# design 1

Figure 1. Congestion heat map (design 1).
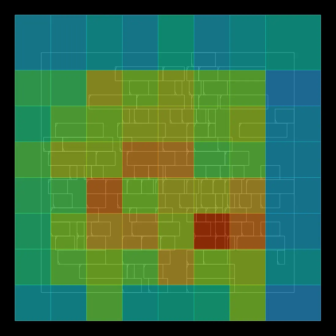
### src/rtl/uart_transmitter.sv
// UART transmitter: serialises TxData as start, DATA_BITS data (LSB first), [parity], stop; paced by 16x Tick.
// Latency: Tx drops low and TxBusy rises on the accepting edge; frame lasts (2+DATA_BITS)*STOP_BIT_TICKS Ticks (+1 bit with UART_TX_PARITY_EN).
// Backpressure: TxStart is honoured only while idle and ignored while TxBusy; TxDone pulses one Clock at the end of the stop bit.
module uart_transmitter #(
    parameter int DATA_BITS      = 8,
    parameter int STOP_BIT_TICKS = 16
`ifdef UART_TX_PARITY_EN
    ,
    parameter bit PARITY_ODD     = 1'b0
`endif
) (
    input  logic                 Clock,
    input  logic                 ResetN,
    input  logic                 Tick,
    input  logic                 TxStart,
    input  logic [DATA_BITS-1:0] TxData,
    output logic                 Tx,
    output logic                 TxBusy,
    output logic                 TxDone
);

    localparam int TW = (STOP_BIT_TICKS > 1) ? $clog2(STOP_BIT_TICKS) : 1;
    localparam int BW = (DATA_BITS > 1) ? $clog2(DATA_BITS) : 1;
    localparam logic [TW-1:0] LAST_TICK = TW'(STOP_BIT_TICKS - 1);
    localparam logic [BW-1:0] LAST_BIT  = BW'(DATA_BITS - 1);

    typedef enum logic [2:0] {
        ST_IDLE   = 3'd0,
        ST_START  = 3'd1,
        ST_DATA   = 3'd2,
`ifdef UART_TX_PARITY_EN
        ST_PARITY = 3'd3,
`endif
        ST_STOP   = 3'd4
    } state_e;

    state_e                 state_q, state_d;
    logic [TW-1:0]          tick_q, tick_d;
    logic [BW-1:0]          bit_q, bit_d;
    logic [DATA_BITS-1:0]   shift_q, shift_d;
    logic                   tx_q, tx_d;
    logic                   busy_q, busy_d;
    logic                   done_q, done_d;
    logic                   bit_end;
`ifdef UART_TX_PARITY_EN
    logic                   parity_q, parity_d;
`endif

    // A bit period ends on the Tick that sees the counter at its last value.
    assign bit_end = Tick && (tick_q == LAST_TICK);

    always_comb begin
        state_d = state_q;
        tick_d  = tick_q;
        bit_d   = bit_q;
        shift_d = shift_q;
        done_d  = 1'b0;
`ifdef UART_TX_PARITY_EN
        parity_d = parity_q;
`endif
        case (state_q)
            ST_IDLE: begin
                if (TxStart) begin
                    shift_d = TxData;
                    tick_d  = '0;
                    bit_d   = '0;
                    state_d = ST_START;
`ifdef UART_TX_PARITY_EN
                    parity_d = (^TxData) ^ PARITY_ODD;
`endif
                end
            end
            ST_START: begin
                if (bit_end) begin
                    tick_d  = '0;
                    bit_d   = '0;
                    state_d = ST_DATA;
                end else if (Tick) begin
                    tick_d = tick_q + TW'(1);
                end
            end
            ST_DATA: begin
                if (bit_end) begin
                    tick_d  = '0;
                    shift_d = shift_q >> 1;
                    if (bit_q == LAST_BIT) begin
`ifdef UART_TX_PARITY_EN
                        state_d = ST_PARITY;
`else
                        state_d = ST_STOP;
`endif
                    end else begin
                        bit_d = bit_q + BW'(1);
                    end
                end else if (Tick) begin
                    tick_d = tick_q + TW'(1);
                end
            end
`ifdef UART_TX_PARITY_EN
            ST_PARITY: begin
                if (bit_end) begin
                    tick_d  = '0;
                    state_d = ST_STOP;
                end else if (Tick) begin
                    tick_d = tick_q + TW'(1);
                end
            end
`endif
            ST_STOP: begin
                if (bit_end) begin
                    tick_d  = '0;
                    state_d = ST_IDLE;
                    done_d  = 1'b1;
                end else if (Tick) begin
                    tick_d = tick_q + TW'(1);
                end
            end
            default: begin
                state_d = ST_IDLE;
                tick_d  = '0;
                bit_d   = '0;
                shift_d = '0;
            end
        endcase
    end

    // The pin flop is loaded with the level of the state being entered, so
    // Tx never depends combinationally on inputs.
    always_comb begin
        tx_d = 1'b1;
        case (state_d)
            ST_START:  tx_d = 1'b0;
            ST_DATA:   tx_d = shift_d[0];
`ifdef UART_TX_PARITY_EN
            ST_PARITY: tx_d = parity_q;
`endif
            default:   tx_d = 1'b1;
        endcase
        busy_d = (state_d != ST_IDLE);
    end

    always_ff @(posedge Clock or negedge ResetN) begin
        if (!ResetN) begin
            state_q <= ST_IDLE;
            tick_q  <= '0;
            bit_q   <= '0;
            shift_q <= '0;
            tx_q    <= 1'b1;
            busy_q  <= 1'b0;
            done_q  <= 1'b0;
        end else begin
            state_q <= state_d;
            tick_q  <= tick_d;
            bit_q   <= bit_d;
            shift_q <= shift_d;
            tx_q    <= tx_d;
            busy_q  <= busy_d;
            done_q  <= done_d;
        end
    end

`ifdef UART_TX_PARITY_EN
    always_ff @(posedge Clock or negedge ResetN) begin
        if (!ResetN) begin
            parity_q <= 1'b0;
        end else begin
            parity_q <= parity_d;
        end
    end
`endif

    assign Tx     = tx_q;
    assign TxBusy = busy_q;
    assign TxDone = done_q;

endmodule

### config.mk
export PLATFORM = sky130hd
export DESIGN_NAME = uart_transmitter
export DESIGN_NICKNAME = d
export VERILOG_FILES = /design/src/rtl/uart_transmitter.sv
export SDC_FILE = /design/constraint.sdc
export NUM_CORES = 1
export LEC_CHECK = 0
export CAP_MARGIN = 10
export CORE_MARGIN = 5
export CORE_UTILIZATION = 45
export DETAILED_ROUTE_END_ITERATION = 16
export PLACE_DENSITY = 0.75
export RECOVER_POWER = 50
export SYNTH_ARGS = -nofsm -noshare
export SYNTH_HDL_FRONTEND = slang
export SYNTH_SLANG_ARGS = --single-unit
### constraint.sdc
create_clock -name Clock -period 2.2 [get_ports Clock]
set_input_delay 0.44 -clock Clock [delete_from_list [all_inputs] [get_ports Clock]]
set_output_delay 0.44 -clock Clock [all_outputs]
set_load 0.02 [all_outputs]
==> GITHUB_STEP_SUMMARY <==
## Implementation flow summary

| Metric | Value |
|---|---|
| Run status | finished clean |
| Share of the core filled with cells | 56.5% |
| Die boundary width | 58.9 um |
| Required time of the critical path | 1760 ps |
| Vias per inst | 5.83 |
| Final Power | 1.22 mW |
| Total vias in the final route | 816 |
| Library cells used by synthesis | 39 |
| Max reg flops | 8 |
| End point of the critical path | Tx |
| Sequential cell area fraction in the yosys report | 48.9% |
| Hold Crit Class | reg2reg |
| Most frequently used flop master after synthesis | dfrtp_1 |
| Most common logic cell in the routed design | dfrtp_1 |
| Avg Inst Size Synth | 11.5 um2 |
| Aggregate routed wire length | 1930 um |
| Reg-to-reg slack, setup | 380 ps |
| Synthesis area per yosys | 1080 um2 |
| # diodes | 0 |
| Number of port buffers | 14 |
| Startpoint of the worst hold path | bit_q[2] |
| Worst-case hold path end point | bit_q[2] |
| Total number of nets in the final design | 128 |
| Clock sink count | 21 |
| M1 WL | 903 um |
| Yosys warning tally | 0 |
| Worst-case headroom to the max-slew limit | 26.8% |
About Figure 1:
Total GRT Usage: 12.9%
final routed wire length divided by cell count: 13.8 um
met3 global-route usage: 3.51%
met2 routing resource usage after global routing: 19.2%
GRT Max-Usage Layer: met2

-- power by group through the flow --
stage | Sequential, mW | Combinational [mW] | Clock, mW
after global routing | 0.637 | 0.483 | 0.208
after floorplan | 0.603 | 0.332 | 0
after detailed placement | 0.621 | 0.430 | 0
after global placement | 0.619 | 0.421 | 0
after CTS | 0.614 | 0.434 | 0.191
final | 0.616 | 0.426 | 0.182
-- final cells by class --
type	instances	area [um2]	area share (%)
Clock buffer	4	26.3	2.06
Inverter	8	30.0	2.36
Multi-Input combinational cell	62	497	39.0
Sequential cell	21	527	41.4
Tap cell	28	35.0	2.75
Timing Repair Buffer	17	159	12.5
-- cells by family after synthesis --
kind of cell,share of synthesized area (%)
AND-OR/OR-AND,22.4
AND/OR/NAND/NOR,17.3
flip-flops,48.9
XOR/XNOR,0.813
adder cells (fa/ha/maj),3.48
buffers and inverters,4.99
multiplexers,2.09
-- synth_stat cells (all sizes together) (2+ instances only) --
master,instances
nor3b,3
a21o,2
o22ai,2
nor2,6
ha,3
a222oi,6
nand2b,2
a22oi,2
nor4,2
nand4,3
nand3,2
a31oi,2
nand2,4
buf,3
nor3,2
dfrtp,20
o21ai,3
a22o,3
inv,8
mux2,2
a21bo,2

# design 2

===== src/rtl/uart_frontend_pkg.sv =====
// Shared types and constants for the UART receive front end.
package uart_frontend_pkg;

  localparam int PRESC_FRAC_W = 4;

  typedef enum logic [1:0] {
    AB_IDLE,
    AB_WAIT_HIGH,
    AB_WAIT_START,
    AB_MEASURE
  } ab_state_t;

endpackage


===== src/rtl/uart_glitch_filter.sv =====
// Two-flop synchroniser followed by a consistency filter: the output only
// follows the input once FILT_LEN consecutive synchronised samples disagree with it.
module uart_glitch_filter #(
  parameter int FILT_LEN = 3
) (
  input  logic clk,
  input  logic rst,
  input  logic din,
  output logic dout,
  output logic toggle
);

  logic [1:0] sync;
  logic [3:0] cnt;
  logic       differ;

  assign differ = (sync[1] != dout);
  // Asserted in the cycle whose clock edge flips dout.
  assign toggle = differ && (cnt == 4'(FILT_LEN - 1));

  always_ff @(posedge clk) begin
    if (rst) begin
      sync <= 2'b11;
      cnt  <= '0;
      dout <= 1'b1;
    end else begin
      sync <= {sync[0], din};
      if (!differ) begin
        cnt <= '0;
      end else if (toggle) begin
        dout <= ~dout;
        cnt  <= '0;
      end else begin
        cnt <= cnt + 1'b1;
      end
    end
  end

endmodule


===== src/rtl/uart_rx_frontend.sv =====
// Serial-line front end: glitch filtering, bit-time based break/idle detection
// and an autobaud engine that times a 0x55 sync character.
module uart_rx_frontend
  import uart_frontend_pkg::*;
#(
  parameter int FILT_LEN   = 3,
  parameter int BREAK_BITS = 11,
  parameter int IDLE_BITS  = 10,
  parameter int MANT_W     = 12
) (
  input  logic                           Clk,
  input  logic                           Rst,
  input  logic                           RxPin,
  output logic                           rxd,
  input  logic [MANT_W+PRESC_FRAC_W-1:0] prescale_in,
  output logic                           break_det,
  output logic                           idle,
  input  logic                           ab_start,
  output logic                           ab_busy,
  output logic                           ab_done,
  output logic                           ab_err,
  output logic [MANT_W+PRESC_FRAC_W-1:0] ab_prescale
);

  localparam int CW     = MANT_W + 3;
  localparam int LOW_W  = $clog2(BREAK_BITS + 1);
  localparam int HIGH_W = $clog2(IDLE_BITS + 1);

  logic              filt_toggle;
  logic              rxd_d;
  logic              rxd_fall;
  logic [MANT_W-1:0] mant;
  logic [MANT_W-1:0] reload;
  logic [MANT_W-1:0] tick_cnt;
  logic              tick;
  logic [LOW_W-1:0]  low_cnt;
  logic [HIGH_W-1:0] high_cnt;
  logic              unused_frac;

  uart_glitch_filter #(.FILT_LEN(FILT_LEN)) u_filter (
    .clk    (Clk),
    .rst    (Rst),
    .din    (RxPin),
    .dout   (rxd),
    .toggle (filt_toggle)
  );

  assign unused_frac = ^prescale_in[PRESC_FRAC_W-1:0];
  assign mant        = prescale_in[MANT_W+PRESC_FRAC_W-1:PRESC_FRAC_W];
  assign reload      = (mant == '0) ? '0 : mant - 1'b1;
  assign tick        = (tick_cnt == '0);
  assign rxd_fall    = rxd_d & ~rxd;

  assign break_det = !rxd && tick && (low_cnt == LOW_W'(BREAK_BITS - 1));
  assign idle      = rxd && (high_cnt == HIGH_W'(IDLE_BITS));

  // Reloading on the filter toggle aligns bit ticks to the first cycle of the new level.
  always_ff @(posedge Clk) begin
    if (Rst) begin
      rxd_d    <= 1'b1;
      tick_cnt <= '0;
      low_cnt  <= '0;
      high_cnt <= '0;
    end else begin
      rxd_d <= rxd;
      if (filt_toggle || tick) tick_cnt <= reload;
      else                     tick_cnt <= tick_cnt - 1'b1;
      if (rxd)                                            low_cnt <= '0;
      else if (tick && low_cnt != LOW_W'(BREAK_BITS))     low_cnt <= low_cnt + 1'b1;
      if (!rxd)                                           high_cnt <= '0;
      else if (tick && high_cnt != HIGH_W'(IDLE_BITS))    high_cnt <= high_cnt + 1'b1;
    end
  end

  ab_state_t     state, state_nx;
  logic [CW-1:0] cyc_cnt;
  logic [CW-1:0] cyc_inc;
  logic [1:0]    edge_cnt;
  logic          cyc_max;
  logic          last_edge;
  logic          cyc_clr;
  logic          done_nx;
  logic          err_nx;

  assign cyc_inc   = cyc_cnt + 1'b1;
  assign cyc_max   = &cyc_cnt;
  assign last_edge = rxd_fall && (edge_cnt == 2'd3);
  assign ab_busy   = (state != AB_IDLE);

  always_comb begin
    state_nx = state;
    cyc_clr  = 1'b0;
    done_nx  = 1'b0;
    err_nx   = 1'b0;
    unique case (state)
      AB_IDLE: begin
        if (ab_start) begin
          state_nx = AB_WAIT_HIGH;
          cyc_clr  = 1'b1;
        end
      end
      AB_WAIT_HIGH, AB_WAIT_START: begin
        if (ab_start) begin
          err_nx   = 1'b1;
          state_nx = AB_WAIT_HIGH;
          cyc_clr  = 1'b1;
        end else if (cyc_max) begin
          err_nx   = 1'b1;
          state_nx = AB_IDLE;
        end else if (state == AB_WAIT_HIGH && rxd) begin
          state_nx = AB_WAIT_START;
          cyc_clr  = 1'b1;
        end else if (state == AB_WAIT_START && rxd_fall) begin
          state_nx = AB_MEASURE;
          cyc_clr  = 1'b1;
        end
      end
      AB_MEASURE: begin
        // The completing edge outranks a coincident ab_start.
        if (last_edge && !cyc_max) begin
          done_nx  = 1'b1;
          state_nx = AB_IDLE;
        end else if (ab_start) begin
          err_nx   = 1'b1;
          state_nx = AB_WAIT_HIGH;
          cyc_clr  = 1'b1;
        end else if (break_det || cyc_max) begin
          err_nx   = 1'b1;
          state_nx = AB_IDLE;
        end
      end
      default: state_nx = AB_IDLE;
    endcase
  end

  // Eight bit times divided by 8 in Q.4 is simply the cycle count times two.
  always_ff @(posedge Clk) begin
    if (Rst) begin
      state       <= AB_IDLE;
      cyc_cnt     <= '0;
      edge_cnt    <= '0;
      ab_done     <= 1'b0;
      ab_err      <= 1'b0;
      ab_prescale <= '0;
    end else begin
      state   <= state_nx;
      ab_done <= done_nx;
      ab_err  <= err_nx;
      if (cyc_clr || state_nx == AB_IDLE) cyc_cnt <= '0;
      else                                cyc_cnt <= cyc_inc;
      if (cyc_clr)                              edge_cnt <= '0;
      else if (state == AB_MEASURE && rxd_fall) edge_cnt <= edge_cnt + 1'b1;
      if (done_nx) ab_prescale <= {cyc_inc, 1'b0};
    end
  end

endmodule


===== config.mk =====
export PLATFORM = sky130hd
export DESIGN_NAME = uart_rx_frontend
export DESIGN_NICKNAME = d
export VERILOG_FILES = /design/src/rtl/uart_frontend_pkg.sv /design/src/rtl/uart_glitch_filter.sv /design/src/rtl/uart_rx_frontend.sv
export SDC_FILE = /design/constraint.sdc
export NUM_CORES = 1
export LEC_CHECK = 0
export ABC_AREA = 0
export CAP_MARGIN = 20
export CORE_MARGIN = 3
export CORE_UTILIZATION = 55
export CTS_BUF_LIST = sky130_fd_sc_hd__clkbuf_16
export CTS_CLUSTER_SIZE = 8
export DETAILED_ROUTE_END_ITERATION = 8
export GPL_TIMING_DRIVEN = 0
export PLACE_DENSITY = 0.8
export RECOVER_POWER = 25
export SYNTH_ARGS = -nofsm -noshare
export SYNTH_HDL_FRONTEND = slang
export SYNTH_SLANG_ARGS = --single-unit

===== constraint.sdc =====
create_clock -name Clk -period 2.8 [get_ports Clk]
set_clock_uncertainty 0.2 [all_clocks]
set_input_delay 0.42 -clock Clk [delete_from_list [all_inputs] [get_ports Clk]]
set_output_delay 0.42 -clock Clk [all_outputs]
set_load 0.01 [all_outputs]

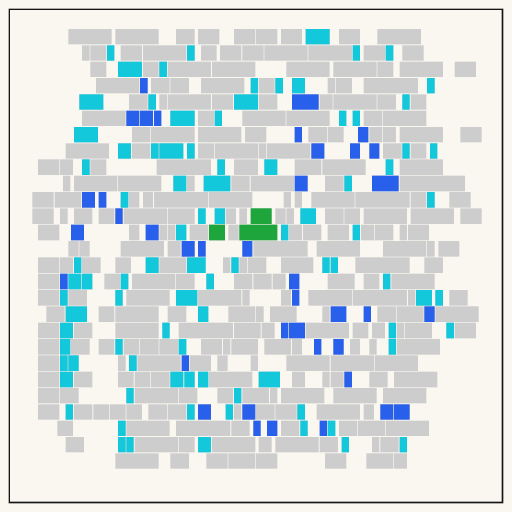
Figure 2: design 2, gate families picked out.
(6 px per um)
- green: AND-OR and OR-AND gates (cells 3)
- cyan: NOR gates (cells 89; most used nor2_1; where widely spread)
- blue: NAND gates (cells 39; most used nand2_1)

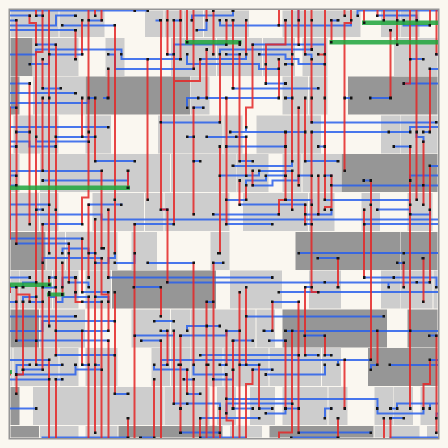
Figure 3: design 2, a small window of the routed layout.
Window x 26 to 56, y 10 to 40 um. Cells in gray, sequential cells in the stronger gray; small squares are vias.
- blue: met1
- red: met2
- green: met3
- sequential cells in the window: 7
- cells with their middle in the window: 81
- most frequent: nor2_1 (11), inv_1 (8), ha_1 (8)
- netlist names of flops here include: low_cnt (2)

[per-stage QoR]
| step | instance area [um2] | hold slack, ps | cells | TNS (ps) |
|---|---|---|---|---|
| global placement | 3610 | 194 | 457 | -617 |
| finish | 3910 | 208 | 473 | 0 |
| floorplan | 3170 | 189 | 350 | 0 |
| global route | 3910 | 241 | 473 | 0 |
| detailed placement | 3610 | 197 | 457 | -1080 |
| CTS | 3910 | 209 | 473 | 0 |
[area by class of cell]
type | count | area [um2] | area share (%)
multi-input cells | 255 | 1760 | 44.9
flip-flops and latches | 64 | 1280 | 32.8
repair buffers | 35 | 350 | 8.97
clock buffers | 9 | 225 | 5.77
well taps | 72 | 90.1 | 2.31
plain buffers | 13 | 71.3 | 1.83
inverters | 18 | 67.6 | 1.73
clock inverters | 7 | 65.1 | 1.67
[layer usage]
layer / part of all wire (%) / vias up
met2: 51 / 52
met5: 0 / -
li1: - / 1307
met1: 44 / 1229
met3: 3.6 / 9
met4: 1.2 / 0
[path summary, 6_finish.rpt]
check	cells past startpoint	endpoint	slack, ps
worst max-delay path	8	cyc_cnt[8]	80
worst min-delay path	1	u_filter.sync[1]	210
worst min register to register	1	u_filter.sync[1]	210
worst max register to register	8	cyc_cnt[8]	80
==> GITHUB_STEP_SUMMARY <==
## Implementation flow summary

| Metric | Value |
|---|---|
| Share of the core filled with cells | 70.5% |
| Switching pwr | 0.887 mW |
| Total vias in the final route | 2597 |
| Final routed wire length divided by cell count | 13.5 um |
| Via count of the first global-routing pass | 2437 |
| GRT Max-Usage Layer | met2 |
| Area share of the largest cell type after synthesis | 40.4% |
| Fraction of power consumed by combinational cells | 26.3% |
| Total of flip-flops plus latches after synthesis | 64 |
| Total number of nets in the final design | 432 |
| Most frequently used cell type in the post-synthesis netlist | dfxtp_1 |
| Number of port buffers | 35 |
| Run status | finished clean |
| Quantity of hold-fixing buffers added after cts | 0 |
| Unrepaired setup endpoints after global routing | no |
| Kind of cell with the highest combined delay on the critical path | AND-OR/OR-AND gates |
| Boundary Pins | 42 |
| Cell-internal power | 2.04 mW |
| Start point of the critical path | cyc_cnt[0] |
| Post-synthesis instance total | 350 |
| Number of gates given a new drive strength after cts | 0 |

# design 3

Figure 4. Congestion heat map (design 3).
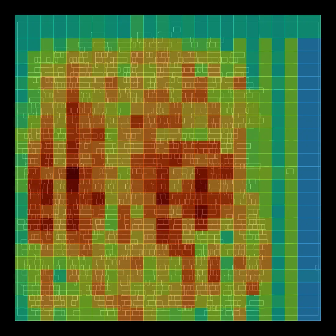
Figure 5. Wire density map (design 3).
(2 px per um) The die is cut into 33 by 33 equal tiles; white is low, dark blue is high, scaled to the fullest tile. Values are wire area over tile area, all layers added.
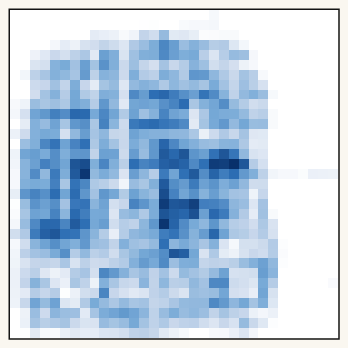
File: src/rtl/buddy_free_ctrl_if.sv
// buddy_free_ctrl_if: request/response bundle between the allocator clients and the buddy tree owner
interface buddy_free_ctrl_if;
  logic       alloc_valid;
  logic [5:0] alloc_addr;
  logic [2:0] alloc_order;
  logic       free_valid;
  logic [5:0] free_addr;
  logic [2:0] free_order;
  logic       req_ready;
  logic       done;
  logic       err;
  logic [5:0] merged_addr;
  logic [2:0] merged_order;
  logic [5:0] free_map;
  modport master(
    output alloc_valid, alloc_addr, alloc_order, free_valid, free_addr, free_order,
    input  req_ready, done, err, merged_addr, merged_order, free_map
  );
  modport slave(
    input  alloc_valid, alloc_addr, alloc_order, free_valid, free_addr, free_order,
    output req_ready, done, err, merged_addr, merged_order, free_map
  );
endinterface

File: src/rtl/buddy_free_ctrl.sv
// buddy_free_ctrl: owns the 64-unit buddy tree, commits allocs, frees blocks and coalesces one level per cycle.
// Define BUDDY_FREE_CHECK_EN to reject illegal requests with err; otherwise requests are applied as given.
module buddy_free_ctrl (
  input logic              clk,
  input logic              rst,
  buddy_free_ctrl_if.slave bus
);
  typedef enum logic [1:0] {IDLE, CHECK, RESP} state_t;
  state_t      r_state, w_state_nxt;
  logic [63:0] r_alloc, r_split, w_alloc_nxt, w_split_nxt;
  logic [5:0]  r_cur_addr, w_cur_addr_nxt;
  logic [2:0]  r_cur_order, w_cur_order_nxt;
  logic        r_err, w_err_nxt;
  logic        w_alloc_ok, w_free_ok;
  logic [5:0]  w_bit, w_buddy, w_free_map;
  logic        w_buddy_free;
  // Nodes are packed order by order: order k starts at 64 - (64 >> k).
  function automatic logic [5:0] node_idx(input logic [5:0] addr, input logic [2:0] order);
    logic [2:0] k;
    k = order > 3'd5 ? 3'd5 : order;
    return 6'(7'd64 - (7'd64 >> k)) + (addr >> (k + 3'd1));
  endfunction
  function automatic logic [5:0] blk_mask(input logic [2:0] order);
    logic [6:0] m;
    m = (7'd2 << order) - 7'd1;
    return m[5:0];
  endfunction
`ifdef BUDDY_FREE_CHECK_EN
  always_comb begin
    w_alloc_ok = bus.alloc_order <= 3'd5 && (bus.alloc_addr & blk_mask(bus.alloc_order)) == 6'd0 &&
                 !r_alloc[node_idx(bus.alloc_addr, bus.alloc_order)] &&
                 !r_split[node_idx(bus.alloc_addr, bus.alloc_order)];
    for (int k = 1; k < 6; k++)
      if (3'(k) > bus.alloc_order && r_alloc[node_idx(bus.alloc_addr, 3'(k))]) w_alloc_ok = 1'b0;
    w_free_ok = bus.free_order <= 3'd5 && (bus.free_addr & blk_mask(bus.free_order)) == 6'd0 &&
                r_alloc[node_idx(bus.free_addr, bus.free_order)];
  end
`else
  assign w_alloc_ok = 1'b1;
  assign w_free_ok  = 1'b1;
`endif
  assign w_bit        = 6'(7'd2 << r_cur_order);
  assign w_buddy      = r_cur_addr ^ w_bit;
  assign w_buddy_free = !r_alloc[node_idx(w_buddy, r_cur_order)] && !r_split[node_idx(w_buddy, r_cur_order)];
  always_comb begin
    w_state_nxt     = r_state;
    w_alloc_nxt     = r_alloc;
    w_split_nxt     = r_split;
    w_cur_addr_nxt  = r_cur_addr;
    w_cur_order_nxt = r_cur_order;
    w_err_nxt       = r_err;
    case (r_state)
      IDLE: begin
        if (bus.alloc_valid) begin
          w_cur_addr_nxt  = bus.alloc_addr;
          w_cur_order_nxt = bus.alloc_order;
          w_err_nxt       = !w_alloc_ok;
          w_state_nxt     = RESP;
          if (w_alloc_ok) begin
            w_alloc_nxt[node_idx(bus.alloc_addr, bus.alloc_order)] = 1'b1;
            for (int k = 1; k < 6; k++)
              if (3'(k) > bus.alloc_order) w_split_nxt[node_idx(bus.alloc_addr, 3'(k))] = 1'b1;
          end
        end else if (bus.free_valid) begin
          w_cur_addr_nxt  = bus.free_addr;
          w_cur_order_nxt = bus.free_order;
          w_err_nxt       = !w_free_ok;
          w_state_nxt     = w_free_ok ? CHECK : RESP;
          if (w_free_ok) w_alloc_nxt[node_idx(bus.free_addr, bus.free_order)] = 1'b0;
        end
      end
      CHECK: begin
        if (r_cur_order >= 3'd5 || !w_buddy_free) begin
          w_state_nxt = RESP;
        end else begin
          w_split_nxt[node_idx(r_cur_addr, r_cur_order + 3'd1)] = 1'b0;
          w_cur_addr_nxt  = r_cur_addr & ~w_bit;
          w_cur_order_nxt = r_cur_order + 3'd1;
        end
      end
      default: w_state_nxt = IDLE;
    endcase
  end
  // A node is available when free and its parent is split (the root needs no parent).
  always_comb begin
    w_free_map = '0;
    for (int k = 0; k < 6; k++)
      for (int n = 0; n < (32 >> k); n++)
        if (!r_alloc[node_idx(6'(n << (k + 1)), 3'(k))] && !r_split[node_idx(6'(n << (k + 1)), 3'(k))] &&
            (k == 5 || r_split[node_idx(6'(n << (k + 1)), 3'(k + 1))]))
          w_free_map[k] = 1'b1;
  end
  always_ff @(posedge clk) begin
    if (rst) begin
      r_state     <= IDLE;
      r_alloc     <= '0;
      r_split     <= '0;
      r_cur_addr  <= '0;
      r_cur_order <= '0;
      r_err       <= 1'b0;
    end else begin
      r_state     <= w_state_nxt;
      r_alloc     <= w_alloc_nxt;
      r_split     <= w_split_nxt;
      r_cur_addr  <= w_cur_addr_nxt;
      r_cur_order <= w_cur_order_nxt;
      r_err       <= w_err_nxt;
    end
  end
  assign bus.req_ready    = r_state == IDLE;
  assign bus.done         = r_state == RESP;
  assign bus.err          = r_err;
  assign bus.merged_addr  = r_cur_addr;
  assign bus.merged_order = r_cur_order;
  assign bus.free_map     = w_free_map;
endmodule

File: src/flat_wrapper.sv
// flat-port wrapper written by rule: the top's interface ports become plain ports
module buddy_free_ctrl_flat 
  (clk, rst, bus_alloc_valid, bus_alloc_addr, bus_alloc_order, bus_free_valid, bus_free_addr, bus_free_order, bus_req_ready, bus_done, bus_err, bus_merged_addr, bus_merged_order, bus_free_map);
  buddy_free_ctrl_if bus_i ();
  input logic clk;
  input logic rst;
  input wire logic [$bits(bus_i.alloc_valid)-1:0] bus_alloc_valid;
  input wire logic [$bits(bus_i.alloc_addr)-1:0] bus_alloc_addr;
  input wire logic [$bits(bus_i.alloc_order)-1:0] bus_alloc_order;
  input wire logic [$bits(bus_i.free_valid)-1:0] bus_free_valid;
  input wire logic [$bits(bus_i.free_addr)-1:0] bus_free_addr;
  input wire logic [$bits(bus_i.free_order)-1:0] bus_free_order;
  output wire logic [$bits(bus_i.req_ready)-1:0] bus_req_ready;
  output wire logic [$bits(bus_i.done)-1:0] bus_done;
  output wire logic [$bits(bus_i.err)-1:0] bus_err;
  output wire logic [$bits(bus_i.merged_addr)-1:0] bus_merged_addr;
  output wire logic [$bits(bus_i.merged_order)-1:0] bus_merged_order;
  output wire logic [$bits(bus_i.free_map)-1:0] bus_free_map;
  assign bus_i.alloc_valid = bus_alloc_valid;
  assign bus_i.alloc_addr = bus_alloc_addr;
  assign bus_i.alloc_order = bus_alloc_order;
  assign bus_i.free_valid = bus_free_valid;
  assign bus_i.free_addr = bus_free_addr;
  assign bus_i.free_order = bus_free_order;
  assign bus_req_ready = bus_i.req_ready;
  assign bus_done = bus_i.done;
  assign bus_err = bus_i.err;
  assign bus_merged_addr = bus_i.merged_addr;
  assign bus_merged_order = bus_i.merged_order;
  assign bus_free_map = bus_i.free_map;
  buddy_free_ctrl u_core (.clk(clk), .rst(rst), .bus(bus_i));
endmodule
File: config.mk
export PLATFORM = sky130hd
export DESIGN_NAME = buddy_free_ctrl_flat
export DESIGN_NICKNAME = d
export VERILOG_FILES = /design/src/rtl/buddy_free_ctrl_if.sv /design/src/rtl/buddy_free_ctrl.sv /design/src/flat_wrapper.sv
export SDC_FILE = /design/constraint.sdc
export NUM_CORES = 1
export LEC_CHECK = 0
export CAP_MARGIN = 20
export CORE_UTILIZATION = 35
export DETAILED_ROUTE_END_ITERATION = 8
export GPL_TIMING_DRIVEN = 0
export PLACE_DENSITY = 0.55
export REMOVE_ABC_BUFFERS = 1
export SLEW_MARGIN = 20
export SYNTH_ARGS = -nofsm -noshare
export SYNTH_HDL_FRONTEND = slang
export SYNTH_SLANG_ARGS = --single-unit
File: constraint.sdc
create_clock -name clk -period 5.3 [get_ports clk]
set_input_delay 0.795 -clock clk [delete_from_list [all_inputs] [get_ports clk]]
set_output_delay 0.795 -clock clk [all_outputs]
set_load 0.05 [all_outputs]
==> GITHUB_STEP_SUMMARY <==
## Implementation flow summary

| Metric | Value |
|---|---|
| Comb area share | 57.7% |
| Cell area after placement | 9680 um2 |
| First-pass GRT wire length | 50700 um |
| Clock-cell share | 5.34% |
| Final routed wire length divided by cell count | 22.3 um |
| Synthesis area per yosys | 9210 um2 |
| Post-synthesis instance total | 1130 |
| End point of the critical path | u_core.r_split[53] |
| Post-synthesis share of cell area spent on and-or and or-and gates | 26.7% |
| Worst-path clk slew | 70 ps |
| Crit path DAT | 5390 ps |
| Parity-gate share of the synthesized area counting xor and xnor cells | 1.89% |
| Height of the die | 164 um |
| # Cells Yosys | 1130 |
| Max clock buf depth | 2 |
| Aggregate routed wire length | 33100 um |
| Starting DRC count in detailed routing | 901 |
| Vias per inst | 6.06 |
| Share of async-settable or async-resettable flops after synthesis | 0% |
| Area taken by multi-input logic gates | 6070 um2 |
| Fill count | 2585 |
| Dominant combinational cell family by area after synthesis | AND-OR/OR-AND gates |
| Boundary Pins | 40 |
| Final tally of setup violations | 0 |
| Area share of the largest cell type after synthesis | 30.2% |
| TritonCTS clock tree | built |
| Sum of negative setup slack | 0 ps |
| Clock sink count | 139 |
| GP Congestion | 0.942 |
| Latency at later pin | 430 ps |
| Area fraction in mux cells | 9.36% |
| Non-Clock Buffer Count | 53 |
| Most frequently used cell type in the post-synthesis netlist | nand2_1 |
| Count of flip-flops with a built-in enable after synthesis | 0 |
| Post-route worst setup slack | 185 ps |
| Run status | finished clean |
| Total iterations of the first detailed-routing run | 6 |
| Transition time at the pin with the least slew margin | 1080 ps |
| Minimum clock period | 5120 ps |
| Global route overflow | 0 |
| M1 WL | 15000 um |
| Library cells used by synthesis | 77 |
Notes on Figure 4 above:
GR Layer Usage met1: 34.8%
Total GRT Usage: 25.1%

Notes on Figure 5 above:
- densest ninth of the die: center
- emptiest ninth of the die: north-east
- mean over tiles: 0.20
- tiles over half the peak: 22%

-- sequential cells by signal (all words and copies together), names as in the netlist --
name                     count
u_core.r_alloc              64
u_core.r_split              64
u_core.bus.merged_addr       6
u_core.bus.merged_order      3
u_core.r_state               2
-- worst max-delay path: stages (launching register included) --
cell and delay, ps:
dfxtp_2 380, inv_2 140, ha_2 250, nand2_1 70
ha_1 320, o21ai_0 190, nand2_1 70, a21oi_1 150
a31oi_1 80, ha_2 230, fa_2 430, xor2_2 400
mux4_1 600, mux4_2 570, nor3b_4 410, a211o_4 240
and3_2 300, a211oi_1 100
-- layer usage --
layer	track usage [%]	vias up
met5	0	-
met4	8.21	0
met3	3.81	54
met2	39.7	341
met1	34.8	4335
li1	-	4256

# design 4

Figure 6. Congestion heat map (design 4).
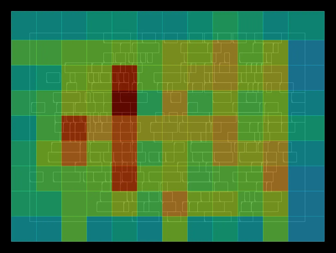
Figure 7. Gate families picked out (design 4).
(6 px per um)
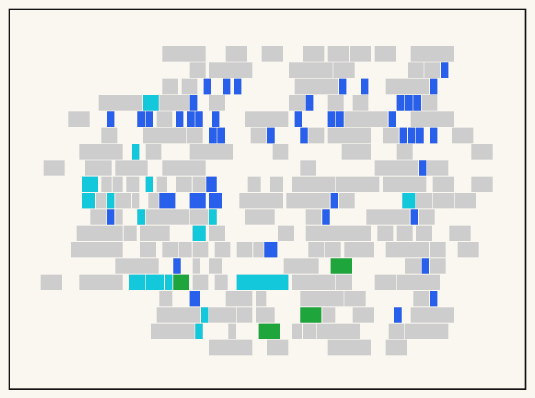
Figure 8. A small window of the routed layout (design 4).
Window x 28 to 58, y 4 to 34 um. Cells in gray, sequential cells in the stronger gray; small squares are vias.
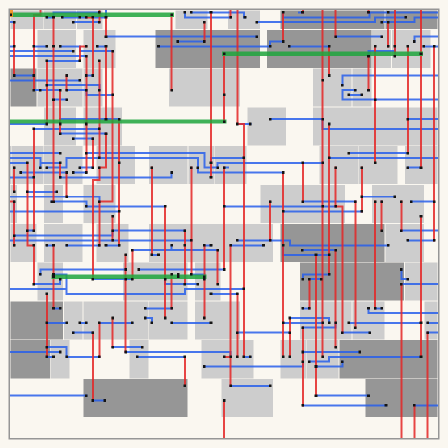
**config.mk**
```make
export PLATFORM = sky130hd
export DESIGN_NAME = spi_master
export DESIGN_NICKNAME = d
export VERILOG_FILES = /design/src/rtl/spi_pkg.sv /design/src/rtl/spi_clk_gen.sv /design/src/rtl/spi_master.sv
export SDC_FILE = /design/constraint.sdc
export NUM_CORES = 1
export LEC_CHECK = 0
export CAP_MARGIN = 20
export CORE_ASPECT_RATIO = 0.7
export CORE_MARGIN = 5
export CORE_UTILIZATION = 40
export DETAILED_ROUTE_END_ITERATION = 12
export SLEW_MARGIN = 20
export SYNTH_ARGS = -nofsm -noshare
export SYNTH_HDL_FRONTEND = slang
export SYNTH_SLANG_ARGS = --single-unit
```
**constraint.sdc**
```tcl
create_clock -name clk -period 1.6 [get_ports clk]
set_input_delay 0.16 -clock clk [delete_from_list [all_inputs] [get_ports clk]]
set_output_delay 0.16 -clock clk [all_outputs]
set_load 0.005 [all_outputs]
```
**src/rtl/spi_pkg.sv**
```systemverilog
// spi_pkg
//   Shared definitions for the SPI master: FSM state encoding, SPI mode
//   constants (mode 0) and a helper that tells whether a state drives the
//   slave select low.
//   No ports (package).
package spi_pkg;

    // SPI mode 0: sclk idles low; data is sampled on the leading (rising) edge
    // and shifted on the trailing (falling) edge.
    localparam logic MODE_CPOL = 1'b0;
    localparam logic MODE_CPHA = 1'b0;

    localparam logic [2:0] S_IDLE  = 3'd0;
    localparam logic [2:0] S_SETUP = 3'd1;
    localparam logic [2:0] S_HIGH  = 3'd2;
    localparam logic [2:0] S_LOW   = 3'd3;
    localparam logic [2:0] S_HOLD  = 3'd4;
    localparam logic [2:0] S_GAP   = 3'd5;

    typedef enum logic [2:0] {
        ST_IDLE  = S_IDLE,
        ST_SETUP = S_SETUP,
        ST_HIGH  = S_HIGH,
        ST_LOW   = S_LOW,
        ST_HOLD  = S_HOLD,
        ST_GAP   = S_GAP
    } state_t;

    // True for every state in which the slave is selected.
    function automatic logic is_select(input state_t s);
        return (s == ST_SETUP) || (s == ST_HIGH) || (s == ST_LOW) || (s == ST_HOLD);
    endfunction

endpackage

```
**src/rtl/spi_clk_gen.sv**
```systemverilog
// spi_clk_gen
//   Half-period tick generator. While en is high, counts clk cycles and
//   raises tick on the last cycle of every CLK_DIV-cycle half period. The
//   count is held at zero while en is low so the first half period after
//   enabling is always full length.
// Ports
//   clk    in  system clock
//   rst_n  in  synchronous active-low reset
//   en     in  count enable
//   tick   out last cycle of the current half period (combinational)
module spi_clk_gen #(
    parameter int CLK_DIV = 2
) (
    input  logic clk,
    input  logic rst_n,
    input  logic en,
    output logic tick
);
    localparam int CW = $clog2(CLK_DIV + 1);
    localparam logic [CW-1:0] LAST = CW'(CLK_DIV - 1);

    logic [CW-1:0] cnt;

    always_ff @(posedge clk) begin
        if (!rst_n || !en) begin
            cnt <= '0;
        end else if (cnt == LAST) begin
            cnt <= '0;
        end else begin
            cnt <= cnt + CW'(1);
        end
    end

    assign tick = en && (cnt == LAST);

endmodule

```
**src/rtl/spi_master.sv**
```systemverilog
// spi_master
//   Single-clock SPI master, mode 0, full duplex, MSB first.
//
//   state | meaning
//   IDLE  | waiting for start, ss_n high, busy low
//   SETUP | ss_n low, sclk low, MSB presented on mosi
//   HIGH  | sclk high; miso captured on entry
//   LOW   | sclk low; mosi advanced on entry
//   HOLD  | sclk low after the last bit, ss_n still low
//   GAP   | ss_n high recovery time, busy still high
//
// Ports
//   clk      in   system clock
//   rst_n    in   synchronous active-low reset
//   start    in   transfer request, taken only in IDLE
//   tx_data  in   word to send, latched when start is taken
//   busy     out  transfer in progress (including the GAP recovery)
//   done     out  one-cycle pulse, rx_data updated
//   rx_data  out  last received word
//   ss_n     out  slave select, active low
//   sclk     out  SPI clock
//   mosi     out  serial data out
//   miso     in   serial data in (assumed synchronous to clk)
module spi_master
    import spi_pkg::*;
#(
    parameter int BITS    = 8,
    parameter int CLK_DIV = 2
) (
    input  logic            clk,
    input  logic            rst_n,
    input  logic            start,
    input  logic [BITS-1:0] tx_data,
    output logic            busy,
    output logic            done,
    output logic [BITS-1:0] rx_data,
    output logic            ss_n,
    output logic            sclk,
    output logic            mosi,
    input  logic            miso
);
    localparam int BW = $clog2(BITS + 1);

    state_t          state, state_nxt;
    logic            tick;
    logic            accept, lead_edge, trail_edge, capture, advance;
    logic [BW-1:0]   bit_cnt;
    logic [BITS-1:0] tx_sr, rx_sr;
    logic            ss_n_nxt, sclk_nxt, mosi_nxt, busy_nxt, done_nxt;

    spi_clk_gen #(
        .CLK_DIV(CLK_DIV)
    ) u_clk_gen (
        .clk  (clk),
        .rst_n(rst_n),
        .en   (state != ST_IDLE),
        .tick (tick)
    );

    always_comb begin
        state_nxt = state;
        case (state)
            ST_IDLE:  if (start) state_nxt = ST_SETUP;
            ST_SETUP: if (tick)  state_nxt = ST_HIGH;
            // bit_cnt already counts the rising edge that entered this HIGH
            ST_HIGH:  if (tick)  state_nxt = (bit_cnt == BW'(BITS)) ? ST_HOLD : ST_LOW;
            ST_LOW:   if (tick)  state_nxt = ST_HIGH;
            ST_HOLD:  if (tick)  state_nxt = ST_GAP;
            ST_GAP:   if (tick)  state_nxt = ST_IDLE;
            default:  state_nxt = ST_IDLE;
        endcase

        accept     = (state == ST_IDLE) && start;
        lead_edge  = (state != ST_HIGH) && (state_nxt == ST_HIGH);
        trail_edge = (state == ST_HIGH) && (state_nxt == ST_LOW);
        // Mode 0 samples on the leading edge and shifts on the trailing edge.
        capture    = (MODE_CPHA == 1'b0) ? lead_edge  : trail_edge;
        advance    = (MODE_CPHA == 1'b0) ? trail_edge : lead_edge;

        ss_n_nxt = !is_select(state_nxt);
        sclk_nxt = (state_nxt == ST_HIGH) ^ MODE_CPOL;
        busy_nxt = (state_nxt != ST_IDLE);
        done_nxt = (state == ST_HOLD) && (state_nxt == ST_GAP);

        if (!is_select(state_nxt)) begin
            mosi_nxt = 1'b0;
        end else if (accept) begin
            mosi_nxt = tx_data[BITS-1];
        end else if (advance) begin
            mosi_nxt = tx_sr[BITS-2];
        end else begin
            mosi_nxt = tx_sr[BITS-1];
        end
    end

    always_ff @(posedge clk) begin
        if (!rst_n) begin
            state   <= ST_IDLE;
            bit_cnt <= '0;
            tx_sr   <= '0;
            rx_sr   <= '0;
            rx_data <= '0;
            ss_n    <= 1'b1;
            sclk    <= MODE_CPOL;
            mosi    <= 1'b0;
            busy    <= 1'b0;
            done    <= 1'b0;
        end else begin
            state <= state_nxt;
            ss_n  <= ss_n_nxt;
            sclk  <= sclk_nxt;
            mosi  <= mosi_nxt;
            busy  <= busy_nxt;
            done  <= done_nxt;

            if (accept) begin
                tx_sr   <= tx_data;
                bit_cnt <= '0;
            end else if (advance) begin
                tx_sr <= {tx_sr[BITS-2:0], 1'b0};
            end

            if (capture) begin
                rx_sr   <= {rx_sr[BITS-2:0], miso};
                bit_cnt <= bit_cnt + BW'(1);
            end

            if (done_nxt) begin
                rx_data <= rx_sr;
            end
        end
    end

endmodule

```
==> GITHUB_STEP_SUMMARY <==
## Implementation flow summary

| Metric | Value |
|---|---|
| Run status | finished clean |
| # Cells Yosys | 178 |
| Simple-gate portion of the synthesized area | 23.7% |
| Sequential cell area fraction in the yosys report | 47.3% |
| Dominant combinational cell family by area after synthesis | simple AND/OR/NAND/NOR gates |
| Non-Clock Buffer Count | 36 |
| Number of antenna violations at the first check in global routing | 0 |
| Clock network fraction of total power | 40.6% |
| DRC violations left | 0 |
| Vias per inst | 4.95 |
| Global route overflow | 0 |
| Clk_buf instances | 5 |
| Max clock buf depth | 2 |
| M1 WL | 1670 um |
| Share of async-settable or async-resettable flops after synthesis | 0% |
| Height of the die | 63.1 um |
| Area fraction in mux cells | 0% |
| Total setup buffers inserted after CTS | 0 |
| Parity-gate share of the synthesized area counting xor and xnor cells | 0.544% |
| Fill count | 369 |
| Sum of negative setup slack | 0 ps |
| Arithmetic-cell share of the synthesized area counting full adders, half adders and majority gates | 2.33% |
| Max Fclk | 639 MHz |
| Met2 wire length | 1450 um |
| Cell-internal power | 1.54 mW |
| Library cells used by synthesis | 32 |
| Most frequently used cell type in the post-synthesis netlist | nand2_1 |
| Power in combinational cells | 0.185 mW |
| Sequential group share of total power | 50.0% |
| Hold Fails Final Rpt | 0 |
| Max rail drop VDD | 549 uV |
| CP cell instances | inv_1 -> ha_1 -> buf_4 -> and3b_1 -> nor2_1 -> nor2_1 -> nor3b_1 |
| Hold Crit Class | reg2reg |
| Num sequential | 38 |
## Picture notes: Figure 6
GRT Max-Usage Layer: met2
Total GRT Usage: 13.2%
share of the core filled with cells: 52.9%
GR Layer Usage met1: 17.3%

## Picture notes: Figure 7
- green: AND-OR and OR-AND gates (cells 4; most used o211a_1; where south)
- cyan: NOR gates (cells 16; most used nor2_1)
- blue: NAND gates (cells 46; most used nand2_1)
Non-Filler Instances: 263
Comb area share: 37.4%
most common logic cell in the routed design: nand2_1

## Picture notes: Figure 8
- red: met2
- orange: met4
- green: met3
- blue: met1
- netlist names of flops here include: state (2), tx_sr (2)
- most frequent: dfxtp_1 (8), buf_4 (8)
- cells with their middle in the window: 54
- sequential cells in the window: 8

==> placed cells by master (no fill, tap or decap), types with 2 or more instances in the layout <==
| master | count |
|---|---|
| clkdlybuf4s50_1 | 24 |
| nand3_1 | 2 |
| nor3b_1 | 3 |
| nor2_1 | 8 |
| and2_1 | 4 |
| a21boi_0 | 22 |
| and3_1 | 4 |
| a21oi_1 | 3 |
| o21ai_0 | 5 |
| nand2b_1 | 2 |
| o211a_1 | 2 |
| a22oi_1 | 7 |
| a21boi_1 | 2 |
| or3_1 | 2 |
| ha_1 | 2 |
| clkinvlp_4 | 2 |
| buf_4 | 12 |
| dfxtp_1 | 36 |
| inv_1 | 3 |
| clkbuf_8 | 5 |
| nand3b_1 | 2 |
| nor2b_1 | 3 |
| nand2_1 | 40 |
==> path summary, 6_finish.rpt <==
check	from	slack (ps)	to	cells after the start
worst min register to register	u_clk_gen.cnt[0]	420	u_clk_gen.cnt[0]	1
worst max-delay path	u_clk_gen.cnt[1]	40	bit_cnt[3]	7
worst min-delay path	u_clk_gen.cnt[0]	420	u_clk_gen.cnt[0]	1
worst max register to register	u_clk_gen.cnt[1]	40	bit_cnt[3]	7

# design 5

[src/rtl/serial_adder_ctrl.sv]
// Bit-serial adder controller: one shared 1-bit add cell is sequenced LSB first over WIDTH cycles.
// Optional macro SERIAL_SUB_EN makes sub=1 compute A + ~B + 1 (c_out=1 means no borrow).
module serial_adder_ctrl #(
    parameter int WIDTH = 8
) (
    input  logic             clk,
    input  logic             rst,
    input  logic             start,
    input  logic [WIDTH-1:0] a,
    input  logic [WIDTH-1:0] b,
    input  logic             sub,
    output logic             busy,
    output logic             done,
    output logic [WIDTH-1:0] sum,
    output logic             c_out
);

    localparam int CNT_W = (WIDTH > 1) ? $clog2(WIDTH) : 1;
    localparam logic [CNT_W-1:0] LAST_BIT = CNT_W'(WIDTH - 1);

    typedef enum logic [1:0] {
        IDLE,
        RUN,
        DONE
    } state_t;

    state_t           state;
    logic [WIDTH-1:0] a_sh;
    logic [WIDTH-1:0] b_sh;
    logic [WIDTH-1:0] res;
    logic [WIDTH-1:0] res_next;
    logic [CNT_W-1:0] cnt;
    logic             carry;
    logic             bit_sum;
    logic             carry_next;
    logic             res_drop_unused;
    logic [WIDTH-1:0] b_load;
    logic             carry_in;

`ifdef SERIAL_SUB_EN
    assign b_load   = sub ? ~b : b;
    assign carry_in = sub;
`else
    logic sub_unused;
    assign sub_unused = sub;
    assign b_load     = b;
    assign carry_in   = 1'b0;
`endif

    // The single bit-slice: full-adder sum and majority carry.
    always_comb begin
        bit_sum    = a_sh[0] ^ b_sh[0] ^ carry;
        carry_next = (a_sh[0] & b_sh[0]) | (a_sh[0] & carry) | (b_sh[0] & carry);
    end

    // New bit enters at the MSB; the oldest bit falls off the LSB after WIDTH shifts.
    assign {res_next, res_drop_unused} = {bit_sum, res};

    // NOTE: every register here is state, so only non-blocking assignments are used; reads
    // within the block see the pre-edge values, which is what the shift/carry chain relies on.
    always_ff @(posedge clk or posedge rst) begin
        if (rst) begin
            state <= IDLE;
            a_sh  <= '0;
            b_sh  <= '0;
            res   <= '0;
            cnt   <= '0;
            carry <= 1'b0;
            busy  <= 1'b0;
            done  <= 1'b0;
            sum   <= '0;
            c_out <= 1'b0;
        end else begin
            case (state)
                IDLE, DONE: begin
                    done <= 1'b0;
                    if (start) begin
                        a_sh  <= a;
                        b_sh  <= b_load;
                        carry <= carry_in;
                        res   <= '0;
                        cnt   <= '0;
                        busy  <= 1'b1;
                        state <= RUN;
                    end else begin
                        state <= IDLE;
                    end
                end
                RUN: begin
                    a_sh  <= a_sh >> 1;
                    b_sh  <= b_sh >> 1;
                    carry <= carry_next;
                    res   <= res_next;
                    cnt   <= cnt + 1'b1;
                    if (cnt == LAST_BIT) begin
                        sum   <= res_next;
                        c_out <= carry_next;
                        busy  <= 1'b0;
                        done  <= 1'b1;
                        state <= DONE;
                    end
                end
                default: begin
                    busy  <= 1'b0;
                    done  <= 1'b0;
                    state <= IDLE;
                end
            endcase
        end
    end

endmodule
[config.mk]
export PLATFORM = sky130hd
export DESIGN_NAME = serial_adder_ctrl
export DESIGN_NICKNAME = d
export VERILOG_FILES = /design/src/rtl/serial_adder_ctrl.sv
export SDC_FILE = /design/constraint.sdc
export NUM_CORES = 1
export LEC_CHECK = 0
export CORE_UTILIZATION = 47
export DETAILED_ROUTE_END_ITERATION = 16
export PLACE_DENSITY = 0.71
export SKIP_LAST_GASP = 1
export SLEW_MARGIN = 20
export SYNTH_ARGS = -nofsm -noshare
export SYNTH_HDL_FRONTEND = slang
export SYNTH_SLANG_ARGS = --single-unit
[constraint.sdc]
create_clock -name clk -period 1.3 [get_ports clk]
set_input_delay 0.13 -clock clk [delete_from_list [all_inputs] [get_ports clk]]
set_output_delay 0.13 -clock clk [all_outputs]
set_load 0.03 [all_outputs]
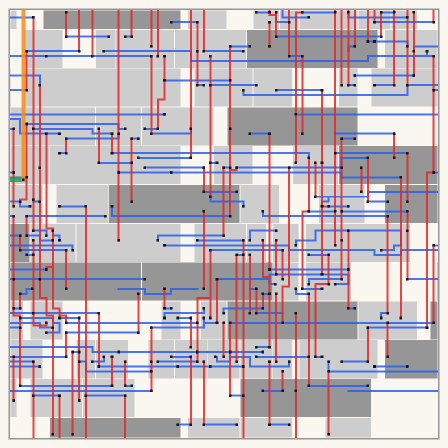
Figure 9: design 5, a small window of the routed layout.
Window x 17 to 47, y 4 to 34 um. Cells in gray, sequential cells in the stronger gray; small squares are vias.
- green: met3
- orange: met4
- blue: met1
- red: met2
- netlist names of flops here include: a_sh (5), res (2)
- sequential cells in the window: 9
- most frequent: dfrtp_1 (9), clkdlybuf4s50_1 (7)
- cells with their middle in the window: 57

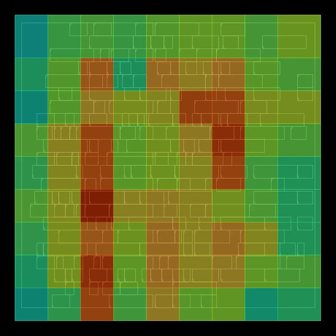
Figure 10: design 5, congestion heat map.
GRT Max-Usage Layer: met2
share of the core filled with cells: 64.7%
met3 global-route usage: 4.46%
final routed wire length divided by cell count: 14.2 um

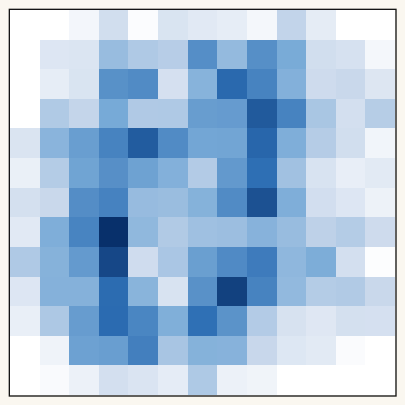
Figure 11: design 5, wire density map.
(6 px per um) The die is cut into 13 by 13 equal tiles; white is low, dark blue is high, scaled to the fullest tile. Values are wire area over tile area, all layers added.
- nearly empty tiles: 9.5%
- mean over tiles: 0.13
- fullest tile: 0.38
- emptiest ninth of the die: south-east
- tiles over half the peak: 27%

==> where the power goes <==
| group | leakage (nW) | internal [mW] | switching [mW] |
|---|---|---|---|
| combinational | 0.553 | 1.32 | 1.25 |
| clock | 0.0612 | 0.621 | 0.417 |
| sequential | 0.479 | 1.77 | 0.371 |
==> cell families after synthesis <==
| family | after synthesis | share of synthesized area (%) |
|---|---|---|
| adders and majority gates | 3 | 2.48 |
| muxes | 20 | 13.9 |
| DFF | 39 | 53.6 |
| xor gates and xnor gates | 1 | 0.482 |
| AOI/OAI and AO/OA | 33 | 11.8 |
| buffers and inverters | 13 | 4.06 |
| and+or+nand+nor | 47 | 13.6 |
==> per-stage QoR <==
stage	hold slack [ps]	worst slack [ps]	TNS (ps)	power [mW]	utilization [%]
2_1_floorplan	270	11.8	0	3.93	-
3_3_place_gp	394	-5.81	-49.3	4.55	60.5
3_5_place_dp	411	-66.7	-771	4.71	60.5
4_1_cts	94.7	-28.8	-229	5.67	63.6
5_1_grt	113	-45.7	-341	6.16	64.7
6_report	82.7	-9.97	-22.4	5.74	64.7
==> GITHUB_STEP_SUMMARY <==
## Implementation flow summary

| Metric | Value |
|---|---|
| Count of flip-flops with a built-in enable after synthesis | 0 |
| Quantity of hold-fixing buffers added after cts | 0 |
| Post-route worst setup slack | -9.97 ps |
| Failing checks | setup timing |
| Run status | complete, but fails checks |
| Global route overflow | 0 |
| Area taken by multi-input logic gates | 808 um2 |
| Count of H-tree levels built during CTS | 2 |
| Power density over the cells | 2410 nW/um2 |
| Library cells used by synthesis | 27 |
| Area occupied by registers | 977 um2 |
| Fill count | 307 |
| Number of gates given a new drive strength after cts | 12 |
| Count of inverters other than clock inverters in the layout | 2 |
| CP cell instances | ha_2 -> ha_4 -> nand2_4 -> mux2_4 |
| Minimum clock period | 1310 ps |
| Seq area share | 40.9% |
| Share of async-settable or async-resettable flops after synthesis | 100% |
| Kind of cell with the highest combined delay on the critical path | adder cells |
| Boundary Pins | 31 |
| Synthesized Nets | 179 |
| Most frequently used flop master after synthesis | dfrtp_1 |
| Buffers & Inverters on Critical Path | 0 |
| Start point of the critical path | cnt[0] |
| Vias per inst | 5.25 |
| Met2 routing resource usage after global routing | 31.6% |
| Met2 wire length | 1730 um |
| Total number of nets in the final design | 220 |
| Total vias in the final route | 1292 |
| Hold Crit Class | in2async |
| Worst-path clk slew | 80 ps |
| Synthesis area per yosys | 1820 um2 |
| Largest clock skew in the final design | 8.51 ps |
| Top cells by area | dfrtp_1, mux2_4, a22o_1, mux2_2, o22ai_1 |
| Stage delay of the slowest cell on the critical path | 380 ps |
| Reg-to-reg slack, setup | -10 ps |
| Area growth from synthesis to layout | 31.2% |
| Required time of the critical path | 1480 ps |
| Final tally of setup violations | 4 |

# design 6

Figure 12. Wire density map (design 6).
(3 px per um) The die is cut into 27 by 27 equal tiles; white is low, dark blue is high, scaled to the fullest tile. Values are wire area over tile area, all layers added.
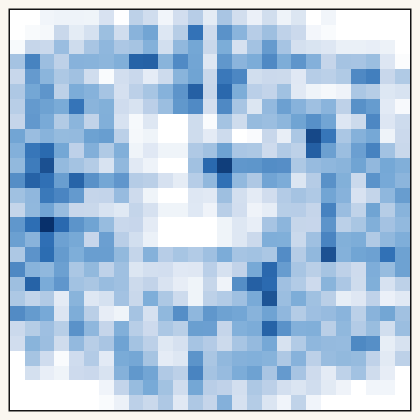
Figure 13. Congestion heat map (design 6).
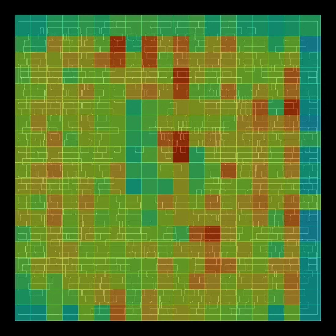
`config.mk`:
```
export PLATFORM = sky130hd
export DESIGN_NAME = controle_busca
export DESIGN_NICKNAME = d
export VERILOG_FILES = /design/src/rtl/controle_busca.sv
export SDC_FILE = /design/constraint.sdc
export NUM_CORES = 1
export LEC_CHECK = 0
export ABC_AREA = 0
export CAP_MARGIN = 10
export CELL_PAD_IN_SITES_DETAIL_PLACEMENT = 0
export CELL_PAD_IN_SITES_GLOBAL_PLACEMENT = 1
export CORE_UTILIZATION = 41
export DETAILED_ROUTE_END_ITERATION = 10
export GPL_TIMING_DRIVEN = 1
export PLACE_DENSITY_LB_ADDON = 0.3
export SKIP_CTS_REPAIR_TIMING = 1
export SYNTH_ARGS = -nofsm -noshare
export SYNTH_HDL_FRONTEND = slang
export SYNTH_SLANG_ARGS = --single-unit
```
`constraint.sdc`:
```
create_clock -name clock -period 6.8 [get_ports clock]
set_input_delay 1.7 -clock clock [delete_from_list [all_inputs] [get_ports clock]]
set_output_delay 1.7 -clock clock [all_outputs]
set_load 0.005 [all_outputs]
```
`src/rtl/controle_busca.sv`:
```
// Instruction-fetch sequencer: owns the PC, reads the ROM and feeds decode through a 2-entry buffer.
// Optional macro FETCH_STATS_EN adds the push and bubble counters cont_busca / cont_bolha.
module controle_busca #(
    parameter int unsigned MEM_WORDS    = 51,
    parameter logic [31:0] ADDR_INICIAL = 32'h0000_0000
) (
    input  logic        clock,
    input  logic        reset,
    output logic [31:0] endereco,
    input  logic [31:0] instrucao_mem,
    input  logic        habilitar,
    input  logic        desvio,
    input  logic [31:0] alvo_desvio,
    output logic [31:0] instrucao,
    output logic [31:0] pc_instrucao,
    output logic        valido,
    input  logic        pronto,
    output logic        fora_limite
`ifdef FETCH_STATS_EN
    ,
    output logic [31:0] cont_busca,
    output logic [31:0] cont_bolha
`endif
);

    localparam int unsigned XLEN      = 32;
    localparam logic [XLEN-1:0] LIMITE    = XLEN'(MEM_WORDS);
    localparam logic [XLEN-1:0] MASCARA   = 32'hFFFF_FFFC;
    localparam logic [XLEN-1:0] PC_RESET  = ADDR_INICIAL & MASCARA;

    typedef enum logic [1:0] {
        OCIOSO = 2'd0,
        BUSCA  = 2'd1,
        CHEIO  = 2'd2,
        ERRO   = 2'd3
    } estado_t;

    estado_t         estado_q, estado_d;
    logic [XLEN-1:0] pc_q, pc_d;
    logic [1:0]      cnt_q, cnt_d;
    logic [XLEN-1:0] cab_instr_q, cab_instr_d;
    logic [XLEN-1:0] cab_pc_q, cab_pc_d;
    logic [XLEN-1:0] cau_instr_q, cau_instr_d;
    logic [XLEN-1:0] cau_pc_q, cau_pc_d;
    logic            fora_q, fora_d;

    logic pop;
    logic espaco;
    logic no_limite;
    logic push;
    logic bloqueio;

    assign valido       = (cnt_q != 2'd0);
    assign endereco     = pc_q;
    assign instrucao    = cab_instr_q;
    assign pc_instrucao = cab_pc_q;
    assign fora_limite  = fora_q;

    assign pop       = valido && pronto;
    assign espaco    = (cnt_q != 2'd2) || pop;
    assign no_limite = ({2'b00, pc_q[XLEN-1:2]} < LIMITE);
    assign push      = habilitar && !desvio && no_limite && espaco;
    assign bloqueio  = habilitar && !desvio && !no_limite && espaco;

    // Buffer and PC update; a redirect flushes without disturbing the visible head.
    always_comb begin
        pc_d        = pc_q;
        cnt_d       = cnt_q;
        cab_instr_d = cab_instr_q;
        cab_pc_d    = cab_pc_q;
        cau_instr_d = cau_instr_q;
        cau_pc_d    = cau_pc_q;
        if (desvio) begin
            cnt_d = 2'd0;
            pc_d  = alvo_desvio & MASCARA;
        end else begin
            case (cnt_q)
                2'd0: begin
                    if (push) begin
                        cab_instr_d = instrucao_mem;
                        cab_pc_d    = pc_q;
                        cnt_d       = 2'd1;
                    end
                end
                2'd1: begin
                    if (push && pop) begin
                        cab_instr_d = instrucao_mem;
                        cab_pc_d    = pc_q;
                    end else if (push) begin
                        cau_instr_d = instrucao_mem;
                        cau_pc_d    = pc_q;
                        cnt_d       = 2'd2;
                    end else if (pop) begin
                        cnt_d = 2'd0;
                    end
                end
                default: begin
                    if (pop) begin
                        cab_instr_d = cau_instr_q;
                        cab_pc_d    = cau_pc_q;
                        if (push) begin
                            cau_instr_d = instrucao_mem;
                            cau_pc_d    = pc_q;
                        end else begin
                            cnt_d = 2'd1;
                        end
                    end
                end
            endcase
            if (push) begin
                pc_d = pc_q + 32'd4;
            end
        end
    end

    // Next-state logic; ERRO is left only through a redirect or reset.
    always_comb begin
        estado_d = estado_q;
        if (desvio) begin
            estado_d = habilitar ? BUSCA : OCIOSO;
        end else if (estado_q == ERRO) begin
            estado_d = ERRO;
        end else if (!habilitar) begin
            estado_d = OCIOSO;
        end else if (bloqueio) begin
            estado_d = ERRO;
        end else if ((cnt_d == 2'd2) && !pop) begin
            estado_d = CHEIO;
        end else begin
            estado_d = BUSCA;
        end
        fora_d = (estado_d == ERRO);
    end

    always_ff @(posedge clock or posedge reset) begin
        if (reset) begin
            estado_q    <= OCIOSO;
            pc_q        <= PC_RESET;
            cnt_q       <= 2'd0;
            cab_instr_q <= '0;
            cab_pc_q    <= '0;
            cau_instr_q <= '0;
            cau_pc_q    <= '0;
            fora_q      <= 1'b0;
        end else begin
            estado_q    <= estado_d;
            pc_q        <= pc_d;
            cnt_q       <= cnt_d;
            cab_instr_q <= cab_instr_d;
            cab_pc_q    <= cab_pc_d;
            cau_instr_q <= cau_instr_d;
            cau_pc_q    <= cau_pc_d;
            fora_q      <= fora_d;
        end
    end

`ifdef FETCH_STATS_EN
    logic [XLEN-1:0] cont_busca_q;
    logic [XLEN-1:0] cont_bolha_q;

    // Counters ignore redirects; only reset clears them.
    always_ff @(posedge clock or posedge reset) begin
        if (reset) begin
            cont_busca_q <= '0;
            cont_bolha_q <= '0;
        end else begin
            if (push) begin
                cont_busca_q <= cont_busca_q + 32'd1;
            end
            if (habilitar && !valido) begin
                cont_bolha_q <= cont_bolha_q + 32'd1;
            end
        end
    end

    assign cont_busca = cont_busca_q;
    assign cont_bolha = cont_bolha_q;
`endif

endmodule
```
==> GITHUB_STEP_SUMMARY <==
## Implementation flow summary

| Metric | Value |
|---|---|
| Num sequential | 159 |
| M1 WL | 6830 um |
| Total iterations of the first detailed-routing run | 4 |
| Hold Crit Class | reg2reg |
| Max Fclk | 236 MHz |
| Synthesis area per yosys | 7080 um2 |
| Comb area share | 30.8% |
| Run status | finished clean |
| Proportion of layout cells with a drive suffix above 1 | 34.8% |
| Post-DRT Antenna Nets | 0 |
| Reg-to-Reg Start | endereco[27] |
| TritonCTS buffer count | 17 |
| Largest clock skew in the final design | 8.39 ps |
| # diodes | 0 |
| Total vias in the final route | 4305 |
| Highest metal layer used by the detailed router | met4 |
| Total number of nets in the final design | 696 |
| Highest-count cells in the layout ignoring fill and taps | clkdlybuf4s50_1, dfrtp_1, mux2_2 |
Notes on Figure 12 above:
- mean over tiles: 0.13
- nearly empty tiles: 7.7%
- fullest tile: 0.40
- tiles over half the peak: 20%

Notes on Figure 13 above:
final routed wire length divided by cell count: 17.4 um
Total GRT Usage: 18.0%
met3 global-route usage: 6.62%
GR Layer Usage met1: 23.2%
GRT Max-Usage Layer: met2

-- sequential cells by signal, indices dropped and copies added, names as in the netlist --
register      count
endereco         30
estado_q          2
pc_instrucao     30
cau_instr_q      32
instrucao        32
cau_pc_q         30
cnt_q             2
fora_limite       1
-- report_power, final --
part | switching [mW] | leakage (nW) | internal (mW)
sequential | 0.0310 | 2.10 | 0.978
combinational | 0.0660 | 1.99 | 0.136
clock | 0.356 | 0.301 | 0.642
total | 0.453 | 4.39 | 1.75
-- cells by family after synthesis --
| kind of cell | share of synthesized area, % |
|---|---|
| and+or+nand+nor | 5.23 |
| other | 0.0530 |
| DFF | 56.2 |
| AOI/OAI and AO/OA | 2.07 |
| adders and majority gates | 0.177 |
| muxes | 32.9 |
| buffers and inverters | 3.08 |
| xor gates and xnor gates | 0.248 |
-- metrics by stage --
step                power [mW]  setup WS, ps  cells  hold slack, ps  utilization, %
finish                    2.21          2570    858             492            56.5
global route              2.30          2360    858             519            56.5
CTS                       2.24          2500    858             498            56.5
detailed placement        1.23          2260    827             482            52.8
global placement          1.22          2270    827             478            52.8
floorplan                 1.11           808    474             458               -

# design 7

$ cat config.mk
export PLATFORM = sky130hd
export DESIGN_NAME = data_mem_arbiter
export DESIGN_NICKNAME = d
export VERILOG_FILES = /design/src/rtl/mem_arb_pkg.sv /design/src/rtl/arb_grant_fsm.sv /design/src/rtl/data_mem_arbiter.sv
export SDC_FILE = /design/constraint.sdc
export NUM_CORES = 1
export LEC_CHECK = 0
export ABC_AREA = 1
export CORE_MARGIN = 4
export CORE_UTILIZATION = 35
export CTS_BUF_LIST = sky130_fd_sc_hd__clkbuf_4 sky130_fd_sc_hd__clkbuf_8 sky130_fd_sc_hd__clkbuf_16
export DETAILED_ROUTE_END_ITERATION = 10
export GPL_TIMING_DRIVEN = 1
export PLACE_DENSITY = 0.85
export SYNTH_ARGS = -nofsm -noshare
export SYNTH_HDL_FRONTEND = slang
export SYNTH_SLANG_ARGS = --single-unit
$ cat constraint.sdc
create_clock -name CLK -period 5.65 [get_ports CLK]
set_input_delay 1.13 -clock CLK [delete_from_list [all_inputs] [get_ports CLK]]
set_output_delay 1.13 -clock CLK [all_outputs]
set_load 0.01 [all_outputs]
$ cat src/rtl/mem_arb_pkg.sv
// Shared types and default sizes for the DataMemory arbiter.
package mem_arb_pkg;

  localparam int unsigned DEPTH_DEF     = 64;
  localparam int unsigned AW_DEF        = 16;
  localparam int unsigned DW_DEF        = 16;
  localparam int unsigned MAX_BURST_DEF = 4;

  // Arbiter ownership state: nobody, or the port that won the previous cycle
  typedef enum logic [1:0] {
    ST_IDLE = 2'd0,
    ST_OWN0 = 2'd1,
    ST_OWN1 = 2'd2
  } arb_state_e;

  // Requester index: 0 = pipeline MEM stage, 1 = loader/DMA
  typedef enum logic {
    PORT0 = 1'b0,
    PORT1 = 1'b1
  } port_idx_e;

endpackage

$ cat src/rtl/arb_grant_fsm.sv
// Round-robin grant FSM with a burst limit for two requesters.
// Produces a combinational one-hot (or zero) grant from the current requests.
module arb_grant_fsm
  import mem_arb_pkg::*;
#(
  parameter int unsigned MAX_BURST = MAX_BURST_DEF
) (
  input  logic clk_i,
  input  logic rst_ni,
  input  logic req0_i,
  input  logic req1_i,
  output logic gnt0_o,
  output logic gnt1_o
);

  localparam int unsigned   CW      = (MAX_BURST > 1) ? $clog2(MAX_BURST) : 1;
  localparam logic [CW-1:0] CNT_MAX = CW'(MAX_BURST - 1);

  arb_state_e      state_q, state_d;
  port_idx_e       last_q, last_d;
  logic [CW-1:0]   cnt_q, cnt_d;

  port_idx_e       own, other, win;
  logic            own_vld, own_req, oth_req, win_vld;

  // Winner selection and next-state computation
  always_comb begin
    own_vld = (state_q != ST_IDLE);
    own     = (state_q == ST_OWN1) ? PORT1 : PORT0;
    other   = (own == PORT1) ? PORT0 : PORT1;
    own_req = (own == PORT1) ? req1_i : req0_i;
    oth_req = (own == PORT1) ? req0_i : req1_i;
    win_vld = 1'b0;
    win     = PORT0;
    state_d = state_q;
    cnt_d   = cnt_q;
    last_d  = last_q;

    if (!own_vld) begin
      if (req0_i && req1_i) begin
        win_vld = 1'b1;
        win     = (last_q == PORT1) ? PORT0 : PORT1;
      end else if (req0_i) begin
        win_vld = 1'b1;
        win     = PORT0;
      end else if (req1_i) begin
        win_vld = 1'b1;
        win     = PORT1;
      end
    end else if (own_req) begin
      win_vld = 1'b1;
      win     = ((cnt_q == CNT_MAX) && oth_req) ? other : own;
    end else if (oth_req) begin
      win_vld = 1'b1;
      win     = other;
    end

    if (!win_vld) begin
      state_d = ST_IDLE;
      cnt_d   = '0;
    end else begin
      state_d = (win == PORT1) ? ST_OWN1 : ST_OWN0;
      last_d  = win;
      // Count stays saturated while the owner keeps the grant past expiry
      if (own_vld && (win == own)) begin
        cnt_d = (cnt_q == CNT_MAX) ? cnt_q : cnt_q + 1'b1;
      end else begin
        cnt_d = '0;
      end
    end

    gnt0_o = rst_ni & win_vld & (win == PORT0);
    gnt1_o = rst_ni & win_vld & (win == PORT1);
  end

  // State, last winner and burst counter registers
  always_ff @(posedge clk_i or negedge rst_ni) begin
    if (!rst_ni) begin
      state_q <= ST_IDLE;
      last_q  <= PORT1;
      cnt_q   <= '0;
    end else begin
      state_q <= state_d;
      last_q  <= last_d;
      cnt_q   <= cnt_d;
    end
  end

endmodule

$ cat src/rtl/data_mem_arbiter.sv
// Two-port arbiter in front of the single-port DataMemory.
// Optional feature: define ARB_PERF_CNT_EN to add the PERF_CONFLICT counter output.
module data_mem_arbiter
  import mem_arb_pkg::*;
#(
  parameter int unsigned DEPTH     = DEPTH_DEF,
  parameter int unsigned AW        = AW_DEF,
  parameter int unsigned DW        = DW_DEF,
  parameter int unsigned MAX_BURST = MAX_BURST_DEF
) (
  input  logic          CLK,
  input  logic          RST_N,
  input  logic          P0_REQ,
  input  logic          P0_WE,
  input  logic [AW-1:0] P0_A,
  input  logic [DW-1:0] P0_WD,
  input  logic          P1_REQ,
  input  logic          P1_WE,
  input  logic [AW-1:0] P1_A,
  input  logic [DW-1:0] P1_WD,
  output logic          P0_GNT,
  output logic          P1_GNT,
  output logic          P0_RVALID,
  output logic          P1_RVALID,
  output logic [DW-1:0] P0_RD,
  output logic [DW-1:0] P1_RD,
  output logic [AW-1:0] M_A,
  output logic [DW-1:0] M_WD,
  output logic          M_WE,
  input  logic [DW-1:0] M_RD,
  output logic          ERR
`ifdef ARB_PERF_CNT_EN
  ,
  output logic [15:0]   PERF_CONFLICT
`endif
);

  localparam logic [AW:0] DEPTH_W = (AW + 1)'(DEPTH);

  logic          gnt_any, sel_we, in_range;
  logic [AW-1:0] sel_a;
  logic [DW-1:0] sel_wd;

  logic [AW-1:0] ma_q, ma_d;
  logic [DW-1:0] mwd_q, mwd_d;
  logic          rvalid0_q, rvalid0_d;
  logic          rvalid1_q, rvalid1_d;
  logic          rzero_q, rzero_d;
  logic          err_q, err_d;

  arb_grant_fsm #(
    .MAX_BURST (MAX_BURST)
  ) u_fsm (
    .clk_i  (CLK),
    .rst_ni (RST_N),
    .req0_i (P0_REQ),
    .req1_i (P1_REQ),
    .gnt0_o (P0_GNT),
    .gnt1_o (P1_GNT)
  );

  // Winner mux onto the memory port; address/data hold when nobody is granted
  always_comb begin
    gnt_any  = P0_GNT | P1_GNT;
    sel_a    = P1_GNT ? P1_A  : P0_A;
    sel_wd   = P1_GNT ? P1_WD : P0_WD;
    sel_we   = P1_GNT ? P1_WE : P0_WE;
    in_range = ({1'b0, sel_a} < DEPTH_W);

    M_A   = gnt_any ? sel_a  : ma_q;
    M_WD  = gnt_any ? sel_wd : mwd_q;
    M_WE  = gnt_any & sel_we & in_range;
    ma_d  = M_A;
    mwd_d = M_WD;

    rvalid0_d = P0_GNT & ~P0_WE;
    rvalid1_d = P1_GNT & ~P1_WE;
    rzero_d   = gnt_any & ~sel_we & ~in_range;
    err_d     = gnt_any & ~in_range;

    P0_RVALID = rvalid0_q;
    P1_RVALID = rvalid1_q;
    P0_RD     = (rvalid0_q & ~rzero_q) ? M_RD : '0;
    P1_RD     = (rvalid1_q & ~rzero_q) ? M_RD : '0;
    ERR       = err_q;
  end

  // Held memory drive, read-return pipe and error pulse
  always_ff @(posedge CLK or negedge RST_N) begin
    if (!RST_N) begin
      ma_q      <= '0;
      mwd_q     <= '0;
      rvalid0_q <= 1'b0;
      rvalid1_q <= 1'b0;
      rzero_q   <= 1'b0;
      err_q     <= 1'b0;
    end else begin
      ma_q      <= ma_d;
      mwd_q     <= mwd_d;
      rvalid0_q <= rvalid0_d;
      rvalid1_q <= rvalid1_d;
      rzero_q   <= rzero_d;
      err_q     <= err_d;
    end
  end

`ifdef ARB_PERF_CNT_EN
  logic [15:0] perf_q, perf_d;

  // Saturating count of cycles where both ports request
  always_comb begin
    perf_d = perf_q;
    if (P0_REQ && P1_REQ && (perf_q != '1)) begin
      perf_d = perf_q + 16'd1;
    end
    PERF_CONFLICT = perf_q;
  end

  // Conflict counter register
  always_ff @(posedge CLK or negedge RST_N) begin
    if (!RST_N) begin
      perf_q <= '0;
    end else begin
      perf_q <= perf_d;
    end
  end
`endif

endmodule

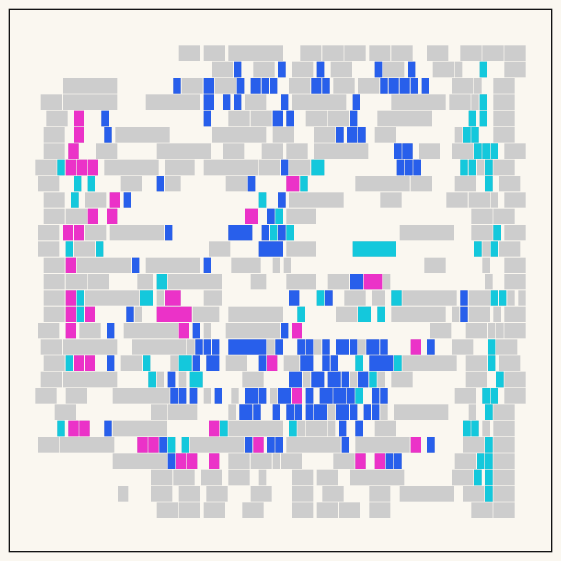
Figure 14: design 7, gate families picked out.
(6 px per um)
- blue: NAND gates (cells 122; most used nand2_1)
- magenta: inverting AOI/OAI gates (cells 40; most used o21ai_0)
- cyan: NOR gates (cells 68; most used nor2_1)
Non-Filler Instances: 560
most common logic cell in the routed design: clkdlybuf4s50_1
Comb area share: 26.8%

==> GITHUB_STEP_SUMMARY <==
## Implementation flow summary

| Metric | Value |
|---|---|
| Run status | finished clean |
| Number of gates given a new drive strength after cts | 0 |
| Post-DP HPWL | 5950 um |
| Switching part of the total | 30.2% |
| GRT Max-Usage Layer | met2 |
| Number of antenna violations at the first check in global routing | 0 |
| Area leader, netlist | dfrtp_1 |
| Die Size | 8130 um2 |
| DRC violations left | 0 |
| Latency at later pin | 300 ps |
| Dominant combinational cell family by area after synthesis | simple AND/OR/NAND/NOR gates |
| M1 WL | 3020 um |
| Total of flip-flops plus latches after synthesis | 41 |
| Via count of the first global-routing pass | 2502 |
| CP Launch Type | primary input |
| Total vias in the final route | 2630 |
| Proportion of layout cells with a drive suffix above 1 | 6.42% |
| WHS | 472 ps |
| Worst-path fanout max | 16 |
| Avg Inst Size Synth | 7.12 um2 |
| Capture point of the worst reg-to-reg path | ERR |
| Most frequently used cell type in the post-synthesis netlist | nand2_1 |
| TritonCTS buffer count | 5 |
| Quantity of hold-fixing buffers added after cts | 0 |
| Aggregate routed wire length | 7530 um |
| Length of routed met3 wiring | 633 um |
| Final Instance Area | 4030 um2 |
| Worst Reg2Reg Path Length in Cells | 14 |
| Switching pwr | 0.263 mW |
| Most frequently used flop master after synthesis | dfrtp_1 |
| Worst-path clk slew | 70 ps |
| Number of maximum-capacitance constraint violations | 0 |
| Registers with the most flip-flops | ma_q (16), mwd_q (16) |
| Parity-gate share of the synthesized area counting xor and xnor cells | 0.371% |
| Synthesis area per yosys | 2360 um2 |
| Required time of the critical path | 4520 ps |
| Minimum clock period | 4780 ps |
| Height of the die | 90.2 um |
| Vias per inst | 4.70 |
| Critical setup path kind | in2out |
| Share of the core filled with cells | 62.4% |
| Count of flip-flops with a built-in enable after synthesis | 0 |
| Cell-internal power | 0.608 mW |
| Sequential group share of total power | 40.0% |
| Area fraction in mux cells | 0% |
[worst max-delay path by stage]
stage          slack, ps   start  depth (start not counted)       end
6_report             870  P0_REQ                         10   M_A[15]
3_5_place_dp         840  P0_REQ                          9    M_A[6]
2_1_floorplan       2360  P0_REQ                          8  M_WD[12]
3_3_place_gp         910  P0_REQ                         12      M_WE
5_1_grt              560  P0_REQ                          9    M_A[6]
4_1_cts              840  P0_REQ                          9    M_A[6]
[area by class of cell]
| cell class | instances | area (um2) | share of cell area, % |
|---|---|---|---|
| clock buffer | 8 | 97.6 | 2.42 |
| multi-input combinational | 233 | 1080 | 26.8 |
| sequential | 41 | 1030 | 25.5 |
| inverter | 43 | 161 | 4.00 |
| timing repair buffer | 158 | 1570 | 38.9 |
| tap | 77 | 96.3 | 2.39 |
[cells by family after synthesis]
logic type,after synthesis
and+or+nand+nor,191
adders and majority gates,1
buffers and inverters,58
DFF,41
xor gates and xnor gates,1
AOI/OAI and AO/OA,40
[worst max-delay path: stages]
cell	delay (ps)
clkdlybuf4s50_1	430
nand2_1	70
inv_1	60
a21oi_4	330
nand3_4	300
buf_4	320
nand2_1	80
nand2_1	70
o21ai_0	240
clkdlybuf4s50_1	610

# design 8

Figure 15. A small window of the routed layout (design 8).
Window x 36 to 66, y 16 to 46 um. Cells in gray, sequential cells in the stronger gray; small squares are vias.
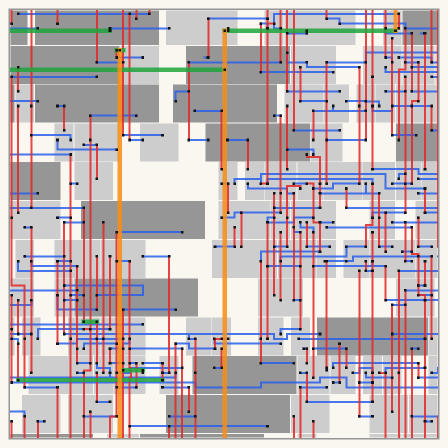
Figure 16. Gate families picked out (design 8).
(6 px per um)
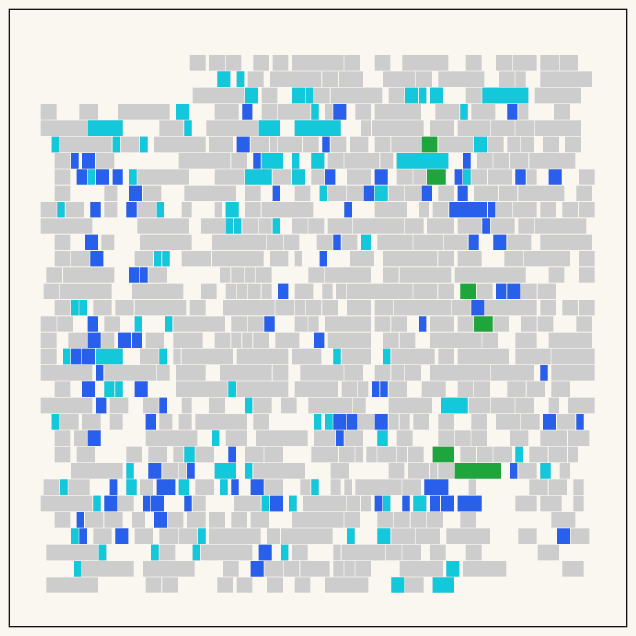
Figure 17. Congestion heat map (design 8).
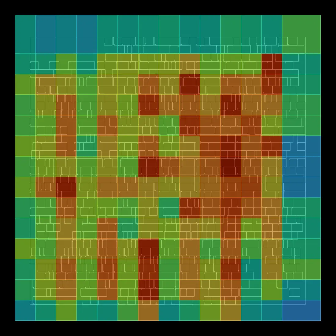
<file path="src/rtl/hazard_pkg.sv">
// ----------------------------------------------------------------------------
// hazard_pkg
// Shared types and constants for the pipeline hazard controller.
//   hz_state_t     : sequencer state encoding (RUN, MEM_WAIT, HALT)
//   REG_ADDR_W_DEF : default register-file index width
//   NOP_INSN       : instruction word the pipeline registers load as a bubble
// ----------------------------------------------------------------------------
package hazard_pkg;

   typedef enum logic [1:0] {
      RUN      = 2'd0,
      MEM_WAIT = 2'd1,
      HALT     = 2'd2
   } hz_state_t;

   localparam int          REG_ADDR_W_DEF = 5;
   localparam logic [31:0] NOP_INSN       = 32'h0000_0013;

endpackage : hazard_pkg

</file>
<file path="src/rtl/pipeline_hazard_ctrl_sat_counter.sv">
// ----------------------------------------------------------------------------
// sat_counter
// Up-counter that sticks at its all-ones value instead of wrapping.
//   clk   : clock
//   rst   : synchronous active-high clear
//   inc   : count this cycle
//   count : current count value
// ----------------------------------------------------------------------------
module sat_counter #(
   parameter int WIDTH = 32
) (
   input  logic             clk,
   input  logic             rst,
   input  logic             inc,
   output logic [WIDTH-1:0] count
);

   logic [WIDTH-1:0] count_q;
   logic [WIDTH-1:0] count_d;

   // next count: advance only when requested and not yet saturated
   always_comb begin
      count_d = count_q;
      if (inc && (count_q != {WIDTH{1'b1}})) begin
         count_d = count_q + WIDTH'(1);
      end else begin
         count_d = count_q;
      end
   end

   // count register with synchronous clear
   always_ff @(posedge clk) begin
      if (rst) begin
         count_q <= '0;
      end else begin
         count_q <= count_d;
      end
   end

   assign count = count_q;

endmodule : sat_counter

</file>
<file path="src/rtl/pipeline_hazard_ctrl.sv">
// ----------------------------------------------------------------------------
// pipeline_hazard_ctrl
// Stall/flush sequencer for a 5-stage RISC-V pipeline. Resolves load-use
// hazards, taken-branch redirects and data-memory waits (with a watchdog that
// halts the pipe), and keeps saturating stall/flush performance counters.
//   id_rs1/id_rs2, id_uses_rs1/2 : source operands of the instruction in ID
//   ex_mem_read, ex_rd           : load in EX and its destination
//   ex_branch_taken              : EX redirects the front end
//   dmem_req, dmem_ready         : outstanding MEM access / completes now
//   pc_en .. ex_mem_en           : register load enables
//   if_id/id_ex/mem_wb_flush     : load a bubble into that register
//   mem_err                      : sticky watchdog error (HALT)
//   stall_cnt, flush_cnt         : saturating performance counters
// Outputs are combinational from state and inputs.
// ----------------------------------------------------------------------------
module pipeline_hazard_ctrl
   import hazard_pkg::*;
#(
   parameter int REG_ADDR_W  = REG_ADDR_W_DEF,
   parameter int MEM_TIMEOUT = 64,
   parameter int CNT_WIDTH   = 32
) (
   input  logic                  clk,
   input  logic                  rst,
   input  logic [REG_ADDR_W-1:0] id_rs1,
   input  logic [REG_ADDR_W-1:0] id_rs2,
   input  logic                  id_uses_rs1,
   input  logic                  id_uses_rs2,
   input  logic                  ex_mem_read,
   input  logic [REG_ADDR_W-1:0] ex_rd,
   input  logic                  ex_branch_taken,
   input  logic                  dmem_req,
   input  logic                  dmem_ready,
   output logic                  pc_en,
   output logic                  if_id_en,
   output logic                  id_ex_en,
   output logic                  ex_mem_en,
   output logic                  if_id_flush,
   output logic                  id_ex_flush,
   output logic                  mem_wb_flush,
   output logic                  mem_err,
   output logic [CNT_WIDTH-1:0]  stall_cnt,
   output logic [CNT_WIDTH-1:0]  flush_cnt
);

   localparam int                WAIT_W    = $clog2(MEM_TIMEOUT) + 1;
   localparam logic [WAIT_W-1:0] WAIT_LAST = WAIT_W'(MEM_TIMEOUT - 1);

   hz_state_t         state_q, state_d;
   logic [WAIT_W-1:0] wait_q,  wait_d;
   logic              mem_err_q, mem_err_d;

   logic load_use_s;
   logic stall_inc_s;
   logic flush_inc_s;

   // A taken branch kills the ID instruction, so it masks any load-use hazard.
   logic run_pc_en_s;
   logic run_if_id_flush_s;
   logic run_id_ex_flush_s;

   assign load_use_s = ex_mem_read && (ex_rd != '0) &&
                       (((ex_rd == id_rs1) && id_uses_rs1) ||
                        ((ex_rd == id_rs2) && id_uses_rs2));

   assign run_pc_en_s       = ex_branch_taken || !load_use_s;
   assign run_if_id_flush_s = ex_branch_taken;
   assign run_id_ex_flush_s = ex_branch_taken || load_use_s;

   // next-state and output decode
   always_comb begin
      state_d      = state_q;
      wait_d       = wait_q;
      mem_err_d    = mem_err_q;
      pc_en        = 1'b1;
      if_id_en     = 1'b1;
      id_ex_en     = 1'b1;
      ex_mem_en    = 1'b1;
      if_id_flush  = 1'b0;
      id_ex_flush  = 1'b0;
      mem_wb_flush = 1'b0;
      if (rst) begin
         pc_en        = 1'b0;
         if_id_en     = 1'b0;
         id_ex_en     = 1'b0;
         ex_mem_en    = 1'b0;
         if_id_flush  = 1'b1;
         id_ex_flush  = 1'b1;
         mem_wb_flush = 1'b1;
         state_d      = RUN;
         wait_d       = '0;
         mem_err_d    = 1'b0;
      end else begin
         case (state_q)
            RUN: begin
               if (dmem_req && !dmem_ready) begin
                  pc_en        = 1'b0;
                  if_id_en     = 1'b0;
                  id_ex_en     = 1'b0;
                  ex_mem_en    = 1'b0;
                  mem_wb_flush = 1'b1;
                  state_d      = MEM_WAIT;
                  wait_d       = WAIT_W'(1);
               end else begin
                  pc_en       = run_pc_en_s;
                  if_id_en    = run_pc_en_s;
                  if_id_flush = run_if_id_flush_s;
                  id_ex_flush = run_id_ex_flush_s;
               end
            end
            MEM_WAIT: begin
               if (dmem_ready) begin
                  // release in the ready cycle; pending redirect/hazard served now
                  pc_en       = run_pc_en_s;
                  if_id_en    = run_pc_en_s;
                  if_id_flush = run_if_id_flush_s;
                  id_ex_flush = run_id_ex_flush_s;
                  state_d     = RUN;
                  wait_d      = '0;
               end else begin
                  pc_en     = 1'b0;
                  if_id_en  = 1'b0;
                  id_ex_en  = 1'b0;
                  ex_mem_en = 1'b0;
                  if (wait_q == WAIT_LAST) begin
                     state_d   = HALT;
                     mem_err_d = 1'b1;
                  end else begin
                     wait_d = wait_q + WAIT_W'(1);
                  end
               end
            end
            HALT: begin
               pc_en     = 1'b0;
               if_id_en  = 1'b0;
               id_ex_en  = 1'b0;
               ex_mem_en = 1'b0;
               mem_err_d = 1'b1;
            end
            default: begin
               // unreachable encoding: stop the pipe and flag it
               pc_en     = 1'b0;
               if_id_en  = 1'b0;
               id_ex_en  = 1'b0;
               ex_mem_en = 1'b0;
               state_d   = HALT;
               mem_err_d = 1'b1;
            end
         endcase
      end
   end

   // state, wait counter and error flag registers
   always_ff @(posedge clk) begin
      if (rst) begin
         state_q   <= RUN;
         wait_q    <= '0;
         mem_err_q <= 1'b0;
      end else begin
         state_q   <= state_d;
         wait_q    <= wait_d;
         mem_err_q <= mem_err_d;
      end
   end

   assign mem_err     = mem_err_q;
   assign stall_inc_s = !rst && ((state_q == RUN) || (state_q == MEM_WAIT)) && !pc_en;
   assign flush_inc_s = !rst && if_id_flush;

   sat_counter #(.WIDTH(CNT_WIDTH)) u_stall_cnt (
      .clk   (clk),
      .rst   (rst),
      .inc   (stall_inc_s),
      .count (stall_cnt)
   );

   sat_counter #(.WIDTH(CNT_WIDTH)) u_flush_cnt (
      .clk   (clk),
      .rst   (rst),
      .inc   (flush_inc_s),
      .count (flush_cnt)
   );

endmodule : pipeline_hazard_ctrl

</file>
<file path="config.mk">
export PLATFORM = sky130hd
export DESIGN_NAME = pipeline_hazard_ctrl
export DESIGN_NICKNAME = d
export VERILOG_FILES = /design/src/rtl/hazard_pkg.sv /design/src/rtl/pipeline_hazard_ctrl_sat_counter.sv /design/src/rtl/pipeline_hazard_ctrl.sv
export SDC_FILE = /design/constraint.sdc
export NUM_CORES = 1
export LEC_CHECK = 0
export CORE_MARGIN = 5
export CORE_UTILIZATION = 45
export DETAILED_ROUTE_END_ITERATION = 6
export PLACE_DENSITY_LB_ADDON = 0.12
export SLEW_MARGIN = 20
export SYNTH_ARGS = -nofsm -noshare
export SYNTH_HDL_FRONTEND = slang
export SYNTH_SLANG_ARGS = --single-unit
</file>
<file path="constraint.sdc">
create_clock -name clk -period 2 [get_ports clk]
set_clock_uncertainty 0.05 [all_clocks]
set_input_delay 0.3 -clock clk [delete_from_list [all_inputs] [get_ports clk]]
set_output_delay 0.3 -clock clk [all_outputs]
set_load 0.1 [all_outputs]
</file>
==> GITHUB_STEP_SUMMARY <==
## Implementation flow summary

| Metric | Value |
|---|---|
| Capture point of the worst reg-to-reg path | u_stall_cnt.count[19] |
| Clock sink count | 74 |
| Largest net degree at the start of global routing | 49 |
| Failing checks | setup timing |
| TritonCTS buffer count | 9 |
| Die boundary width | 103 um |
| Cell area after placement | 5520 um2 |
| Hold Path Depth | 5 |
| Most frequently used cell type in the post-synthesis netlist | dfxtp_1 |
| Switching pwr | 0.785 mW |
| Number of antenna violations at the first check in global routing | 0 |
| Number of OpenROAD warnings | 29 |
| Sort of element at the end of the critical path | flip-flop |
| Run status | complete, but fails checks |
| Via count of the first global-routing pass | 4116 |
| Clock-cell share | 2.93% |
| Area occupied by registers | 1700 um2 |
| Post-DP HPWL | 8040 um |
| Number of maximum-capacitance constraint violations | 0 |
| Max Fclk | 497 MHz |
| GP Congestion | 0.805 |
| Area leader, netlist | dfxtp_1 |
| Met2 wire length | 6120 um |
| Area-dominant class | logic gates |
| Placed Cells | 705 |
| Required time of the critical path | 2230 ps |
| M1 WL | 4710 um |
| Area of the placeable core | 8300 um2 |
| Final Instance Area | 6140 um2 |
| Final tally of setup violations | 3 |
| Starting DRC count in detailed routing | 231 |
| Max clock buf depth | 2 |
| Max rail drop VDD | 402 uV |
| Post-route worst setup slack | -12.1 ps |
| Area growth from synthesis to layout | 59.1% |
| Length of routed met3 wiring | 911 um |
| Unrepaired setup endpoints after global routing | yes |
| Top cells by area | dfxtp_1, xor2_1, nor2_1, nand4_1, nand2_1 |
| Total GRT Usage | 21.9% |
| Worst-case hold path end point | state_q[0] |
| Worst slack, placed | -622 ps |
| Final routed wire length divided by cell count | 16.2 um |
| Total setup buffers inserted after CTS | 10 |
| # Cells Yosys | 468 |
| GRT Max-Usage Layer | met2 |
## Picture notes: Figure 15
- red: met2
- green: met3
- orange: met4
- blue: met1
- most frequent: nor2_1 (11), buf_4 (11)
- sequential cells in the window: 11
- cells with their middle in the window: 76
- netlist names of flops here include: u_flush_cnt.count (5), wait_q (4)

## Picture notes: Figure 16
- green: AND-OR and OR-AND gates (cells 6)
- cyan: NOR gates (cells 87; most used nor2_1)
- blue: NAND gates (cells 91; most used nand2_1)
Comb area share: 42.5%
most common logic cell in the routed design: buf_4
Non-Filler Instances: 741

## Picture notes: Figure 17
met2 routing resource usage after global routing: 39.0%
GR Layer Usage met1: 25.8%
met3 global-route usage: 4.26%

[cells by family after synthesis]
kind of cell | after synthesis | share of synthesized area, %
muxes | 11 | 3.11
buffers and inverters | 32 | 3.79
and+or+nand+nor | 229 | 31.4
AOI/OAI and AO/OA | 77 | 12.9
adders and majority gates | 3 | 0.972
DFF | 74 | 38.4
xor gates and xnor gates | 42 | 9.52
[worst max-delay path: stages, from the launching register on]
cell and delay (ps):
dfxtp_4 350, and4_4 200, and4_4 170, and4_4 200
buf_4 150, or3_1 390, or3_1 330, a21oi_2 110
[flip-flops by register name, indices dropped and copies added (netlist names)]
signal             count
state_q                2
wait_q                 7
u_flush_cnt.count     32
u_stall_cnt.count     32
mem_err                1
[power by group through the flow]
stage	registers, mW	clock network (mW)	logic, mW
2_1_floorplan	1.49	0	0.190
3_3_place_gp	1.46	0	0.383
3_5_place_dp	1.46	0	0.389
4_1_cts	1.42	1.13	0.395
5_1_grt	1.43	1.20	0.435
6_report	1.42	1.10	0.409
[through the flow]
stage	utilization, %	setup TNS, ps
after CTS	71.3	-12.8
after global routing	74.0	-1600
after global placement	66.5	-19260
final	74.0	-23.6
after floorplan	-	-2280
after detailed placement	66.5	-21930

# design 9

Figure 18. M4 wires (design 9).
(4 px per um) Supply wires on this layer in gray.
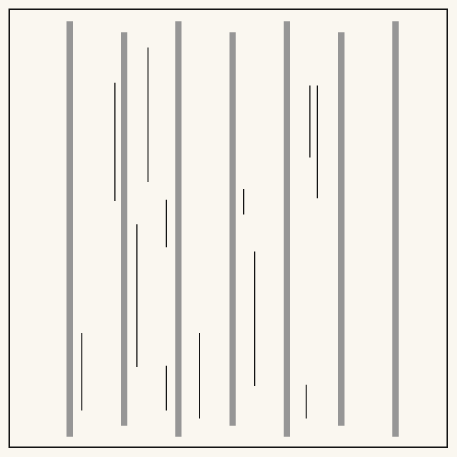
Figure 19. Gate families picked out (design 9).
(4 px per um)
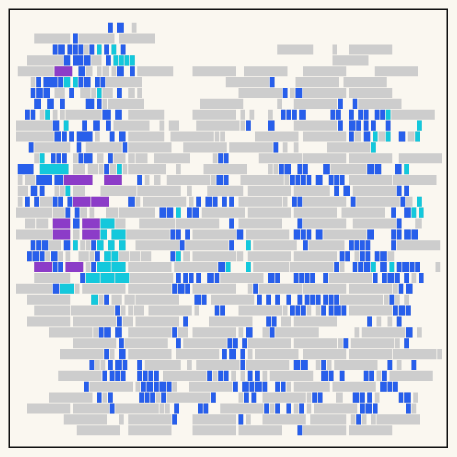
$ cat src/rtl/uart_rx_fifo_if.sv
// Interface bundling the receiver side, consumer side and status
// signals of uart_rx_fifo. Slave is the FIFO; master is its environment.
interface uart_rx_fifo_if #(
  parameter int DATA_BIT_COUNT   = 8,
  parameter int DEPTH            = 16,
  parameter int DROP_COUNT_WIDTH = 8
);
  logic                        rx_ready;
  logic [DATA_BIT_COUNT-1:0]   rx_data;
  logic                        out_valid;
  logic [DATA_BIT_COUNT-1:0]   out_data;
  logic                        out_ack;
  logic [$clog2(DEPTH):0]      count;
  logic                        full;
  logic                        overflow;
  logic                        overflow_clear;
  logic [DROP_COUNT_WIDTH-1:0] drop_count;

  modport slave (
    input  rx_ready, rx_data, out_ack, overflow_clear,
    output out_valid, out_data, count, full, overflow, drop_count
  );

  modport master (
    output rx_ready, rx_data, out_ack, overflow_clear,
    input  out_valid, out_data, count, full, overflow, drop_count
  );
endinterface

$ cat src/rtl/uart_rx_fifo.sv
// Byte FIFO behind a UART receiver: one push per rising edge of rx_ready,
// first-word-fall-through output, sticky overflow and saturating drop count.
module uart_rx_fifo #(
  parameter int DATA_BIT_COUNT   = 8,
  parameter int DEPTH            = 16,
  parameter int DROP_COUNT_WIDTH = 8
) (
  input  logic            clk,
  input  logic            rst,
  uart_rx_fifo_if.slave   bus
);
  localparam int AW = $clog2(DEPTH);
  localparam int PW = AW + 1;

  logic [DATA_BIT_COUNT-1:0]   mem_q [DEPTH];
  logic [PW-1:0]               rd_ptr_q, rd_ptr_d;
  logic [PW-1:0]               wr_ptr_q, wr_ptr_d;
  logic                        rx_ready_q;
  logic                        overflow_q, overflow_d;
  logic [DROP_COUNT_WIDTH-1:0] drop_cnt_q, drop_cnt_d;

  logic push_req, empty, full, pop, push_ok, drop;

  assign push_req = bus.rx_ready & ~rx_ready_q;
  assign empty    = (rd_ptr_q == wr_ptr_q);
  assign full     = (rd_ptr_q[AW-1:0] == wr_ptr_q[AW-1:0]) &&
                    (rd_ptr_q[AW] != wr_ptr_q[AW]);
  assign pop      = bus.out_ack & ~empty;
  // A full FIFO still accepts when the head is popped in the same cycle.
  assign push_ok  = push_req & (~full | pop);
  assign drop     = push_req & full & ~pop;

  always_comb begin
    rd_ptr_d   = rd_ptr_q;
    wr_ptr_d   = wr_ptr_q;
    overflow_d = overflow_q;
    drop_cnt_d = drop_cnt_q;
    if (pop)     rd_ptr_d = rd_ptr_q + 1'b1;
    if (push_ok) wr_ptr_d = wr_ptr_q + 1'b1;
    // A drop coinciding with a clear wins: the flag stays set, count restarts at one.
    if (drop) begin
      overflow_d = 1'b1;
      if (bus.overflow_clear)
        drop_cnt_d = DROP_COUNT_WIDTH'(1);
      else if (!(&drop_cnt_q))
        drop_cnt_d = drop_cnt_q + 1'b1;
    end else if (bus.overflow_clear) begin
      overflow_d = 1'b0;
      drop_cnt_d = '0;
    end
  end

  always_ff @(posedge clk or posedge rst) begin
    if (rst) begin
      rd_ptr_q   <= '0;
      wr_ptr_q   <= '0;
      rx_ready_q <= 1'b1;
      overflow_q <= 1'b0;
      drop_cnt_q <= '0;
    end else begin
      rd_ptr_q   <= rd_ptr_d;
      wr_ptr_q   <= wr_ptr_d;
      rx_ready_q <= bus.rx_ready;
      overflow_q <= overflow_d;
      drop_cnt_q <= drop_cnt_d;
    end
  end

  always_ff @(posedge clk) begin
    if (push_ok) mem_q[wr_ptr_q[AW-1:0]] <= bus.rx_data;
  end

  assign bus.out_valid  = ~empty;
  assign bus.out_data   = mem_q[rd_ptr_q[AW-1:0]];
  assign bus.count      = wr_ptr_q - rd_ptr_q;
  assign bus.full       = full;
  assign bus.overflow   = overflow_q;
  assign bus.drop_count = drop_cnt_q;
endmodule

$ cat src/flat_wrapper.sv
// flat-port wrapper written by rule: the top's interface ports become plain ports
module uart_rx_fifo_flat 
#(
  parameter int DATA_BIT_COUNT   = 8,
  parameter int DEPTH            = 16,
  parameter int DROP_COUNT_WIDTH = 8
)
  (clk, rst, bus_rx_ready, bus_rx_data, bus_out_ack, bus_overflow_clear, bus_out_valid, bus_out_data, bus_count, bus_full, bus_overflow, bus_drop_count);
  uart_rx_fifo_if #(.DATA_BIT_COUNT(DATA_BIT_COUNT), .DEPTH(DEPTH), .DROP_COUNT_WIDTH(DROP_COUNT_WIDTH)) bus_i ();
  input  logic clk;
  input  logic rst;
  input wire logic [$bits(bus_i.rx_ready)-1:0] bus_rx_ready;
  input wire logic [$bits(bus_i.rx_data)-1:0] bus_rx_data;
  input wire logic [$bits(bus_i.out_ack)-1:0] bus_out_ack;
  input wire logic [$bits(bus_i.overflow_clear)-1:0] bus_overflow_clear;
  output wire logic [$bits(bus_i.out_valid)-1:0] bus_out_valid;
  output wire logic [$bits(bus_i.out_data)-1:0] bus_out_data;
  output wire logic [$bits(bus_i.count)-1:0] bus_count;
  output wire logic [$bits(bus_i.full)-1:0] bus_full;
  output wire logic [$bits(bus_i.overflow)-1:0] bus_overflow;
  output wire logic [$bits(bus_i.drop_count)-1:0] bus_drop_count;
  assign bus_i.rx_ready = bus_rx_ready;
  assign bus_i.rx_data = bus_rx_data;
  assign bus_i.out_ack = bus_out_ack;
  assign bus_i.overflow_clear = bus_overflow_clear;
  assign bus_out_valid = bus_i.out_valid;
  assign bus_out_data = bus_i.out_data;
  assign bus_count = bus_i.count;
  assign bus_full = bus_i.full;
  assign bus_overflow = bus_i.overflow;
  assign bus_drop_count = bus_i.drop_count;
  uart_rx_fifo #(.DATA_BIT_COUNT(DATA_BIT_COUNT), .DEPTH(DEPTH), .DROP_COUNT_WIDTH(DROP_COUNT_WIDTH)) u_core (.clk(clk), .rst(rst), .bus(bus_i));
endmodule
$ cat config.mk
export PLATFORM = sky130hd
export DESIGN_NAME = uart_rx_fifo_flat
export DESIGN_NICKNAME = d
export VERILOG_FILES = /design/src/rtl/uart_rx_fifo_if.sv /design/src/rtl/uart_rx_fifo.sv /design/src/flat_wrapper.sv
export SDC_FILE = /design/constraint.sdc
export NUM_CORES = 1
export LEC_CHECK = 0
export ABC_AREA = 1
export CAP_MARGIN = 20
export CORE_MARGIN = 1
export CORE_UTILIZATION = 60
export CTS_BUF_LIST = sky130_fd_sc_hd__clkbuf_8 sky130_fd_sc_hd__clkbuf_16
export CTS_CLUSTER_DIAMETER = 50
export DETAILED_ROUTE_END_ITERATION = 10
export DONT_BUFFER_PORTS = 1
export GPL_TIMING_DRIVEN = 1
export PLACE_DENSITY = 0.85
export SETUP_SLACK_MARGIN = 0.3
export SLEW_MARGIN = 20
export SYNTH_ARGS = -nofsm -noshare
export SYNTH_HDL_FRONTEND = slang
export SYNTH_SLANG_ARGS = --single-unit
$ cat constraint.sdc
create_clock -name clk -period 5.6 [get_ports clk]
set_clock_uncertainty 0.05 [all_clocks]
set_input_delay 1.4 -clock clk [delete_from_list [all_inputs] [get_ports clk]]
set_output_delay 1.4 -clock clk [all_outputs]
set_load 0.05 [all_outputs]
==> GITHUB_STEP_SUMMARY <==
## Implementation flow summary

| Metric | Value |
|---|---|
| Run status | finished clean |
| Post-synthesis instance total | 720 |
| Sequential cell area fraction in the yosys report | 63.1% |
| Num sequential | 148 |
| Die boundary width | 109 um |
| Sort of element at the end of the critical path | output pin |
| Capture point of the worst reg-to-reg path | u_core.mem_q[15][1] |
| Area fraction in mux cells | 0% |
| Die Size | 11900 um2 |
| WHS | 475 ps |
| Starting DRC count in detailed routing | 477 |
| Placement Rows | 38 |
| Total iterations of the first detailed-routing run | 5 |
| Worst-path clk slew | 50 ps |
| Post-Synthesis Cell Area | 6890 um2 |
| Hold Crit Class | reg2reg |
| Slowest stage cell, crit path | dfrtp_2 |
| Critical Path Stages | 7 |
| Largest net degree at the start of global routing | 53 |
| Crit path DAT | 2500 ps |
| Vias per inst | 5.61 |
| Clock sink count | 148 |
| Startpoint of the worst hold path | u_core.wr_ptr_q[4] |
| Number of OpenROAD warnings | 29 |
| Worst-case hold path end point | u_core.wr_ptr_q[4] |
| Boundary Pins | 37 |
| Count of flip-flops with a built-in enable after synthesis | 128 |
| Dominant combinational cell family by area after synthesis | simple AND/OR/NAND/NOR gates |
| # Cells Yosys | 720 |
| Final routed wire length divided by cell count | 17.6 um |
| Post-synthesis share of cell area spent on and-or and or-and gates | 1.49% |
| Number of antenna violations at the first check in global routing | 0 |
| Hold Fails Final Rpt | 0 |
| Total of flip-flops plus latches after synthesis | 148 |
| Fraction of power consumed by combinational cells | 40.1% |
Notes on Figure 18 above:
- share of all routed wire: 1.6%
- wire length on this layer: 254 um
aggregate routed wire length: 15400 um
total vias in the final route: 4925

Notes on Figure 19 above:
- cyan: NOR gates (cells 48; most used nor2_1)
- blue: NAND gates (cells 353; most used nand2_1; where widely spread)
- purple: adder and majority cells (cells 11; most used ha_1; where west)
Comb area share: 26.8%
Non-Filler Instances: 878
most common logic cell in the routed design: nand2_1

==> sequential cells by signal (all words and copies together), names as in the netlist <==
| name | cells |
|---|---|
| u_core.mem_q | 128 |
| u_core.bus.drop_count | 8 |
| u_core.rd_ptr_q | 5 |
| u_core.wr_ptr_q | 5 |
| u_core.bus.overflow | 1 |
| u_core.rx_ready_q | 1 |
==> tightest hold or removal path, cell delays in order, from the launching register on <==
cell	delay [ps]
dfrtp_1	380
nand2_1	60
nand2_1	50
==> metal layers <==
layer / vias to the layer above / wire length (um) / GRT usage (%)
li1: 2326 / - / -
met1: 2323 / 6260 / 38.1
met2: 247 / 7550 / 45.4
met3: 29 / 1370 / 6.99
met4: 0 / 253 / 11.5
met5: - / 0 / 0
==> power groups by stage <==
stage               registers, mW  clock network, mW  logic, mW
floorplan                    1.33                  0       1.33
global placement             1.37                  0       1.58
detailed placement           1.37                  0       1.62
CTS                          1.35               1.12       1.64
global route                 1.36               1.16       1.79
finish                       1.35               1.11       1.65
==> logic make-up after synthesis <==
| group | Yosys count |
|---|---|
| simple gates | 401 |
| flops | 148 |
| buf+inv | 132 |
| compound gates | 19 |
| fa+ha+maj | 11 |
| xor+xnor | 9 |

# design 10

Figure 20. Gate families picked out (design 10).
(6 px per um)
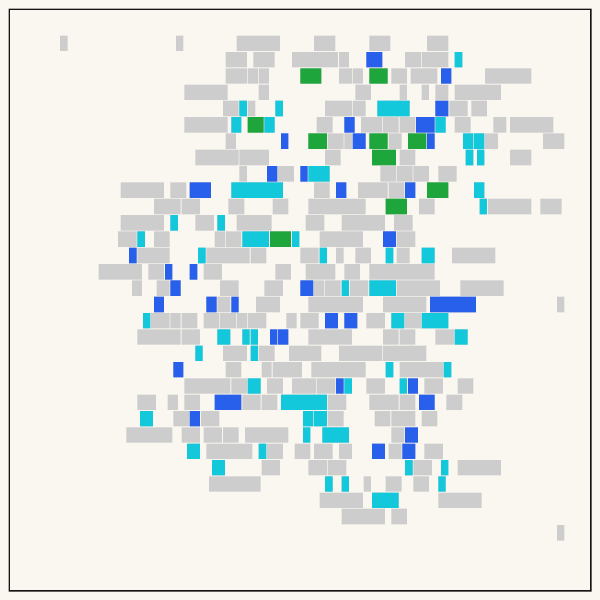
Figure 21. A small window of the routed layout (design 10).
Window x 33 to 63, y 14 to 44 um. Cells in gray, sequential cells in the stronger gray; small squares are vias.
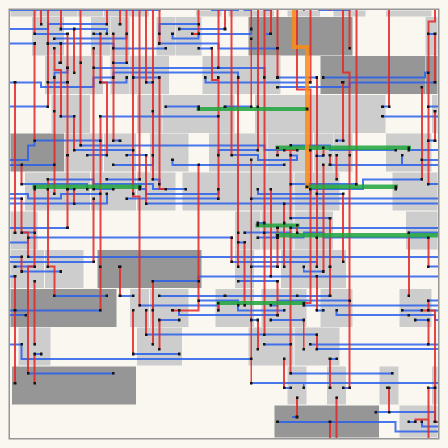
===== config.mk =====
export PLATFORM = sky130hd
export DESIGN_NAME = ipm2t_hssthp_lpll_lock_ctrl_v1_0
export DESIGN_NICKNAME = d
export VERILOG_FILES = /design/src/rtl/ipm2t_hssthp_lpll_lock_ctrl_v1_0.sv
export SDC_FILE = /design/constraint.sdc
export NUM_CORES = 1
export LEC_CHECK = 0
export CORE_MARGIN = 4
export CORE_UTILIZATION = 25
export CTS_CLUSTER_SIZE = 28
export DETAILED_ROUTE_END_ITERATION = 8
export PLACE_DENSITY = 0.49
export SKIP_LAST_GASP = 1
export SYNTH_ARGS = -nofsm -noshare
export SYNTH_HDL_FRONTEND = slang
export SYNTH_SLANG_ARGS = --single-unit

===== constraint.sdc =====
create_clock -name clk -period 2.02 [get_ports clk]
set_input_delay 0.404 -clock clk [delete_from_list [all_inputs] [get_ports clk]]
set_output_delay 0.404 -clock clk [all_outputs]
set_load 0.005 [all_outputs]

===== src/rtl/ipm2t_hssthp_lpll_lock_ctrl_v1_0.sv =====
// Lane-PLL bring-up supervisor: sequences the LPLL reset, qualifies lock, monitors it, retries on fault.
// Optional macro IPM2T_LPLL_AUTO_RETRY_EN enables bounded automatic retries; otherwise any fault goes to FAIL.
module ipm2t_hssthp_lpll_lock_ctrl_v1_0 #(
    parameter int unsigned FREE_CLOCK_FREQ      = 100,
    parameter int unsigned RST_PULSE_CYCLES     = 16,
    parameter int unsigned DONE_TIMEOUT_US      = 100,
    parameter int unsigned STABLE_US            = 10,
    parameter int unsigned LOSS_DEBOUNCE_CYCLES = 8,
    parameter int unsigned MAX_RETRY            = 3
) (
    input  logic       clk,
    input  logic       rst,
    input  logic       pll_lock,
    input  logic       lpll_done,
    input  logic       restart,
    output logic       lpll_seq_rst_n,
    output logic       lane_rst,
    output logic       lpll_ready,
    output logic       lock_loss,
    output logic       lock_fail,
    output logic [3:0] retry_cnt
);

    localparam int unsigned DONE_TO    = DONE_TIMEOUT_US * FREE_CLOCK_FREQ;
    localparam int unsigned STABLE_CYC = STABLE_US * FREE_CLOCK_FREQ;

    localparam logic [23:0] RST_LAST    = 24'(RST_PULSE_CYCLES - 1);
    localparam logic [23:0] DONE_LAST   = 24'(DONE_TO - 1);
    localparam logic [23:0] STABLE_LAST = 24'(STABLE_CYC - 1);
    localparam logic [23:0] LOSS_LAST   = 24'(LOSS_DEBOUNCE_CYCLES - 1);
    localparam logic [3:0]  RETRY_MAX   = 4'(MAX_RETRY);

`ifdef IPM2T_LPLL_AUTO_RETRY_EN
    localparam bit AUTO_RETRY = 1'b1;
`else
    localparam bit AUTO_RETRY = 1'b0;
`endif

    typedef enum logic [2:0] {
        IDLE,
        RST,
        WAIT_DONE,
        STABLE,
        READY,
        FAIL
    } state_t;

    state_t      state;
    logic [23:0] cnt;
    logic [23:0] cnt_inc;
    logic        do_retry;
    logic        retry_ok;

    assign cnt_inc  = (cnt == '1) ? cnt : cnt + 24'd1;
    assign retry_ok = AUTO_RETRY && (retry_cnt < RETRY_MAX);

    // In READY the cycle counter doubles as the consecutive-low debounce count.
    always_comb begin
        do_retry = 1'b0;
        case (state)
            WAIT_DONE: do_retry = !lpll_done && (cnt >= DONE_LAST);
            STABLE:    do_retry = !pll_lock;
            READY:     do_retry = !pll_lock && (cnt >= LOSS_LAST);
            default:   do_retry = 1'b0;
        endcase
    end

    always_ff @(posedge clk) begin
        if (rst) begin
            state          <= IDLE;
            cnt            <= '0;
            lpll_seq_rst_n <= 1'b0;
            lane_rst       <= 1'b1;
            lpll_ready     <= 1'b0;
            lock_loss      <= 1'b0;
            lock_fail      <= 1'b0;
            retry_cnt      <= '0;
        end else begin
            lock_loss <= 1'b0;
            if (restart) begin
                state          <= RST;
                cnt            <= '0;
                lpll_seq_rst_n <= 1'b0;
                lane_rst       <= 1'b1;
                lpll_ready     <= 1'b0;
                lock_fail      <= 1'b0;
                retry_cnt      <= '0;
            end else if (do_retry) begin
                // Lock-loss pulse coincides with ready dropping, whatever the retry outcome.
                lock_loss      <= (state == READY);
                cnt            <= '0;
                lpll_seq_rst_n <= 1'b0;
                lane_rst       <= 1'b1;
                lpll_ready     <= 1'b0;
                if (retry_ok) begin
                    state     <= RST;
                    retry_cnt <= retry_cnt + 4'd1;
                end else begin
                    state     <= FAIL;
                    lock_fail <= 1'b1;
                end
            end else begin
                case (state)
                    IDLE: begin
                        state          <= RST;
                        cnt            <= '0;
                        lpll_seq_rst_n <= 1'b0;
                        lane_rst       <= 1'b1;
                        lpll_ready     <= 1'b0;
                    end
                    RST: begin
                        if (cnt >= RST_LAST) begin
                            state          <= WAIT_DONE;
                            cnt            <= '0;
                            lpll_seq_rst_n <= 1'b1;
                        end else begin
                            cnt <= cnt_inc;
                        end
                    end
                    WAIT_DONE: begin
                        if (lpll_done) begin
                            state <= STABLE;
                            cnt   <= '0;
                        end else begin
                            cnt <= cnt_inc;
                        end
                    end
                    STABLE: begin
                        if (cnt >= STABLE_LAST) begin
                            state      <= READY;
                            cnt        <= '0;
                            lpll_ready <= 1'b1;
                            lane_rst   <= 1'b0;
                            retry_cnt  <= '0;
                        end else begin
                            cnt <= cnt_inc;
                        end
                    end
                    READY: begin
                        cnt <= pll_lock ? '0 : cnt_inc;
                    end
                    FAIL: begin
                        cnt <= cnt_inc;
                    end
                    default: begin
                        state <= IDLE;
                        cnt   <= '0;
                    end
                endcase
            end
        end
    end

endmodule


==> GITHUB_STEP_SUMMARY <==
## Implementation flow summary

| Metric | Value |
|---|---|
| Run status | finished clean |
| Required time of the critical path | 2200 ps |
| Height of the die | 96.7 um |
| Unrepaired setup endpoints after global routing | no |
| Proportion of layout cells with a drive suffix above 1 | 34.8% |
| Area occupied by registers | 652 um2 |
| Fraction of power consumed by combinational cells | 12.9% |
| Area growth from synthesis to layout | 40.5% |
| Non-Clock Buffer Count | 63 |
| M1 WL | 2740 um |
| Cell at the root of the clock tree | clkbuf_8 |
| Area share of the largest cell type after synthesis | 32.6% |
| Clk_buf instances | 6 |
| Starting DRC count in detailed routing | 82 |
| Count of H-tree levels built during CTS | 2 |
| First-pass GRT wire length | 8810 um |
| Count of pins over their slew limit | 0 |
| Top cells by area | dfxtp_1, nor2_1, xnor2_1, xor2_1, nand3_1 |
| Buffers & Inverters on Critical Path | 2 |
| Sequential group share of total power | 44.9% |
| TritonCTS clock tree | built |
| Final tally of setup violations | 0 |
| GP Congestion | 0.818 |
| Final Power | 1.46 mW |
| End point of the critical path | state[1] |
| Worst slack, placed | -132 ps |
| Max rail drop VDD | 258 uV |
| Latency at later pin | 280 ps |
| GR Layer Usage met1 | 16.1% |
| Met2 routing resource usage after global routing | 17.0% |
| Largest clock skew in the final design | 3.54 ps |
| Clock-cell share | 3.90% |
| Non-Filler Instances | 392 |
| Hold Path Depth | 2 |
| Via count of the first global-routing pass | 1794 |
Notes on Figure 20 above:
- blue: NAND gates (cells 36; most used nand3_1)
- green: AND-OR and OR-AND gates (cells 10; most used a211o_1)
- cyan: NOR gates (cells 55; most used nor2_1)

Notes on Figure 21 above:
- green: met3
- orange: met4
- blue: met1
- red: met2
- cells with their middle in the window: 56
- most frequent: nor2_1 (8), buf_4 (8), dfxtp_1 (4)
- sequential cells in the window: 6
- netlist names of flops here include: cnt (6)

==> power groups by stage <==
| stage | Sequential [mW] | Combinational [mW] | Clock (mW) |
|---|---|---|---|
| after detailed placement | 0.667 | 0.159 | 0 |
| final | 0.655 | 0.189 | 0.616 |
| after floorplan | 0.661 | 0.104 | 0 |
| after global placement | 0.668 | 0.160 | 0 |
| after CTS | 0.653 | 0.160 | 0.637 |
| after global routing | 0.656 | 0.205 | 0.662 |
==> tightest hold or removal path: cells and delay by family (launching register included) <==
| kind | cells | cell delay (ps) |
|---|---|---|
| flip-flops | 1 | 330 |
| AND/OR/NAND/NOR | 2 | 120 |
==> timing repair <==
action,CTS,global route
gates cloned,0,3
setup endpoints to repair,4,26
pin swaps,0,5
resized,1,26
buffers inserted,0,0
==> registers in the layout, summed over array words and instances, names as in the netlist <==
| signal | count |
|---|---|
| lock_loss | 1 |
| lpll_seq_rst_n | 1 |
| lane_rst | 1 |
| lock_fail | 1 |
| state | 3 |
| lpll_ready | 1 |
| cnt | 24 |
==> logic make-up after synthesis <==
family / after synthesis
AND/OR/NAND/NOR: 109
flip-flops: 32
XOR/XNOR: 21
AND-OR/OR-AND: 43
buffers and inverters: 20
other: 1
adder cells (fa/ha/maj): 4

# design 11

<file path="src/rtl/mem_req_router_pkg.sv">
// Shared SMAC memory-port constants and elaboration helpers for the load router.
package mem_req_router_pkg;

  localparam int unsigned MEM_ADDR_W = 48;
  localparam int unsigned MEM_DATA_W = 64;
  localparam int unsigned SMAC_TAG_W = 2;
  localparam int unsigned SMAC_N_CH  = 4;
  localparam int unsigned SMAC_DEPTH = 8;

  function automatic bit is_pow2(input int unsigned v);
    return (v != 0) && ((v & (v - 1)) == 0);
  endfunction

endpackage

</file>
<file path="src/rtl/mem_req_router_if.sv">
// Tagged single-port memory load interface: request side plus tagged response return.
interface mem_req_router_if #(
  parameter int unsigned ADDR_W = mem_req_router_pkg::MEM_ADDR_W,
  parameter int unsigned DATA_W = mem_req_router_pkg::MEM_DATA_W,
  parameter int unsigned TAG_W  = mem_req_router_pkg::SMAC_TAG_W
);

  logic              req_mem_ld;
  logic [ADDR_W-1:0] req_mem_addr;
  logic [TAG_W-1:0]  req_mem_tag;
  logic              req_mem_stall;
  logic              rsp_mem_push;
  logic [TAG_W-1:0]  rsp_mem_tag;
  logic [DATA_W-1:0] rsp_mem_q;
  logic              rsp_mem_stall;

  modport master (
    output req_mem_ld, req_mem_addr, req_mem_tag, rsp_mem_stall,
    input  req_mem_stall, rsp_mem_push, rsp_mem_tag, rsp_mem_q
  );

  modport slave (
    input  req_mem_ld, req_mem_addr, req_mem_tag, rsp_mem_stall,
    output req_mem_stall, rsp_mem_push, rsp_mem_tag, rsp_mem_q
  );

endinterface

</file>
<file path="src/rtl/smac_rsp_fifo.sv">
// Per-channel response FIFO: DEPTH x DATA_W, first word visible on q, occupancy on count.
module smac_rsp_fifo #(
  parameter int unsigned DEPTH  = 8,
  parameter int unsigned DATA_W = 64
) (
  input  logic                    clk,
  input  logic                    rst,
  input  logic                    push,
  input  logic [DATA_W-1:0]       wdata,
  input  logic                    pop,
  output logic                    valid,
  output logic [DATA_W-1:0]       q,
  output logic [$clog2(DEPTH):0]  count
);

  localparam int unsigned AW    = (DEPTH > 1) ? $clog2(DEPTH) : 1;
  localparam int unsigned CNT_W = $clog2(DEPTH) + 1;

  logic [DATA_W-1:0] mem_q [DEPTH];
  logic [AW-1:0]     wr_ptr_q, rd_ptr_q;
  logic [CNT_W-1:0]  count_q;
  logic              do_push, do_pop;

  // Pop on empty is ignored; push on full is dropped (the router never lets that happen).
  assign do_push = push && (count_q != CNT_W'(DEPTH));
  assign do_pop  = pop && (count_q != '0);

  always_ff @(posedge clk) begin
    if (rst) begin
      wr_ptr_q <= '0;
      rd_ptr_q <= '0;
      count_q  <= '0;
    end else begin
      if (do_push) wr_ptr_q <= (wr_ptr_q == AW'(DEPTH - 1)) ? '0 : wr_ptr_q + 1'b1;
      if (do_pop)  rd_ptr_q <= (rd_ptr_q == AW'(DEPTH - 1)) ? '0 : rd_ptr_q + 1'b1;
      count_q <= count_q + CNT_W'(do_push) - CNT_W'(do_pop);
    end
  end

  always_ff @(posedge clk) begin
    if (do_push) mem_q[wr_ptr_q] <= wdata;
  end

  assign valid = (count_q != '0);
  assign q     = mem_q[rd_ptr_q];
  assign count = count_q;

endmodule

</file>
<file path="src/rtl/mem_req_router.sv">
// N-channel load router: round-robin, credit-limited issue onto one tagged memory port,
// with tagged responses steered back into per-channel FIFOs.
module mem_req_router
  import mem_req_router_pkg::*;
#(
  parameter int unsigned N_CH   = SMAC_N_CH,
  parameter int unsigned TAG_W  = SMAC_TAG_W,
  parameter int unsigned DEPTH  = SMAC_DEPTH,
  parameter int unsigned ADDR_W = MEM_ADDR_W,
  parameter int unsigned DATA_W = MEM_DATA_W
) (
  input  logic                     clk,
  input  logic                     rst,
  input  logic [N_CH-1:0]          ch_req_ld,
  input  logic [N_CH*ADDR_W-1:0]   ch_req_addr,
  output logic [N_CH-1:0]          ch_req_stall,
  output logic [N_CH-1:0]          ch_rsp_valid,
  output logic [N_CH*DATA_W-1:0]   ch_rsp_q,
  input  logic [N_CH-1:0]          ch_rsp_pop,
  mem_req_router_if.master         mem,
  output logic                     busy,
  output logic                     err_tag
);

  localparam int unsigned CNT_W = $clog2(DEPTH) + 1;
  localparam int unsigned SUM_W = CNT_W + 1;
  localparam int unsigned PTR_W = (N_CH > 1) ? $clog2(N_CH) : 1;

  if (!is_pow2(DEPTH)) begin : g_depth_chk
    $error("mem_req_router: DEPTH must be a power of two");
  end
  if (N_CH > (1 << TAG_W)) begin : g_tag_chk
    $error("mem_req_router: TAG_W too narrow for N_CH");
  end

  logic [N_CH-1:0][CNT_W-1:0] inflight_q;
  logic [N_CH-1:0][CNT_W-1:0] fifo_count;
  logic [N_CH-1:0]            eligible, grant, rsp_hit;
  logic [PTR_W-1:0]           rr_ptr_q, win, cand;
  logic [ADDR_W-1:0]          win_addr;
  logic                       grant_any, slot_free;
  logic                       req_ld_q;
  logic [ADDR_W-1:0]          req_addr_q;
  logic [TAG_W-1:0]           req_tag_q;
  logic                       err_q;

  assign slot_free = !req_ld_q || !mem.req_mem_stall;

  // Credit covers both in-flight loads and data already parked, so a response always fits.
  always_comb begin
    for (int i = 0; i < N_CH; i++) begin
      eligible[i] = ch_req_ld[i] &&
                    (({1'b0, inflight_q[i]} + {1'b0, fifo_count[i]}) < SUM_W'(DEPTH));
    end
  end

  always_comb begin
    grant     = '0;
    grant_any = 1'b0;
    win       = '0;
    cand      = '0;
    if (slot_free) begin
      for (int unsigned k = 0; k < N_CH; k++) begin
        cand = PTR_W'((32'(rr_ptr_q) + k) % N_CH);
        if (!grant_any && eligible[cand]) begin
          grant_any   = 1'b1;
          win         = cand;
          grant[cand] = 1'b1;
        end
      end
    end
  end

  always_comb begin
    win_addr = '0;
    for (int i = 0; i < N_CH; i++) begin
      if (grant[i]) win_addr = ch_req_addr[i*ADDR_W +: ADDR_W];
    end
  end

  assign ch_req_stall = ~grant;

  // Out-of-range tags match no channel and fall through to the error path.
  always_comb begin
    for (int i = 0; i < N_CH; i++) begin
      rsp_hit[i] = mem.rsp_mem_push && (mem.rsp_mem_tag == TAG_W'(i)) &&
                   (inflight_q[i] != '0) && (fifo_count[i] != CNT_W'(DEPTH));
    end
  end

  always_ff @(posedge clk) begin
    if (rst) begin
      rr_ptr_q   <= '0;
      req_ld_q   <= 1'b0;
      req_addr_q <= '0;
      req_tag_q  <= '0;
      err_q      <= 1'b0;
      inflight_q <= '0;
    end else begin
      if (grant_any) begin
        rr_ptr_q   <= (win == PTR_W'(N_CH - 1)) ? '0 : win + 1'b1;
        req_ld_q   <= 1'b1;
        req_addr_q <= win_addr;
        req_tag_q  <= TAG_W'(win);
      end else if (slot_free) begin
        req_ld_q <= 1'b0;
      end
      err_q <= err_q | (mem.rsp_mem_push & ~(|rsp_hit));
      for (int i = 0; i < N_CH; i++) begin
        inflight_q[i] <= inflight_q[i] + CNT_W'(grant[i]) - CNT_W'(rsp_hit[i]);
      end
    end
  end

  for (genvar g = 0; g < N_CH; g++) begin : g_fifo
    smac_rsp_fifo #(
      .DEPTH  (DEPTH),
      .DATA_W (DATA_W)
    ) u_fifo (
      .clk   (clk),
      .rst   (rst),
      .push  (rsp_hit[g]),
      .wdata (mem.rsp_mem_q),
      .pop   (ch_rsp_pop[g]),
      .valid (ch_rsp_valid[g]),
      .q     (ch_rsp_q[g*DATA_W +: DATA_W]),
      .count (fifo_count[g])
    );
  end

  always_comb begin
    busy = req_ld_q | (|ch_rsp_valid);
    for (int i = 0; i < N_CH; i++) begin
      if (inflight_q[i] != '0) busy = 1'b1;
    end
  end

  assign mem.req_mem_ld    = req_ld_q;
  assign mem.req_mem_addr  = req_addr_q;
  assign mem.req_mem_tag   = req_tag_q;
  assign mem.rsp_mem_stall = 1'b0;
  assign err_tag           = err_q;

endmodule

</file>
<file path="src/flat_wrapper.sv">
// flat-port wrapper written by rule: the top's interface ports become plain ports
module mem_req_router_flat import mem_req_router_pkg::*;
#(
  parameter int unsigned N_CH   = SMAC_N_CH,
  parameter int unsigned TAG_W  = SMAC_TAG_W,
  parameter int unsigned DEPTH  = SMAC_DEPTH,
  parameter int unsigned ADDR_W = MEM_ADDR_W,
  parameter int unsigned DATA_W = MEM_DATA_W
)
  (clk, rst, ch_req_ld, ch_req_addr, ch_req_stall, ch_rsp_valid, ch_rsp_q, ch_rsp_pop, busy, err_tag, mem_req_mem_ld, mem_req_mem_addr, mem_req_mem_tag, mem_rsp_mem_stall, mem_req_mem_stall, mem_rsp_mem_push, mem_rsp_mem_tag, mem_rsp_mem_q);
  mem_req_router_if #(.ADDR_W(ADDR_W), .DATA_W(DATA_W), .TAG_W(TAG_W)) mem_i ();
  input  logic clk;
  input  logic rst;
  input  logic [N_CH-1:0] ch_req_ld;
  input  logic [N_CH*ADDR_W-1:0] ch_req_addr;
  output logic [N_CH-1:0] ch_req_stall;
  output logic [N_CH-1:0] ch_rsp_valid;
  output logic [N_CH*DATA_W-1:0] ch_rsp_q;
  input  logic [N_CH-1:0] ch_rsp_pop;
  output logic busy;
  output logic err_tag;
  output wire logic [$bits(mem_i.req_mem_ld)-1:0] mem_req_mem_ld;
  output wire logic [$bits(mem_i.req_mem_addr)-1:0] mem_req_mem_addr;
  output wire logic [$bits(mem_i.req_mem_tag)-1:0] mem_req_mem_tag;
  output wire logic [$bits(mem_i.rsp_mem_stall)-1:0] mem_rsp_mem_stall;
  input wire logic [$bits(mem_i.req_mem_stall)-1:0] mem_req_mem_stall;
  input wire logic [$bits(mem_i.rsp_mem_push)-1:0] mem_rsp_mem_push;
  input wire logic [$bits(mem_i.rsp_mem_tag)-1:0] mem_rsp_mem_tag;
  input wire logic [$bits(mem_i.rsp_mem_q)-1:0] mem_rsp_mem_q;
  assign mem_req_mem_ld = mem_i.req_mem_ld;
  assign mem_req_mem_addr = mem_i.req_mem_addr;
  assign mem_req_mem_tag = mem_i.req_mem_tag;
  assign mem_rsp_mem_stall = mem_i.rsp_mem_stall;
  assign mem_i.req_mem_stall = mem_req_mem_stall;
  assign mem_i.rsp_mem_push = mem_rsp_mem_push;
  assign mem_i.rsp_mem_tag = mem_rsp_mem_tag;
  assign mem_i.rsp_mem_q = mem_rsp_mem_q;
  mem_req_router #(.N_CH(N_CH), .TAG_W(TAG_W), .DEPTH(DEPTH), .ADDR_W(ADDR_W), .DATA_W(DATA_W)) u_core (.clk(clk), .rst(rst), .ch_req_ld(ch_req_ld), .ch_req_addr(ch_req_addr), .ch_req_stall(ch_req_stall), .ch_rsp_valid(ch_rsp_valid), .ch_rsp_q(ch_rsp_q), .ch_rsp_pop(ch_rsp_pop), .mem(mem_i), .busy(busy), .err_tag(err_tag));
endmodule
</file>
<file path="config.mk">
export PLATFORM = sky130hd
export DESIGN_NAME = mem_req_router_flat
export DESIGN_NICKNAME = d
export VERILOG_FILES = /design/src/rtl/mem_req_router_pkg.sv /design/src/rtl/mem_req_router_if.sv /design/src/rtl/smac_rsp_fifo.sv /design/src/rtl/mem_req_router.sv /design/src/flat_wrapper.sv
export SDC_FILE = /design/constraint.sdc
export NUM_CORES = 2
export LEC_CHECK = 0
export ABC_AREA = 1
export CORE_ASPECT_RATIO = 1.2
export CORE_MARGIN = 1
export CORE_UTILIZATION = 45
export CTS_CLUSTER_SIZE = 14
export DETAILED_ROUTE_END_ITERATION = 16
export GPL_TIMING_DRIVEN = 0
export HOLD_SLACK_MARGIN = 0.08
export PLACE_DENSITY = 0.63
export RECOVER_POWER = 50
export SLEW_MARGIN = 5
export SYNTH_ARGS = -nofsm -noshare
export SYNTH_HDL_FRONTEND = slang
export SYNTH_SLANG_ARGS = --single-unit
</file>
<file path="constraint.sdc">
create_clock -name clk -period 6.6 [get_ports clk]
set_clock_uncertainty 0.15 [all_clocks]
set_input_delay 0.99 -clock clk [delete_from_list [all_inputs] [get_ports clk]]
set_output_delay 0.99 -clock clk [all_outputs]
set_load 0.05 [all_outputs]
</file>
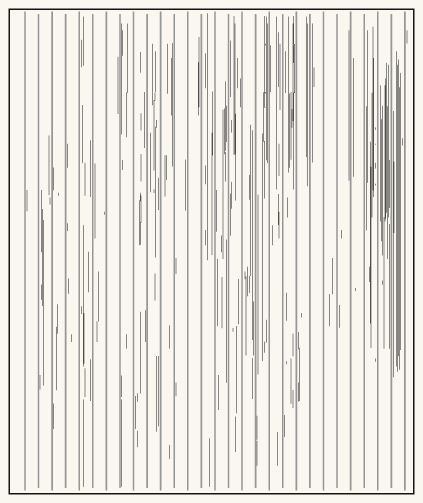
Figure 22: design 11, M4 wires.
(1 px per um) Supply wires on this layer in gray.
- share of all routed wire: 4.8%
- wire length on this layer: 13500 um
- main direction: vertical

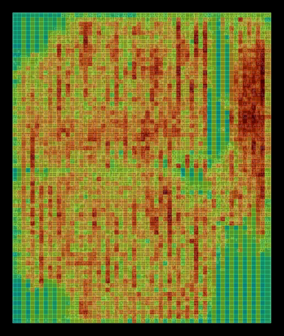
Figure 23: design 11, congestion heat map.
Total GRT Usage: 28.1%
GR Layer Usage met1: 36.2%
met3 global-route usage: 4.88%
GRT Max-Usage Layer: met2
share of the core filled with cells: 54.0%

==> kinds of logic after synthesis <==
| family | synth area share (%) |
|---|---|
| flops | 73.7 |
| compound gates | 10.7 |
| buf+inv | 2.91 |
| simple gates | 11.3 |
| xor+xnor | 0.0908 |
| fa+ha+maj | 1.32 |
| other cells | 0.00432 |
==> sequential cells by signal (all words and copies together) (netlist names), named ones only <==
register and flops:
u_core.g_fifo.u_fifo.count 16, u_core.inflight_q 16, u_core.rr_ptr_q 2, u_core.mem.req_mem_addr 48, u_core.mem.req_mem_ld 1, u_core.mem.req_mem_tag 2, u_core.err_tag 1, u_core.g_fifo.u_fifo.rd_ptr_q 12
u_core.g_fifo.u_fifo.mem_q 2048, u_core.g_fifo.u_fifo.wr_ptr_q 12
==> tightest hold or removal path, delay by kind of cell, from the launching register on <==
kind,cells,cell delay [ps]
AND-OR/OR-AND,1,60
AND/OR/NAND/NOR,1,60
flip-flops,1,310
==> routing by layer <==
| metal | track usage [%] | wire [um] |
|---|---|---|
| met5 | 0 | 124 |
| met4 | 12.9 | 13500 |
| met2 | 46.3 | 134000 |
| met1 | 36.2 | 108000 |
| met3 | 4.88 | 23100 |
==> GITHUB_STEP_SUMMARY <==
## Implementation flow summary

| Metric | Value |
|---|---|
| Capture point of the worst reg-to-reg path | u_core.g_fifo[3].u_fifo.mem_q[7][16] |
| Sum of negative setup slack | 0 ps |
| TritonCTS clock tree | built |
| Post-DP HPWL | 194000 um |
| Area growth from synthesis to layout | 19.1% |
| Max rail drop VDD | 397 uV |
| Final Instance Area | 103000 um2 |
| Max clock buf depth | 3 |
| Run status | complete, but fails checks |
| Worst Reg2Reg Path Length in Cells | 9 |
| Via count of the first global-routing pass | 58000 |
| Total iterations of the first detailed-routing run | 5 |
| Critical setup path kind | reg2out |
| Yosys warning tally | 0 |
| Worst-path fanout max | 13 |
| Failing checks | capacitance limit, slew limit |
| Count of pins over their slew limit | 2194 |
| # diodes | 7 |
| Number of maximum-capacitance constraint violations | 73 |

# design 12

### src/rtl/e_unary_dec.sv
// Two-stage valid/ready decoder for unary/thermometer vectors: re-checks admission, emits run length.
// Optional rejected-vector counter enabled by E_UNARY_DEC_ERR_CNT_EN.
module e_unary_dec #(
  parameter int W                     = 16,
  parameter bit P_ADMIT_COMPLIMENT_EN = 1'b1,
  localparam int LW                   = $clog2(W)
) (
  input  logic          clk,
  input  logic          rst,
  input  logic          i_in_vld,
  input  logic [W-1:0]  i_in_x,
  output logic          o_in_rdy,
  output logic          o_out_vld,
  input  logic          i_out_rdy,
  output logic [LW-1:0] o_out_len,
  output logic          o_out_is_compliment,
  output logic          o_out_err,
  output logic [15:0]   o_err_cnt
);

  localparam logic [W-2:0] E_ONE = 1;

  // [0] = S0 holds the raw vector, [1] = S1 holds the decoded result
  logic [1:0]    r_vld_pipe;
  logic [W-1:0]  r_s0_x;
  logic [LW-1:0] r_len;
  logic          r_comp;
  logic          r_err;

  logic          w_s1_adv;
  logic          w_s0_adv;
  logic [W-2:0]  w_e;
  logic          w_one_e;
  logic          w_zero;
  logic          w_ones;
  logic [LW:0]   w_pop;
  logic [LW:0]   w_cpl;
  logic [LW-1:0] w_len;
  logic          w_comp;
  logic          w_err;

  assign w_s1_adv = !r_vld_pipe[1] || i_out_rdy;
  assign w_s0_adv = !r_vld_pipe[0] || w_s1_adv;
  assign o_in_rdy = w_s0_adv;

  // A legal code has a single 0/1 boundary between adjacent bits
  assign w_e     = r_s0_x[W-1:1] ^ r_s0_x[W-2:0];
  assign w_one_e = (w_e != '0) && ((w_e & (w_e - E_ONE)) == '0);
  assign w_zero  = (r_s0_x == '0);
  assign w_ones  = &r_s0_x;
  assign w_cpl   = (LW+1)'(W) - w_pop;

  always_comb begin
    w_pop = '0;
    for (int i = 0; i < W; i++)
      w_pop = w_pop + {{LW{1'b0}}, r_s0_x[i]};
  end

  always_comb begin
    w_err  = 1'b1;
    w_comp = 1'b0;
    w_len  = '0;
    if (!r_s0_x[W-1] && (w_zero || w_one_e)) begin
      w_err = 1'b0;
      w_len = w_pop[LW-1:0];
    end else if (P_ADMIT_COMPLIMENT_EN && r_s0_x[W-1] && (w_ones || w_one_e)) begin
      w_err  = 1'b0;
      w_comp = 1'b1;
      w_len  = w_cpl[LW-1:0];
    end
  end

  always_ff @(posedge clk) begin
    if (rst) begin
      r_vld_pipe <= '0;
      r_s0_x     <= '0;
      r_len      <= '0;
      r_comp     <= 1'b0;
      r_err      <= 1'b0;
    end else begin
      if (w_s0_adv) begin
        r_vld_pipe[0] <= i_in_vld;
        if (i_in_vld) r_s0_x <= i_in_x;
      end
      // payload only moves when S1 advances, so it holds under backpressure
      if (w_s1_adv) begin
        r_vld_pipe[1] <= r_vld_pipe[0];
        if (r_vld_pipe[0]) begin
          r_len  <= w_len;
          r_comp <= w_comp;
          r_err  <= w_err;
        end
      end
    end
  end

  assign o_out_vld           = r_vld_pipe[1];
  assign o_out_len           = r_len;
  assign o_out_is_compliment = r_comp;
  assign o_out_err           = r_err;

`ifdef E_UNARY_DEC_ERR_CNT_EN
  logic [15:0] r_err_cnt;

  always_ff @(posedge clk) begin
    if (rst)
      r_err_cnt <= '0;
    else if (r_vld_pipe[1] && i_out_rdy && r_err && (r_err_cnt != 16'hFFFF))
      r_err_cnt <= r_err_cnt + 16'd1;
  end

  assign o_err_cnt = r_err_cnt;
`else
  assign o_err_cnt = '0;
`endif

endmodule

### config.mk
export PLATFORM = sky130hd
export DESIGN_NAME = e_unary_dec
export DESIGN_NICKNAME = d
export VERILOG_FILES = /design/src/rtl/e_unary_dec.sv
export SDC_FILE = /design/constraint.sdc
export NUM_CORES = 1
export LEC_CHECK = 0
export CORE_UTILIZATION = 30
export CTS_BUF_LIST = sky130_fd_sc_hd__clkbuf_16
export CTS_CLUSTER_DIAMETER = 50
export DETAILED_ROUTE_END_ITERATION = 8
export GPL_TIMING_DRIVEN = 0
export PLACE_DENSITY = 0.54
export SYNTH_ARGS = -nofsm -noshare
export SYNTH_HDL_FRONTEND = slang
export SYNTH_SLANG_ARGS = --single-unit
### constraint.sdc
create_clock -name clk -period 3.99 [get_ports clk]
set_input_delay 0.798 -clock clk [delete_from_list [all_inputs] [get_ports clk]]
set_output_delay 0.798 -clock clk [all_outputs]
set_load 0.005 [all_outputs]
==> GITHUB_STEP_SUMMARY <==
## Implementation flow summary

| Metric | Value |
|---|---|
| Cell area after placement | 2420 um2 |
| Via count of the first global-routing pass | 1570 |
| Run status | finished clean |
| Latency at later pin | 260 ps |
| Max clock buf depth | 2 |
| Sort of element at the end of the critical path | flip-flop |
| Sequential group share of total power | 30.4% |
| Clock-cell share | 2.85% |
| Cell-internal power | 0.596 mW |
| Simple-gate portion of the synthesized area | 20.2% |
| Final Instance Area | 2640 um2 |
| Top contributor to total power | combinational logic |
| TritonCTS clock tree | built |
| Post-synthesis instance total | 242 |
| Placement Rows | 29 |
| Count of inverters other than clock inverters in the layout | 27 |
==> worst max-delay path, cell delays in order, from the launching register on <==
cell and delay, ps:
dfxtp_4 380, inv_4 40, fa_1 530, fa_1 440
fa_1 430, fa_1 590, inv_1 60, ha_1 290
a21o_1 160, a21oi_1 190, xnor2_1 200, xor2_1 180
nor2_1 70, a22oi_1 150, a31oi_1 100
==> layer usage <==
| metal | wire (um) | vias up | GRT usage [%] |
|---|---|---|---|
| met4 | 60 | 0 | 4.62 |
| met1 | 1960 | 750 | 15.9 |
| met3 | 118 | 5 | 2.08 |
| met5 | 0 | - | 0 |
| li1 | - | 875 | - |
| met2 | 1900 | 33 | 21.5 |
==> how the worst max path moves through the flow <==
stage          slack [ps]            to  startpoint
2_1_floorplan          60  o_out_len[3]   r_s0_x[5]
3_3_place_gp         -190  o_out_len[3]   r_s0_x[3]
4_1_cts                 3  o_out_len[3]   r_s0_x[7]
6_report               50  o_out_len[3]   r_s0_x[5]
5_1_grt              -210  o_out_len[3]   r_s0_x[9]
3_5_place_dp         -200  o_out_len[3]   r_s0_x[3]
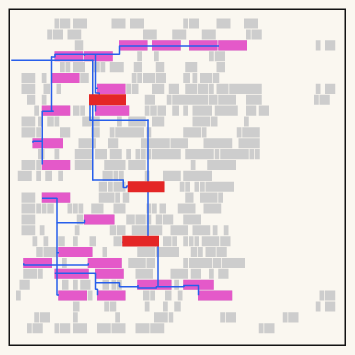
Figure 24: design 12, clock distribution.
(4 px per um)
- blue: clock wires (length 329 um)
- magenta: flip-flops (count 24)
- red: cells driving clock nets (count 3)
- routed clock nets: 4

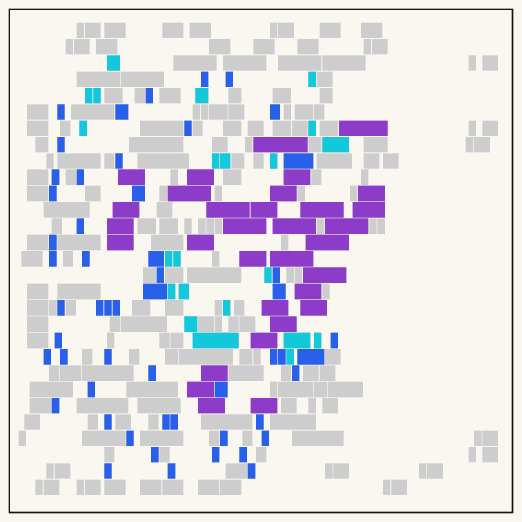
Figure 25: design 12, gate families picked out.
(6 px per um)
- purple: adder and majority cells (cells 32; most used ha_1)
- blue: NAND gates (cells 53; most used nand2_1)
- cyan: NOR gates (cells 22; most used nor2_1)
Non-Filler Instances: 373
Comb area share: 51.7%

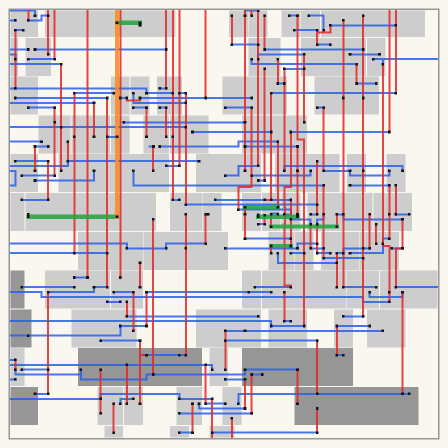
Figure 26: design 12, a small window of the routed layout.
Window x 27 to 57, y 10 to 40 um. Cells in gray, sequential cells in the stronger gray; small squares are vias.
- blue: met1
- orange: met4
- green: met3
- red: met2
- netlist names of flops here include: r_s0_x (3)
- cells with their middle in the window: 63
- sequential cells in the window: 3
- most frequent: nand2_1 (9), ha_1 (9), inv_1 (6)


# design 13

Figure 27. Gate families picked out (design 13).
(8 px per um)
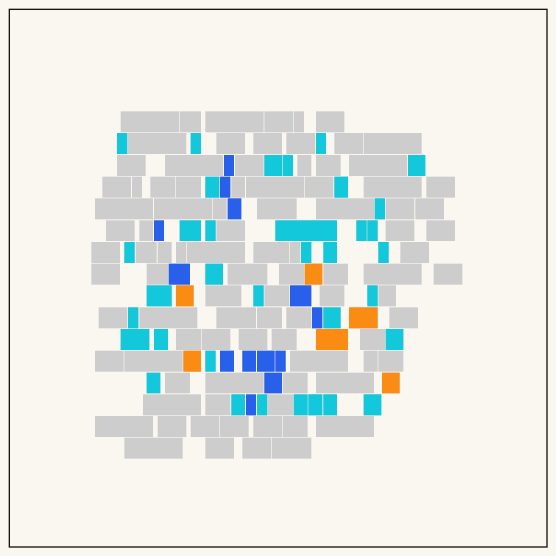
Figure 28. A small window of the routed layout (design 13).
Window x 19 to 49, y 5 to 35 um. Cells in gray, sequential cells in the stronger gray; small squares are vias.
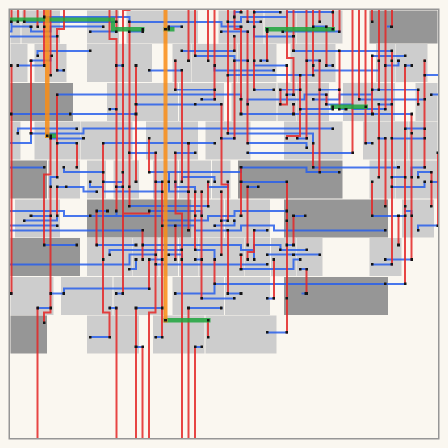
**config.mk**
```make
export PLATFORM = sky130hd
export DESIGN_NAME = temporizador_ctrl
export DESIGN_NICKNAME = d
export VERILOG_FILES = /design/src/rtl/temporizador_ctrl_pkg.sv /design/src/rtl/temporizador_ctrl_contador.sv /design/src/rtl/temporizador_ctrl.sv
export SDC_FILE = /design/constraint.sdc
export NUM_CORES = 1
export LEC_CHECK = 0
export CAP_MARGIN = 20
export CORE_MARGIN = 10
export CORE_UTILIZATION = 49
export CTS_BUF_LIST = sky130_fd_sc_hd__clkbuf_8
export DETAILED_ROUTE_END_ITERATION = 16
export PLACE_DENSITY = 0.92
export SLEW_MARGIN = 20
export SYNTH_ARGS = -nofsm -noshare
export SYNTH_HDL_FRONTEND = slang
export SYNTH_SLANG_ARGS = --single-unit
```
**constraint.sdc**
```tcl
create_clock -name clk -period 2.75 [get_ports clk]
set_input_delay 0.4125 -clock clk [delete_from_list [all_inputs] [get_ports clk]]
set_output_delay 0.4125 -clock clk [all_outputs]
set_load 0.05 [all_outputs]
```
**src/rtl/temporizador_ctrl_pkg.sv**
```systemverilog
// Shared definitions for the programmable event timer: FSM state encoding and default widths.
package temporizador_ctrl_pkg;

  localparam int unsigned N_DEF       = 8;
  localparam int unsigned PRESC_W_DEF = 4;

  typedef enum logic {
    ST_IDLE = 1'b0,
    ST_RUN  = 1'b1
  } state_e;

endpackage

```
**src/rtl/temporizador_ctrl_contador.sv**
```systemverilog
// N-bit counter with clear, count enable and runtime modulo; ov_o is a registered
// one-cycle wrap pulse, wrap_c_o is the same-cycle wrap condition for the controlling FSM.
module temporizador_ctrl_contador #(
  parameter int unsigned N = 8
) (
  input  logic         clk,
  input  logic         rst,
  input  logic         clr_i,
  input  logic         en_i,
  input  logic [N-1:0] mod_i,
  output logic [N-1:0] cnt_o,
  output logic         ov_o,
  output logic         wrap_c_o
);

  logic [N-1:0] cnt_q;
  logic         ov_q;

  // mod_i is never 0 while enabled, so mod_i-1 does not underflow in use
  assign wrap_c_o = en_i && (cnt_q == (mod_i - N'(1)));

  always_ff @(posedge clk) begin
    if (rst) begin
      cnt_q <= '0;
      ov_q  <= 1'b0;
    end else if (clr_i) begin
      cnt_q <= '0;
      ov_q  <= 1'b0;
    end else begin
      ov_q <= wrap_c_o;
      if (en_i) begin
        cnt_q <= wrap_c_o ? '0 : cnt_q + N'(1);
      end
    end
  end

  assign cnt_o = cnt_q;
  assign ov_o  = ov_q;

endmodule

```
**src/rtl/temporizador_ctrl.sv**
```systemverilog
// Programmable event timer: start/stop FSM around a runtime-modulo counter, periodic or one-shot.
// Optional build macro TIMER_PRESC_EN adds a prescaler dividing the count rate by presc+1.
module temporizador_ctrl
  import temporizador_ctrl_pkg::*;
#(
  parameter int unsigned N       = N_DEF,
  parameter int unsigned PRESC_W = PRESC_W_DEF
) (
  input  logic               clk,
  input  logic               rst,
  input  logic               start,
  input  logic               stop,
  input  logic               oneshot,
  input  logic [N-1:0]       period,
  input  logic [PRESC_W-1:0] presc,
  output logic               busy,
  output logic               tick,
  output logic               done,
  output logic               err,
  output logic [N-1:0]       q
);

  state_e       state_q;
  logic         busy_q;
  logic         done_q;
  logic         err_q;
  logic         oneshot_q;
  logic [N-1:0] period_q;
  logic         run;
  logic         adv;
  logic         cnt_clr;
  logic         wrap;
  logic         start_ok;

  assign run      = (state_q == ST_RUN);
  assign start_ok = !run && start && !stop && (period != '0);

`ifdef TIMER_PRESC_EN
  logic [PRESC_W-1:0] presc_q;
  logic [PRESC_W-1:0] pcnt_q;

  assign adv = run && (pcnt_q == presc_q);

  // Prescaler restarts from zero on every start, stop and each enabled cycle
  always_ff @(posedge clk) begin
    if (rst) begin
      presc_q <= '0;
      pcnt_q  <= '0;
    end else begin
      if (start_ok) begin
        presc_q <= presc;
      end
      if (!run || stop || adv) begin
        pcnt_q <= '0;
      end else begin
        pcnt_q <= pcnt_q + PRESC_W'(1);
      end
    end
  end
`else
  logic unused_presc;

  assign unused_presc = ^presc;
  assign adv          = run;
`endif

  // Counter held at zero while idle; stop overrides a coincident wrap
  assign cnt_clr = !run || stop;

  temporizador_ctrl_contador #(
    .N(N)
  ) u_contador (
    .clk      (clk),
    .rst      (rst),
    .clr_i    (cnt_clr),
    .en_i     (adv),
    .mod_i    (period_q),
    .cnt_o    (q),
    .ov_o     (tick),
    .wrap_c_o (wrap)
  );

  always_ff @(posedge clk) begin
    if (rst) begin
      state_q   <= ST_IDLE;
      busy_q    <= 1'b0;
      done_q    <= 1'b0;
      err_q     <= 1'b0;
      oneshot_q <= 1'b0;
      period_q  <= '0;
    end else begin
      done_q <= 1'b0;
      err_q  <= 1'b0;
      case (state_q)
        ST_IDLE: begin
          if (start_ok) begin
            state_q   <= ST_RUN;
            busy_q    <= 1'b1;
            oneshot_q <= oneshot;
            period_q  <= period;
          end else if (start && !stop) begin
            err_q <= 1'b1;
          end
        end
        ST_RUN: begin
          if (stop) begin
            state_q <= ST_IDLE;
            busy_q  <= 1'b0;
          end else if (oneshot_q && wrap) begin
            state_q <= ST_IDLE;
            busy_q  <= 1'b0;
            done_q  <= 1'b1;
          end
        end
        default: begin
          state_q <= ST_IDLE;
          busy_q  <= 1'b0;
        end
      endcase
    end
  end

  assign busy = busy_q;
  assign done = done_q;
  assign err  = err_q;

endmodule

```
==> GITHUB_STEP_SUMMARY <==
## Implementation flow summary

| Metric | Value |
|---|---|
| Run status | finished clean |
| Clock sink count | 22 |
| Dominant combinational cell family by area after synthesis | simple AND/OR/NAND/NOR gates |
| Share of async-settable or async-resettable flops after synthesis | 0% |
| Highest-count cells in the layout ignoring fill and taps | clkdlybuf4s50_1, dfxtp_1, nor2_1 |
| Total of flip-flops plus latches after synthesis | 22 |
| Count of inverters other than clock inverters in the layout | 4 |
| Area share of the largest cell type after synthesis | 40.6% |
| Max Fclk | 407 MHz |
| Worst-path fanout max | 5 |
| Latency at later pin | 260 ps |
| Synthesized Nets | 139 |
| Max rail drop VDD | 329 uV |
| Pre-placement core utilization | 53.6% |
| Area growth from synthesis to layout | 29.9% |
| Reg-to-reg slack, setup | 290 ps |
| Total vias in the final route | 948 |
| Required time of the critical path | 2910 ps |
| Most common logic cell in the routed design | clkdlybuf4s50_1 |
| Number of port buffers | 24 |
| Clk_buf instances | 4 |
| Placed Cells | 169 |
| WHS | 495 ps |
| Number of maximum-capacitance constraint violations | 0 |
| Slowest stage cell, crit path | or4_4 |
| Power density over the cells | 475 nW/um2 |
| Non-clock buffering overhead in the final layout | 17.6% |
| Post-DRT Antenna Nets | 0 |
| Startpoint of the worst hold path | oneshot_q |
| Library cells used by synthesis | 30 |
| Buffers & Inverters on Critical Path | 1 |
| Vias per inst | 5.48 |
| Stage delay of the slowest cell on the critical path | 580 ps |
About Figure 27:
- blue: NAND gates (cells 13; most used nand2_1)
- orange: AND and OR gates (cells 6; most used and3_1)
- cyan: NOR gates (cells 35; most used nor2_1)

About Figure 28:
- blue: met1
- orange: met4
- red: met2
- green: met3
- cells with their middle in the window: 63
- netlist names of flops here include: u_contador.cnt_o (6), period_q (1)
- most frequent: clkdlybuf4s50_1 (8), xnor2_1 (7), dfxtp_1 (7)
- sequential cells in the window: 7

[where the power goes]
| part | switching (mW) | internal [mW] |
|---|---|---|
| logic | 0.0537 | 0.0487 |
| clock network | 0.101 | 0.128 |
| registers | 0.0111 | 0.327 |
| total | 0.166 | 0.503 |
[worst max path at each step]
stage          slack [ps]                  end        start
2_1_floorplan         560  u_contador.cnt_o[1]  period_q[0]
3_3_place_gp          470  u_contador.cnt_o[1]  period_q[0]
3_5_place_dp          390  u_contador.cnt_o[1]  period_q[0]
4_1_cts               320  u_contador.cnt_o[1]  period_q[0]
5_1_grt               200                  adv  period_q[0]
6_report              290  u_contador.cnt_o[1]  period_q[0]
[per-layer routing]
layer	routed length, um	share of wire [%]	vias up	global-route usage, %
met5	0	0	-	0
met4	53	1.9	0	6.15
met3	146	5.2	7	3.18
met2	1460	52	23	22.5
met1	1150	41	443	15.4
li1	-	-	475	-
[flip-flops by register name, indices dropped and copies added (netlist names)]
name              flops
u_contador.cnt_o      8
oneshot_q             1
u_contador.ov_o       1
done                  1
err                   1
busy                  1
period_q              8
adv                   1

# design 14

### src/rtl/rvfi_mon_pkg.sv
// Shared types for the RVFI retirement monitor: error causes, FSM states and opcode constants.
// The optional SYSTEM-instruction exemption is controlled by RVFI_MON_SYSTEM_EXEMPT_EN.
package rvfi_mon_pkg;

  typedef enum logic [2:0] {
    ERR_NONE  = 3'd0,
    ERR_PACK  = 3'd1,
    ERR_ORDER = 3'd2,
    ERR_PCSEQ = 3'd3,
    ERR_SPEC  = 3'd4,
    ERR_RD    = 3'd5,
    ERR_PCW   = 3'd6,
    ERR_X0    = 3'd7
  } err_code_e;

  typedef enum logic [1:0] {
    WARM  = 2'd0,
    CHECK = 2'd1,
    FAIL  = 2'd2
  } mon_state_e;

  localparam logic [6:0] OPC_SYSTEM = 7'b1110011;

  function automatic logic is_system(input logic [6:0] opcode);
    return opcode == OPC_SYSTEM;
  endfunction

endpackage

### src/rtl/rvfi_lane_check.sv
// Combinational per-lane comparison of one retirement against the ISA spec model (causes SPEC..X0).
// With RVFI_MON_SYSTEM_EXEMPT_EN defined, SYSTEM-opcode lanes skip the spec comparisons like traps do.
module rvfi_lane_check
  import rvfi_mon_pkg::*;
#(
  parameter int XLEN = 32,
  parameter int ILEN = 32
) (
  input  logic            trap,
  input  logic [ILEN-1:0] insn,
  input  logic [4:0]      rd_addr,
  input  logic [XLEN-1:0] rd_wdata,
  input  logic [XLEN-1:0] pc_wdata,
  input  logic            spec_valid,
  input  logic            spec_trap,
  input  logic [4:0]      spec_rd_addr,
  input  logic [XLEN-1:0] spec_rd_wdata,
  input  logic [XLEN-1:0] spec_pc_wdata,
  output err_code_e       code
);

  logic exempt;
  logic unused_insn;

  assign unused_insn = ^insn;

`ifdef RVFI_MON_SYSTEM_EXEMPT_EN
  assign exempt = trap | is_system(insn[6:0]);
`else
  assign exempt = trap;
`endif

  // Checks are applied highest cause first so the lowest failing cause overrides.
  // NOTE: assigning a default before any condition keeps always_comb free of inferred latches.
  always_comb begin
    code = ERR_NONE;
    if (rd_addr == 5'd0 && rd_wdata != '0)
      code = ERR_X0;
    if (!exempt && pc_wdata != spec_pc_wdata)
      code = ERR_PCW;
    if (!exempt && (rd_addr != spec_rd_addr ||
                    (rd_addr != 5'd0 && rd_wdata != spec_rd_wdata)))
      code = ERR_RD;
    if (!exempt && (!spec_valid || spec_trap))
      code = ERR_SPEC;
  end

endmodule

### src/rtl/rvfi_retire_monitor.sv
// RVFI retirement monitor: lane packing, order/PC sequencing and spec-model checks with a sticky
// first-error record and saturating retire/trap counters. Option: RVFI_MON_SYSTEM_EXEMPT_EN.
module rvfi_retire_monitor
  import rvfi_mon_pkg::*;
#(
  parameter int NRET   = 1,
  parameter int XLEN   = 32,
  parameter int ILEN   = 32,
  parameter int WARMUP = 2,
  parameter int CNT_W  = 32
) (
  input  logic                   clk,
  input  logic                   reset,
  input  logic [NRET-1:0]        rvfi_valid,
  input  logic [NRET*64-1:0]     rvfi_order,
  input  logic [NRET*ILEN-1:0]   rvfi_insn,
  input  logic [NRET-1:0]        rvfi_trap,
  input  logic [NRET*XLEN-1:0]   rvfi_pc_rdata,
  input  logic [NRET*XLEN-1:0]   rvfi_pc_wdata,
  input  logic [NRET*5-1:0]      rvfi_rd_addr,
  input  logic [NRET*XLEN-1:0]   rvfi_rd_wdata,
  input  logic [NRET-1:0]        spec_valid,
  input  logic [NRET-1:0]        spec_trap,
  input  logic [NRET*5-1:0]      spec_rd_addr,
  input  logic [NRET*XLEN-1:0]   spec_rd_wdata,
  input  logic [NRET*XLEN-1:0]   spec_pc_wdata,
  output logic                   checking,
  output logic                   err,
  output logic [2:0]             err_code,
  output logic [$clog2(NRET):0]  err_lane,
  output logic [63:0]            err_order,
  output logic [CNT_W-1:0]       retired_cnt,
  output logic [CNT_W-1:0]       trap_cnt
);

  localparam int LANE_W = $clog2(NRET) + 1;
  localparam int WC_W   = $clog2(WARMUP + 2);
  localparam int SUM_W  = CNT_W + 1;

  mon_state_e       state;
  logic [WC_W-1:0]  warm_cnt;
  logic             warm_done;
  logic [63:0]      exp_order;
  logic [XLEN-1:0]  last_pc;
  logic             have_pc;

  logic [NRET*3-1:0] lane_code;
  logic              hit;
  logic [2:0]        hit_code;
  logic [LANE_W-1:0] hit_lane;
  logic [63:0]       hit_order;
  logic [2:0]        k;
  logic [2:0]        k_trap;
  logic [XLEN-1:0]   hi_pc;
  logic [63:0]       hi_order;
  logic [SUM_W-1:0]  ret_sum;
  logic [SUM_W-1:0]  trap_sum;

  for (genvar g = 0; g < NRET; g++) begin : g_lane
    logic [63:0]     ord;
    logic [XLEN-1:0] pc_r;
    logic [XLEN-1:0] pc_prev;
    logic            prev_ok;
    logic            pc_chk;
    err_code_e       spec_code;
    err_code_e       code;

    assign ord  = rvfi_order[g*64 +: 64];
    assign pc_r = rvfi_pc_rdata[g*XLEN +: XLEN];

    // Lane 0 continues from the previous cycle; higher lanes continue from the lane below.
    if (g == 0) begin : g_first
      assign prev_ok = 1'b1;
      assign pc_chk  = have_pc;
      assign pc_prev = last_pc;
    end else begin : g_rest
      assign prev_ok = rvfi_valid[g-1];
      assign pc_chk  = 1'b1;
      assign pc_prev = rvfi_pc_wdata[(g-1)*XLEN +: XLEN];
    end

    rvfi_lane_check #(
      .XLEN(XLEN),
      .ILEN(ILEN)
    ) u_check (
      .trap          (rvfi_trap[g]),
      .insn          (rvfi_insn[g*ILEN +: ILEN]),
      .rd_addr       (rvfi_rd_addr[g*5 +: 5]),
      .rd_wdata      (rvfi_rd_wdata[g*XLEN +: XLEN]),
      .pc_wdata      (rvfi_pc_wdata[g*XLEN +: XLEN]),
      .spec_valid    (spec_valid[g]),
      .spec_trap     (spec_trap[g]),
      .spec_rd_addr  (spec_rd_addr[g*5 +: 5]),
      .spec_rd_wdata (spec_rd_wdata[g*XLEN +: XLEN]),
      .spec_pc_wdata (spec_pc_wdata[g*XLEN +: XLEN]),
      .code          (spec_code)
    );

    always_comb begin
      code = spec_code;
      if (pc_chk && pc_r != pc_prev)
        code = ERR_PCSEQ;
      if (ord != exp_order + 64'(g))
        code = ERR_ORDER;
      if (!prev_ok)
        code = ERR_PACK;
      if (!rvfi_valid[g])
        code = ERR_NONE;
    end

    assign lane_code[g*3 +: 3] = code;
  end

  // Scanning downward lets the lowest failing lane win.
  always_comb begin
    hit       = 1'b0;
    hit_code  = '0;
    hit_lane  = '0;
    hit_order = '0;
    for (int i = NRET - 1; i >= 0; i--) begin
      if (lane_code[i*3 +: 3] != 3'd0) begin
        hit       = 1'b1;
        hit_code  = lane_code[i*3 +: 3];
        hit_lane  = LANE_W'(i);
        hit_order = rvfi_order[i*64 +: 64];
      end
    end
  end

  always_comb begin
    k        = '0;
    k_trap   = '0;
    hi_pc    = last_pc;
    hi_order = exp_order;
    for (int i = 0; i < NRET; i++) begin
      if (rvfi_valid[i]) begin
        k        = k + 3'd1;
        hi_pc    = rvfi_pc_wdata[i*XLEN +: XLEN];
        hi_order = rvfi_order[i*64 +: 64];
        if (rvfi_trap[i])
          k_trap = k_trap + 3'd1;
      end
    end
  end

  assign warm_done = (int'(warm_cnt) + 1 >= WARMUP);
  assign ret_sum   = {1'b0, retired_cnt} + SUM_W'(k);
  assign trap_sum  = {1'b0, trap_cnt} + SUM_W'(k_trap);
  assign checking  = (state == CHECK);

  // NOTE: all state here is written with non-blocking assignments so every register samples
  // the same pre-edge values regardless of statement order.
  always_ff @(posedge clk) begin
    if (reset) begin
      state       <= WARM;
      warm_cnt    <= '0;
      exp_order   <= '0;
      last_pc     <= '0;
      have_pc     <= 1'b0;
      err         <= 1'b0;
      err_code    <= '0;
      err_lane    <= '0;
      err_order   <= '0;
      retired_cnt <= '0;
      trap_cnt    <= '0;
    end else begin
      // During warm-up the observed stream seeds the expected order instead of being checked.
      if (|rvfi_valid) begin
        last_pc   <= hi_pc;
        have_pc   <= 1'b1;
        exp_order <= (state == WARM) ? hi_order + 64'd1 : exp_order + 64'(k);
      end

      if (state != FAIL) begin
        retired_cnt <= ret_sum[CNT_W]  ? '1 : ret_sum[CNT_W-1:0];
        trap_cnt    <= trap_sum[CNT_W] ? '1 : trap_sum[CNT_W-1:0];
      end

      case (state)
        WARM: begin
          if (warm_done)
            state <= CHECK;
          else
            warm_cnt <= warm_cnt + 1'b1;
        end
        CHECK: begin
          if (hit) begin
            state     <= FAIL;
            err       <= 1'b1;
            err_code  <= hit_code;
            err_lane  <= hit_lane;
            err_order <= hit_order;
          end
        end
        FAIL:    state <= FAIL;
        default: state <= WARM;
      endcase
    end
  end

endmodule

### config.mk
export PLATFORM = sky130hd
export DESIGN_NAME = rvfi_retire_monitor
export DESIGN_NICKNAME = d
export VERILOG_FILES = /design/src/rtl/rvfi_mon_pkg.sv /design/src/rtl/rvfi_lane_check.sv /design/src/rtl/rvfi_retire_monitor.sv
export SDC_FILE = /design/constraint.sdc
export NUM_CORES = 1
export LEC_CHECK = 0
export CAP_MARGIN = 20
export CELL_PAD_IN_SITES_DETAIL_PLACEMENT = 1
export CELL_PAD_IN_SITES_GLOBAL_PLACEMENT = 2
export CORE_ASPECT_RATIO = 1.5
export CORE_UTILIZATION = 25
export CTS_CLUSTER_SIZE = 14
export DETAILED_ROUTE_END_ITERATION = 16
export GPL_ROUTABILITY_DRIVEN = 0
export GPL_TIMING_DRIVEN = 1
export PLACE_DENSITY_LB_ADDON = 0.08
export SKIP_LAST_GASP = 1
export SLEW_MARGIN = 10
export SYNTH_ARGS = -nofsm -noshare
export SYNTH_HDL_FRONTEND = slang
export SYNTH_SLANG_ARGS = --single-unit
### constraint.sdc
create_clock -name clk -period 4.8 [get_ports clk]
set_input_delay 0.96 -clock clk [delete_from_list [all_inputs] [get_ports clk]]
set_output_delay 0.96 -clock clk [all_outputs]
set_load 0.02 [all_outputs]
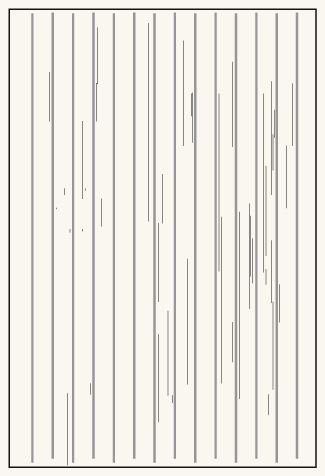
Figure 29: design 14, M4 wires.
(1.5 px per um) Supply wires on this layer in gray.
- wire length on this layer: 1870 um
- nets with wire on the layer: 26
- share of all routed wire: 2.8%
- main direction: vertical
- longest straight run: 132 um

==> GITHUB_STEP_SUMMARY <==
## Implementation flow summary

| Metric | Value |
|---|---|
| Height of the die | 304 um |
| Synthesized Nets | 2201 |
| Clock sink count | 233 |
| Post-Synthesis Cell Area | 15200 um2 |
| Parity-gate share of the synthesized area counting xor and xnor cells | 15.1% |
| GRT Max-Usage Layer | met2 |
| Boundary Pins | 406 |
| Count of H-tree levels built during CTS | 1 |
| Arithmetic-cell share of the synthesized area counting full adders, half adders and majority gates | 0.903% |
| Area leader, netlist | dfxtp_1 |
| Number of OpenROAD warnings | 62 |
| Non-clock buffering overhead in the final layout | 19.8% |
| Non-Clock Buffer Count | 416 |
| Stage delay of the slowest cell on the critical path | 660 ps |
| Post-route worst setup slack | 1210 ps |
| Tap cells | 784 |
| Global route overflow | 0 |
| Vias per inst | 5.11 |
| Area growth from synthesis to layout | 35.8% |
| # Cells Yosys | 1918 |
| Worst Reg2Reg Path Length in Cells | 7 |
| Run status | finished clean |
| Quantity of hold-fixing buffers added after cts | 0 |
| Starting DRC count in detailed routing | 591 |
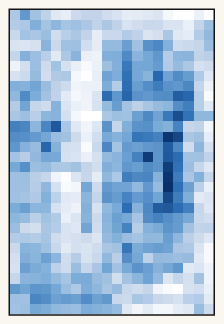
Figure 30: design 14, wire density map.
(1 px per um) The die is cut into 20 by 30 equal tiles; white is low, dark blue is high, scaled to the fullest tile. Values are wire area over tile area, all layers added.
- mean over tiles: 0.17
- fullest tile: 0.46
- nearly empty tiles: 1.2%
- tiles over half the peak: 27%
total vias in the final route: 15500
Total GRT Usage: 21.4%
aggregate routed wire length: 67400 um

==> worst min-delay path by stage <==
stage	cells past startpoint	end	start	slack, ps
floorplan	2	warm_cnt[1]	warm_cnt[1]	440
global placement	2	err_order[38]	err_order[38]	440
detailed placement	2	err_code[1]	err_code[1]	450
CTS	2	err_code[1]	err_code[1]	460
global route	2	err_order[36]	err_order[36]	470
finish	2	err_code[1]	err_code[1]	450
==> worst register-to-register path, delay by kind of cell (launching register included) <==
kind               cells  cell delay (ps)
and+or+nand+nor        4             1970
muxes                  1              390
AOI/OAI and AO/OA      2              200
DFF                    1              540
==> per-layer routing <==
metal  wire length, um  share of wire (%)  vias to the layer above
li1                  -                  -                     7468
met1             26400                 39                     7630
met2             35600                 53                      339
met3              3440                5.1                       84
met4              1870                2.8                        6
met5                35              0.052                        -
==> flip-flops by register name, indices dropped and copies added, names as in the netlist, 2 cells and up <==
register,count
err_code,3
retired_cnt,32
g_lane.pc_prev,32
warm_cnt,2
trap_cnt,32
err_order,64
state,2
exp_order,64
==> where the power goes <==
group	internal [mW]	switching [mW]
Sequential	2.15	0.300
Clock	1.28	0.966
Combinational	0.905	1.29

# design 15

`config.mk`:
```
export PLATFORM = sky130hd
export DESIGN_NAME = ram_fifo_ctrl
export DESIGN_NICKNAME = d
export VERILOG_FILES = /design/src/rtl/ram_fifo_ctrl.sv
export SDC_FILE = /design/constraint.sdc
export NUM_CORES = 1
export LEC_CHECK = 0
export CAP_MARGIN = 0
export CORE_AREA = 2 2 52 102
export DETAILED_ROUTE_END_ITERATION = 8
export DIE_AREA = 0 0 54 104
export PLACE_DENSITY = 0.76
export SETUP_SLACK_MARGIN = 0.2
export SLEW_MARGIN = 25
export SYNTH_ARGS = -nofsm -noshare
export SYNTH_HDL_FRONTEND = slang
export SYNTH_SLANG_ARGS = --single-unit
```
`constraint.sdc`:
```
create_clock -name clk -period 3.75 [get_ports clk]
set_clock_uncertainty 0.2 [all_clocks]
set_input_delay 0.5625 -clock clk [delete_from_list [all_inputs] [get_ports clk]]
set_output_delay 0.5625 -clock clk [all_outputs]
set_load 0.02 [all_outputs]
```
`src/rtl/ram_fifo_ctrl.sv`:
```
// FIFO controller that stores entries in an external dual-port RAM (port A write, port B read).
// Reads are fetched one entry at a time into a registered output stage.
module ram_fifo_ctrl #(
  parameter int DEPTH = 32,
  parameter int WIDTH = 8
) (
  input  logic                       clk,
  input  logic                       rst_n,
  input  logic                       in_valid,
  output logic                       in_ready,
  input  logic [WIDTH-1:0]           in_data,
  output logic                       out_valid,
  input  logic                       out_ready,
  output logic [WIDTH-1:0]           out_data,
  output logic [$clog2(DEPTH):0]     count,
  output logic                       full,
  output logic                       empty,
  output logic                       ram_en_a,
  output logic [$clog2(DEPTH)-1:0]   ram_addr_a,
  output logic [WIDTH-1:0]           ram_data_in_a,
  output logic                       ram_en_b,
  output logic [$clog2(DEPTH)-1:0]   ram_addr_b,
  output logic [WIDTH-1:0]           ram_data_in_b,
  input  logic [WIDTH-1:0]           ram_data_out_b,
  output logic [1:0]                 state_dbg
);

  localparam int AW = $clog2(DEPTH);
  localparam int PW = AW + 1;

  // Handshake: a transfer happens on a rising edge where valid && ready are both high;
  // the sender holds data stable while valid is high and ready is low.

  typedef enum logic [1:0] {
    IDLE  = 2'd0,
    FETCH = 2'd1,
    HOLD  = 2'd2
  } state_t;

  state_t          state;
  logic [PW-1:0]   wr_ptr;
  logic [PW-1:0]   rd_ptr;
  logic [PW-1:0]   unfetched;
  logic [AW-1:0]   addr_a_q;
  logic [WIDTH-1:0] data_a_q;
  logic            push;
  logic            pop;

  assign full      = (count == PW'(DEPTH));
  assign empty     = (count == '0);
  assign in_ready  = !full;
  // Gated by rst_n so the write strobe is quiet while reset is held.
  assign push      = in_valid && in_ready && rst_n;
  assign pop       = out_valid && out_ready;
  assign unfetched = wr_ptr - rd_ptr;

  assign ram_en_a      = push;
  assign ram_addr_a    = push ? wr_ptr[AW-1:0] : addr_a_q;
  assign ram_data_in_a = push ? in_data : data_a_q;

  // Port B is permanently in read mode (enable low), addressed by the read pointer.
  assign ram_en_b      = 1'b0;
  assign ram_data_in_b = '0;
  assign ram_addr_b    = rd_ptr[AW-1:0];

  assign state_dbg = state;

  always_ff @(posedge clk or negedge rst_n) begin
    if (!rst_n) begin
      state     <= IDLE;
      wr_ptr    <= '0;
      rd_ptr    <= '0;
      count     <= '0;
      out_valid <= 1'b0;
      out_data  <= '0;
      addr_a_q  <= '0;
      data_a_q  <= '0;
    end else begin
      if (push) begin
        wr_ptr   <= wr_ptr + PW'(1);
        addr_a_q <= wr_ptr[AW-1:0];
        data_a_q <= in_data;
      end

      if (push && !pop) begin
        count <= count + PW'(1);
      end else if (pop && !push) begin
        count <= count - PW'(1);
      end

      // unfetched only reflects writes from earlier edges, so a read never targets
      // the address being written in the same cycle.
      case (state)
        IDLE: begin
          if (unfetched != '0) begin
            rd_ptr <= rd_ptr + PW'(1);
            state  <= FETCH;
          end
        end
        FETCH: begin
          out_data  <= ram_data_out_b;
          out_valid <= 1'b1;
          state     <= HOLD;
        end
        HOLD: begin
          if (pop) begin
            out_valid <= 1'b0;
            if (unfetched != '0) begin
              rd_ptr <= rd_ptr + PW'(1);
              state  <= FETCH;
            end else begin
              state <= IDLE;
            end
          end
        end
        default: begin
          out_valid <= 1'b0;
          state     <= IDLE;
        end
      endcase
    end
  end

endmodule

```
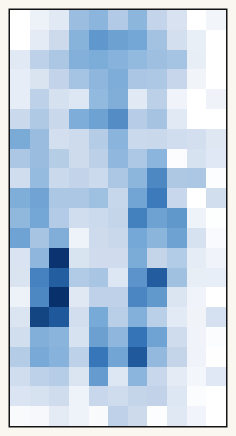
Figure 31: design 15, wire density map.
(4 px per um) The die is cut into 11 by 21 equal tiles; white is low, dark blue is high, scaled to the fullest tile. Values are wire area over tile area, all layers added.
- fullest tile: 0.42
- mean over tiles: 0.12
- nearly empty tiles: 8.2%
- tiles over half the peak: 15%

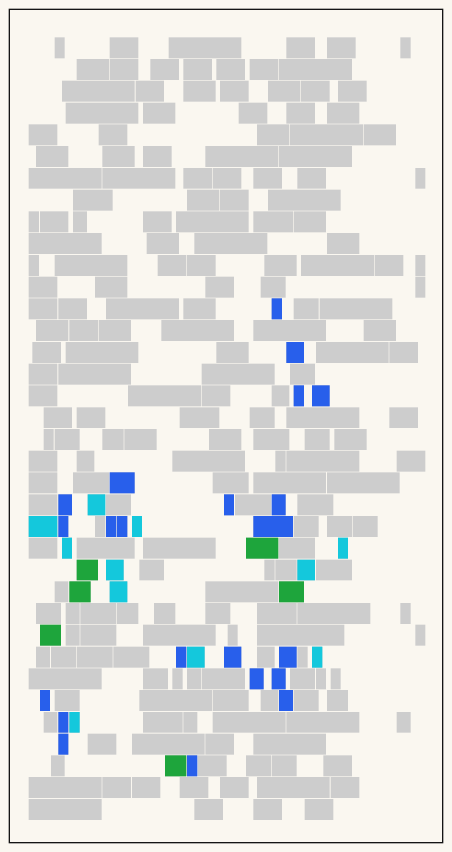
Figure 32: design 15, gate families picked out.
(8 px per um)
- green: AND-OR and OR-AND gates (cells 6)
- blue: NAND gates (cells 22; most used nand2_1)
- cyan: NOR gates (cells 11; most used nor2_1)

==> GITHUB_STEP_SUMMARY <==
## Implementation flow summary

| Metric | Value |
|---|---|
| Parity-gate share of the synthesized area counting xor and xnor cells | 6.98% |
| Area-dominant class | sequential cells |
| Sort of element at the end of the critical path | output pin |
| Non-Filler Instances | 295 |
| Run status | finished clean |
| Fraction of power consumed by combinational cells | 53.8% |
| TritonCTS clock tree | built |
| Met3 global-route usage | 4.31% |
| Seq area share | 37.3% |
| Crit share post-route | 86.5% |
| Worst-path fanout max | 20 |
| GR Layer Usage met1 | 20.3% |
| Vias per inst | 5.08 |
| Final Instance Area | 2820 um2 |
| Switching pwr | 1.03 mW |
| Sum of negative setup slack | 0 ps |
| Area of the placeable core | 4860 um2 |
| Library cells used by synthesis | 34 |
## Yosys cell counts (3+ instances only)
library cell	instances
dfrtp_1	42
mux2_2	23
xnor2_1	15
buf_4	14
ha_1	12
nand2_1	11
inv_1	9
nand3_1	5
nor2_1	5
o21ai_0	5
and3_1	4
nor4_1	4
a21oi_1	3
nand4_1	3
## state kept, by name (all words and copies together) (netlist names)
register	count
out_valid	1
out_data	8
count	6
state_dbg	2
rd_ptr	6
wr_ptr	6
data_a_q	8
addr_a_q	5
## path summary, 6_finish.rpt
| path | from | end | slack, ps | depth (start not counted) |
|---|---|---|---|---|
| worst min-delay path | rst_n | rd_ptr[4] | 190 | 2 |
| worst max-delay path | count[1] | ram_addr_a[1] | 510 | 6 |
| worst min register to register | out_valid | out_valid | 300 | 1 |
| min in group clk | out_valid | out_valid | 300 | 1 |
| worst max register to register | count[1] | count[5] | 770 | 10 |
| max in group asynchronous | rst_n | out_data[0] | 2780 | 2 |
## layer usage
layer	part of all wire [%]	vias up	routed length, um
met1	35	748	1550
met2	58	35	2570
li1	-	709	-
met5	0	-	0
met3	3.8	8	169
met4	2.7	0	119

# design 16

===== src/rtl/spi_txn_arbiter.sv =====
`default_nettype none
// ---------------------------------------------------------------------------
// spi_txn_arbiter: shares one spi_controller between a priority host port (A)
// and an accelerometer poller (B) with starvation limit and timeout. Rev 1.0
// ---------------------------------------------------------------------------
module spi_txn_arbiter #(
  parameter int STARVE_MAX = 4,
  parameter int TIMEOUT    = 1023,
  parameter int TO_W       = 10
) (
  input  logic        iRSTN,
  input  logic        iSPI_CLK,
  input  logic        iA_REQ,
  input  logic        iA_RNW,
  input  logic [5:0]  iA_ADDR,
  input  logic [7:0]  iA_WDATA,
  output logic        oA_ACK,
  input  logic        iB_REQ,
  input  logic        iB_RNW,
  input  logic [5:0]  iB_ADDR,
  input  logic [7:0]  iB_WDATA,
  output logic        oB_ACK,
  output logic        oERR,
  output logic [7:0]  oRDATA,
  output logic [15:0] oP2S_DATA,
  output logic        oSPI_GO,
  input  logic        iSPI_END,
  input  logic [7:0]  iS2P_DATA,
  output logic        oBUSY
);

  localparam int SC_W = (STARVE_MAX < 1) ? 1 : $clog2(STARVE_MAX + 1);

  typedef enum logic [1:0] {
    S_IDLE = 2'd0,
    S_WAIT = 2'd1,
    S_ACK  = 2'd2
  } state_t;

  state_t          state;
  logic [SC_W-1:0] starve_cnt;
  logic [TO_W-1:0] to_cnt;
  logic            cur_b;

  logic            grant_b;
  logic [15:0]     cmd_a;
  logic [15:0]     cmd_b;

  // B wins outright when alone, or when A has used up its starvation allowance.
  assign grant_b = iB_REQ && (!iA_REQ || (starve_cnt == SC_W'(STARVE_MAX)));
  assign cmd_a   = {iA_RNW, 1'b0, iA_ADDR, (iA_RNW ? 8'h00 : iA_WDATA)};
  assign cmd_b   = {iB_RNW, 1'b0, iB_ADDR, (iB_RNW ? 8'h00 : iB_WDATA)};
  assign oBUSY   = (state != S_IDLE);

  always_ff @(posedge iSPI_CLK or negedge iRSTN) begin
    if (!iRSTN) begin
      state      <= S_IDLE;
      starve_cnt <= '0;
      to_cnt     <= '0;
      cur_b      <= 1'b0;
      oSPI_GO    <= 1'b0;
      oP2S_DATA  <= 16'h0000;
      oA_ACK     <= 1'b0;
      oB_ACK     <= 1'b0;
      oERR       <= 1'b0;
      oRDATA     <= 8'h00;
    end else begin
      case (state)
        S_IDLE: begin
          if (iA_REQ || iB_REQ) begin
            state     <= S_WAIT;
            oSPI_GO   <= 1'b1;
            cur_b     <= grant_b;
            oP2S_DATA <= grant_b ? cmd_b : cmd_a;
            if (grant_b || !iB_REQ) begin
              starve_cnt <= '0;
            end else if (starve_cnt != SC_W'(STARVE_MAX)) begin
              starve_cnt <= starve_cnt + SC_W'(1);
            end
          end
        end
        S_WAIT: begin
          // A real end on the timeout edge takes precedence over the abort.
          if (iSPI_END) begin
            state   <= S_ACK;
            oSPI_GO <= 1'b0;
            oRDATA  <= oP2S_DATA[15] ? iS2P_DATA : 8'h00;
            oA_ACK  <= !cur_b;
            oB_ACK  <= cur_b;
            oERR    <= 1'b0;
          end else if (to_cnt == TO_W'(TIMEOUT)) begin
            state   <= S_ACK;
            oSPI_GO <= 1'b0;
            oRDATA  <= 8'hFF;
            oA_ACK  <= !cur_b;
            oB_ACK  <= cur_b;
            oERR    <= 1'b1;
          end else begin
            to_cnt <= to_cnt + TO_W'(1);
          end
        end
        S_ACK: begin
          state  <= S_IDLE;
          oA_ACK <= 1'b0;
          oB_ACK <= 1'b0;
          oERR   <= 1'b0;
          to_cnt <= '0;
        end
        default: begin
          state   <= S_IDLE;
          oSPI_GO <= 1'b0;
        end
      endcase
    end
  end

endmodule
`default_nettype wire


===== config.mk =====
export PLATFORM = sky130hd
export DESIGN_NAME = spi_txn_arbiter
export DESIGN_NICKNAME = d
export VERILOG_FILES = /design/src/rtl/spi_txn_arbiter.sv
export SDC_FILE = /design/constraint.sdc
export NUM_CORES = 1
export LEC_CHECK = 0
export CAP_MARGIN = 30
export CORE_MARGIN = 8
export CORE_UTILIZATION = 48
export CTS_BUF_LIST = sky130_fd_sc_hd__clkbuf_8
export DETAILED_ROUTE_END_ITERATION = 6
export GPL_TIMING_DRIVEN = 0
export HOLD_SLACK_MARGIN = 0.15
export PLACE_DENSITY = 0.83
export SLEW_MARGIN = 10
export SYNTH_ARGS = -nofsm -noshare
export SYNTH_HDL_FRONTEND = slang
export SYNTH_SLANG_ARGS = --single-unit

===== constraint.sdc =====
create_clock -name iSPI_CLK -period 2.5 [get_ports iSPI_CLK]
set_clock_uncertainty 0.2 [all_clocks]
set_input_delay 0.75 -clock iSPI_CLK [delete_from_list [all_inputs] [get_ports iSPI_CLK]]
set_output_delay 0.75 -clock iSPI_CLK [all_outputs]
set_load 0.02 [all_outputs]

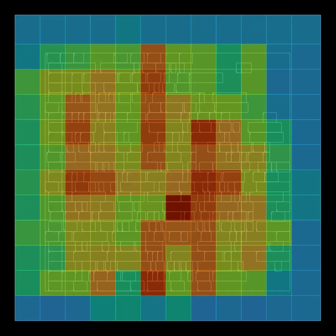
Figure 33: design 16, congestion heat map.
met3 global-route usage: 8.59%
met2 routing resource usage after global routing: 26.5%

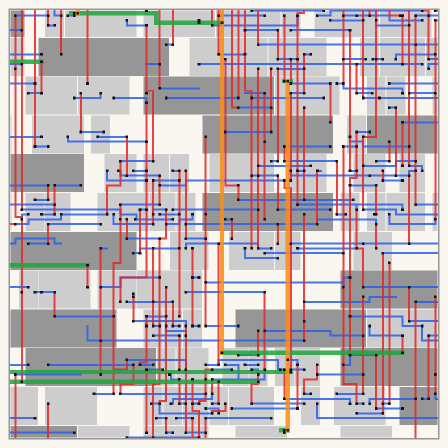
Figure 34: design 16, a small window of the routed layout.
Window x 27 to 57, y 10 to 40 um. Cells in gray, sequential cells in the stronger gray; small squares are vias.
- red: met2
- blue: met1
- orange: met4
- green: met3
- netlist names of flops here include: oP2S_DATA (3), starve_cnt (3), state (2)
- most frequent: dfrtp_1 (12), nand2_1 (10), inv_1 (9)
- cells with their middle in the window: 75
- sequential cells in the window: 12

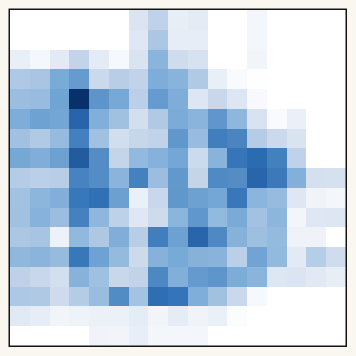
Figure 35: design 16, wire density map.
(4 px per um) The die is cut into 17 by 17 equal tiles; white is low, dark blue is high, scaled to the fullest tile. Values are wire area over tile area, all layers added.
- emptiest ninth of the die: north-east
- tiles over half the peak: 18%
- mean over tiles: 0.14
aggregate routed wire length: 5800 um
total vias in the final route: 1967

==> GITHUB_STEP_SUMMARY <==
## Implementation flow summary

| Metric | Value |
|---|---|
| Run status | finished clean |
| WHS | 190 ps |
| Cell-internal power | 1.99 mW |
| Most flops, register | oP2S_DATA |
| Highest-count cells in the layout ignoring fill and taps | clkdlybuf4s50_1, dfrtp_1, nand2_1 |
| Avg Inst Size Synth | 10.1 um2 |
| Worst slack, placed | -179 ps |
| Worst-path clk slew | 80 ps |
| Hold Fails Final Rpt | 0 |
| Post-DP HPWL | 4540 um |
| Reg-to-reg slack, setup | 330 ps |
| Fill count | 344 |
| First-pass GRT wire length | 10100 um |
| Largest net degree at the start of global routing | 27 |
| Clock sink count | 43 |
| Sum of negative setup slack | 0 ps |
| Count of pins over their slew limit | 0 |
| Switching part of the total | 41.6% |
## cell type report
cell class	instances	area, um2	share of cell area [%]
multi-input cells	153	1040	33.7
plain buffers	11	58.8	1.91
inverters	11	41.3	1.34
flip-flops and latches	43	1080	35.0
clock inverters	3	12.5	0.407
clock buffers	5	68.8	2.24
repair buffers	71	714	23.2
well taps	52	65.1	2.12
## cells by family after synthesis
family	after synthesis
and+or+nand+nor	68
AOI/OAI and AO/OA	65
DFF	43
buffers and inverters	23
muxes	12
adders and majority gates	7
other	1
## synthesized netlist by cell type (3+ instances only)
| cell type | n | area [um2] |
|---|---|---|
| a21oi_1 | 3 | 15.0 |
| o21ai_1 | 5 | 25.0 |
| a2bb2oi_1 | 7 | 61.3 |
| nand3_1 | 7 | 35.0 |
| inv_1 | 11 | 41.3 |
| clkbuf_1 | 7 | 26.3 |
| a22oi_1 | 9 | 67.6 |
| dfrtp_1 | 43 | 1080 |
| mux2i_1 | 9 | 90.1 |
| nor2b_1 | 4 | 25.0 |
| o221ai_1 | 3 | 26.3 |
| nand2_1 | 35 | 131 |
| nor2_1 | 8 | 30.0 |
| a22o_1 | 4 | 35.0 |
| ha_1 | 7 | 87.6 |
| o21ai_0 | 13 | 65.1 |

# design 17

Figure 36. A small window of the routed layout (design 17).
Window x 40 to 70, y 19 to 49 um. Cells in gray, sequential cells in the stronger gray; small squares are vias.
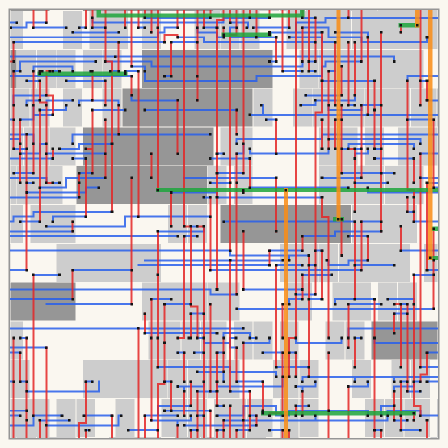
Figure 37. Gate families picked out (design 17).
(4 px per um)
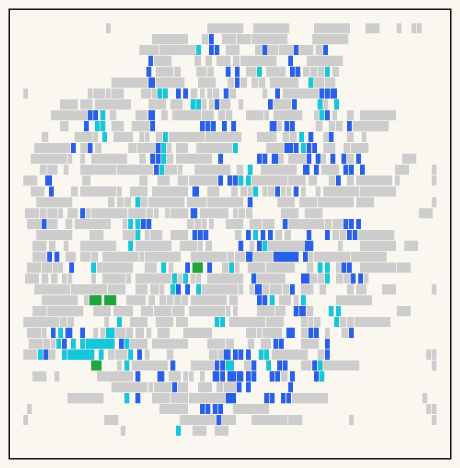
Figure 38. M4 wires (design 17).
(4 px per um) Supply wires on this layer in gray.
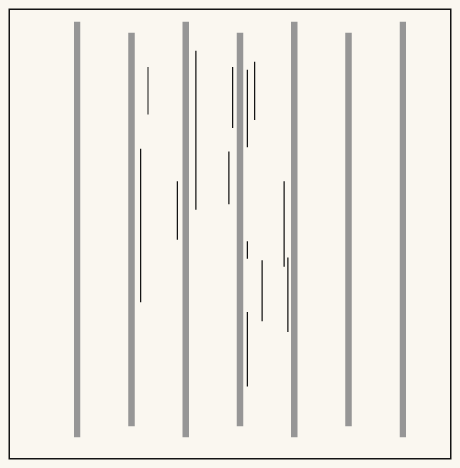
==> src/rtl/score_bcd_accum_if.sv <==
// Handshake and display bus between the jump logic / HEX path and score_bcd_accum.
// master = producer of increments and game-over, slave = the score accumulator.
interface score_bcd_accum_if #(
  parameter int DIGITS = 5,
  parameter int INC_W  = 8
);
  logic                  inc_valid;
  logic [INC_W-1:0]      inc_amount;
  logic                  inc_ready;
  logic                  game_over;
  logic [4*DIGITS-1:0]   Score;
  logic [4*DIGITS-1:0]   HiScore;
  logic                  busy;
  logic                  sat;

  modport master (
    output inc_valid, inc_amount, game_over,
    input  inc_ready, Score, HiScore, busy, sat
  );

  modport slave (
    input  inc_valid, inc_amount, game_over,
    output inc_ready, Score, HiScore, busy, sat
  );
endinterface

==> src/rtl/score_bcd_accum.sv <==
// Saturating packed-BCD score accumulator: double-dabble each binary increment, then a
// digit-serial BCD add. Define SCORE_HISCORE_EN to build the high-score register.
module score_bcd_accum #(
  parameter int DIGITS = 5,
  parameter int INC_W  = 8
) (
  input logic               Clk,
  input logic               Reset,
  score_bcd_accum_if.slave  bus
);

  localparam int SW    = 4 * DIGITS;
  localparam int CNT_W = (INC_W  > 1) ? $clog2(INC_W)  : 1;
  localparam int IDX_W = (DIGITS > 1) ? $clog2(DIGITS) : 1;
  localparam logic [SW-1:0] NINES = {DIGITS{4'h9}};

  typedef enum logic [1:0] {IDLE, CONV, ADD, CLEAR} state_e;

  state_e            state_q,   state_d;
  logic [INC_W-1:0]  amt_q,     amt_d;
  logic [SW-1:0]     scratch_q, scratch_d;
  logic [CNT_W-1:0]  cnt_q,     cnt_d;
  logic [IDX_W-1:0]  idx_q,     idx_d;
  logic              carry_q,   carry_d;
  logic [SW-1:0]     work_q,    work_d;
  logic [SW-1:0]     score_q,   score_d;
  logic              sat_q,     sat_d;
  logic              pending_q, pending_d;
`ifdef SCORE_HISCORE_EN
  logic [SW-1:0]     hi_q,      hi_d;
`endif

  logic [SW-1:0]     adj;
  logic [4:0]        sum;
  logic              carry_nx;

  assign bus.inc_ready = (state_q == IDLE) & ~bus.game_over & ~pending_q;
  assign bus.busy      = (state_q != IDLE) | pending_q;
  assign bus.Score     = score_q;
  assign bus.sat       = sat_q;
`ifdef SCORE_HISCORE_EN
  assign bus.HiScore   = hi_q;
`else
  assign bus.HiScore   = '0;
`endif

  always_comb begin
    // NOTE: every _d starts as its _q so no path through the case leaves a variable
    // unassigned; an unassigned path in always_comb would infer a latch.
    state_d   = state_q;
    amt_d     = amt_q;
    scratch_d = scratch_q;
    cnt_d     = cnt_q;
    idx_d     = idx_q;
    carry_d   = carry_q;
    work_d    = work_q;
    score_d   = score_q;
    sat_d     = sat_q;
    pending_d = pending_q;
`ifdef SCORE_HISCORE_EN
    hi_d      = hi_q;
`endif
    adj       = scratch_q;
    sum       = '0;
    carry_nx  = 1'b0;

    unique case (state_q)
      IDLE: begin
        if (bus.game_over || pending_q) begin
          state_d = CLEAR;
        end else if (bus.inc_valid) begin
          amt_d     = bus.inc_amount;
          scratch_d = '0;
          cnt_d     = '0;
          state_d   = CONV;
        end
      end

      CONV: begin
        pending_d = pending_q | bus.game_over;
        for (int i = 0; i < DIGITS; i++) begin
          if (scratch_q[4*i +: 4] >= 4'd5) adj[4*i +: 4] = scratch_q[4*i +: 4] + 4'd3;
        end
        scratch_d = {adj[SW-2:0], amt_q[INC_W-1]};
        amt_d     = amt_q << 1;
        cnt_d     = cnt_q + CNT_W'(1);
        if (cnt_q == CNT_W'(INC_W - 1)) begin
          state_d = ADD;
          idx_d   = '0;
          carry_d = 1'b0;
          work_d  = score_q;
        end
      end

      ADD: begin
        pending_d = pending_q | bus.game_over;
        // Constant-index mux over digits keeps the datapath a plain 4-bit adder.
        for (int i = 0; i < DIGITS; i++) begin
          if (idx_q == IDX_W'(i)) begin
            sum = {1'b0, score_q[4*i +: 4]} + {1'b0, scratch_q[4*i +: 4]} + {4'b0, carry_q};
            if (sum > 5'd9) begin
              work_d[4*i +: 4] = 4'(sum - 5'd10);
              carry_nx         = 1'b1;
            end else begin
              work_d[4*i +: 4] = sum[3:0];
              carry_nx         = 1'b0;
            end
          end
        end
        carry_d = carry_nx;
        idx_d   = idx_q + IDX_W'(1);
        if (idx_q == IDX_W'(DIGITS - 1)) begin
          // Score is committed in one step here; a carry out of the top digit saturates.
          if (carry_nx) begin
            score_d = NINES;
            sat_d   = 1'b1;
          end else begin
            score_d = work_d;
          end
          state_d = (pending_q || bus.game_over) ? CLEAR : IDLE;
        end
      end

      CLEAR: begin
`ifdef SCORE_HISCORE_EN
        // Packed BCD orders the same as unsigned binary, so a plain compare suffices.
        if (score_q > hi_q) hi_d = score_q;
`endif
        score_d   = '0;
        sat_d     = 1'b0;
        pending_d = 1'b0;
        state_d   = IDLE;
      end

      default: state_d = IDLE;
    endcase
  end

  // NOTE: sequential state is updated with non-blocking assignments only, so every flop
  // samples its _d value from before the edge regardless of statement order.
  always_ff @(posedge Clk or posedge Reset) begin
    if (Reset) begin
      state_q   <= IDLE;
      amt_q     <= '0;
      scratch_q <= '0;
      cnt_q     <= '0;
      idx_q     <= '0;
      carry_q   <= 1'b0;
      work_q    <= '0;
      score_q   <= '0;
      sat_q     <= 1'b0;
      pending_q <= 1'b0;
`ifdef SCORE_HISCORE_EN
      hi_q      <= '0;
`endif
    end else begin
      state_q   <= state_d;
      amt_q     <= amt_d;
      scratch_q <= scratch_d;
      cnt_q     <= cnt_d;
      idx_q     <= idx_d;
      carry_q   <= carry_d;
      work_q    <= work_d;
      score_q   <= score_d;
      sat_q     <= sat_d;
      pending_q <= pending_d;
`ifdef SCORE_HISCORE_EN
      hi_q      <= hi_d;
`endif
    end
  end

endmodule

==> src/flat_wrapper.sv <==
// flat-port wrapper written by rule: the top's interface ports become plain ports
module score_bcd_accum_flat 
#(
  parameter int DIGITS = 5,
  parameter int INC_W  = 8
)
  (Clk, Reset, bus_inc_valid, bus_inc_amount, bus_game_over, bus_inc_ready, bus_Score, bus_HiScore, bus_busy, bus_sat);
  score_bcd_accum_if #(.DIGITS(DIGITS), .INC_W(INC_W)) bus_i ();
  input logic Clk;
  input logic Reset;
  input wire logic [$bits(bus_i.inc_valid)-1:0] bus_inc_valid;
  input wire logic [$bits(bus_i.inc_amount)-1:0] bus_inc_amount;
  input wire logic [$bits(bus_i.game_over)-1:0] bus_game_over;
  output wire logic [$bits(bus_i.inc_ready)-1:0] bus_inc_ready;
  output wire logic [$bits(bus_i.Score)-1:0] bus_Score;
  output wire logic [$bits(bus_i.HiScore)-1:0] bus_HiScore;
  output wire logic [$bits(bus_i.busy)-1:0] bus_busy;
  output wire logic [$bits(bus_i.sat)-1:0] bus_sat;
  assign bus_i.inc_valid = bus_inc_valid;
  assign bus_i.inc_amount = bus_inc_amount;
  assign bus_i.game_over = bus_game_over;
  assign bus_inc_ready = bus_i.inc_ready;
  assign bus_Score = bus_i.Score;
  assign bus_HiScore = bus_i.HiScore;
  assign bus_busy = bus_i.busy;
  assign bus_sat = bus_i.sat;
  score_bcd_accum #(.DIGITS(DIGITS), .INC_W(INC_W)) u_core (.Clk(Clk), .Reset(Reset), .bus(bus_i));
endmodule
==> config.mk <==
export PLATFORM = sky130hd
export DESIGN_NAME = score_bcd_accum_flat
export DESIGN_NICKNAME = d
export VERILOG_FILES = /design/src/rtl/score_bcd_accum_if.sv /design/src/rtl/score_bcd_accum.sv /design/src/flat_wrapper.sv
export SDC_FILE = /design/constraint.sdc
export NUM_CORES = 1
export LEC_CHECK = 0
export ABC_AREA = 1
export CAP_MARGIN = 20
export CORE_AREA = 3 3 107 109
export CTS_CLUSTER_SIZE = 10
export DETAILED_ROUTE_END_ITERATION = 8
export DIE_AREA = 0 0 110 112
export PLACE_DENSITY = 0.77
export SYNTH_ARGS = -nofsm -noshare
export SYNTH_HDL_FRONTEND = slang
export SYNTH_SLANG_ARGS = --single-unit
export TNS_END_PERCENT = 100
==> constraint.sdc <==
create_clock -name Clk -period 5.8 [get_ports Clk]
set_clock_uncertainty 0.05 [all_clocks]
set_input_delay 1.74 -clock Clk [delete_from_list [all_inputs] [get_ports Clk]]
set_output_delay 1.74 -clock Clk [all_outputs]
set_load 0.05 [all_outputs]
==> GITHUB_STEP_SUMMARY <==
## Implementation flow summary

| Metric | Value |
|---|---|
| Quantity of hold-fixing buffers added after cts | 0 |
| Pre-placement core utilization | 48.8% |
| Critical Path Most Common Cell | clkdlybuf4s50_1 |
| Proportion of layout cells with a drive suffix above 1 | 5.79% |
| Starting DRC count in detailed routing | 248 |
| Worst slack, placed | 841 ps |
| Total setup buffers inserted after CTS | 0 |
| Most common logic cell in the routed design | nand2_1 |
| First-pass GRT wire length | 20000 um |
| Post-synthesis share of cell area spent on and-or and or-and gates | 16.8% |
| Synthesis area per yosys | 5220 um2 |
| CP Launch Type | primary input |
| Highest-count cells in the layout ignoring fill and taps | nand2_1, dfrtp_1, inv_1 |
| CP cell instances | clkdlybuf4s50_1 -> nor2_1 -> clkdlybuf4s50_1 |
| Via count of the first global-routing pass | 4424 |
| Clock sink count | 77 |
| Count of flip-flops with a built-in enable after synthesis | 0 |
| Cell area after placement | 5570 um2 |
| Fraction of power consumed by combinational cells | 61.9% |
| Number of OpenROAD warnings | 34 |
| Switching part of the total | 52.7% |
| Non-Filler Instances | 831 |
| Dominant combinational cell family by area after synthesis | simple AND/OR/NAND/NOR gates |
| Stage delay of the slowest cell on the critical path | 830 ps |
| Hold Fails Final Rpt | 0 |
| WHS | 439 ps |
| Number of gates given a new drive strength after cts | 0 |
| GP Congestion | 0.932 |
| Global route overflow | 0 |
| Max rail drop VDD | 311 uV |
| # Cells Yosys | 657 |
| Transition time at the pin with the least slew margin | 956 ps |
| Die boundary width | 110 um |
| Power density over the cells | 608 nW/um2 |
| Count of pins over their slew limit | 0 |
| Critical setup path kind | in2out |
| Run status | finished clean |
| Most frequently used flop master after synthesis | dfrtp_1 |
| Area leader, netlist | dfrtp_1 |
| Placed Cells | 815 |
| Yosys warning tally | 0 |
| Clock network fraction of total power | 10.5% |
| Total number of nets in the final design | 745 |
| Total vias in the final route | 4467 |
About Figure 36:
- red: met2
- orange: met4
- blue: met1
- green: met3
- sequential cells in the window: 7
- cells with their middle in the window: 92
- most frequent: nand2_1 (23), inv_1 (12), nor2_1 (11)
- netlist names of flops here include: u_core.scratch_q (3), u_core.work_q (3)

About Figure 37:
- green: AND-OR and OR-AND gates (cells 4)
- cyan: NOR gates (cells 72; most used nor2_1)
- blue: NAND gates (cells 173; most used nand2_1)

About Figure 38:
- main direction: vertical
- share of all routed wire: 2.0%
- longest straight run: 39.4 um
- wire length on this layer: 241 um
- nets with wire on the layer: 10

==> metal layers <==
metal	wire [um]	global-route usage, %	vias to the layer above
met5	0	0	-
met4	241	7.81	0
met3	784	4.75	28
met2	5550	32.4	142
met1	5290	26.8	2136
li1	-	-	2161
==> final timing paths <==
check                           depth (start not counted)  slack (ps)                  end
worst min-delay path                                    2         440    u_core.work_q[15]
worst max register to register                         17        2590  u_core.bus.Score[3]
min in group asynchronous                               2        1790       u_core.bus.sat
worst max-delay path                                    3         840        bus_inc_ready
max in group asynchronous                               3        2870  u_core.bus.Score[4]
worst min register to register                          2         440    u_core.work_q[15]
==> final cells by class <==
cell class | count | area share (%)
inverter | 84 | 5.54
timing repair buffer | 36 | 6.19
multi-input combinational | 478 | 48.7
clock inverter | 6 | 0.697
sequential | 77 | 33.6
clock buffer | 10 | 2.22
tap | 140 | 3.05
==> worst max-delay path: cells and delay by family <==
kind          cells  cell delay (ps)
buf+inv           2             1260
simple gates      1              170
==> state kept, by name, summed over array words and instances (netlist names), 2 cells and up <==
register          cells
u_core.bus.Score     20
u_core.scratch_q     20
u_core.work_q        18
u_core.amt_q          8
u_core.cnt_q          3
u_core.idx_q          3
u_core.state_q        2

# design 18

Figure 39. Congestion heat map (design 18).
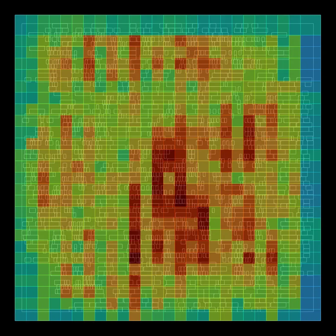
Figure 40. Wire density map (design 18).
(2 px per um) The die is cut into 37 by 37 equal tiles; white is low, dark blue is high, scaled to the fullest tile. Values are wire area over tile area, all layers added.
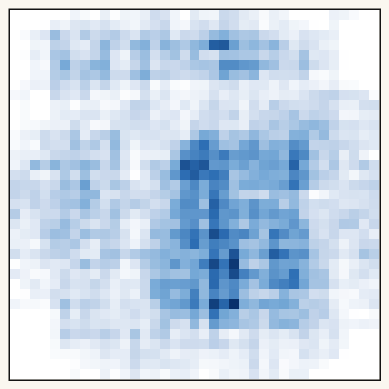
[src/rtl/sot_frame_aligner_v2_if.sv]
// Bundle of the S-bit data, SoT, control and status signals of one VFAT
// frame aligner. The aligner takes the slave view; the driver of the
// deserialised bits and the monitoring registers takes the master view.
interface sot_frame_aligner_v2_if #(
    parameter int FRAME_SIZE = 8,
    parameter int NUM_CHUNKS = 8,
    parameter int CNT_W      = 12,
    parameter int ERR_W      = 16
);
    localparam int MXSBITS = FRAME_SIZE * NUM_CHUNKS;
    localparam int SLIP_W  = $clog2(FRAME_SIZE);

    logic [MXSBITS-1:0]    sbits_i;
    logic [FRAME_SIZE-1:0] start_of_frame_i;
    logic                  mask_i;
    logic                  clear_i;
    logic [CNT_W-1:0]      aligned_count_to_ready_i;
    logic [3:0]            miss_tolerance_i;

    logic [MXSBITS-1:0]    sbits_o;
    logic [SLIP_W-1:0]     bitslip_cnt_o;
    logic                  sot_is_aligned_o;
    logic                  sot_unstable_o;
    logic [ERR_W-1:0]      sot_err_cnt_o;
    logic [ERR_W-1:0]      sot_relock_cnt_o;

    modport master (
        output sbits_i, start_of_frame_i, mask_i, clear_i,
               aligned_count_to_ready_i, miss_tolerance_i,
        input  sbits_o, bitslip_cnt_o, sot_is_aligned_o, sot_unstable_o,
               sot_err_cnt_o, sot_relock_cnt_o
    );

    modport slave (
        input  sbits_i, start_of_frame_i, mask_i, clear_i,
               aligned_count_to_ready_i, miss_tolerance_i,
        output sbits_o, bitslip_cnt_o, sot_is_aligned_o, sot_unstable_o,
               sot_err_cnt_o, sot_relock_cnt_o
    );
endinterface

[src/rtl/sot_frame_aligner_v2.sv]
// Per-VFAT S-bit frame aligner. Decodes the one-hot start-of-frame word into
// a bitslip, qualifies it with a hunt/verify/locked FSM that rides through
// short SoT glitches, and re-windows every frame-sized chunk of S-bits by the
// locked slip. Sticky status and saturating counters feed link monitoring.
// Interface parameters must match the module parameters.
module sot_frame_aligner_v2 #(
    parameter int FRAME_SIZE  = 8,
    parameter int NUM_CHUNKS  = 8,
    parameter int SLIP_OFFSET = 1,
    parameter int CNT_W       = 12,
    parameter int ERR_W       = 16
) (
    input  logic                  clock,
    input  logic                  reset_n_i,
    sot_frame_aligner_v2_if.slave bus
);
    localparam int MXSBITS = FRAME_SIZE * NUM_CHUNKS;
    localparam int SLIP_W  = $clog2(FRAME_SIZE);
    localparam logic [SLIP_W-1:0] SLIP_OFF = SLIP_W'(SLIP_OFFSET % FRAME_SIZE);

    typedef enum logic [1:0] {
        HUNT   = 2'd0,
        VERIFY = 2'd1,
        LOCKED = 2'd2
    } state_t;

    // Reset release is re-timed to the frame clock; assertion stays async.
    logic [1:0] rst_sync;
    logic       rst_n;

    // Two-flop reset synchroniser: async clear, clocked release.
    always_ff @(posedge clock or negedge reset_n_i) begin
        if (!reset_n_i) begin
            rst_sync <= 2'b00;
        end else begin
            rst_sync <= {rst_sync[0], 1'b1};
        end
    end

    assign rst_n = rst_sync[1];

    // ------------------------------------------------------------------
    // SoT decode
    // ------------------------------------------------------------------
    logic [FRAME_SIZE-1:0] sof_r;
    logic [SLIP_W:0]       sof_ones;
    logic [SLIP_W-1:0]     sof_idx;
    logic [SLIP_W-1:0]     cand;
    logic                  valid;
    logic                  good;
    logic [SLIP_W-1:0]     slip_q;

    // Register the raw SoT word so decode works on a stable frame.
    always_ff @(posedge clock or negedge rst_n) begin
        // NOTE: sequential state uses non-blocking assignments so every flop
        // samples pre-edge values regardless of block ordering.
        if (!rst_n) begin
            sof_r <= '0;
        end else begin
            sof_r <= bus.start_of_frame_i;
        end
    end

    // Count set bits and locate the (last) set bit; one-hot means valid.
    always_comb begin
        // NOTE: every combinational output gets a default first so no path
        // leaves it unassigned and infers a latch.
        sof_ones = '0;
        sof_idx  = '0;
        for (int i = 0; i < FRAME_SIZE; i++) begin
            if (sof_r[i]) begin
                sof_ones = sof_ones + (SLIP_W+1)'(1);
                sof_idx  = SLIP_W'(i);
            end
        end
    end

    // Slip width equals log2(FRAME_SIZE), so the add wraps mod FRAME_SIZE.
    assign valid = (sof_ones == (SLIP_W+1)'(1));
    assign cand  = sof_idx + SLIP_OFF;
    assign good  = valid && (cand == slip_q);

    // ------------------------------------------------------------------
    // Data path: two-frame history and per-chunk window
    // ------------------------------------------------------------------
    logic [MXSBITS-1:0]      r1;
    logic [MXSBITS-1:0]      r2;
    logic [MXSBITS-1:0]      win;
    logic [2*FRAME_SIZE-1:0] pair;
    logic [MXSBITS-1:0]      sbits_q;

    // Select FRAME_SIZE bits at the slip from {newer, older} frame per chunk.
    always_comb begin
        win  = '0;
        pair = '0;
        for (int c = 0; c < NUM_CHUNKS; c++) begin
            pair = {r1[c*FRAME_SIZE +: FRAME_SIZE], r2[c*FRAME_SIZE +: FRAME_SIZE]};
            win[c*FRAME_SIZE +: FRAME_SIZE] = pair[slip_q +: FRAME_SIZE];
        end
    end

    // Frame history and registered, maskable aligned output.
    always_ff @(posedge clock or negedge rst_n) begin
        // NOTE: the data pipeline is reset too, so sbits_o is a defined zero
        // right after reset instead of stale deserialiser contents.
        if (!rst_n) begin
            r1      <= '0;
            r2      <= '0;
            sbits_q <= '0;
        end else begin
            r1      <= bus.sbits_i;
            r2      <= r1;
            sbits_q <= bus.mask_i ? '0 : win;
        end
    end

    // ------------------------------------------------------------------
    // Lock FSM
    // ------------------------------------------------------------------
    state_t            state_q, state_d;
    logic [SLIP_W-1:0] slip_d;
    logic [CNT_W-1:0]  stable_q, stable_d;
    logic [CNT_W:0]    stable_inc;
    logic [3:0]        miss_q, miss_d;
    logic              err_inc;
    logic              lock_lost;

    assign stable_inc = {1'b0, stable_q} + (CNT_W+1)'(1);

    // State, slip and counters of the lock FSM.
    always_ff @(posedge clock or negedge rst_n) begin
        if (!rst_n) begin
            state_q  <= HUNT;
            slip_q   <= '0;
            stable_q <= '0;
            miss_q   <= '0;
        end else begin
            state_q  <= state_d;
            slip_q   <= slip_d;
            stable_q <= stable_d;
            miss_q   <= miss_d;
        end
    end

    // Next state plus error/lock-loss events; mask overrides everything.
    always_comb begin
        state_d   = state_q;
        slip_d    = slip_q;
        stable_d  = stable_q;
        miss_d    = miss_q;
        err_inc   = 1'b0;
        lock_lost = 1'b0;
        if (bus.mask_i) begin
            state_d  = HUNT;
            stable_d = '0;
            miss_d   = '0;
        end else begin
            unique case (state_q)
                HUNT: begin
                    if (valid) begin
                        slip_d   = cand;
                        stable_d = CNT_W'(1);
                        state_d  = (bus.aligned_count_to_ready_i <= CNT_W'(1)) ? LOCKED : VERIFY;
                    end
                end
                VERIFY: begin
                    if (good) begin
                        // Equality only: a threshold already passed never locks.
                        if (stable_inc == {1'b0, bus.aligned_count_to_ready_i}) begin
                            state_d = LOCKED;
                        end
                        if (stable_q != '1) begin
                            stable_d = stable_inc[CNT_W-1:0];
                        end
                    end else begin
                        state_d  = HUNT;
                        stable_d = '0;
                    end
                end
                LOCKED: begin
                    if (good) begin
                        miss_d = '0;
                    end else begin
                        err_inc = 1'b1;
                        if (miss_q == bus.miss_tolerance_i) begin
                            state_d   = HUNT;
                            stable_d  = '0;
                            miss_d    = '0;
                            lock_lost = 1'b1;
                        end else begin
                            miss_d = miss_q + 4'd1;
                        end
                    end
                end
                default: state_d = HUNT;
            endcase
        end
    end

    // ------------------------------------------------------------------
    // Status: lock flag, sticky instability, saturating counters
    // ------------------------------------------------------------------
    logic             aligned_q;
    logic             unstable_q;
    logic [ERR_W-1:0] err_q;
    logic [ERR_W-1:0] relock_q;

    // An event in the same cycle as clear wins over the clear.
    always_ff @(posedge clock or negedge rst_n) begin
        if (!rst_n) begin
            aligned_q  <= 1'b0;
            unstable_q <= 1'b0;
            err_q      <= '0;
            relock_q   <= '0;
        end else begin
            aligned_q <= (state_q == LOCKED);

            if (lock_lost) begin
                unstable_q <= 1'b1;
            end else if (bus.clear_i) begin
                unstable_q <= 1'b0;
            end

            if (bus.clear_i) begin
                err_q <= err_inc ? ERR_W'(1) : '0;
            end else if (err_inc && (err_q != '1)) begin
                err_q <= err_q + ERR_W'(1);
            end

            if (bus.clear_i) begin
                relock_q <= lock_lost ? ERR_W'(1) : '0;
            end else if (lock_lost && (relock_q != '1)) begin
                relock_q <= relock_q + ERR_W'(1);
            end
        end
    end

    assign bus.sbits_o          = sbits_q;
    assign bus.bitslip_cnt_o    = slip_q;
    assign bus.sot_is_aligned_o = aligned_q;
    assign bus.sot_unstable_o   = unstable_q;
    assign bus.sot_err_cnt_o    = err_q;
    assign bus.sot_relock_cnt_o = relock_q;
endmodule

[src/flat_wrapper.sv]
// flat-port wrapper written by rule: the top's interface ports become plain ports
module sot_frame_aligner_v2_flat 
#(
    parameter int FRAME_SIZE  = 8,
    parameter int NUM_CHUNKS  = 8,
    parameter int SLIP_OFFSET = 1,
    parameter int CNT_W       = 12,
    parameter int ERR_W       = 16
)
  (clock, reset_n_i, bus_sbits_i, bus_start_of_frame_i, bus_mask_i, bus_clear_i, bus_aligned_count_to_ready_i, bus_miss_tolerance_i, bus_sbits_o, bus_bitslip_cnt_o, bus_sot_is_aligned_o, bus_sot_unstable_o, bus_sot_err_cnt_o, bus_sot_relock_cnt_o);
  sot_frame_aligner_v2_if #(.FRAME_SIZE(FRAME_SIZE), .NUM_CHUNKS(NUM_CHUNKS), .CNT_W(CNT_W), .ERR_W(ERR_W)) bus_i ();
  input  logic clock;
  input  logic reset_n_i;
  input wire logic [$bits(bus_i.sbits_i)-1:0] bus_sbits_i;
  input wire logic [$bits(bus_i.start_of_frame_i)-1:0] bus_start_of_frame_i;
  input wire logic [$bits(bus_i.mask_i)-1:0] bus_mask_i;
  input wire logic [$bits(bus_i.clear_i)-1:0] bus_clear_i;
  input wire logic [$bits(bus_i.aligned_count_to_ready_i)-1:0] bus_aligned_count_to_ready_i;
  input wire logic [$bits(bus_i.miss_tolerance_i)-1:0] bus_miss_tolerance_i;
  output wire logic [$bits(bus_i.sbits_o)-1:0] bus_sbits_o;
  output wire logic [$bits(bus_i.bitslip_cnt_o)-1:0] bus_bitslip_cnt_o;
  output wire logic [$bits(bus_i.sot_is_aligned_o)-1:0] bus_sot_is_aligned_o;
  output wire logic [$bits(bus_i.sot_unstable_o)-1:0] bus_sot_unstable_o;
  output wire logic [$bits(bus_i.sot_err_cnt_o)-1:0] bus_sot_err_cnt_o;
  output wire logic [$bits(bus_i.sot_relock_cnt_o)-1:0] bus_sot_relock_cnt_o;
  assign bus_i.sbits_i = bus_sbits_i;
  assign bus_i.start_of_frame_i = bus_start_of_frame_i;
  assign bus_i.mask_i = bus_mask_i;
  assign bus_i.clear_i = bus_clear_i;
  assign bus_i.aligned_count_to_ready_i = bus_aligned_count_to_ready_i;
  assign bus_i.miss_tolerance_i = bus_miss_tolerance_i;
  assign bus_sbits_o = bus_i.sbits_o;
  assign bus_bitslip_cnt_o = bus_i.bitslip_cnt_o;
  assign bus_sot_is_aligned_o = bus_i.sot_is_aligned_o;
  assign bus_sot_unstable_o = bus_i.sot_unstable_o;
  assign bus_sot_err_cnt_o = bus_i.sot_err_cnt_o;
  assign bus_sot_relock_cnt_o = bus_i.sot_relock_cnt_o;
  sot_frame_aligner_v2 #(.FRAME_SIZE(FRAME_SIZE), .NUM_CHUNKS(NUM_CHUNKS), .SLIP_OFFSET(SLIP_OFFSET), .CNT_W(CNT_W), .ERR_W(ERR_W)) u_core (.clock(clock), .reset_n_i(reset_n_i), .bus(bus_i));
endmodule
[config.mk]
export PLATFORM = sky130hd
export DESIGN_NAME = sot_frame_aligner_v2_flat
export DESIGN_NICKNAME = d
export VERILOG_FILES = /design/src/rtl/sot_frame_aligner_v2_if.sv /design/src/rtl/sot_frame_aligner_v2.sv /design/src/flat_wrapper.sv
export SDC_FILE = /design/constraint.sdc
export NUM_CORES = 1
export LEC_CHECK = 0
export ABC_AREA = 1
export CELL_PAD_IN_SITES_DETAIL_PLACEMENT = 0
export CELL_PAD_IN_SITES_GLOBAL_PLACEMENT = 1
export CORE_MARGIN = 4
export CORE_UTILIZATION = 40
export DETAILED_ROUTE_END_ITERATION = 6
export GPL_TIMING_DRIVEN = 0
export PLACE_DENSITY = 0.76
export SLEW_MARGIN = 20
export SYNTH_ARGS = -nofsm -noshare
export SYNTH_HDL_FRONTEND = slang
export SYNTH_SLANG_ARGS = --single-unit
[constraint.sdc]
create_clock -name clock -period 24.4 [get_ports clock]
set_clock_uncertainty 0.15 [all_clocks]
set_input_delay 4.88 -clock clock [delete_from_list [all_inputs] [get_ports clock]]
set_output_delay 4.88 -clock clock [all_outputs]
set_load 0.02 [all_outputs]
==> GITHUB_STEP_SUMMARY <==
## Implementation flow summary

| Metric | Value |
|---|---|
| Total number of nets in the final design | 1794 |
| Clock-cell share | 6.39% |
| Top cell types by occurrence after synthesis | nand2_1, dfrtp_1, o21ai_0 |
| Non-Clock Buffer Count | 271 |
| GP Congestion | 0.938 |
| Sort of element at the end of the critical path | output pin |
| Post-route worst setup slack | 17630 ps |
| Most frequently used flop master after synthesis | dfrtp_1 |
| Yosys warning tally | 0 |
| Power density over the cells | 108 nW/um2 |
| Total vias in the final route | 11300 |
| Count of flip-flops with a built-in enable after synthesis | 0 |
| Switching part of the total | 41.4% |
| Vias per inst | 5.36 |
| Fill count | 2904 |
| Sequential group share of total power | 29.9% |
| First-pass GRT wire length | 64600 um |
| Pre-placement core utilization | 40.7% |
| Placed Cells | 2051 |
| Most common logic cell in the routed design | nand2_1 |
| Clk_buf instances | 41 |
| Avg Inst Size Synth | 8.55 um2 |
| Global route overflow | 0 |
| Library cells used by synthesis | 45 |
| Transition time at the pin with the least slew margin | 1020 ps |
| Slowest stage cell, crit path | clkdlybuf4s50_1 |
| Run status | finished clean |
| Post-synthesis instance total | 1460 |
| Largest net degree at the start of global routing | 62 |
| # diodes | 0 |
| Synthesized Nets | 1567 |
| Via count of the first global-routing pass | 11100 |
| # Cells Yosys | 1460 |
| Number of gates given a new drive strength after cts | 0 |
| Switching pwr | 0.719 mW |
| TritonCTS clock tree | built |
| Final tally of setup violations | 0 |
| Fraction of power consumed by combinational cells | 43.5% |
| Proportion of layout cells with a drive suffix above 1 | 7.14% |
| Crit share post-route | 27.8% |
| Reported clock group power | 0.461 mW |
| Hold Fails Final Rpt | 0 |
Notes on Figure 39 above:
Total GRT Usage: 24.6%
share of the core filled with cells: 52.3%
met2 routing resource usage after global routing: 38.1%
GR Layer Usage met1: 35.0%
GRT Max-Usage Layer: met2

Notes on Figure 40 above:
- tiles over half the peak: 12%
- densest ninth of the die: center
- mean over tiles: 0.21
- emptiest ninth of the die: south-west
final routed wire length divided by cell count: 20.3 um
aggregate routed wire length: 42600 um

==> final timing paths <==
check,from,cells after the start,slack [ps],end
setup / recovery,u_core.bus.sot_err_cnt_o[10],1,17630,bus_sot_err_cnt_o[10]
hold / removal,u_core.r1[31],0,200,u_core.r2[31]
setup reg to reg,u_core.sof_r[0],32,19430,u_core.bus.sot_relock_cnt_o[14]
hold reg to reg,u_core.r1[31],0,200,u_core.r2[31]
max in group asynchronous,reset_n_i,1,19640,u_core.rst_sync[1]
min in group asynchronous,u_core.rst_sync[1],0,240,u_core.sof_r[4]
==> per-layer routing <==
| metal | track usage (%) | part of all wire (%) | vias up |
|---|---|---|---|
| met5 | 0 | 0 | - |
| met4 | 7.46 | 2.9 | 0 |
| met3 | 5.19 | 10 | 93 |
| met2 | 38.1 | 44 | 555 |
| met1 | 35.0 | 43 | 5368 |
| li1 | - | - | 5265 |
==> kinds of logic after synthesis <==
family / count (synthesis) / share of synthesized area, %
other cells: 1 / 0.0300
xor+xnor: 42 / 3.06
mux: 37 / 2.97
simple gates: 691 / 25.0
fa+ha+maj: 15 / 1.50
flops: 257 / 51.5
compound gates: 245 / 10.5
buf+inv: 172 / 5.49

# design 19

Figure 41. Wire density map (design 19).
(3 px per um) The die is cut into 29 by 15 equal tiles; white is low, dark blue is high, scaled to the fullest tile. Values are wire area over tile area, all layers added.
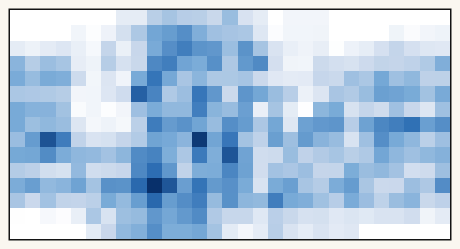
--- config.mk ---
export PLATFORM = sky130hd
export DESIGN_NAME = lc3_mem_arbiter_flat
export DESIGN_NICKNAME = d
export VERILOG_FILES = /design/src/rtl/lc3_mem_arbiter_if.sv /design/src/rtl/lc3_mem_arbiter.sv /design/src/flat_wrapper.sv
export SDC_FILE = /design/constraint.sdc
export NUM_CORES = 1
export LEC_CHECK = 0
export CORE_ASPECT_RATIO = 0.5
export CORE_MARGIN = 3
export CORE_UTILIZATION = 34
export CTS_BUF_LIST = sky130_fd_sc_hd__clkbuf_8
export CTS_CLUSTER_DIAMETER = 120
export DETAILED_ROUTE_END_ITERATION = 10
export MAX_ROUTING_LAYER = met4
export PLACE_DENSITY = 0.71
export SYNTH_ARGS = -nofsm -noshare
export SYNTH_HDL_FRONTEND = slang
export SYNTH_SLANG_ARGS = --single-unit
--- constraint.sdc ---
create_clock -name clk -period 2.6 [get_ports clk]
set_input_delay 0.26 -clock clk [delete_from_list [all_inputs] [get_ports clk]]
set_output_delay 0.26 -clock clk [all_outputs]
set_load 0.03 [all_outputs]
--- src/rtl/lc3_mem_arbiter_if.sv ---
// Bus bundle between the LC3 memory arbiter, its three requesters and Memory.
//
// Handshake: a requester raises *_req with its address/data stable and holds
// it until the matching one-cycle *_ack pulse. It drops req in the cycle after
// the ack. Read data (*_dout) is valid with the ack and holds until that
// requester's next ack. Toward Memory, mem_en is a one-cycle strobe. mem_addr,
// mem_din and mem_rd stay stable until mem_complete, which may already be high
// in the strobe cycle.
interface lc3_mem_arbiter_if #(
    parameter int AW = 16,
    parameter int DW = 16
);
    logic          ld_req;
    logic [AW-1:0] ld_addr;
    logic [DW-1:0] ld_din;
    logic          ld_ack;

    logic          f_req;
    logic [AW-1:0] f_addr;
    logic [DW-1:0] f_dout;
    logic          f_ack;

    logic          m_req;
    logic          m_we;
    logic [AW-1:0] m_addr;
    logic [DW-1:0] m_din;
    logic [DW-1:0] m_dout;
    logic          m_ack;

    logic          mem_en;
    logic          mem_rd;
    logic [AW-1:0] mem_addr;
    logic [DW-1:0] mem_din;
    logic [DW-1:0] mem_dout;
    logic          mem_complete;

    logic          busy;
    logic [1:0]    grant_id;
    logic          err;
    logic [1:0]    state_dbg;

    // Arbiter side
    modport slave (
        input  ld_req, ld_addr, ld_din, f_req, f_addr,
        input  m_req, m_we, m_addr, m_din, mem_dout, mem_complete,
        output ld_ack, f_dout, f_ack, m_dout, m_ack,
        output mem_en, mem_rd, mem_addr, mem_din,
        output busy, grant_id, err, state_dbg
    );

    // Requester / Memory side
    modport master (
        output ld_req, ld_addr, ld_din, f_req, f_addr,
        output m_req, m_we, m_addr, m_din, mem_dout, mem_complete,
        input  ld_ack, f_dout, f_ack, m_dout, m_ack,
        input  mem_en, mem_rd, mem_addr, mem_din,
        input  busy, grant_id, err, state_dbg
    );
endinterface

--- src/rtl/lc3_mem_arbiter.sv ---
// LC3 shared memory-port arbiter: loader > MemAccess > Fetch, with Fetch
// promoted over MemAccess after STARVE_LIMIT back-to-back MemAccess grants.
// One access at a time: IDLE -> ISSUE -> (WAIT) -> RESP -> IDLE.
// The first IDLE cycle after RESP grants nobody. This gives the just-acked
// requester its cycle to drop req. It also means a requester that keeps req
// high competes again one cycle later.
// Optional build macro MEM_ARB_TIMEOUT_EN: abort an access after TIMEOUT
// cycles without mem_complete, acking with err = 1 and zero read data.
module lc3_mem_arbiter #(
    parameter int AW           = 16,
    parameter int DW           = 16,
    parameter int STARVE_LIMIT = 4,
    parameter int TIMEOUT      = 64
) (
    input logic              clk,
    input logic              reset,
    lc3_mem_arbiter_if.slave bus
);
    typedef enum logic [1:0] {
        IDLE  = 2'd0,
        ISSUE = 2'd1,
        WAIT  = 2'd2,
        RESP  = 2'd3
    } state_t;

    localparam logic [1:0] G_NONE = 2'd0;
    localparam logic [1:0] G_LD   = 2'd1;
    localparam logic [1:0] G_M    = 2'd2;
    localparam logic [1:0] G_F    = 2'd3;

    localparam int SCW = $clog2(STARVE_LIMIT + 1);
    localparam logic [SCW-1:0] STARVE_MAX = SCW'(STARVE_LIMIT);

    state_t         state;
    logic [SCW-1:0] starve_cnt;
    logic [1:0]     mask;        // owner just acked; nonzero only in the turnaround cycle

    logic [1:0]     win;
    logic [AW-1:0]  win_addr;
    logic [DW-1:0]  win_din;
    logic           win_rd;
    logic           promote;
    logic           timed_out;
    logic [DW-1:0]  rdata;

    assign bus.state_dbg = state;
    assign promote       = (starve_cnt == STARVE_MAX);
    // A timed-out read returns zero; a real completion always wins the tie.
    assign rdata         = bus.mem_complete ? bus.mem_dout : {DW{1'b0}};

`ifdef MEM_ARB_TIMEOUT_EN
    localparam logic [7:0] TO_CNT = 8'(TIMEOUT);
    logic [7:0] wait_cnt;
    assign timed_out = !bus.mem_complete && (wait_cnt == TO_CNT);
`else
    assign timed_out = 1'b0;
`endif

    // Pick the winner among current requests and mux its address/data/type.
    always_comb begin
        win      = G_NONE;
        win_addr = '0;
        win_din  = '0;
        win_rd   = 1'b0;
        if (bus.ld_req) begin
            win      = G_LD;
            win_addr = bus.ld_addr;
            win_din  = bus.ld_din;
            win_rd   = 1'b0;
        end else if (bus.f_req && promote) begin
            win      = G_F;
            win_addr = bus.f_addr;
            win_rd   = 1'b1;
        end else if (bus.m_req) begin
            win      = G_M;
            win_addr = bus.m_addr;
            win_din  = bus.m_din;
            win_rd   = !bus.m_we;
        end else if (bus.f_req) begin
            win      = G_F;
            win_addr = bus.f_addr;
            win_rd   = 1'b1;
        end
    end

    // Access sequencer with registered outputs and starvation bookkeeping.
    always_ff @(posedge clk) begin
        if (!reset) begin
            state        <= IDLE;
            starve_cnt   <= '0;
            mask         <= G_NONE;
            bus.ld_ack   <= 1'b0;
            bus.f_ack    <= 1'b0;
            bus.m_ack    <= 1'b0;
            bus.f_dout   <= '0;
            bus.m_dout   <= '0;
            bus.mem_en   <= 1'b0;
            bus.mem_rd   <= 1'b0;
            bus.mem_addr <= '0;
            bus.mem_din  <= '0;
            bus.busy     <= 1'b0;
            bus.grant_id <= G_NONE;
            bus.err      <= 1'b0;
`ifdef MEM_ARB_TIMEOUT_EN
            wait_cnt     <= '0;
`endif
        end else begin
            bus.ld_ack <= 1'b0;
            bus.f_ack  <= 1'b0;
            bus.m_ack  <= 1'b0;
            bus.err    <= 1'b0;
            bus.mem_en <= 1'b0;
            case (state)
                IDLE: begin
                    if (mask != G_NONE) begin
                        mask <= G_NONE;
                    end else if (win != G_NONE) begin
                        state        <= ISSUE;
                        bus.busy     <= 1'b1;
                        bus.mem_en   <= 1'b1;
                        bus.grant_id <= win;
                        bus.mem_addr <= win_addr;
                        bus.mem_din  <= win_din;
                        bus.mem_rd   <= win_rd;
`ifdef MEM_ARB_TIMEOUT_EN
                        wait_cnt     <= '0;
`endif
                        if (win == G_F) begin
                            starve_cnt <= '0;
                        end else if (win == G_M) begin
                            if (!bus.f_req) starve_cnt <= '0;
                            else if (!promote) starve_cnt <= starve_cnt + 1'b1;
                        end
                    end
                end
                ISSUE, WAIT: begin
                    if (bus.mem_complete || timed_out) begin
                        state   <= RESP;
                        bus.err <= timed_out;
                        case (bus.grant_id)
                            G_LD: bus.ld_ack <= 1'b1;
                            G_M: begin
                                bus.m_ack <= 1'b1;
                                if (bus.mem_rd) bus.m_dout <= rdata;
                            end
                            G_F: begin
                                bus.f_ack  <= 1'b1;
                                bus.f_dout <= rdata;
                            end
                            default: ;
                        endcase
                    end else begin
                        state <= WAIT;
`ifdef MEM_ARB_TIMEOUT_EN
                        wait_cnt <= wait_cnt + 1'b1;
`endif
                    end
                end
                RESP: begin
                    state        <= IDLE;
                    bus.busy     <= 1'b0;
                    bus.mem_rd   <= 1'b0;
                    mask         <= bus.grant_id;
                    bus.grant_id <= G_NONE;
                end
                default: state <= IDLE;
            endcase
        end
    end
endmodule

--- src/flat_wrapper.sv ---
// flat-port wrapper written by rule: the top's interface ports become plain ports
module lc3_mem_arbiter_flat 
#(
    parameter int AW           = 16,
    parameter int DW           = 16,
    parameter int STARVE_LIMIT = 4,
    parameter int TIMEOUT      = 64
)
  (clk, reset, bus_ld_req, bus_ld_addr, bus_ld_din, bus_f_req, bus_f_addr, bus_m_req, bus_m_we, bus_m_addr, bus_m_din, bus_mem_dout, bus_mem_complete, bus_ld_ack, bus_f_dout, bus_f_ack, bus_m_dout, bus_m_ack, bus_mem_en, bus_mem_rd, bus_mem_addr, bus_mem_din, bus_busy, bus_grant_id, bus_err, bus_state_dbg);
  lc3_mem_arbiter_if #(.AW(AW), .DW(DW)) bus_i ();
  input logic clk;
  input logic reset;
  input wire logic [$bits(bus_i.ld_req)-1:0] bus_ld_req;
  input wire logic [$bits(bus_i.ld_addr)-1:0] bus_ld_addr;
  input wire logic [$bits(bus_i.ld_din)-1:0] bus_ld_din;
  input wire logic [$bits(bus_i.f_req)-1:0] bus_f_req;
  input wire logic [$bits(bus_i.f_addr)-1:0] bus_f_addr;
  input wire logic [$bits(bus_i.m_req)-1:0] bus_m_req;
  input wire logic [$bits(bus_i.m_we)-1:0] bus_m_we;
  input wire logic [$bits(bus_i.m_addr)-1:0] bus_m_addr;
  input wire logic [$bits(bus_i.m_din)-1:0] bus_m_din;
  input wire logic [$bits(bus_i.mem_dout)-1:0] bus_mem_dout;
  input wire logic [$bits(bus_i.mem_complete)-1:0] bus_mem_complete;
  output wire logic [$bits(bus_i.ld_ack)-1:0] bus_ld_ack;
  output wire logic [$bits(bus_i.f_dout)-1:0] bus_f_dout;
  output wire logic [$bits(bus_i.f_ack)-1:0] bus_f_ack;
  output wire logic [$bits(bus_i.m_dout)-1:0] bus_m_dout;
  output wire logic [$bits(bus_i.m_ack)-1:0] bus_m_ack;
  output wire logic [$bits(bus_i.mem_en)-1:0] bus_mem_en;
  output wire logic [$bits(bus_i.mem_rd)-1:0] bus_mem_rd;
  output wire logic [$bits(bus_i.mem_addr)-1:0] bus_mem_addr;
  output wire logic [$bits(bus_i.mem_din)-1:0] bus_mem_din;
  output wire logic [$bits(bus_i.busy)-1:0] bus_busy;
  output wire logic [$bits(bus_i.grant_id)-1:0] bus_grant_id;
  output wire logic [$bits(bus_i.err)-1:0] bus_err;
  output wire logic [$bits(bus_i.state_dbg)-1:0] bus_state_dbg;
  assign bus_i.ld_req = bus_ld_req;
  assign bus_i.ld_addr = bus_ld_addr;
  assign bus_i.ld_din = bus_ld_din;
  assign bus_i.f_req = bus_f_req;
  assign bus_i.f_addr = bus_f_addr;
  assign bus_i.m_req = bus_m_req;
  assign bus_i.m_we = bus_m_we;
  assign bus_i.m_addr = bus_m_addr;
  assign bus_i.m_din = bus_m_din;
  assign bus_i.mem_dout = bus_mem_dout;
  assign bus_i.mem_complete = bus_mem_complete;
  assign bus_ld_ack = bus_i.ld_ack;
  assign bus_f_dout = bus_i.f_dout;
  assign bus_f_ack = bus_i.f_ack;
  assign bus_m_dout = bus_i.m_dout;
  assign bus_m_ack = bus_i.m_ack;
  assign bus_mem_en = bus_i.mem_en;
  assign bus_mem_rd = bus_i.mem_rd;
  assign bus_mem_addr = bus_i.mem_addr;
  assign bus_mem_din = bus_i.mem_din;
  assign bus_busy = bus_i.busy;
  assign bus_grant_id = bus_i.grant_id;
  assign bus_err = bus_i.err;
  assign bus_state_dbg = bus_i.state_dbg;
  lc3_mem_arbiter #(.AW(AW), .DW(DW), .STARVE_LIMIT(STARVE_LIMIT), .TIMEOUT(TIMEOUT)) u_core (.clk(clk), .reset(reset), .bus(bus_i));
endmodule
==> GITHUB_STEP_SUMMARY <==
## Implementation flow summary

| Metric | Value |
|---|---|
| Run status | finished clean |
| Count of flip-flops with a built-in enable after synthesis | 0 |
| Pre-placement core utilization | 36.7% |
| Top cells by area | dfxtp_1, nand2_1, a21boi_0, a221oi_1, o21ai_0 |
| Fill count | 841 |
| Final Power | 4.61 mW |
| First-pass GRT wire length | 17000 um |
| Number of gates given a new drive strength after cts | 0 |
| Worst slack, placed | 613 ps |
| Library cells used by synthesis | 39 |
| # Cells Yosys | 407 |
| Post-Synthesis Cell Area | 3360 um2 |
| Global route overflow | 0 |
| TritonCTS clock tree | built |
| Count of pins over their slew limit | 0 |
| Largest clock skew in the final design | 9.99 ps |
| Count of inverters other than clock inverters in the layout | 12 |
| Area leader, netlist | dfxtp_1 |
## Picture notes: Figure 41
- nearly empty tiles: 9.9%
- mean over tiles: 0.15
- emptiest ninth of the die: north-east
- tiles over half the peak: 22%
total vias in the final route: 3511
aggregate routed wire length: 10500 um
Total GRT Usage: 19.1%
final routed wire length divided by cell count: 14.8 um

## report_power, final
| group | switching (mW) | internal (mW) | leakage [nW] |
|---|---|---|---|
| logic | 1.17 | 0.857 | 1.18 |
| clock network | 0.452 | 0.534 | 0.107 |
| registers | 0.141 | 1.46 | 0.645 |
## kinds of logic after synthesis
kind of cell / count (synthesis)
simple gates: 146
fa+ha+maj: 4
mux: 1
compound gates: 132
other cells: 1
flops: 79
buf+inv: 44
## path summary, 6_finish.rpt
path	startpoint	endpoint	slack (ps)	cells after the start
max	u_core.bus.state_dbg[0]	u_core.starve_cnt[0]	680	6
min	reset	u_core.bus.state_dbg[0]	320	2
max reg2reg	u_core.bus.state_dbg[0]	u_core.starve_cnt[0]	680	6
min reg2reg	u_core.bus.mem_addr[3]	u_core.bus.mem_addr[3]	460	2
## worst max-delay path, stage by stage (launching register included)
cell and delay, ps:
dfxtp_1 350, inv_1 60, ha_1 200, or3b_4 420, or3_1 360, or3_1 360, a21boi_1 110
## metal layers
layer	up-vias	share of wire (%)	GRT usage (%)	routed length, um
met5	-	0	-	0
met2	102	50	33.1	5240
met4	0	1.4	5.16	146
met3	16	5.3	4.87	556
met1	1629	43	22.1	4570
li1	1764	-	-	-

# design 20

===== config.mk =====
export PLATFORM = sky130hd
export DESIGN_NAME = ext_mem_ctrl
export DESIGN_NICKNAME = d
export VERILOG_FILES = /design/src/rtl/ext_mem_ctrl.sv
export SDC_FILE = /design/constraint.sdc
export NUM_CORES = 1
export LEC_CHECK = 0
export ABC_CLOCK_PERIOD_IN_PS = 4030
export CORE_MARGIN = 2
export CORE_UTILIZATION = 40
export CTS_BUF_LIST = sky130_fd_sc_hd__clkbuf_4
export CTS_CLUSTER_DIAMETER = 30
export CTS_CLUSTER_SIZE = 30
export DETAILED_ROUTE_END_ITERATION = 7
export GPL_TIMING_DRIVEN = 1
export MAX_ROUTING_LAYER = met4
export PLACE_DENSITY = 0.89
export SLEW_MARGIN = 30
export SYNTH_ARGS = -nofsm -noshare
export SYNTH_HDL_FRONTEND = slang
export SYNTH_SLANG_ARGS = --single-unit

===== constraint.sdc =====
create_clock -name clock -period 4.03 [get_ports clock]
set_input_delay 0.403 -clock clock [delete_from_list [all_inputs] [get_ports clock]]
set_output_delay 0.403 -clock clock [all_outputs]
set_load 0.02 [all_outputs]

===== src/rtl/ext_mem_ctrl.sv =====
// ---------------------------------------------------------------------------
// ext_mem_ctrl
//   Front end between a core and a single-port synchronous SRAM.
//   After a boot pulse it streams BOOT_PAD zero words (the first one tagged
//   with the acquire token), then the BOOT_LEN program words read from
//   SRAM addresses 0..BOOT_LEN-1. From then on it arbitrates core loads and
//   stores onto the SRAM port, one access per cycle, with round-robin on
//   conflicts and a hold register for load returns the core cannot accept.
//
// Ports
//   clock, reset          : clock, asynchronous active-low reset
//   I_Boot / O_Booting    : boot-start pulse / boot in progress
//   I_Ld_Req, I_Ld_Addr   : core load request
//   O_Ld_V, O_Ld_A, O_Ld_D: load-return valid, acquire token, data
//   I_Ld_Nack             : core back-pressure on the load return
//   I_St_Req, I_St_V,
//   I_St_Addr, I_St_D     : core store request, data valid, address, data
//   O_St_Nack             : store not accepted this cycle
//   O_Mem_*               : SRAM enable, write enable, address, write data
//   I_Mem_RData           : SRAM read data, one cycle after a read
// ---------------------------------------------------------------------------
module ext_mem_ctrl #(
  parameter int WIDTH_DATA   = 32,
  parameter int WIDTH_EXADDR = 12,
  parameter int BOOT_PAD     = 3,
  parameter int BOOT_LEN     = 5
) (
  input  logic                    clock,
  input  logic                    reset,
  input  logic                    I_Boot,
  output logic                    O_Booting,
  input  logic                    I_Ld_Req,
  input  logic [WIDTH_EXADDR-1:0] I_Ld_Addr,
  output logic                    O_Ld_V,
  output logic                    O_Ld_A,
  output logic [WIDTH_DATA-1:0]   O_Ld_D,
  input  logic                    I_Ld_Nack,
  input  logic                    I_St_Req,
  input  logic                    I_St_V,
  input  logic [WIDTH_EXADDR-1:0] I_St_Addr,
  input  logic [WIDTH_DATA-1:0]   I_St_D,
  output logic                    O_St_Nack,
  output logic                    O_Mem_En,
  output logic                    O_Mem_We,
  output logic [WIDTH_EXADDR-1:0] O_Mem_Addr,
  output logic [WIDTH_DATA-1:0]   O_Mem_WData,
  input  logic [WIDTH_DATA-1:0]   I_Mem_RData
);

  typedef enum logic [1:0] {
    S_IDLE   = 2'd0,
    S_PAD    = 2'd1,
    S_BOOTRD = 2'd2,
    S_RUN    = 2'd3
  } state_t;

  localparam logic [2:0] PAD_LAST = 3'(BOOT_PAD - 1);
  localparam logic [2:0] LEN_LAST = 3'(BOOT_LEN - 1);

  state_t                  state_q, state_d;
  logic [2:0]              cnt_q, cnt_d;
  logic                    rd_ret_q, rd_ret_d;       // SRAM read data arrives this cycle
  logic                    boot_ret_q, boot_ret_d;   // ...and it is a boot word
  logic                    hold_pend_q, hold_pend_d; // a refused word sits in hold_q
  logic [WIDTH_DATA-1:0]   hold_q, hold_d;
  logic                    last_ld_q, last_ld_d;     // 1: last grant was a load

  logic                    ld_v_s;
  logic                    ld_a_s;
  logic [WIDTH_DATA-1:0]   ld_d_s;
  logic                    ld_cand_s;
  logic                    st_cand_s;
  logic                    ld_gnt_s;
  logic                    st_gnt_s;
  logic                    st_nack_s;
  logic                    mem_en_s;
  logic                    mem_we_s;
  logic [WIDTH_EXADDR-1:0] mem_addr_s;
  logic [WIDTH_DATA-1:0]   mem_wdata_s;

  // Word presented on the load-return port: pad word, held word or fresh SRAM data.
  always_comb begin
    ld_v_s = 1'b0;
    ld_a_s = 1'b0;
    ld_d_s = {WIDTH_DATA{1'b0}};
    if (state_q == S_PAD) begin
      ld_v_s = 1'b1;
      ld_a_s = (cnt_q == 3'd0);
    end else if (hold_pend_q) begin
      ld_v_s = 1'b1;
      ld_d_s = hold_q;
    end else if (rd_ret_q) begin
      ld_v_s = 1'b1;
      ld_d_s = I_Mem_RData;
    end else begin
      ld_v_s = 1'b0;
    end
  end

  // Run-mode arbitration between one load and one store candidate.
  // A load is also held off while the return of this cycle is being refused:
  // that word is about to move into the hold register, and a new read would
  // return on top of it.
  always_comb begin
    ld_cand_s = (state_q == S_RUN) && I_Ld_Req && !hold_pend_q && !boot_ret_q
                && !(rd_ret_q && I_Ld_Nack);
    st_cand_s = (state_q == S_RUN) && I_St_Req && I_St_V;
    if (ld_cand_s && st_cand_s) begin
      ld_gnt_s = !last_ld_q;
      st_gnt_s = last_ld_q;
    end else begin
      ld_gnt_s = ld_cand_s;
      st_gnt_s = st_cand_s;
    end
    st_nack_s = st_cand_s && !st_gnt_s;
  end

  // FSM next state, boot counter, SRAM command and hold-register update.
  always_comb begin
    state_d     = state_q;
    cnt_d       = cnt_q;
    rd_ret_d    = 1'b0;
    boot_ret_d  = 1'b0;
    hold_pend_d = hold_pend_q;
    hold_d      = hold_q;
    last_ld_d   = last_ld_q;
    mem_en_s    = 1'b0;
    mem_we_s    = 1'b0;
    mem_addr_s  = {WIDTH_EXADDR{1'b0}};
    mem_wdata_s = {WIDTH_DATA{1'b0}};
    case (state_q)
      S_IDLE: begin
        if (I_Boot) begin
          state_d = S_PAD;
          cnt_d   = 3'd0;
        end else begin
          state_d = S_IDLE;
        end
      end
      S_PAD: begin
        if (cnt_q == PAD_LAST) begin
          state_d = S_BOOTRD;
          cnt_d   = 3'd0;
        end else begin
          cnt_d = cnt_q + 3'd1;
        end
      end
      S_BOOTRD: begin
        mem_en_s   = 1'b1;
        mem_addr_s = WIDTH_EXADDR'(cnt_q);
        rd_ret_d   = 1'b1;
        boot_ret_d = 1'b1;
        if (cnt_q == LEN_LAST) begin
          state_d = S_RUN;
          cnt_d   = 3'd0;
        end else begin
          cnt_d = cnt_q + 3'd1;
        end
      end
      S_RUN: begin
        if (st_gnt_s) begin
          mem_en_s    = 1'b1;
          mem_we_s    = 1'b1;
          mem_addr_s  = I_St_Addr;
          mem_wdata_s = I_St_D;
          last_ld_d   = 1'b0;
        end else if (ld_gnt_s) begin
          mem_en_s   = 1'b1;
          mem_addr_s = I_Ld_Addr;
          rd_ret_d   = 1'b1;
          last_ld_d  = 1'b1;
        end else begin
          mem_en_s = 1'b0;
        end
        // Boot words ignore back-pressure; run-mode words are held while refused.
        if (ld_v_s && !boot_ret_q) begin
          hold_pend_d = I_Ld_Nack;
          if (I_Ld_Nack) begin
            hold_d = ld_d_s;
          end else begin
            hold_d = hold_q;
          end
        end else begin
          hold_pend_d = hold_pend_q;
        end
      end
      default: begin
        state_d = S_IDLE;
        cnt_d   = 3'd0;
      end
    endcase
  end

  // State registers; reset drops any in-flight or held word.
  always_ff @(posedge clock or negedge reset) begin
    if (!reset) begin
      state_q     <= S_IDLE;
      cnt_q       <= 3'd0;
      rd_ret_q    <= 1'b0;
      boot_ret_q  <= 1'b0;
      hold_pend_q <= 1'b0;
      hold_q      <= {WIDTH_DATA{1'b0}};
      last_ld_q   <= 1'b0;
    end else begin
      state_q     <= state_d;
      cnt_q       <= cnt_d;
      rd_ret_q    <= rd_ret_d;
      boot_ret_q  <= boot_ret_d;
      hold_pend_q <= hold_pend_d;
      hold_q      <= hold_d;
      last_ld_q   <= last_ld_d;
    end
  end

  assign O_Booting   = (state_q == S_PAD) || (state_q == S_BOOTRD);
  assign O_Ld_V      = ld_v_s;
  assign O_Ld_A      = ld_a_s;
  assign O_Ld_D      = ld_d_s;
  assign O_St_Nack   = st_nack_s;
  assign O_Mem_En    = mem_en_s;
  assign O_Mem_We    = mem_we_s;
  assign O_Mem_Addr  = mem_addr_s;
  assign O_Mem_WData = mem_wdata_s;

endmodule


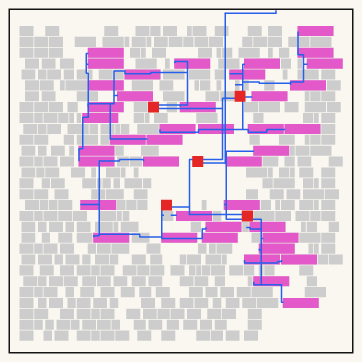
Figure 42: design 20, clock distribution.
(4 px per um)
- blue: clock wires (length 490 um)
- magenta: flip-flops (count 41)
- red: cells driving clock nets (count 5)
- routed clock nets: 6
Latency at later pin: 350 ps
reported clock group power: 0.200 mW
clock network fraction of total power: 14.2%
largest clock skew in the final design: 12.3 ps

==> GITHUB_STEP_SUMMARY <==
## Implementation flow summary

| Metric | Value |
|---|---|
| Largest net degree at the start of global routing | 46 |
| Top cell types by occurrence after synthesis | dfrtp_1, and2_1, nor2_1 |
| First-pass GRT wire length | 13400 um |
| Quantity of hold-fixing buffers added after cts | 0 |
| Met2 wire length | 4390 um |
| Run status | finished clean |
| Height of the die | 85.5 um |
| Post-DRT Antenna Nets | 0 |
| Most frequently used flop master after synthesis | dfrtp_1 |
| Placed Cells | 487 |
| Total number of nets in the final design | 520 |
| Number of maximum-capacitance constraint violations | 0 |
| Sequential cell area fraction in the yosys report | 38.6% |
| End point of the critical path | O_Mem_WData[19] |
| Global route overflow | 0 |
| Most frequently used cell type in the post-synthesis netlist | dfrtp_1 |
| Area share of the largest cell type after synthesis | 38.6% |
| Number of gates given a new drive strength after cts | 0 |
| Synthesis area per yosys | 2660 um2 |
| Cell-internal power | 0.940 mW |
| Worst-path fanout max | 45 |
| Area of the placeable core | 6390 um2 |
| TritonCTS clock tree | built |
| Sum of negative setup slack | 0 ps |
| Cell area after placement | 4420 um2 |
| GP Congestion | 0.757 |
| Post-DP HPWL | 6310 um |
| Count of pins over their slew limit | 0 |
| Pre-placement core utilization | 41.6% |
| TritonCTS buffer count | 5 |
| Minimum clock period | 3240 ps |
| Dominant combinational cell family by area after synthesis | multiplexers |
| Total setup buffers inserted after CTS | 0 |
| Area fraction in mux cells | 19.2% |
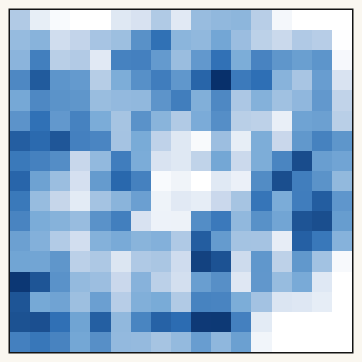
Figure 43: design 20, wire density map.
(4 px per um) The die is cut into 17 by 17 equal tiles; white is low, dark blue is high, scaled to the fullest tile. Values are wire area over tile area, all layers added.
- emptiest ninth of the die: south-east
- tiles over half the peak: 43%
- nearly empty tiles: 5.9%
- fullest tile: 0.40
- mean over tiles: 0.18
final routed wire length divided by cell count: 16.6 um
aggregate routed wire length: 8230 um
total vias in the final route: 2563
Total GRT Usage: 23.5%

==> placed cells by master, fill, tap and decap left out, types with 3 or more instances in the layout <==
master / netlist / final
a22o_1: 10 / 10
clkbuf_4: 0 / 5
inv_1: 5 / 5
clkdlybuf4s50_1: 0 / 175
mux2_2: 4 / 4
mux2_4: 29 / 29
a221o_1: 3 / 3
mux2i_1: 3 / 3
nand2_1: 4 / 4
ha_1: 8 / 8
and2_1: 36 / 36
dfrtp_1: 41 / 41
a22oi_1: 32 / 32
buf_4: 0 / 5
nor2_1: 33 / 33
==> power by group through the flow <==
stage	sequential [mW]	clock (mW)	combinational [mW]
floorplan	0.538	0	0.384
global placement	0.553	0	0.650
detailed placement	0.559	0	0.662
CTS	0.552	0.208	0.666
global route	0.566	0.228	0.706
finish	0.553	0.200	0.660
==> state kept, by name, indices dropped and copies added, names as in the netlist <==
signal / flops
state_q: 2
cnt_q: 3
last_ld_q: 1
rd_ret_q: 1
boot_ret_q: 1
hold_pend_q: 1
hold_q: 32
==> layout make-up <==
type,count,area (um2)
sequential,41,1030
fill,497,1910
timing repair buffer,180,1790
tap,77,96.3
clock inverter,3,17.5
inverter,5,18.8
multi-input combinational,184,1490
clock buffer,5,37.5

# design 21

Figure 44. Congestion heat map (design 21).
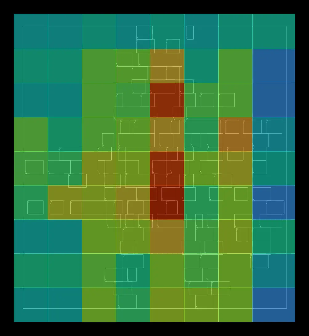
Figure 45. Clock distribution (design 21).
(6 px per um)
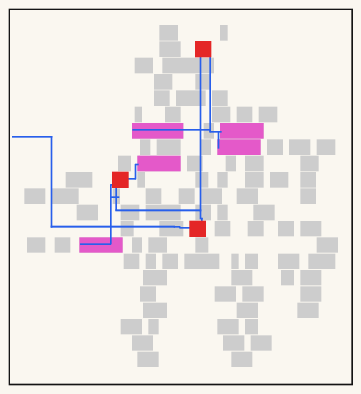
Figure 46. Gate families picked out (design 21).
(10 px per um)
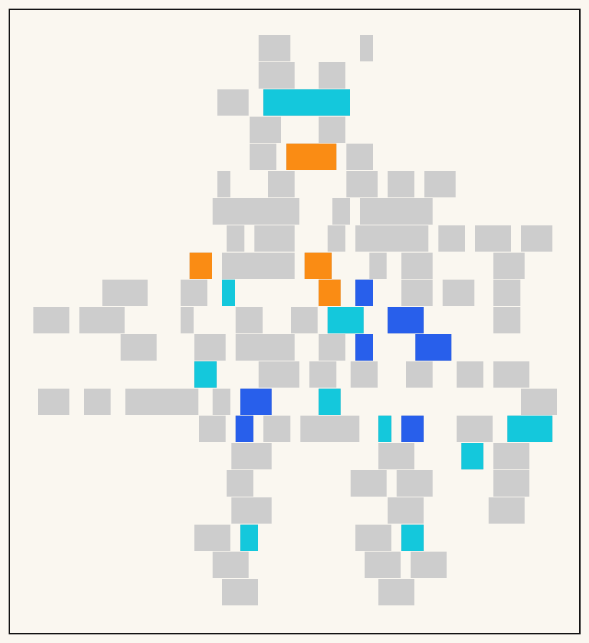
[config.mk]
export PLATFORM = sky130hd
export DESIGN_NAME = flag_register
export DESIGN_NICKNAME = d
export VERILOG_FILES = /design/src/rtl/flag_register.sv
export SDC_FILE = /design/constraint.sdc
export NUM_CORES = 1
export LEC_CHECK = 0
export CAP_MARGIN = 5
export CELL_PAD_IN_SITES_DETAIL_PLACEMENT = 1
export CELL_PAD_IN_SITES_GLOBAL_PLACEMENT = 2
export CORE_ASPECT_RATIO = 1.1
export CORE_MARGIN = 1.5
export CORE_UTILIZATION = 11
export DETAILED_ROUTE_END_ITERATION = 10
export GPL_ROUTABILITY_DRIVEN = 0
export MAX_ROUTING_LAYER = met4
export PLACE_DENSITY = 0.78
export RECOVER_POWER = 25
export SLEW_MARGIN = 20
export SYNTH_ARGS = -nofsm -noshare
export SYNTH_HDL_FRONTEND = slang
export SYNTH_SLANG_ARGS = --single-unit
[constraint.sdc]
create_clock -name clk -period 1.3 [get_ports clk]
set_input_delay 0.13 -clock clk [delete_from_list [all_inputs] [get_ports clk]]
set_output_delay 0.13 -clock clk [all_outputs]
set_load 0.02 [all_outputs]
[src/rtl/flag_register.sv]
// Derives Z/V/N flags from the EX-stage ALU result and provides committed and bypassed views to the ID-stage branch checker.
// Flags register 1 cycle after commit; flags_fwd and flag_hazard are combinational in the commit cycle.
// A stall or flush blocks the write; without bypass, a branch behind a pending flag writer raises flag_hazard.
module flag_register #(
    parameter int       DATA_W      = 16,
    parameter bit [2:0] RESET_FLAGS = 3'b000,
    parameter bit       USE_BYPASS  = 1'b1
) (
    input  logic              clk,
    input  logic              rst,
    input  logic              ex_valid,
    input  logic [3:0]        ex_opcode,
    input  logic [DATA_W-1:0] ex_result,
    input  logic              ex_ovfl,
    input  logic              stall,
    input  logic              flush,
    input  logic              id_is_branch,
    output logic [2:0]        flags_out,
    output logic [2:0]        flags_fwd,
    output logic              flag_hazard,
    output logic              halted
);

    // Opcodes that matter to the flag unit.
    localparam logic [3:0] OP_ADD = 4'b0000;
    localparam logic [3:0] OP_SUB = 4'b0001;
    localparam logic [3:0] OP_XOR = 4'b0010;
    localparam logic [3:0] OP_SLL = 4'b0100;
    localparam logic [3:0] OP_SRA = 4'b0101;
    localparam logic [3:0] OP_ROR = 4'b0110;
    localparam logic [3:0] OP_HLT = 4'b1111;

    typedef enum logic {
        S_RUN  = 1'b0,
        S_HALT = 1'b1
    } state_t;

    state_t     state;
    logic [2:0] wr_mask;
    logic [2:0] new_flags;
    logic [2:0] merged_flags;
    logic       commit;

    // Per-opcode write mask, bit order {Z,V,N}.
    always_comb begin
        wr_mask = 3'b000;
        case (ex_opcode)
            OP_ADD, OP_SUB:                 wr_mask = 3'b111;
            OP_XOR, OP_SLL, OP_SRA, OP_ROR: wr_mask = 3'b100;
            default:                        wr_mask = 3'b000;
        endcase
    end

    // Raw flags from the ALU result and the masked merge with the held flags.
    always_comb begin
        new_flags    = {(ex_result == '0), ex_ovfl, ex_result[DATA_W-1]};
        merged_flags = (new_flags & wr_mask) | (flags_out & ~wr_mask);
    end

    // Flush beats stall; both block the write. Nothing retires once halted.
    assign commit = ex_valid & ~stall & ~flush & ~halted;

    // Branch view of the flags plus the no-bypass hazard check.
    always_comb begin
        flags_fwd   = flags_out;
        flag_hazard = 1'b0;
        if (rst) begin
            flags_fwd = RESET_FLAGS;
        end else begin
            if (USE_BYPASS && commit) begin
                flags_fwd = merged_flags;
            end
            // Hazard ignores stall, so a branch waiting behind a stalled writer keeps seeing it.
            if (!USE_BYPASS && !halted) begin
                flag_hazard = id_is_branch & ex_valid & ~flush & (wr_mask != 3'b000);
            end
        end
    end

    // Halt FSM, architectural flags and the registered halted output.
    always_ff @(posedge clk) begin
        if (rst) begin
            state     <= S_RUN;
            halted    <= 1'b0;
            flags_out <= RESET_FLAGS;
        end else begin
            case (state)
                S_RUN: begin
                    if (commit) begin
                        flags_out <= merged_flags;
                        if (ex_opcode == OP_HLT) begin
                            state  <= S_HALT;
                            halted <= 1'b1;
                        end
                    end
                end
                S_HALT: begin
                    // Only rst leaves HALT; the flags stay frozen.
                    state  <= S_HALT;
                    halted <= 1'b1;
                end
                default: begin
                    state  <= S_RUN;
                    halted <= 1'b0;
                end
            endcase
        end
    end

endmodule
==> GITHUB_STEP_SUMMARY <==
## Implementation flow summary

| Metric | Value |
|---|---|
| Post-DP HPWL | 1270 um |
| Count of H-tree levels built during CTS | 1 |
| Kind of cell with the highest combined delay on the critical path | simple AND/OR/NAND/NOR gates |
| Minimum clock period | 1640 ps |
| Final tally of setup violations | 6 |
| Area occupied by registers | 104 um2 |
| Aggregate routed wire length | 1630 um |
| Number of antenna violations at the first check in global routing | 0 |
| Slowest stage cell, crit path | or4b_4 |
| Run status | complete, but fails checks |
| Area growth from synthesis to layout | 163% |
| Failing checks | setup timing |
| Total setup buffers inserted after CTS | 3 |
| Highest-count cells in the layout ignoring fill and taps | clkdlybuf4s50_1, buf_4, dlygate4sd2_1 |
| Hold Path Depth | 3 |
| # diodes | 0 |
| Post-route worst setup slack | -342 ps |
## Picture notes: Figure 44
met2 routing resource usage after global routing: 15.5%
met3 global-route usage: 3.96%
Total GRT Usage: 9.85%
final routed wire length divided by cell count: 12.5 um

## Picture notes: Figure 45
- magenta: flip-flops (count 5)
- red: cells driving clock nets (count 3)
- blue: clock wires (length 148 um)
- routed clock nets: 4

## Picture notes: Figure 46
- blue: NAND gates (cells 7; most used nand3_1)
- orange: AND and OR gates (cells 4; where center)
- cyan: NOR gates (cells 10; most used nor4_1)
Non-Filler Instances: 130
Comb area share: 32.4%
most common logic cell in the routed design: clkdlybuf4s50_1

through the flow:
stage               worst slack [ps]  std cells  cell area [um2]  hold WS (ps)
finish                          -342        130              926           334
floorplan                      -43.4         45              375           266
CTS                             -379        129              893           521
global route                    -401        130              926           384
detailed placement              -877        122              825           490
global placement                -835        122              825           486
how the worst max path moves through the flow:
stage / cells past startpoint / endpoint / slack, ps / startpoint
detailed placement: 5 / flags_fwd[1] / -880 / flush
global route: 5 / flags_fwd[0] / -400 / ex_opcode[3]
CTS: 4 / flags_fwd[1] / -380 / halted
floorplan: 3 / flags_fwd[0] / -40 / halted
finish: 4 / flags_fwd[1] / -340 / halted
global placement: 5 / flags_fwd[0] / -830 / flush
cells in the mapped netlist, drive strengths merged (2+ instances only):
cell,number,share of area [%]
a21oi,6,8.5
dfxtp,5,28
nand3,5,7.1
nor2,2,2.1
nor3,2,2.8
nor4,4,7.1
o21ai,5,7.1
where the power goes:
group	internal, mW	leakage, nW	switching, mW
Clock	0.117	0.0150	0.0795
Combinational	0.0968	0.315	0.0561
Sequential	0.153	0.0411	0.00104
kinds of logic after synthesis:
group / after synthesis
compound gates: 15
buf+inv: 3
flops: 5
other cells: 1
simple gates: 21

# design 22

Figure 47. Congestion heat map (design 22).
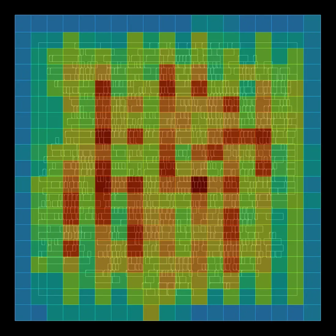
Figure 48. Wire density map (design 22).
(3 px per um) The die is cut into 26 by 26 equal tiles; white is low, dark blue is high, scaled to the fullest tile. Values are wire area over tile area, all layers added.
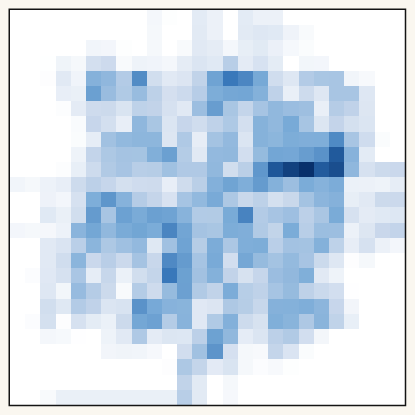
Figure 49. A small window of the routed layout (design 22).
Window x 51 to 81, y 24 to 54 um. Cells in gray, sequential cells in the stronger gray; small squares are vias.
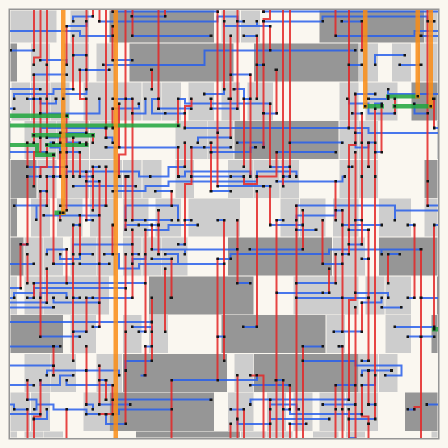
### src/rtl/digital_clock_core.sv
// Wall-clock core: prescaler, HH:MM:SS counters, debounced set buttons, 12/24h
// display conversion and a registered, time-multiplexed 4-digit 7-segment driver.
module digital_clock_core #(
  parameter int TICK_DIV = 100_000_000,
  parameter int SCAN_DIV = 100_000,
  parameter int DEBOUNCE = 1_000_000
) (
  input  logic       clk,
  input  logic       reset,
  input  logic       set_hours_button,
  input  logic       set_minutes_button,
  input  logic       mode_12h,
  input  logic       hold,
  output logic [5:0] seconds,
  output logic [5:0] minutes,
  output logic [4:0] hours,
  output logic       pm,
  output logic       tick,
  output logic [6:0] seg,
  output logic [3:0] an,
  output logic       dp
);

  localparam int PW = (TICK_DIV > 1) ? $clog2(TICK_DIV) : 1;
  localparam int SW = (SCAN_DIV > 1) ? $clog2(SCAN_DIV) : 1;
  localparam int DW = (DEBOUNCE > 1) ? $clog2(DEBOUNCE) : 1;
  localparam logic [PW-1:0] P_LAST  = PW'(TICK_DIV - 1);
  localparam logic [SW-1:0] S_LAST  = SW'(SCAN_DIV - 1);
  localparam logic [DW-1:0] DB_LAST = DW'(DEBOUNCE - 1);

  logic [PW-1:0] pcnt;
  logic [SW-1:0] scnt;
  logic [1:0]    scan_idx;

  // Index 0 = hours button, index 1 = minutes button.
  logic [1:0]    btn_raw;
  logic [1:0]    sync1, sync2, stable, stable_d, press;
  logic [DW-1:0] db_cnt [2];
  logic          press_h, press_m;

  assign btn_raw = {set_minutes_button, set_hours_button};
  assign press_h = press[0];
  assign press_m = press[1];
  assign pm      = (hours >= 5'd12);

  // The accepted level flips only after DEBOUNCE consecutive samples that disagree with it.
  always_ff @(posedge clk) begin
    if (reset) begin
      sync1     <= '0;
      sync2     <= '0;
      stable    <= '0;
      stable_d  <= '0;
      press     <= '0;
      db_cnt[0] <= '0;
      db_cnt[1] <= '0;
    end else begin
      sync1    <= btn_raw;
      sync2    <= sync1;
      stable_d <= stable;
      press    <= stable & ~stable_d;
      for (int i = 0; i < 2; i++) begin
        if (sync2[i] == stable[i]) begin
          db_cnt[i] <= '0;
        end else if (db_cnt[i] == DB_LAST) begin
          stable[i] <= sync2[i];
          db_cnt[i] <= '0;
        end else begin
          db_cnt[i] <= db_cnt[i] + 1'b1;
        end
      end
    end
  end

  // A minute press restarts the one-second period from zero.
  always_ff @(posedge clk) begin
    if (reset) begin
      pcnt <= '0;
      tick <= 1'b0;
    end else if (press_m) begin
      pcnt <= '0;
      tick <= 1'b0;
    end else begin
      pcnt <= (pcnt == P_LAST) ? '0 : pcnt + 1'b1;
      tick <= (pcnt == P_LAST);
    end
  end

  // Presses take priority over a coincident tick, whose increment is dropped.
  always_ff @(posedge clk) begin
    if (reset) begin
      seconds <= '0;
      minutes <= '0;
      hours   <= '0;
    end else if (press_h || press_m) begin
      if (press_h) hours <= (hours == 5'd23) ? 5'd0 : hours + 5'd1;
      if (press_m) begin
        minutes <= (minutes == 6'd59) ? 6'd0 : minutes + 6'd1;
        seconds <= '0;
      end
    end else if (tick && !hold) begin
      if (seconds == 6'd59) begin
        seconds <= '0;
        if (minutes == 6'd59) begin
          minutes <= '0;
          hours   <= (hours == 5'd23) ? 5'd0 : hours + 5'd1;
        end else begin
          minutes <= minutes + 6'd1;
        end
      end else begin
        seconds <= seconds + 6'd1;
      end
    end
  end

  always_ff @(posedge clk) begin
    if (reset) begin
      scnt     <= '0;
      scan_idx <= '0;
    end else if (scnt == S_LAST) begin
      scnt     <= '0;
      scan_idx <= scan_idx + 2'd1;
    end else begin
      scnt <= scnt + 1'b1;
    end
  end

  function automatic logic [6:0] seg_of(input logic [3:0] d);
    case (d)
      4'd0:    seg_of = 7'b1000000;
      4'd1:    seg_of = 7'b1111001;
      4'd2:    seg_of = 7'b0100100;
      4'd3:    seg_of = 7'b0110000;
      4'd4:    seg_of = 7'b0011001;
      4'd5:    seg_of = 7'b0010010;
      4'd6:    seg_of = 7'b0000010;
      4'd7:    seg_of = 7'b1111000;
      4'd8:    seg_of = 7'b0000000;
      4'd9:    seg_of = 7'b0010000;
      default: seg_of = 7'b1111111;
    endcase
  endfunction

  logic [4:0] dh;
  logic [3:0] digit;
  logic [6:0] seg_next;
  logic [3:0] an_next;
  logic       dp_next;

  always_comb begin
    dh = hours;
    if (mode_12h) begin
      if (hours == 5'd0)       dh = 5'd12;
      else if (hours > 5'd12)  dh = hours - 5'd12;
    end
    case (scan_idx)
      2'd0:    digit = 4'(minutes % 6'd10);
      2'd1:    digit = 4'(minutes / 6'd10);
      2'd2:    digit = 4'(dh % 5'd10);
      default: digit = 4'(dh / 5'd10);
    endcase
    // Leading hour digit is blanked only in 12h mode; its anode stays active.
    seg_next = (scan_idx == 2'd3 && mode_12h && digit == 4'd0) ? 7'h7F : seg_of(digit);
    an_next  = ~(4'b0001 << scan_idx);
    dp_next  = 1'b1;
    if (scan_idx == 2'd2 && !seconds[0])      dp_next = 1'b0;
    if (scan_idx == 2'd0 && mode_12h && pm)   dp_next = 1'b0;
  end

  always_ff @(posedge clk) begin
    if (reset) begin
      seg <= 7'b1000000;
      an  <= 4'b1110;
      dp  <= 1'b1;
    end else begin
      seg <= seg_next;
      an  <= an_next;
      dp  <= dp_next;
    end
  end

endmodule
### config.mk
export PLATFORM = sky130hd
export DESIGN_NAME = digital_clock_core
export DESIGN_NICKNAME = d
export VERILOG_FILES = /design/src/rtl/digital_clock_core.sv
export SDC_FILE = /design/constraint.sdc
export NUM_CORES = 1
export LEC_CHECK = 0
export ABC_AREA = 1
export CAP_MARGIN = 10
export CORE_MARGIN = 10
export CORE_UTILIZATION = 55
export CTS_BUF_LIST = sky130_fd_sc_hd__clkbuf_2
export CTS_CLUSTER_DIAMETER = 60
export DETAILED_ROUTE_END_ITERATION = 6
export GPL_TIMING_DRIVEN = 0
export MAX_ROUTING_LAYER = met4
export PLACE_DENSITY = 0.84
export SLEW_MARGIN = 40
export SYNTH_ARGS = -nofsm -noshare
export SYNTH_HDL_FRONTEND = slang
export SYNTH_SLANG_ARGS = --single-unit
### constraint.sdc
create_clock -name clk -period 5.8 [get_ports clk]
set_input_delay 0.87 -clock clk [delete_from_list [all_inputs] [get_ports clk]]
set_output_delay 0.87 -clock clk [all_outputs]
set_load 0.01 [all_outputs]
==> GITHUB_STEP_SUMMARY <==
## Implementation flow summary

| Metric | Value |
|---|---|
| Post-DRT Antenna Nets | 0 |
| Clk_buf instances | 18 |
| Sort of element at the end of the critical path | flip-flop |
| Sum of negative setup slack | 0 ps |
| Area share of the largest cell type after synthesis | 25.1% |
| First-pass GRT wire length | 23200 um |
| Area-dominant class | logic gates |
| # Cells Yosys | 893 |
| Worst slack, placed | 1340 ps |
| Run status | finished clean |
| Most common logic cell in the routed design | nand2_1 |
| Comb area share | 44.7% |
| M1 WL | 6070 um |
| Share of async-settable or async-resettable flops after synthesis | 0% |
| Quantity of hold-fixing buffers added after cts | 0 |
| Share of the core filled with cells | 64.6% |
| Final Instance Area | 7820 um2 |
| Number of OpenROAD warnings | 38 |
| Count of pins over their slew limit | 0 |
| Worst-path clk slew | 190 ps |
| Cell area after placement | 7570 um2 |
| Crit path DAT | 4380 ps |
| Starting DRC count in detailed routing | 305 |
## Picture notes: Figure 47
Total GRT Usage: 15.9%
GR Layer Usage met1: 18.0%
met2 routing resource usage after global routing: 26.3%

## Picture notes: Figure 48
- densest ninth of the die: center
- tiles over half the peak: 7.1%
- nearly empty tiles: 31%
- mean over tiles: 0.12
- fullest tile: 0.63

## Picture notes: Figure 49
- red: met2
- blue: met1
- green: met3
- orange: met4
- netlist names of flops here include: pcnt (9), seconds (3)
- most frequent: nand2_1 (15), inv_1 (13), dfxtp_1 (13)
- cells with their middle in the window: 95
- sequential cells in the window: 13

[where the power goes]
group          internal (mW)  switching (mW)  leakage [nW]
clock                  0.243           0.333         0.152
sequential             0.926          0.0121          1.11
combinational         0.0207          0.0422          2.07
[registers in the layout, indices dropped and copies added (netlist names), 2 cells and up]
| signal | count |
|---|---|
| db_cnt | 40 |
| pcnt | 27 |
| scnt | 17 |
| seg | 7 |
| minutes | 6 |
| seconds | 6 |
| hours | 5 |
| an | 4 |
| press | 2 |
| scan_idx | 2 |
| stable | 2 |
| stable_d | 2 |
| sync1 | 2 |
| sync2 | 2 |
[logic make-up after synthesis]
family / Yosys count / synth area share (%)
buffers and inverters: 154 / 8.46
and+or+nand+nor: 469 / 33.5
AOI/OAI and AO/OA: 104 / 8.88
other: 1 / 0.0548
DFF: 126 / 42.7
adders and majority gates: 26 / 4.75
xor gates and xnor gates: 13 / 1.66
[final timing paths]
path,startpoint,end,slack (ps)
hold / removal,stable_d[0],press[0],410
setup / recovery,mode_12h,seg[4],2010
hold reg to reg,stable_d[0],press[0],410
setup reg to reg,hours[0],seg[4],2040


==> layout pictures side by side <==
Clock distribution.
picture 1
(4 px per um)
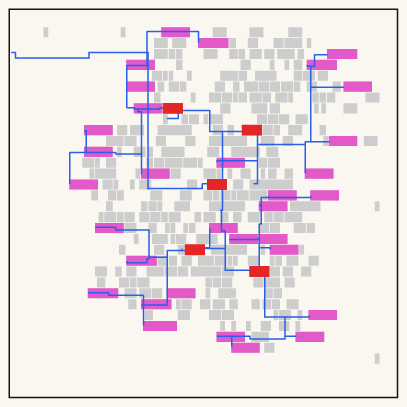
picture 2
(6 px per um)
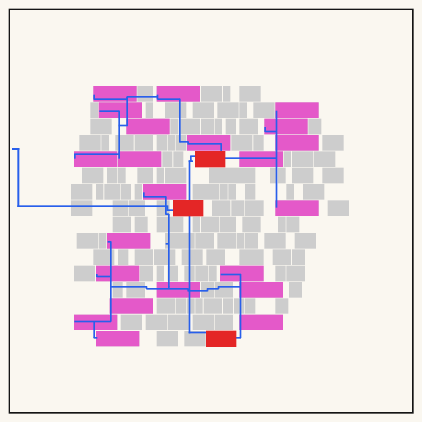
picture 3
(6 px per um)
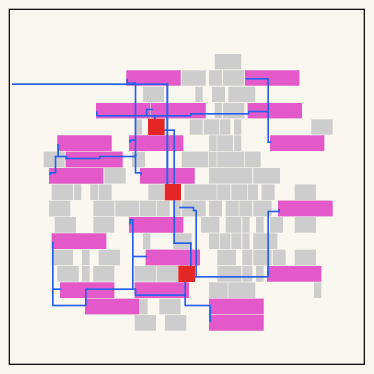
picture 4
(4 px per um)
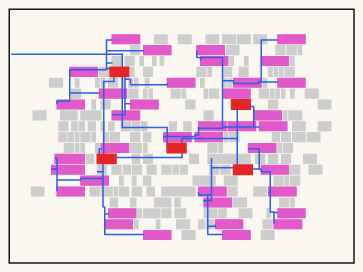
picture 5
(6 px per um)
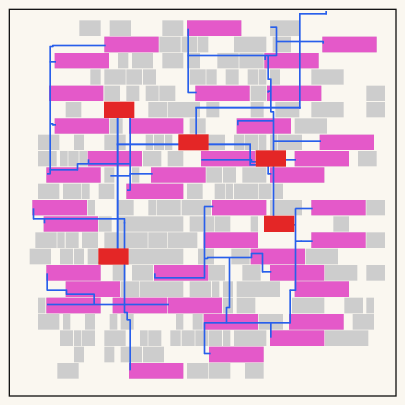
picture 6
(4 px per um)
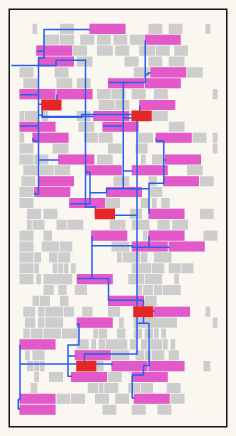
Design 15 is picture 6.
Design 13 is picture 2.
Design 1 is picture 3.
Design 4 is picture 4.
Design 5 is picture 5.
Design 10 is picture 1.
- largest die: picture 1
- smallest die: picture 3


==> notes/layouts.md <==
Pictures saved along the way, in no particular order.

Gate families picked out.
(a)
(4 px per um)
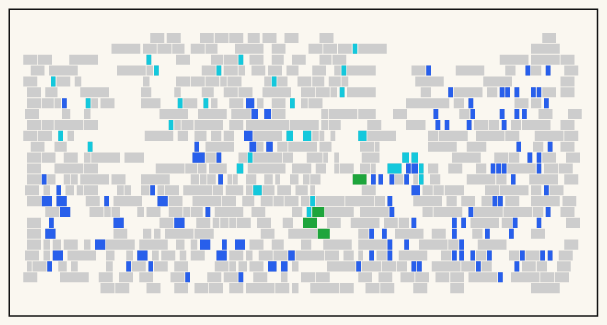
(b)
(4 px per um)
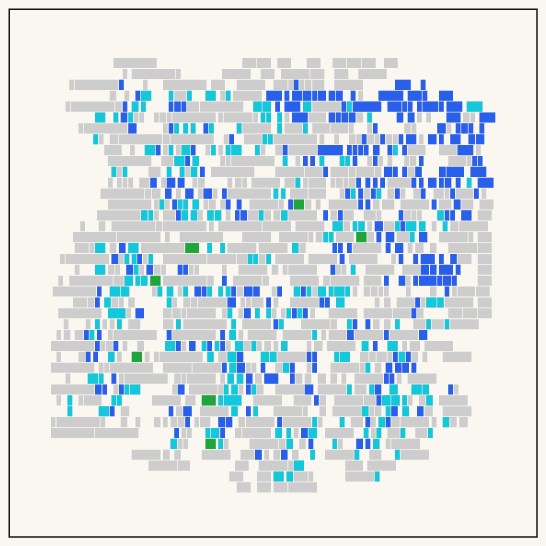
(c)
(10 px per um)
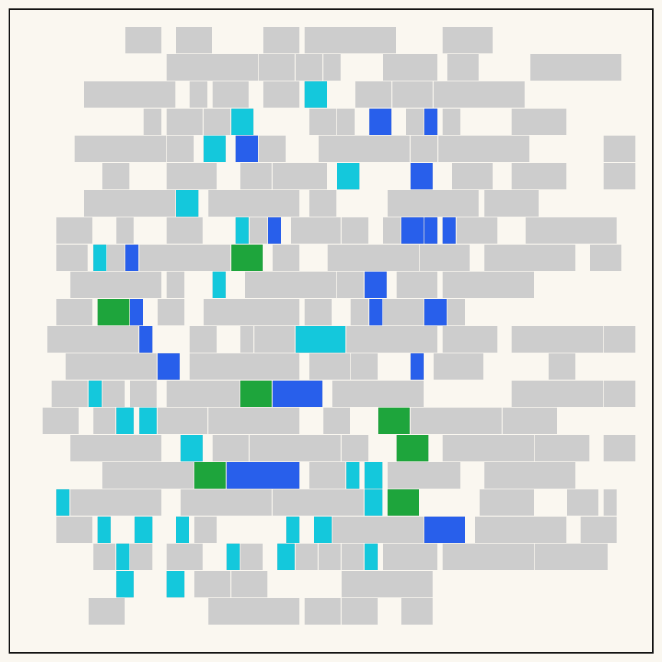
(d)
(3 px per um)
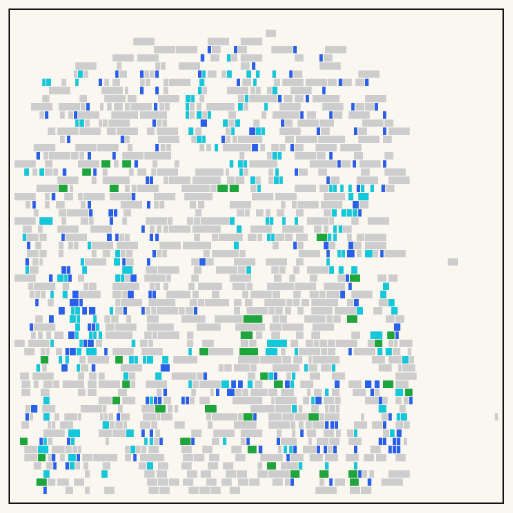
(e)
(6 px per um)
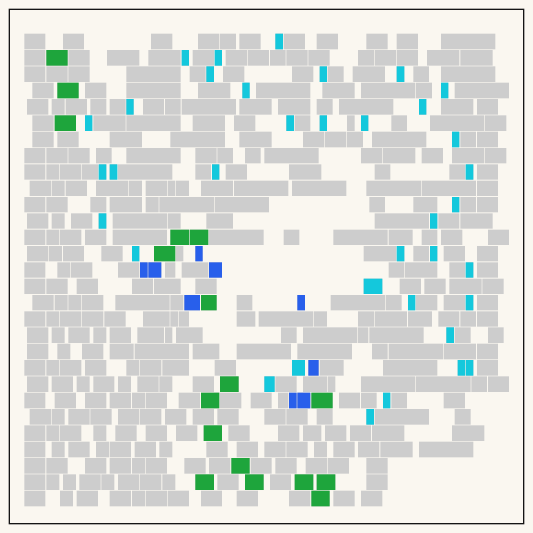
(f)
(2 px per um)
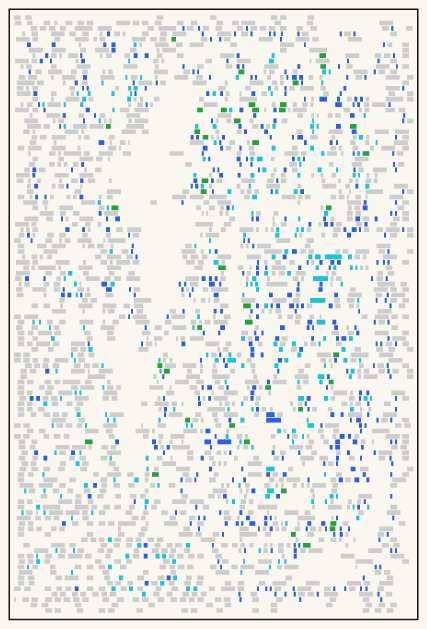
- design 19 = (a)
- design 3 = (d)
- design 22 = (b)
- design 20 = (e)
- design 14 = (f)
- design 5 = (c)
The one with the fewest cells is (c).
The one with the largest die is (f).

Power and IR drop assume default switching activity.
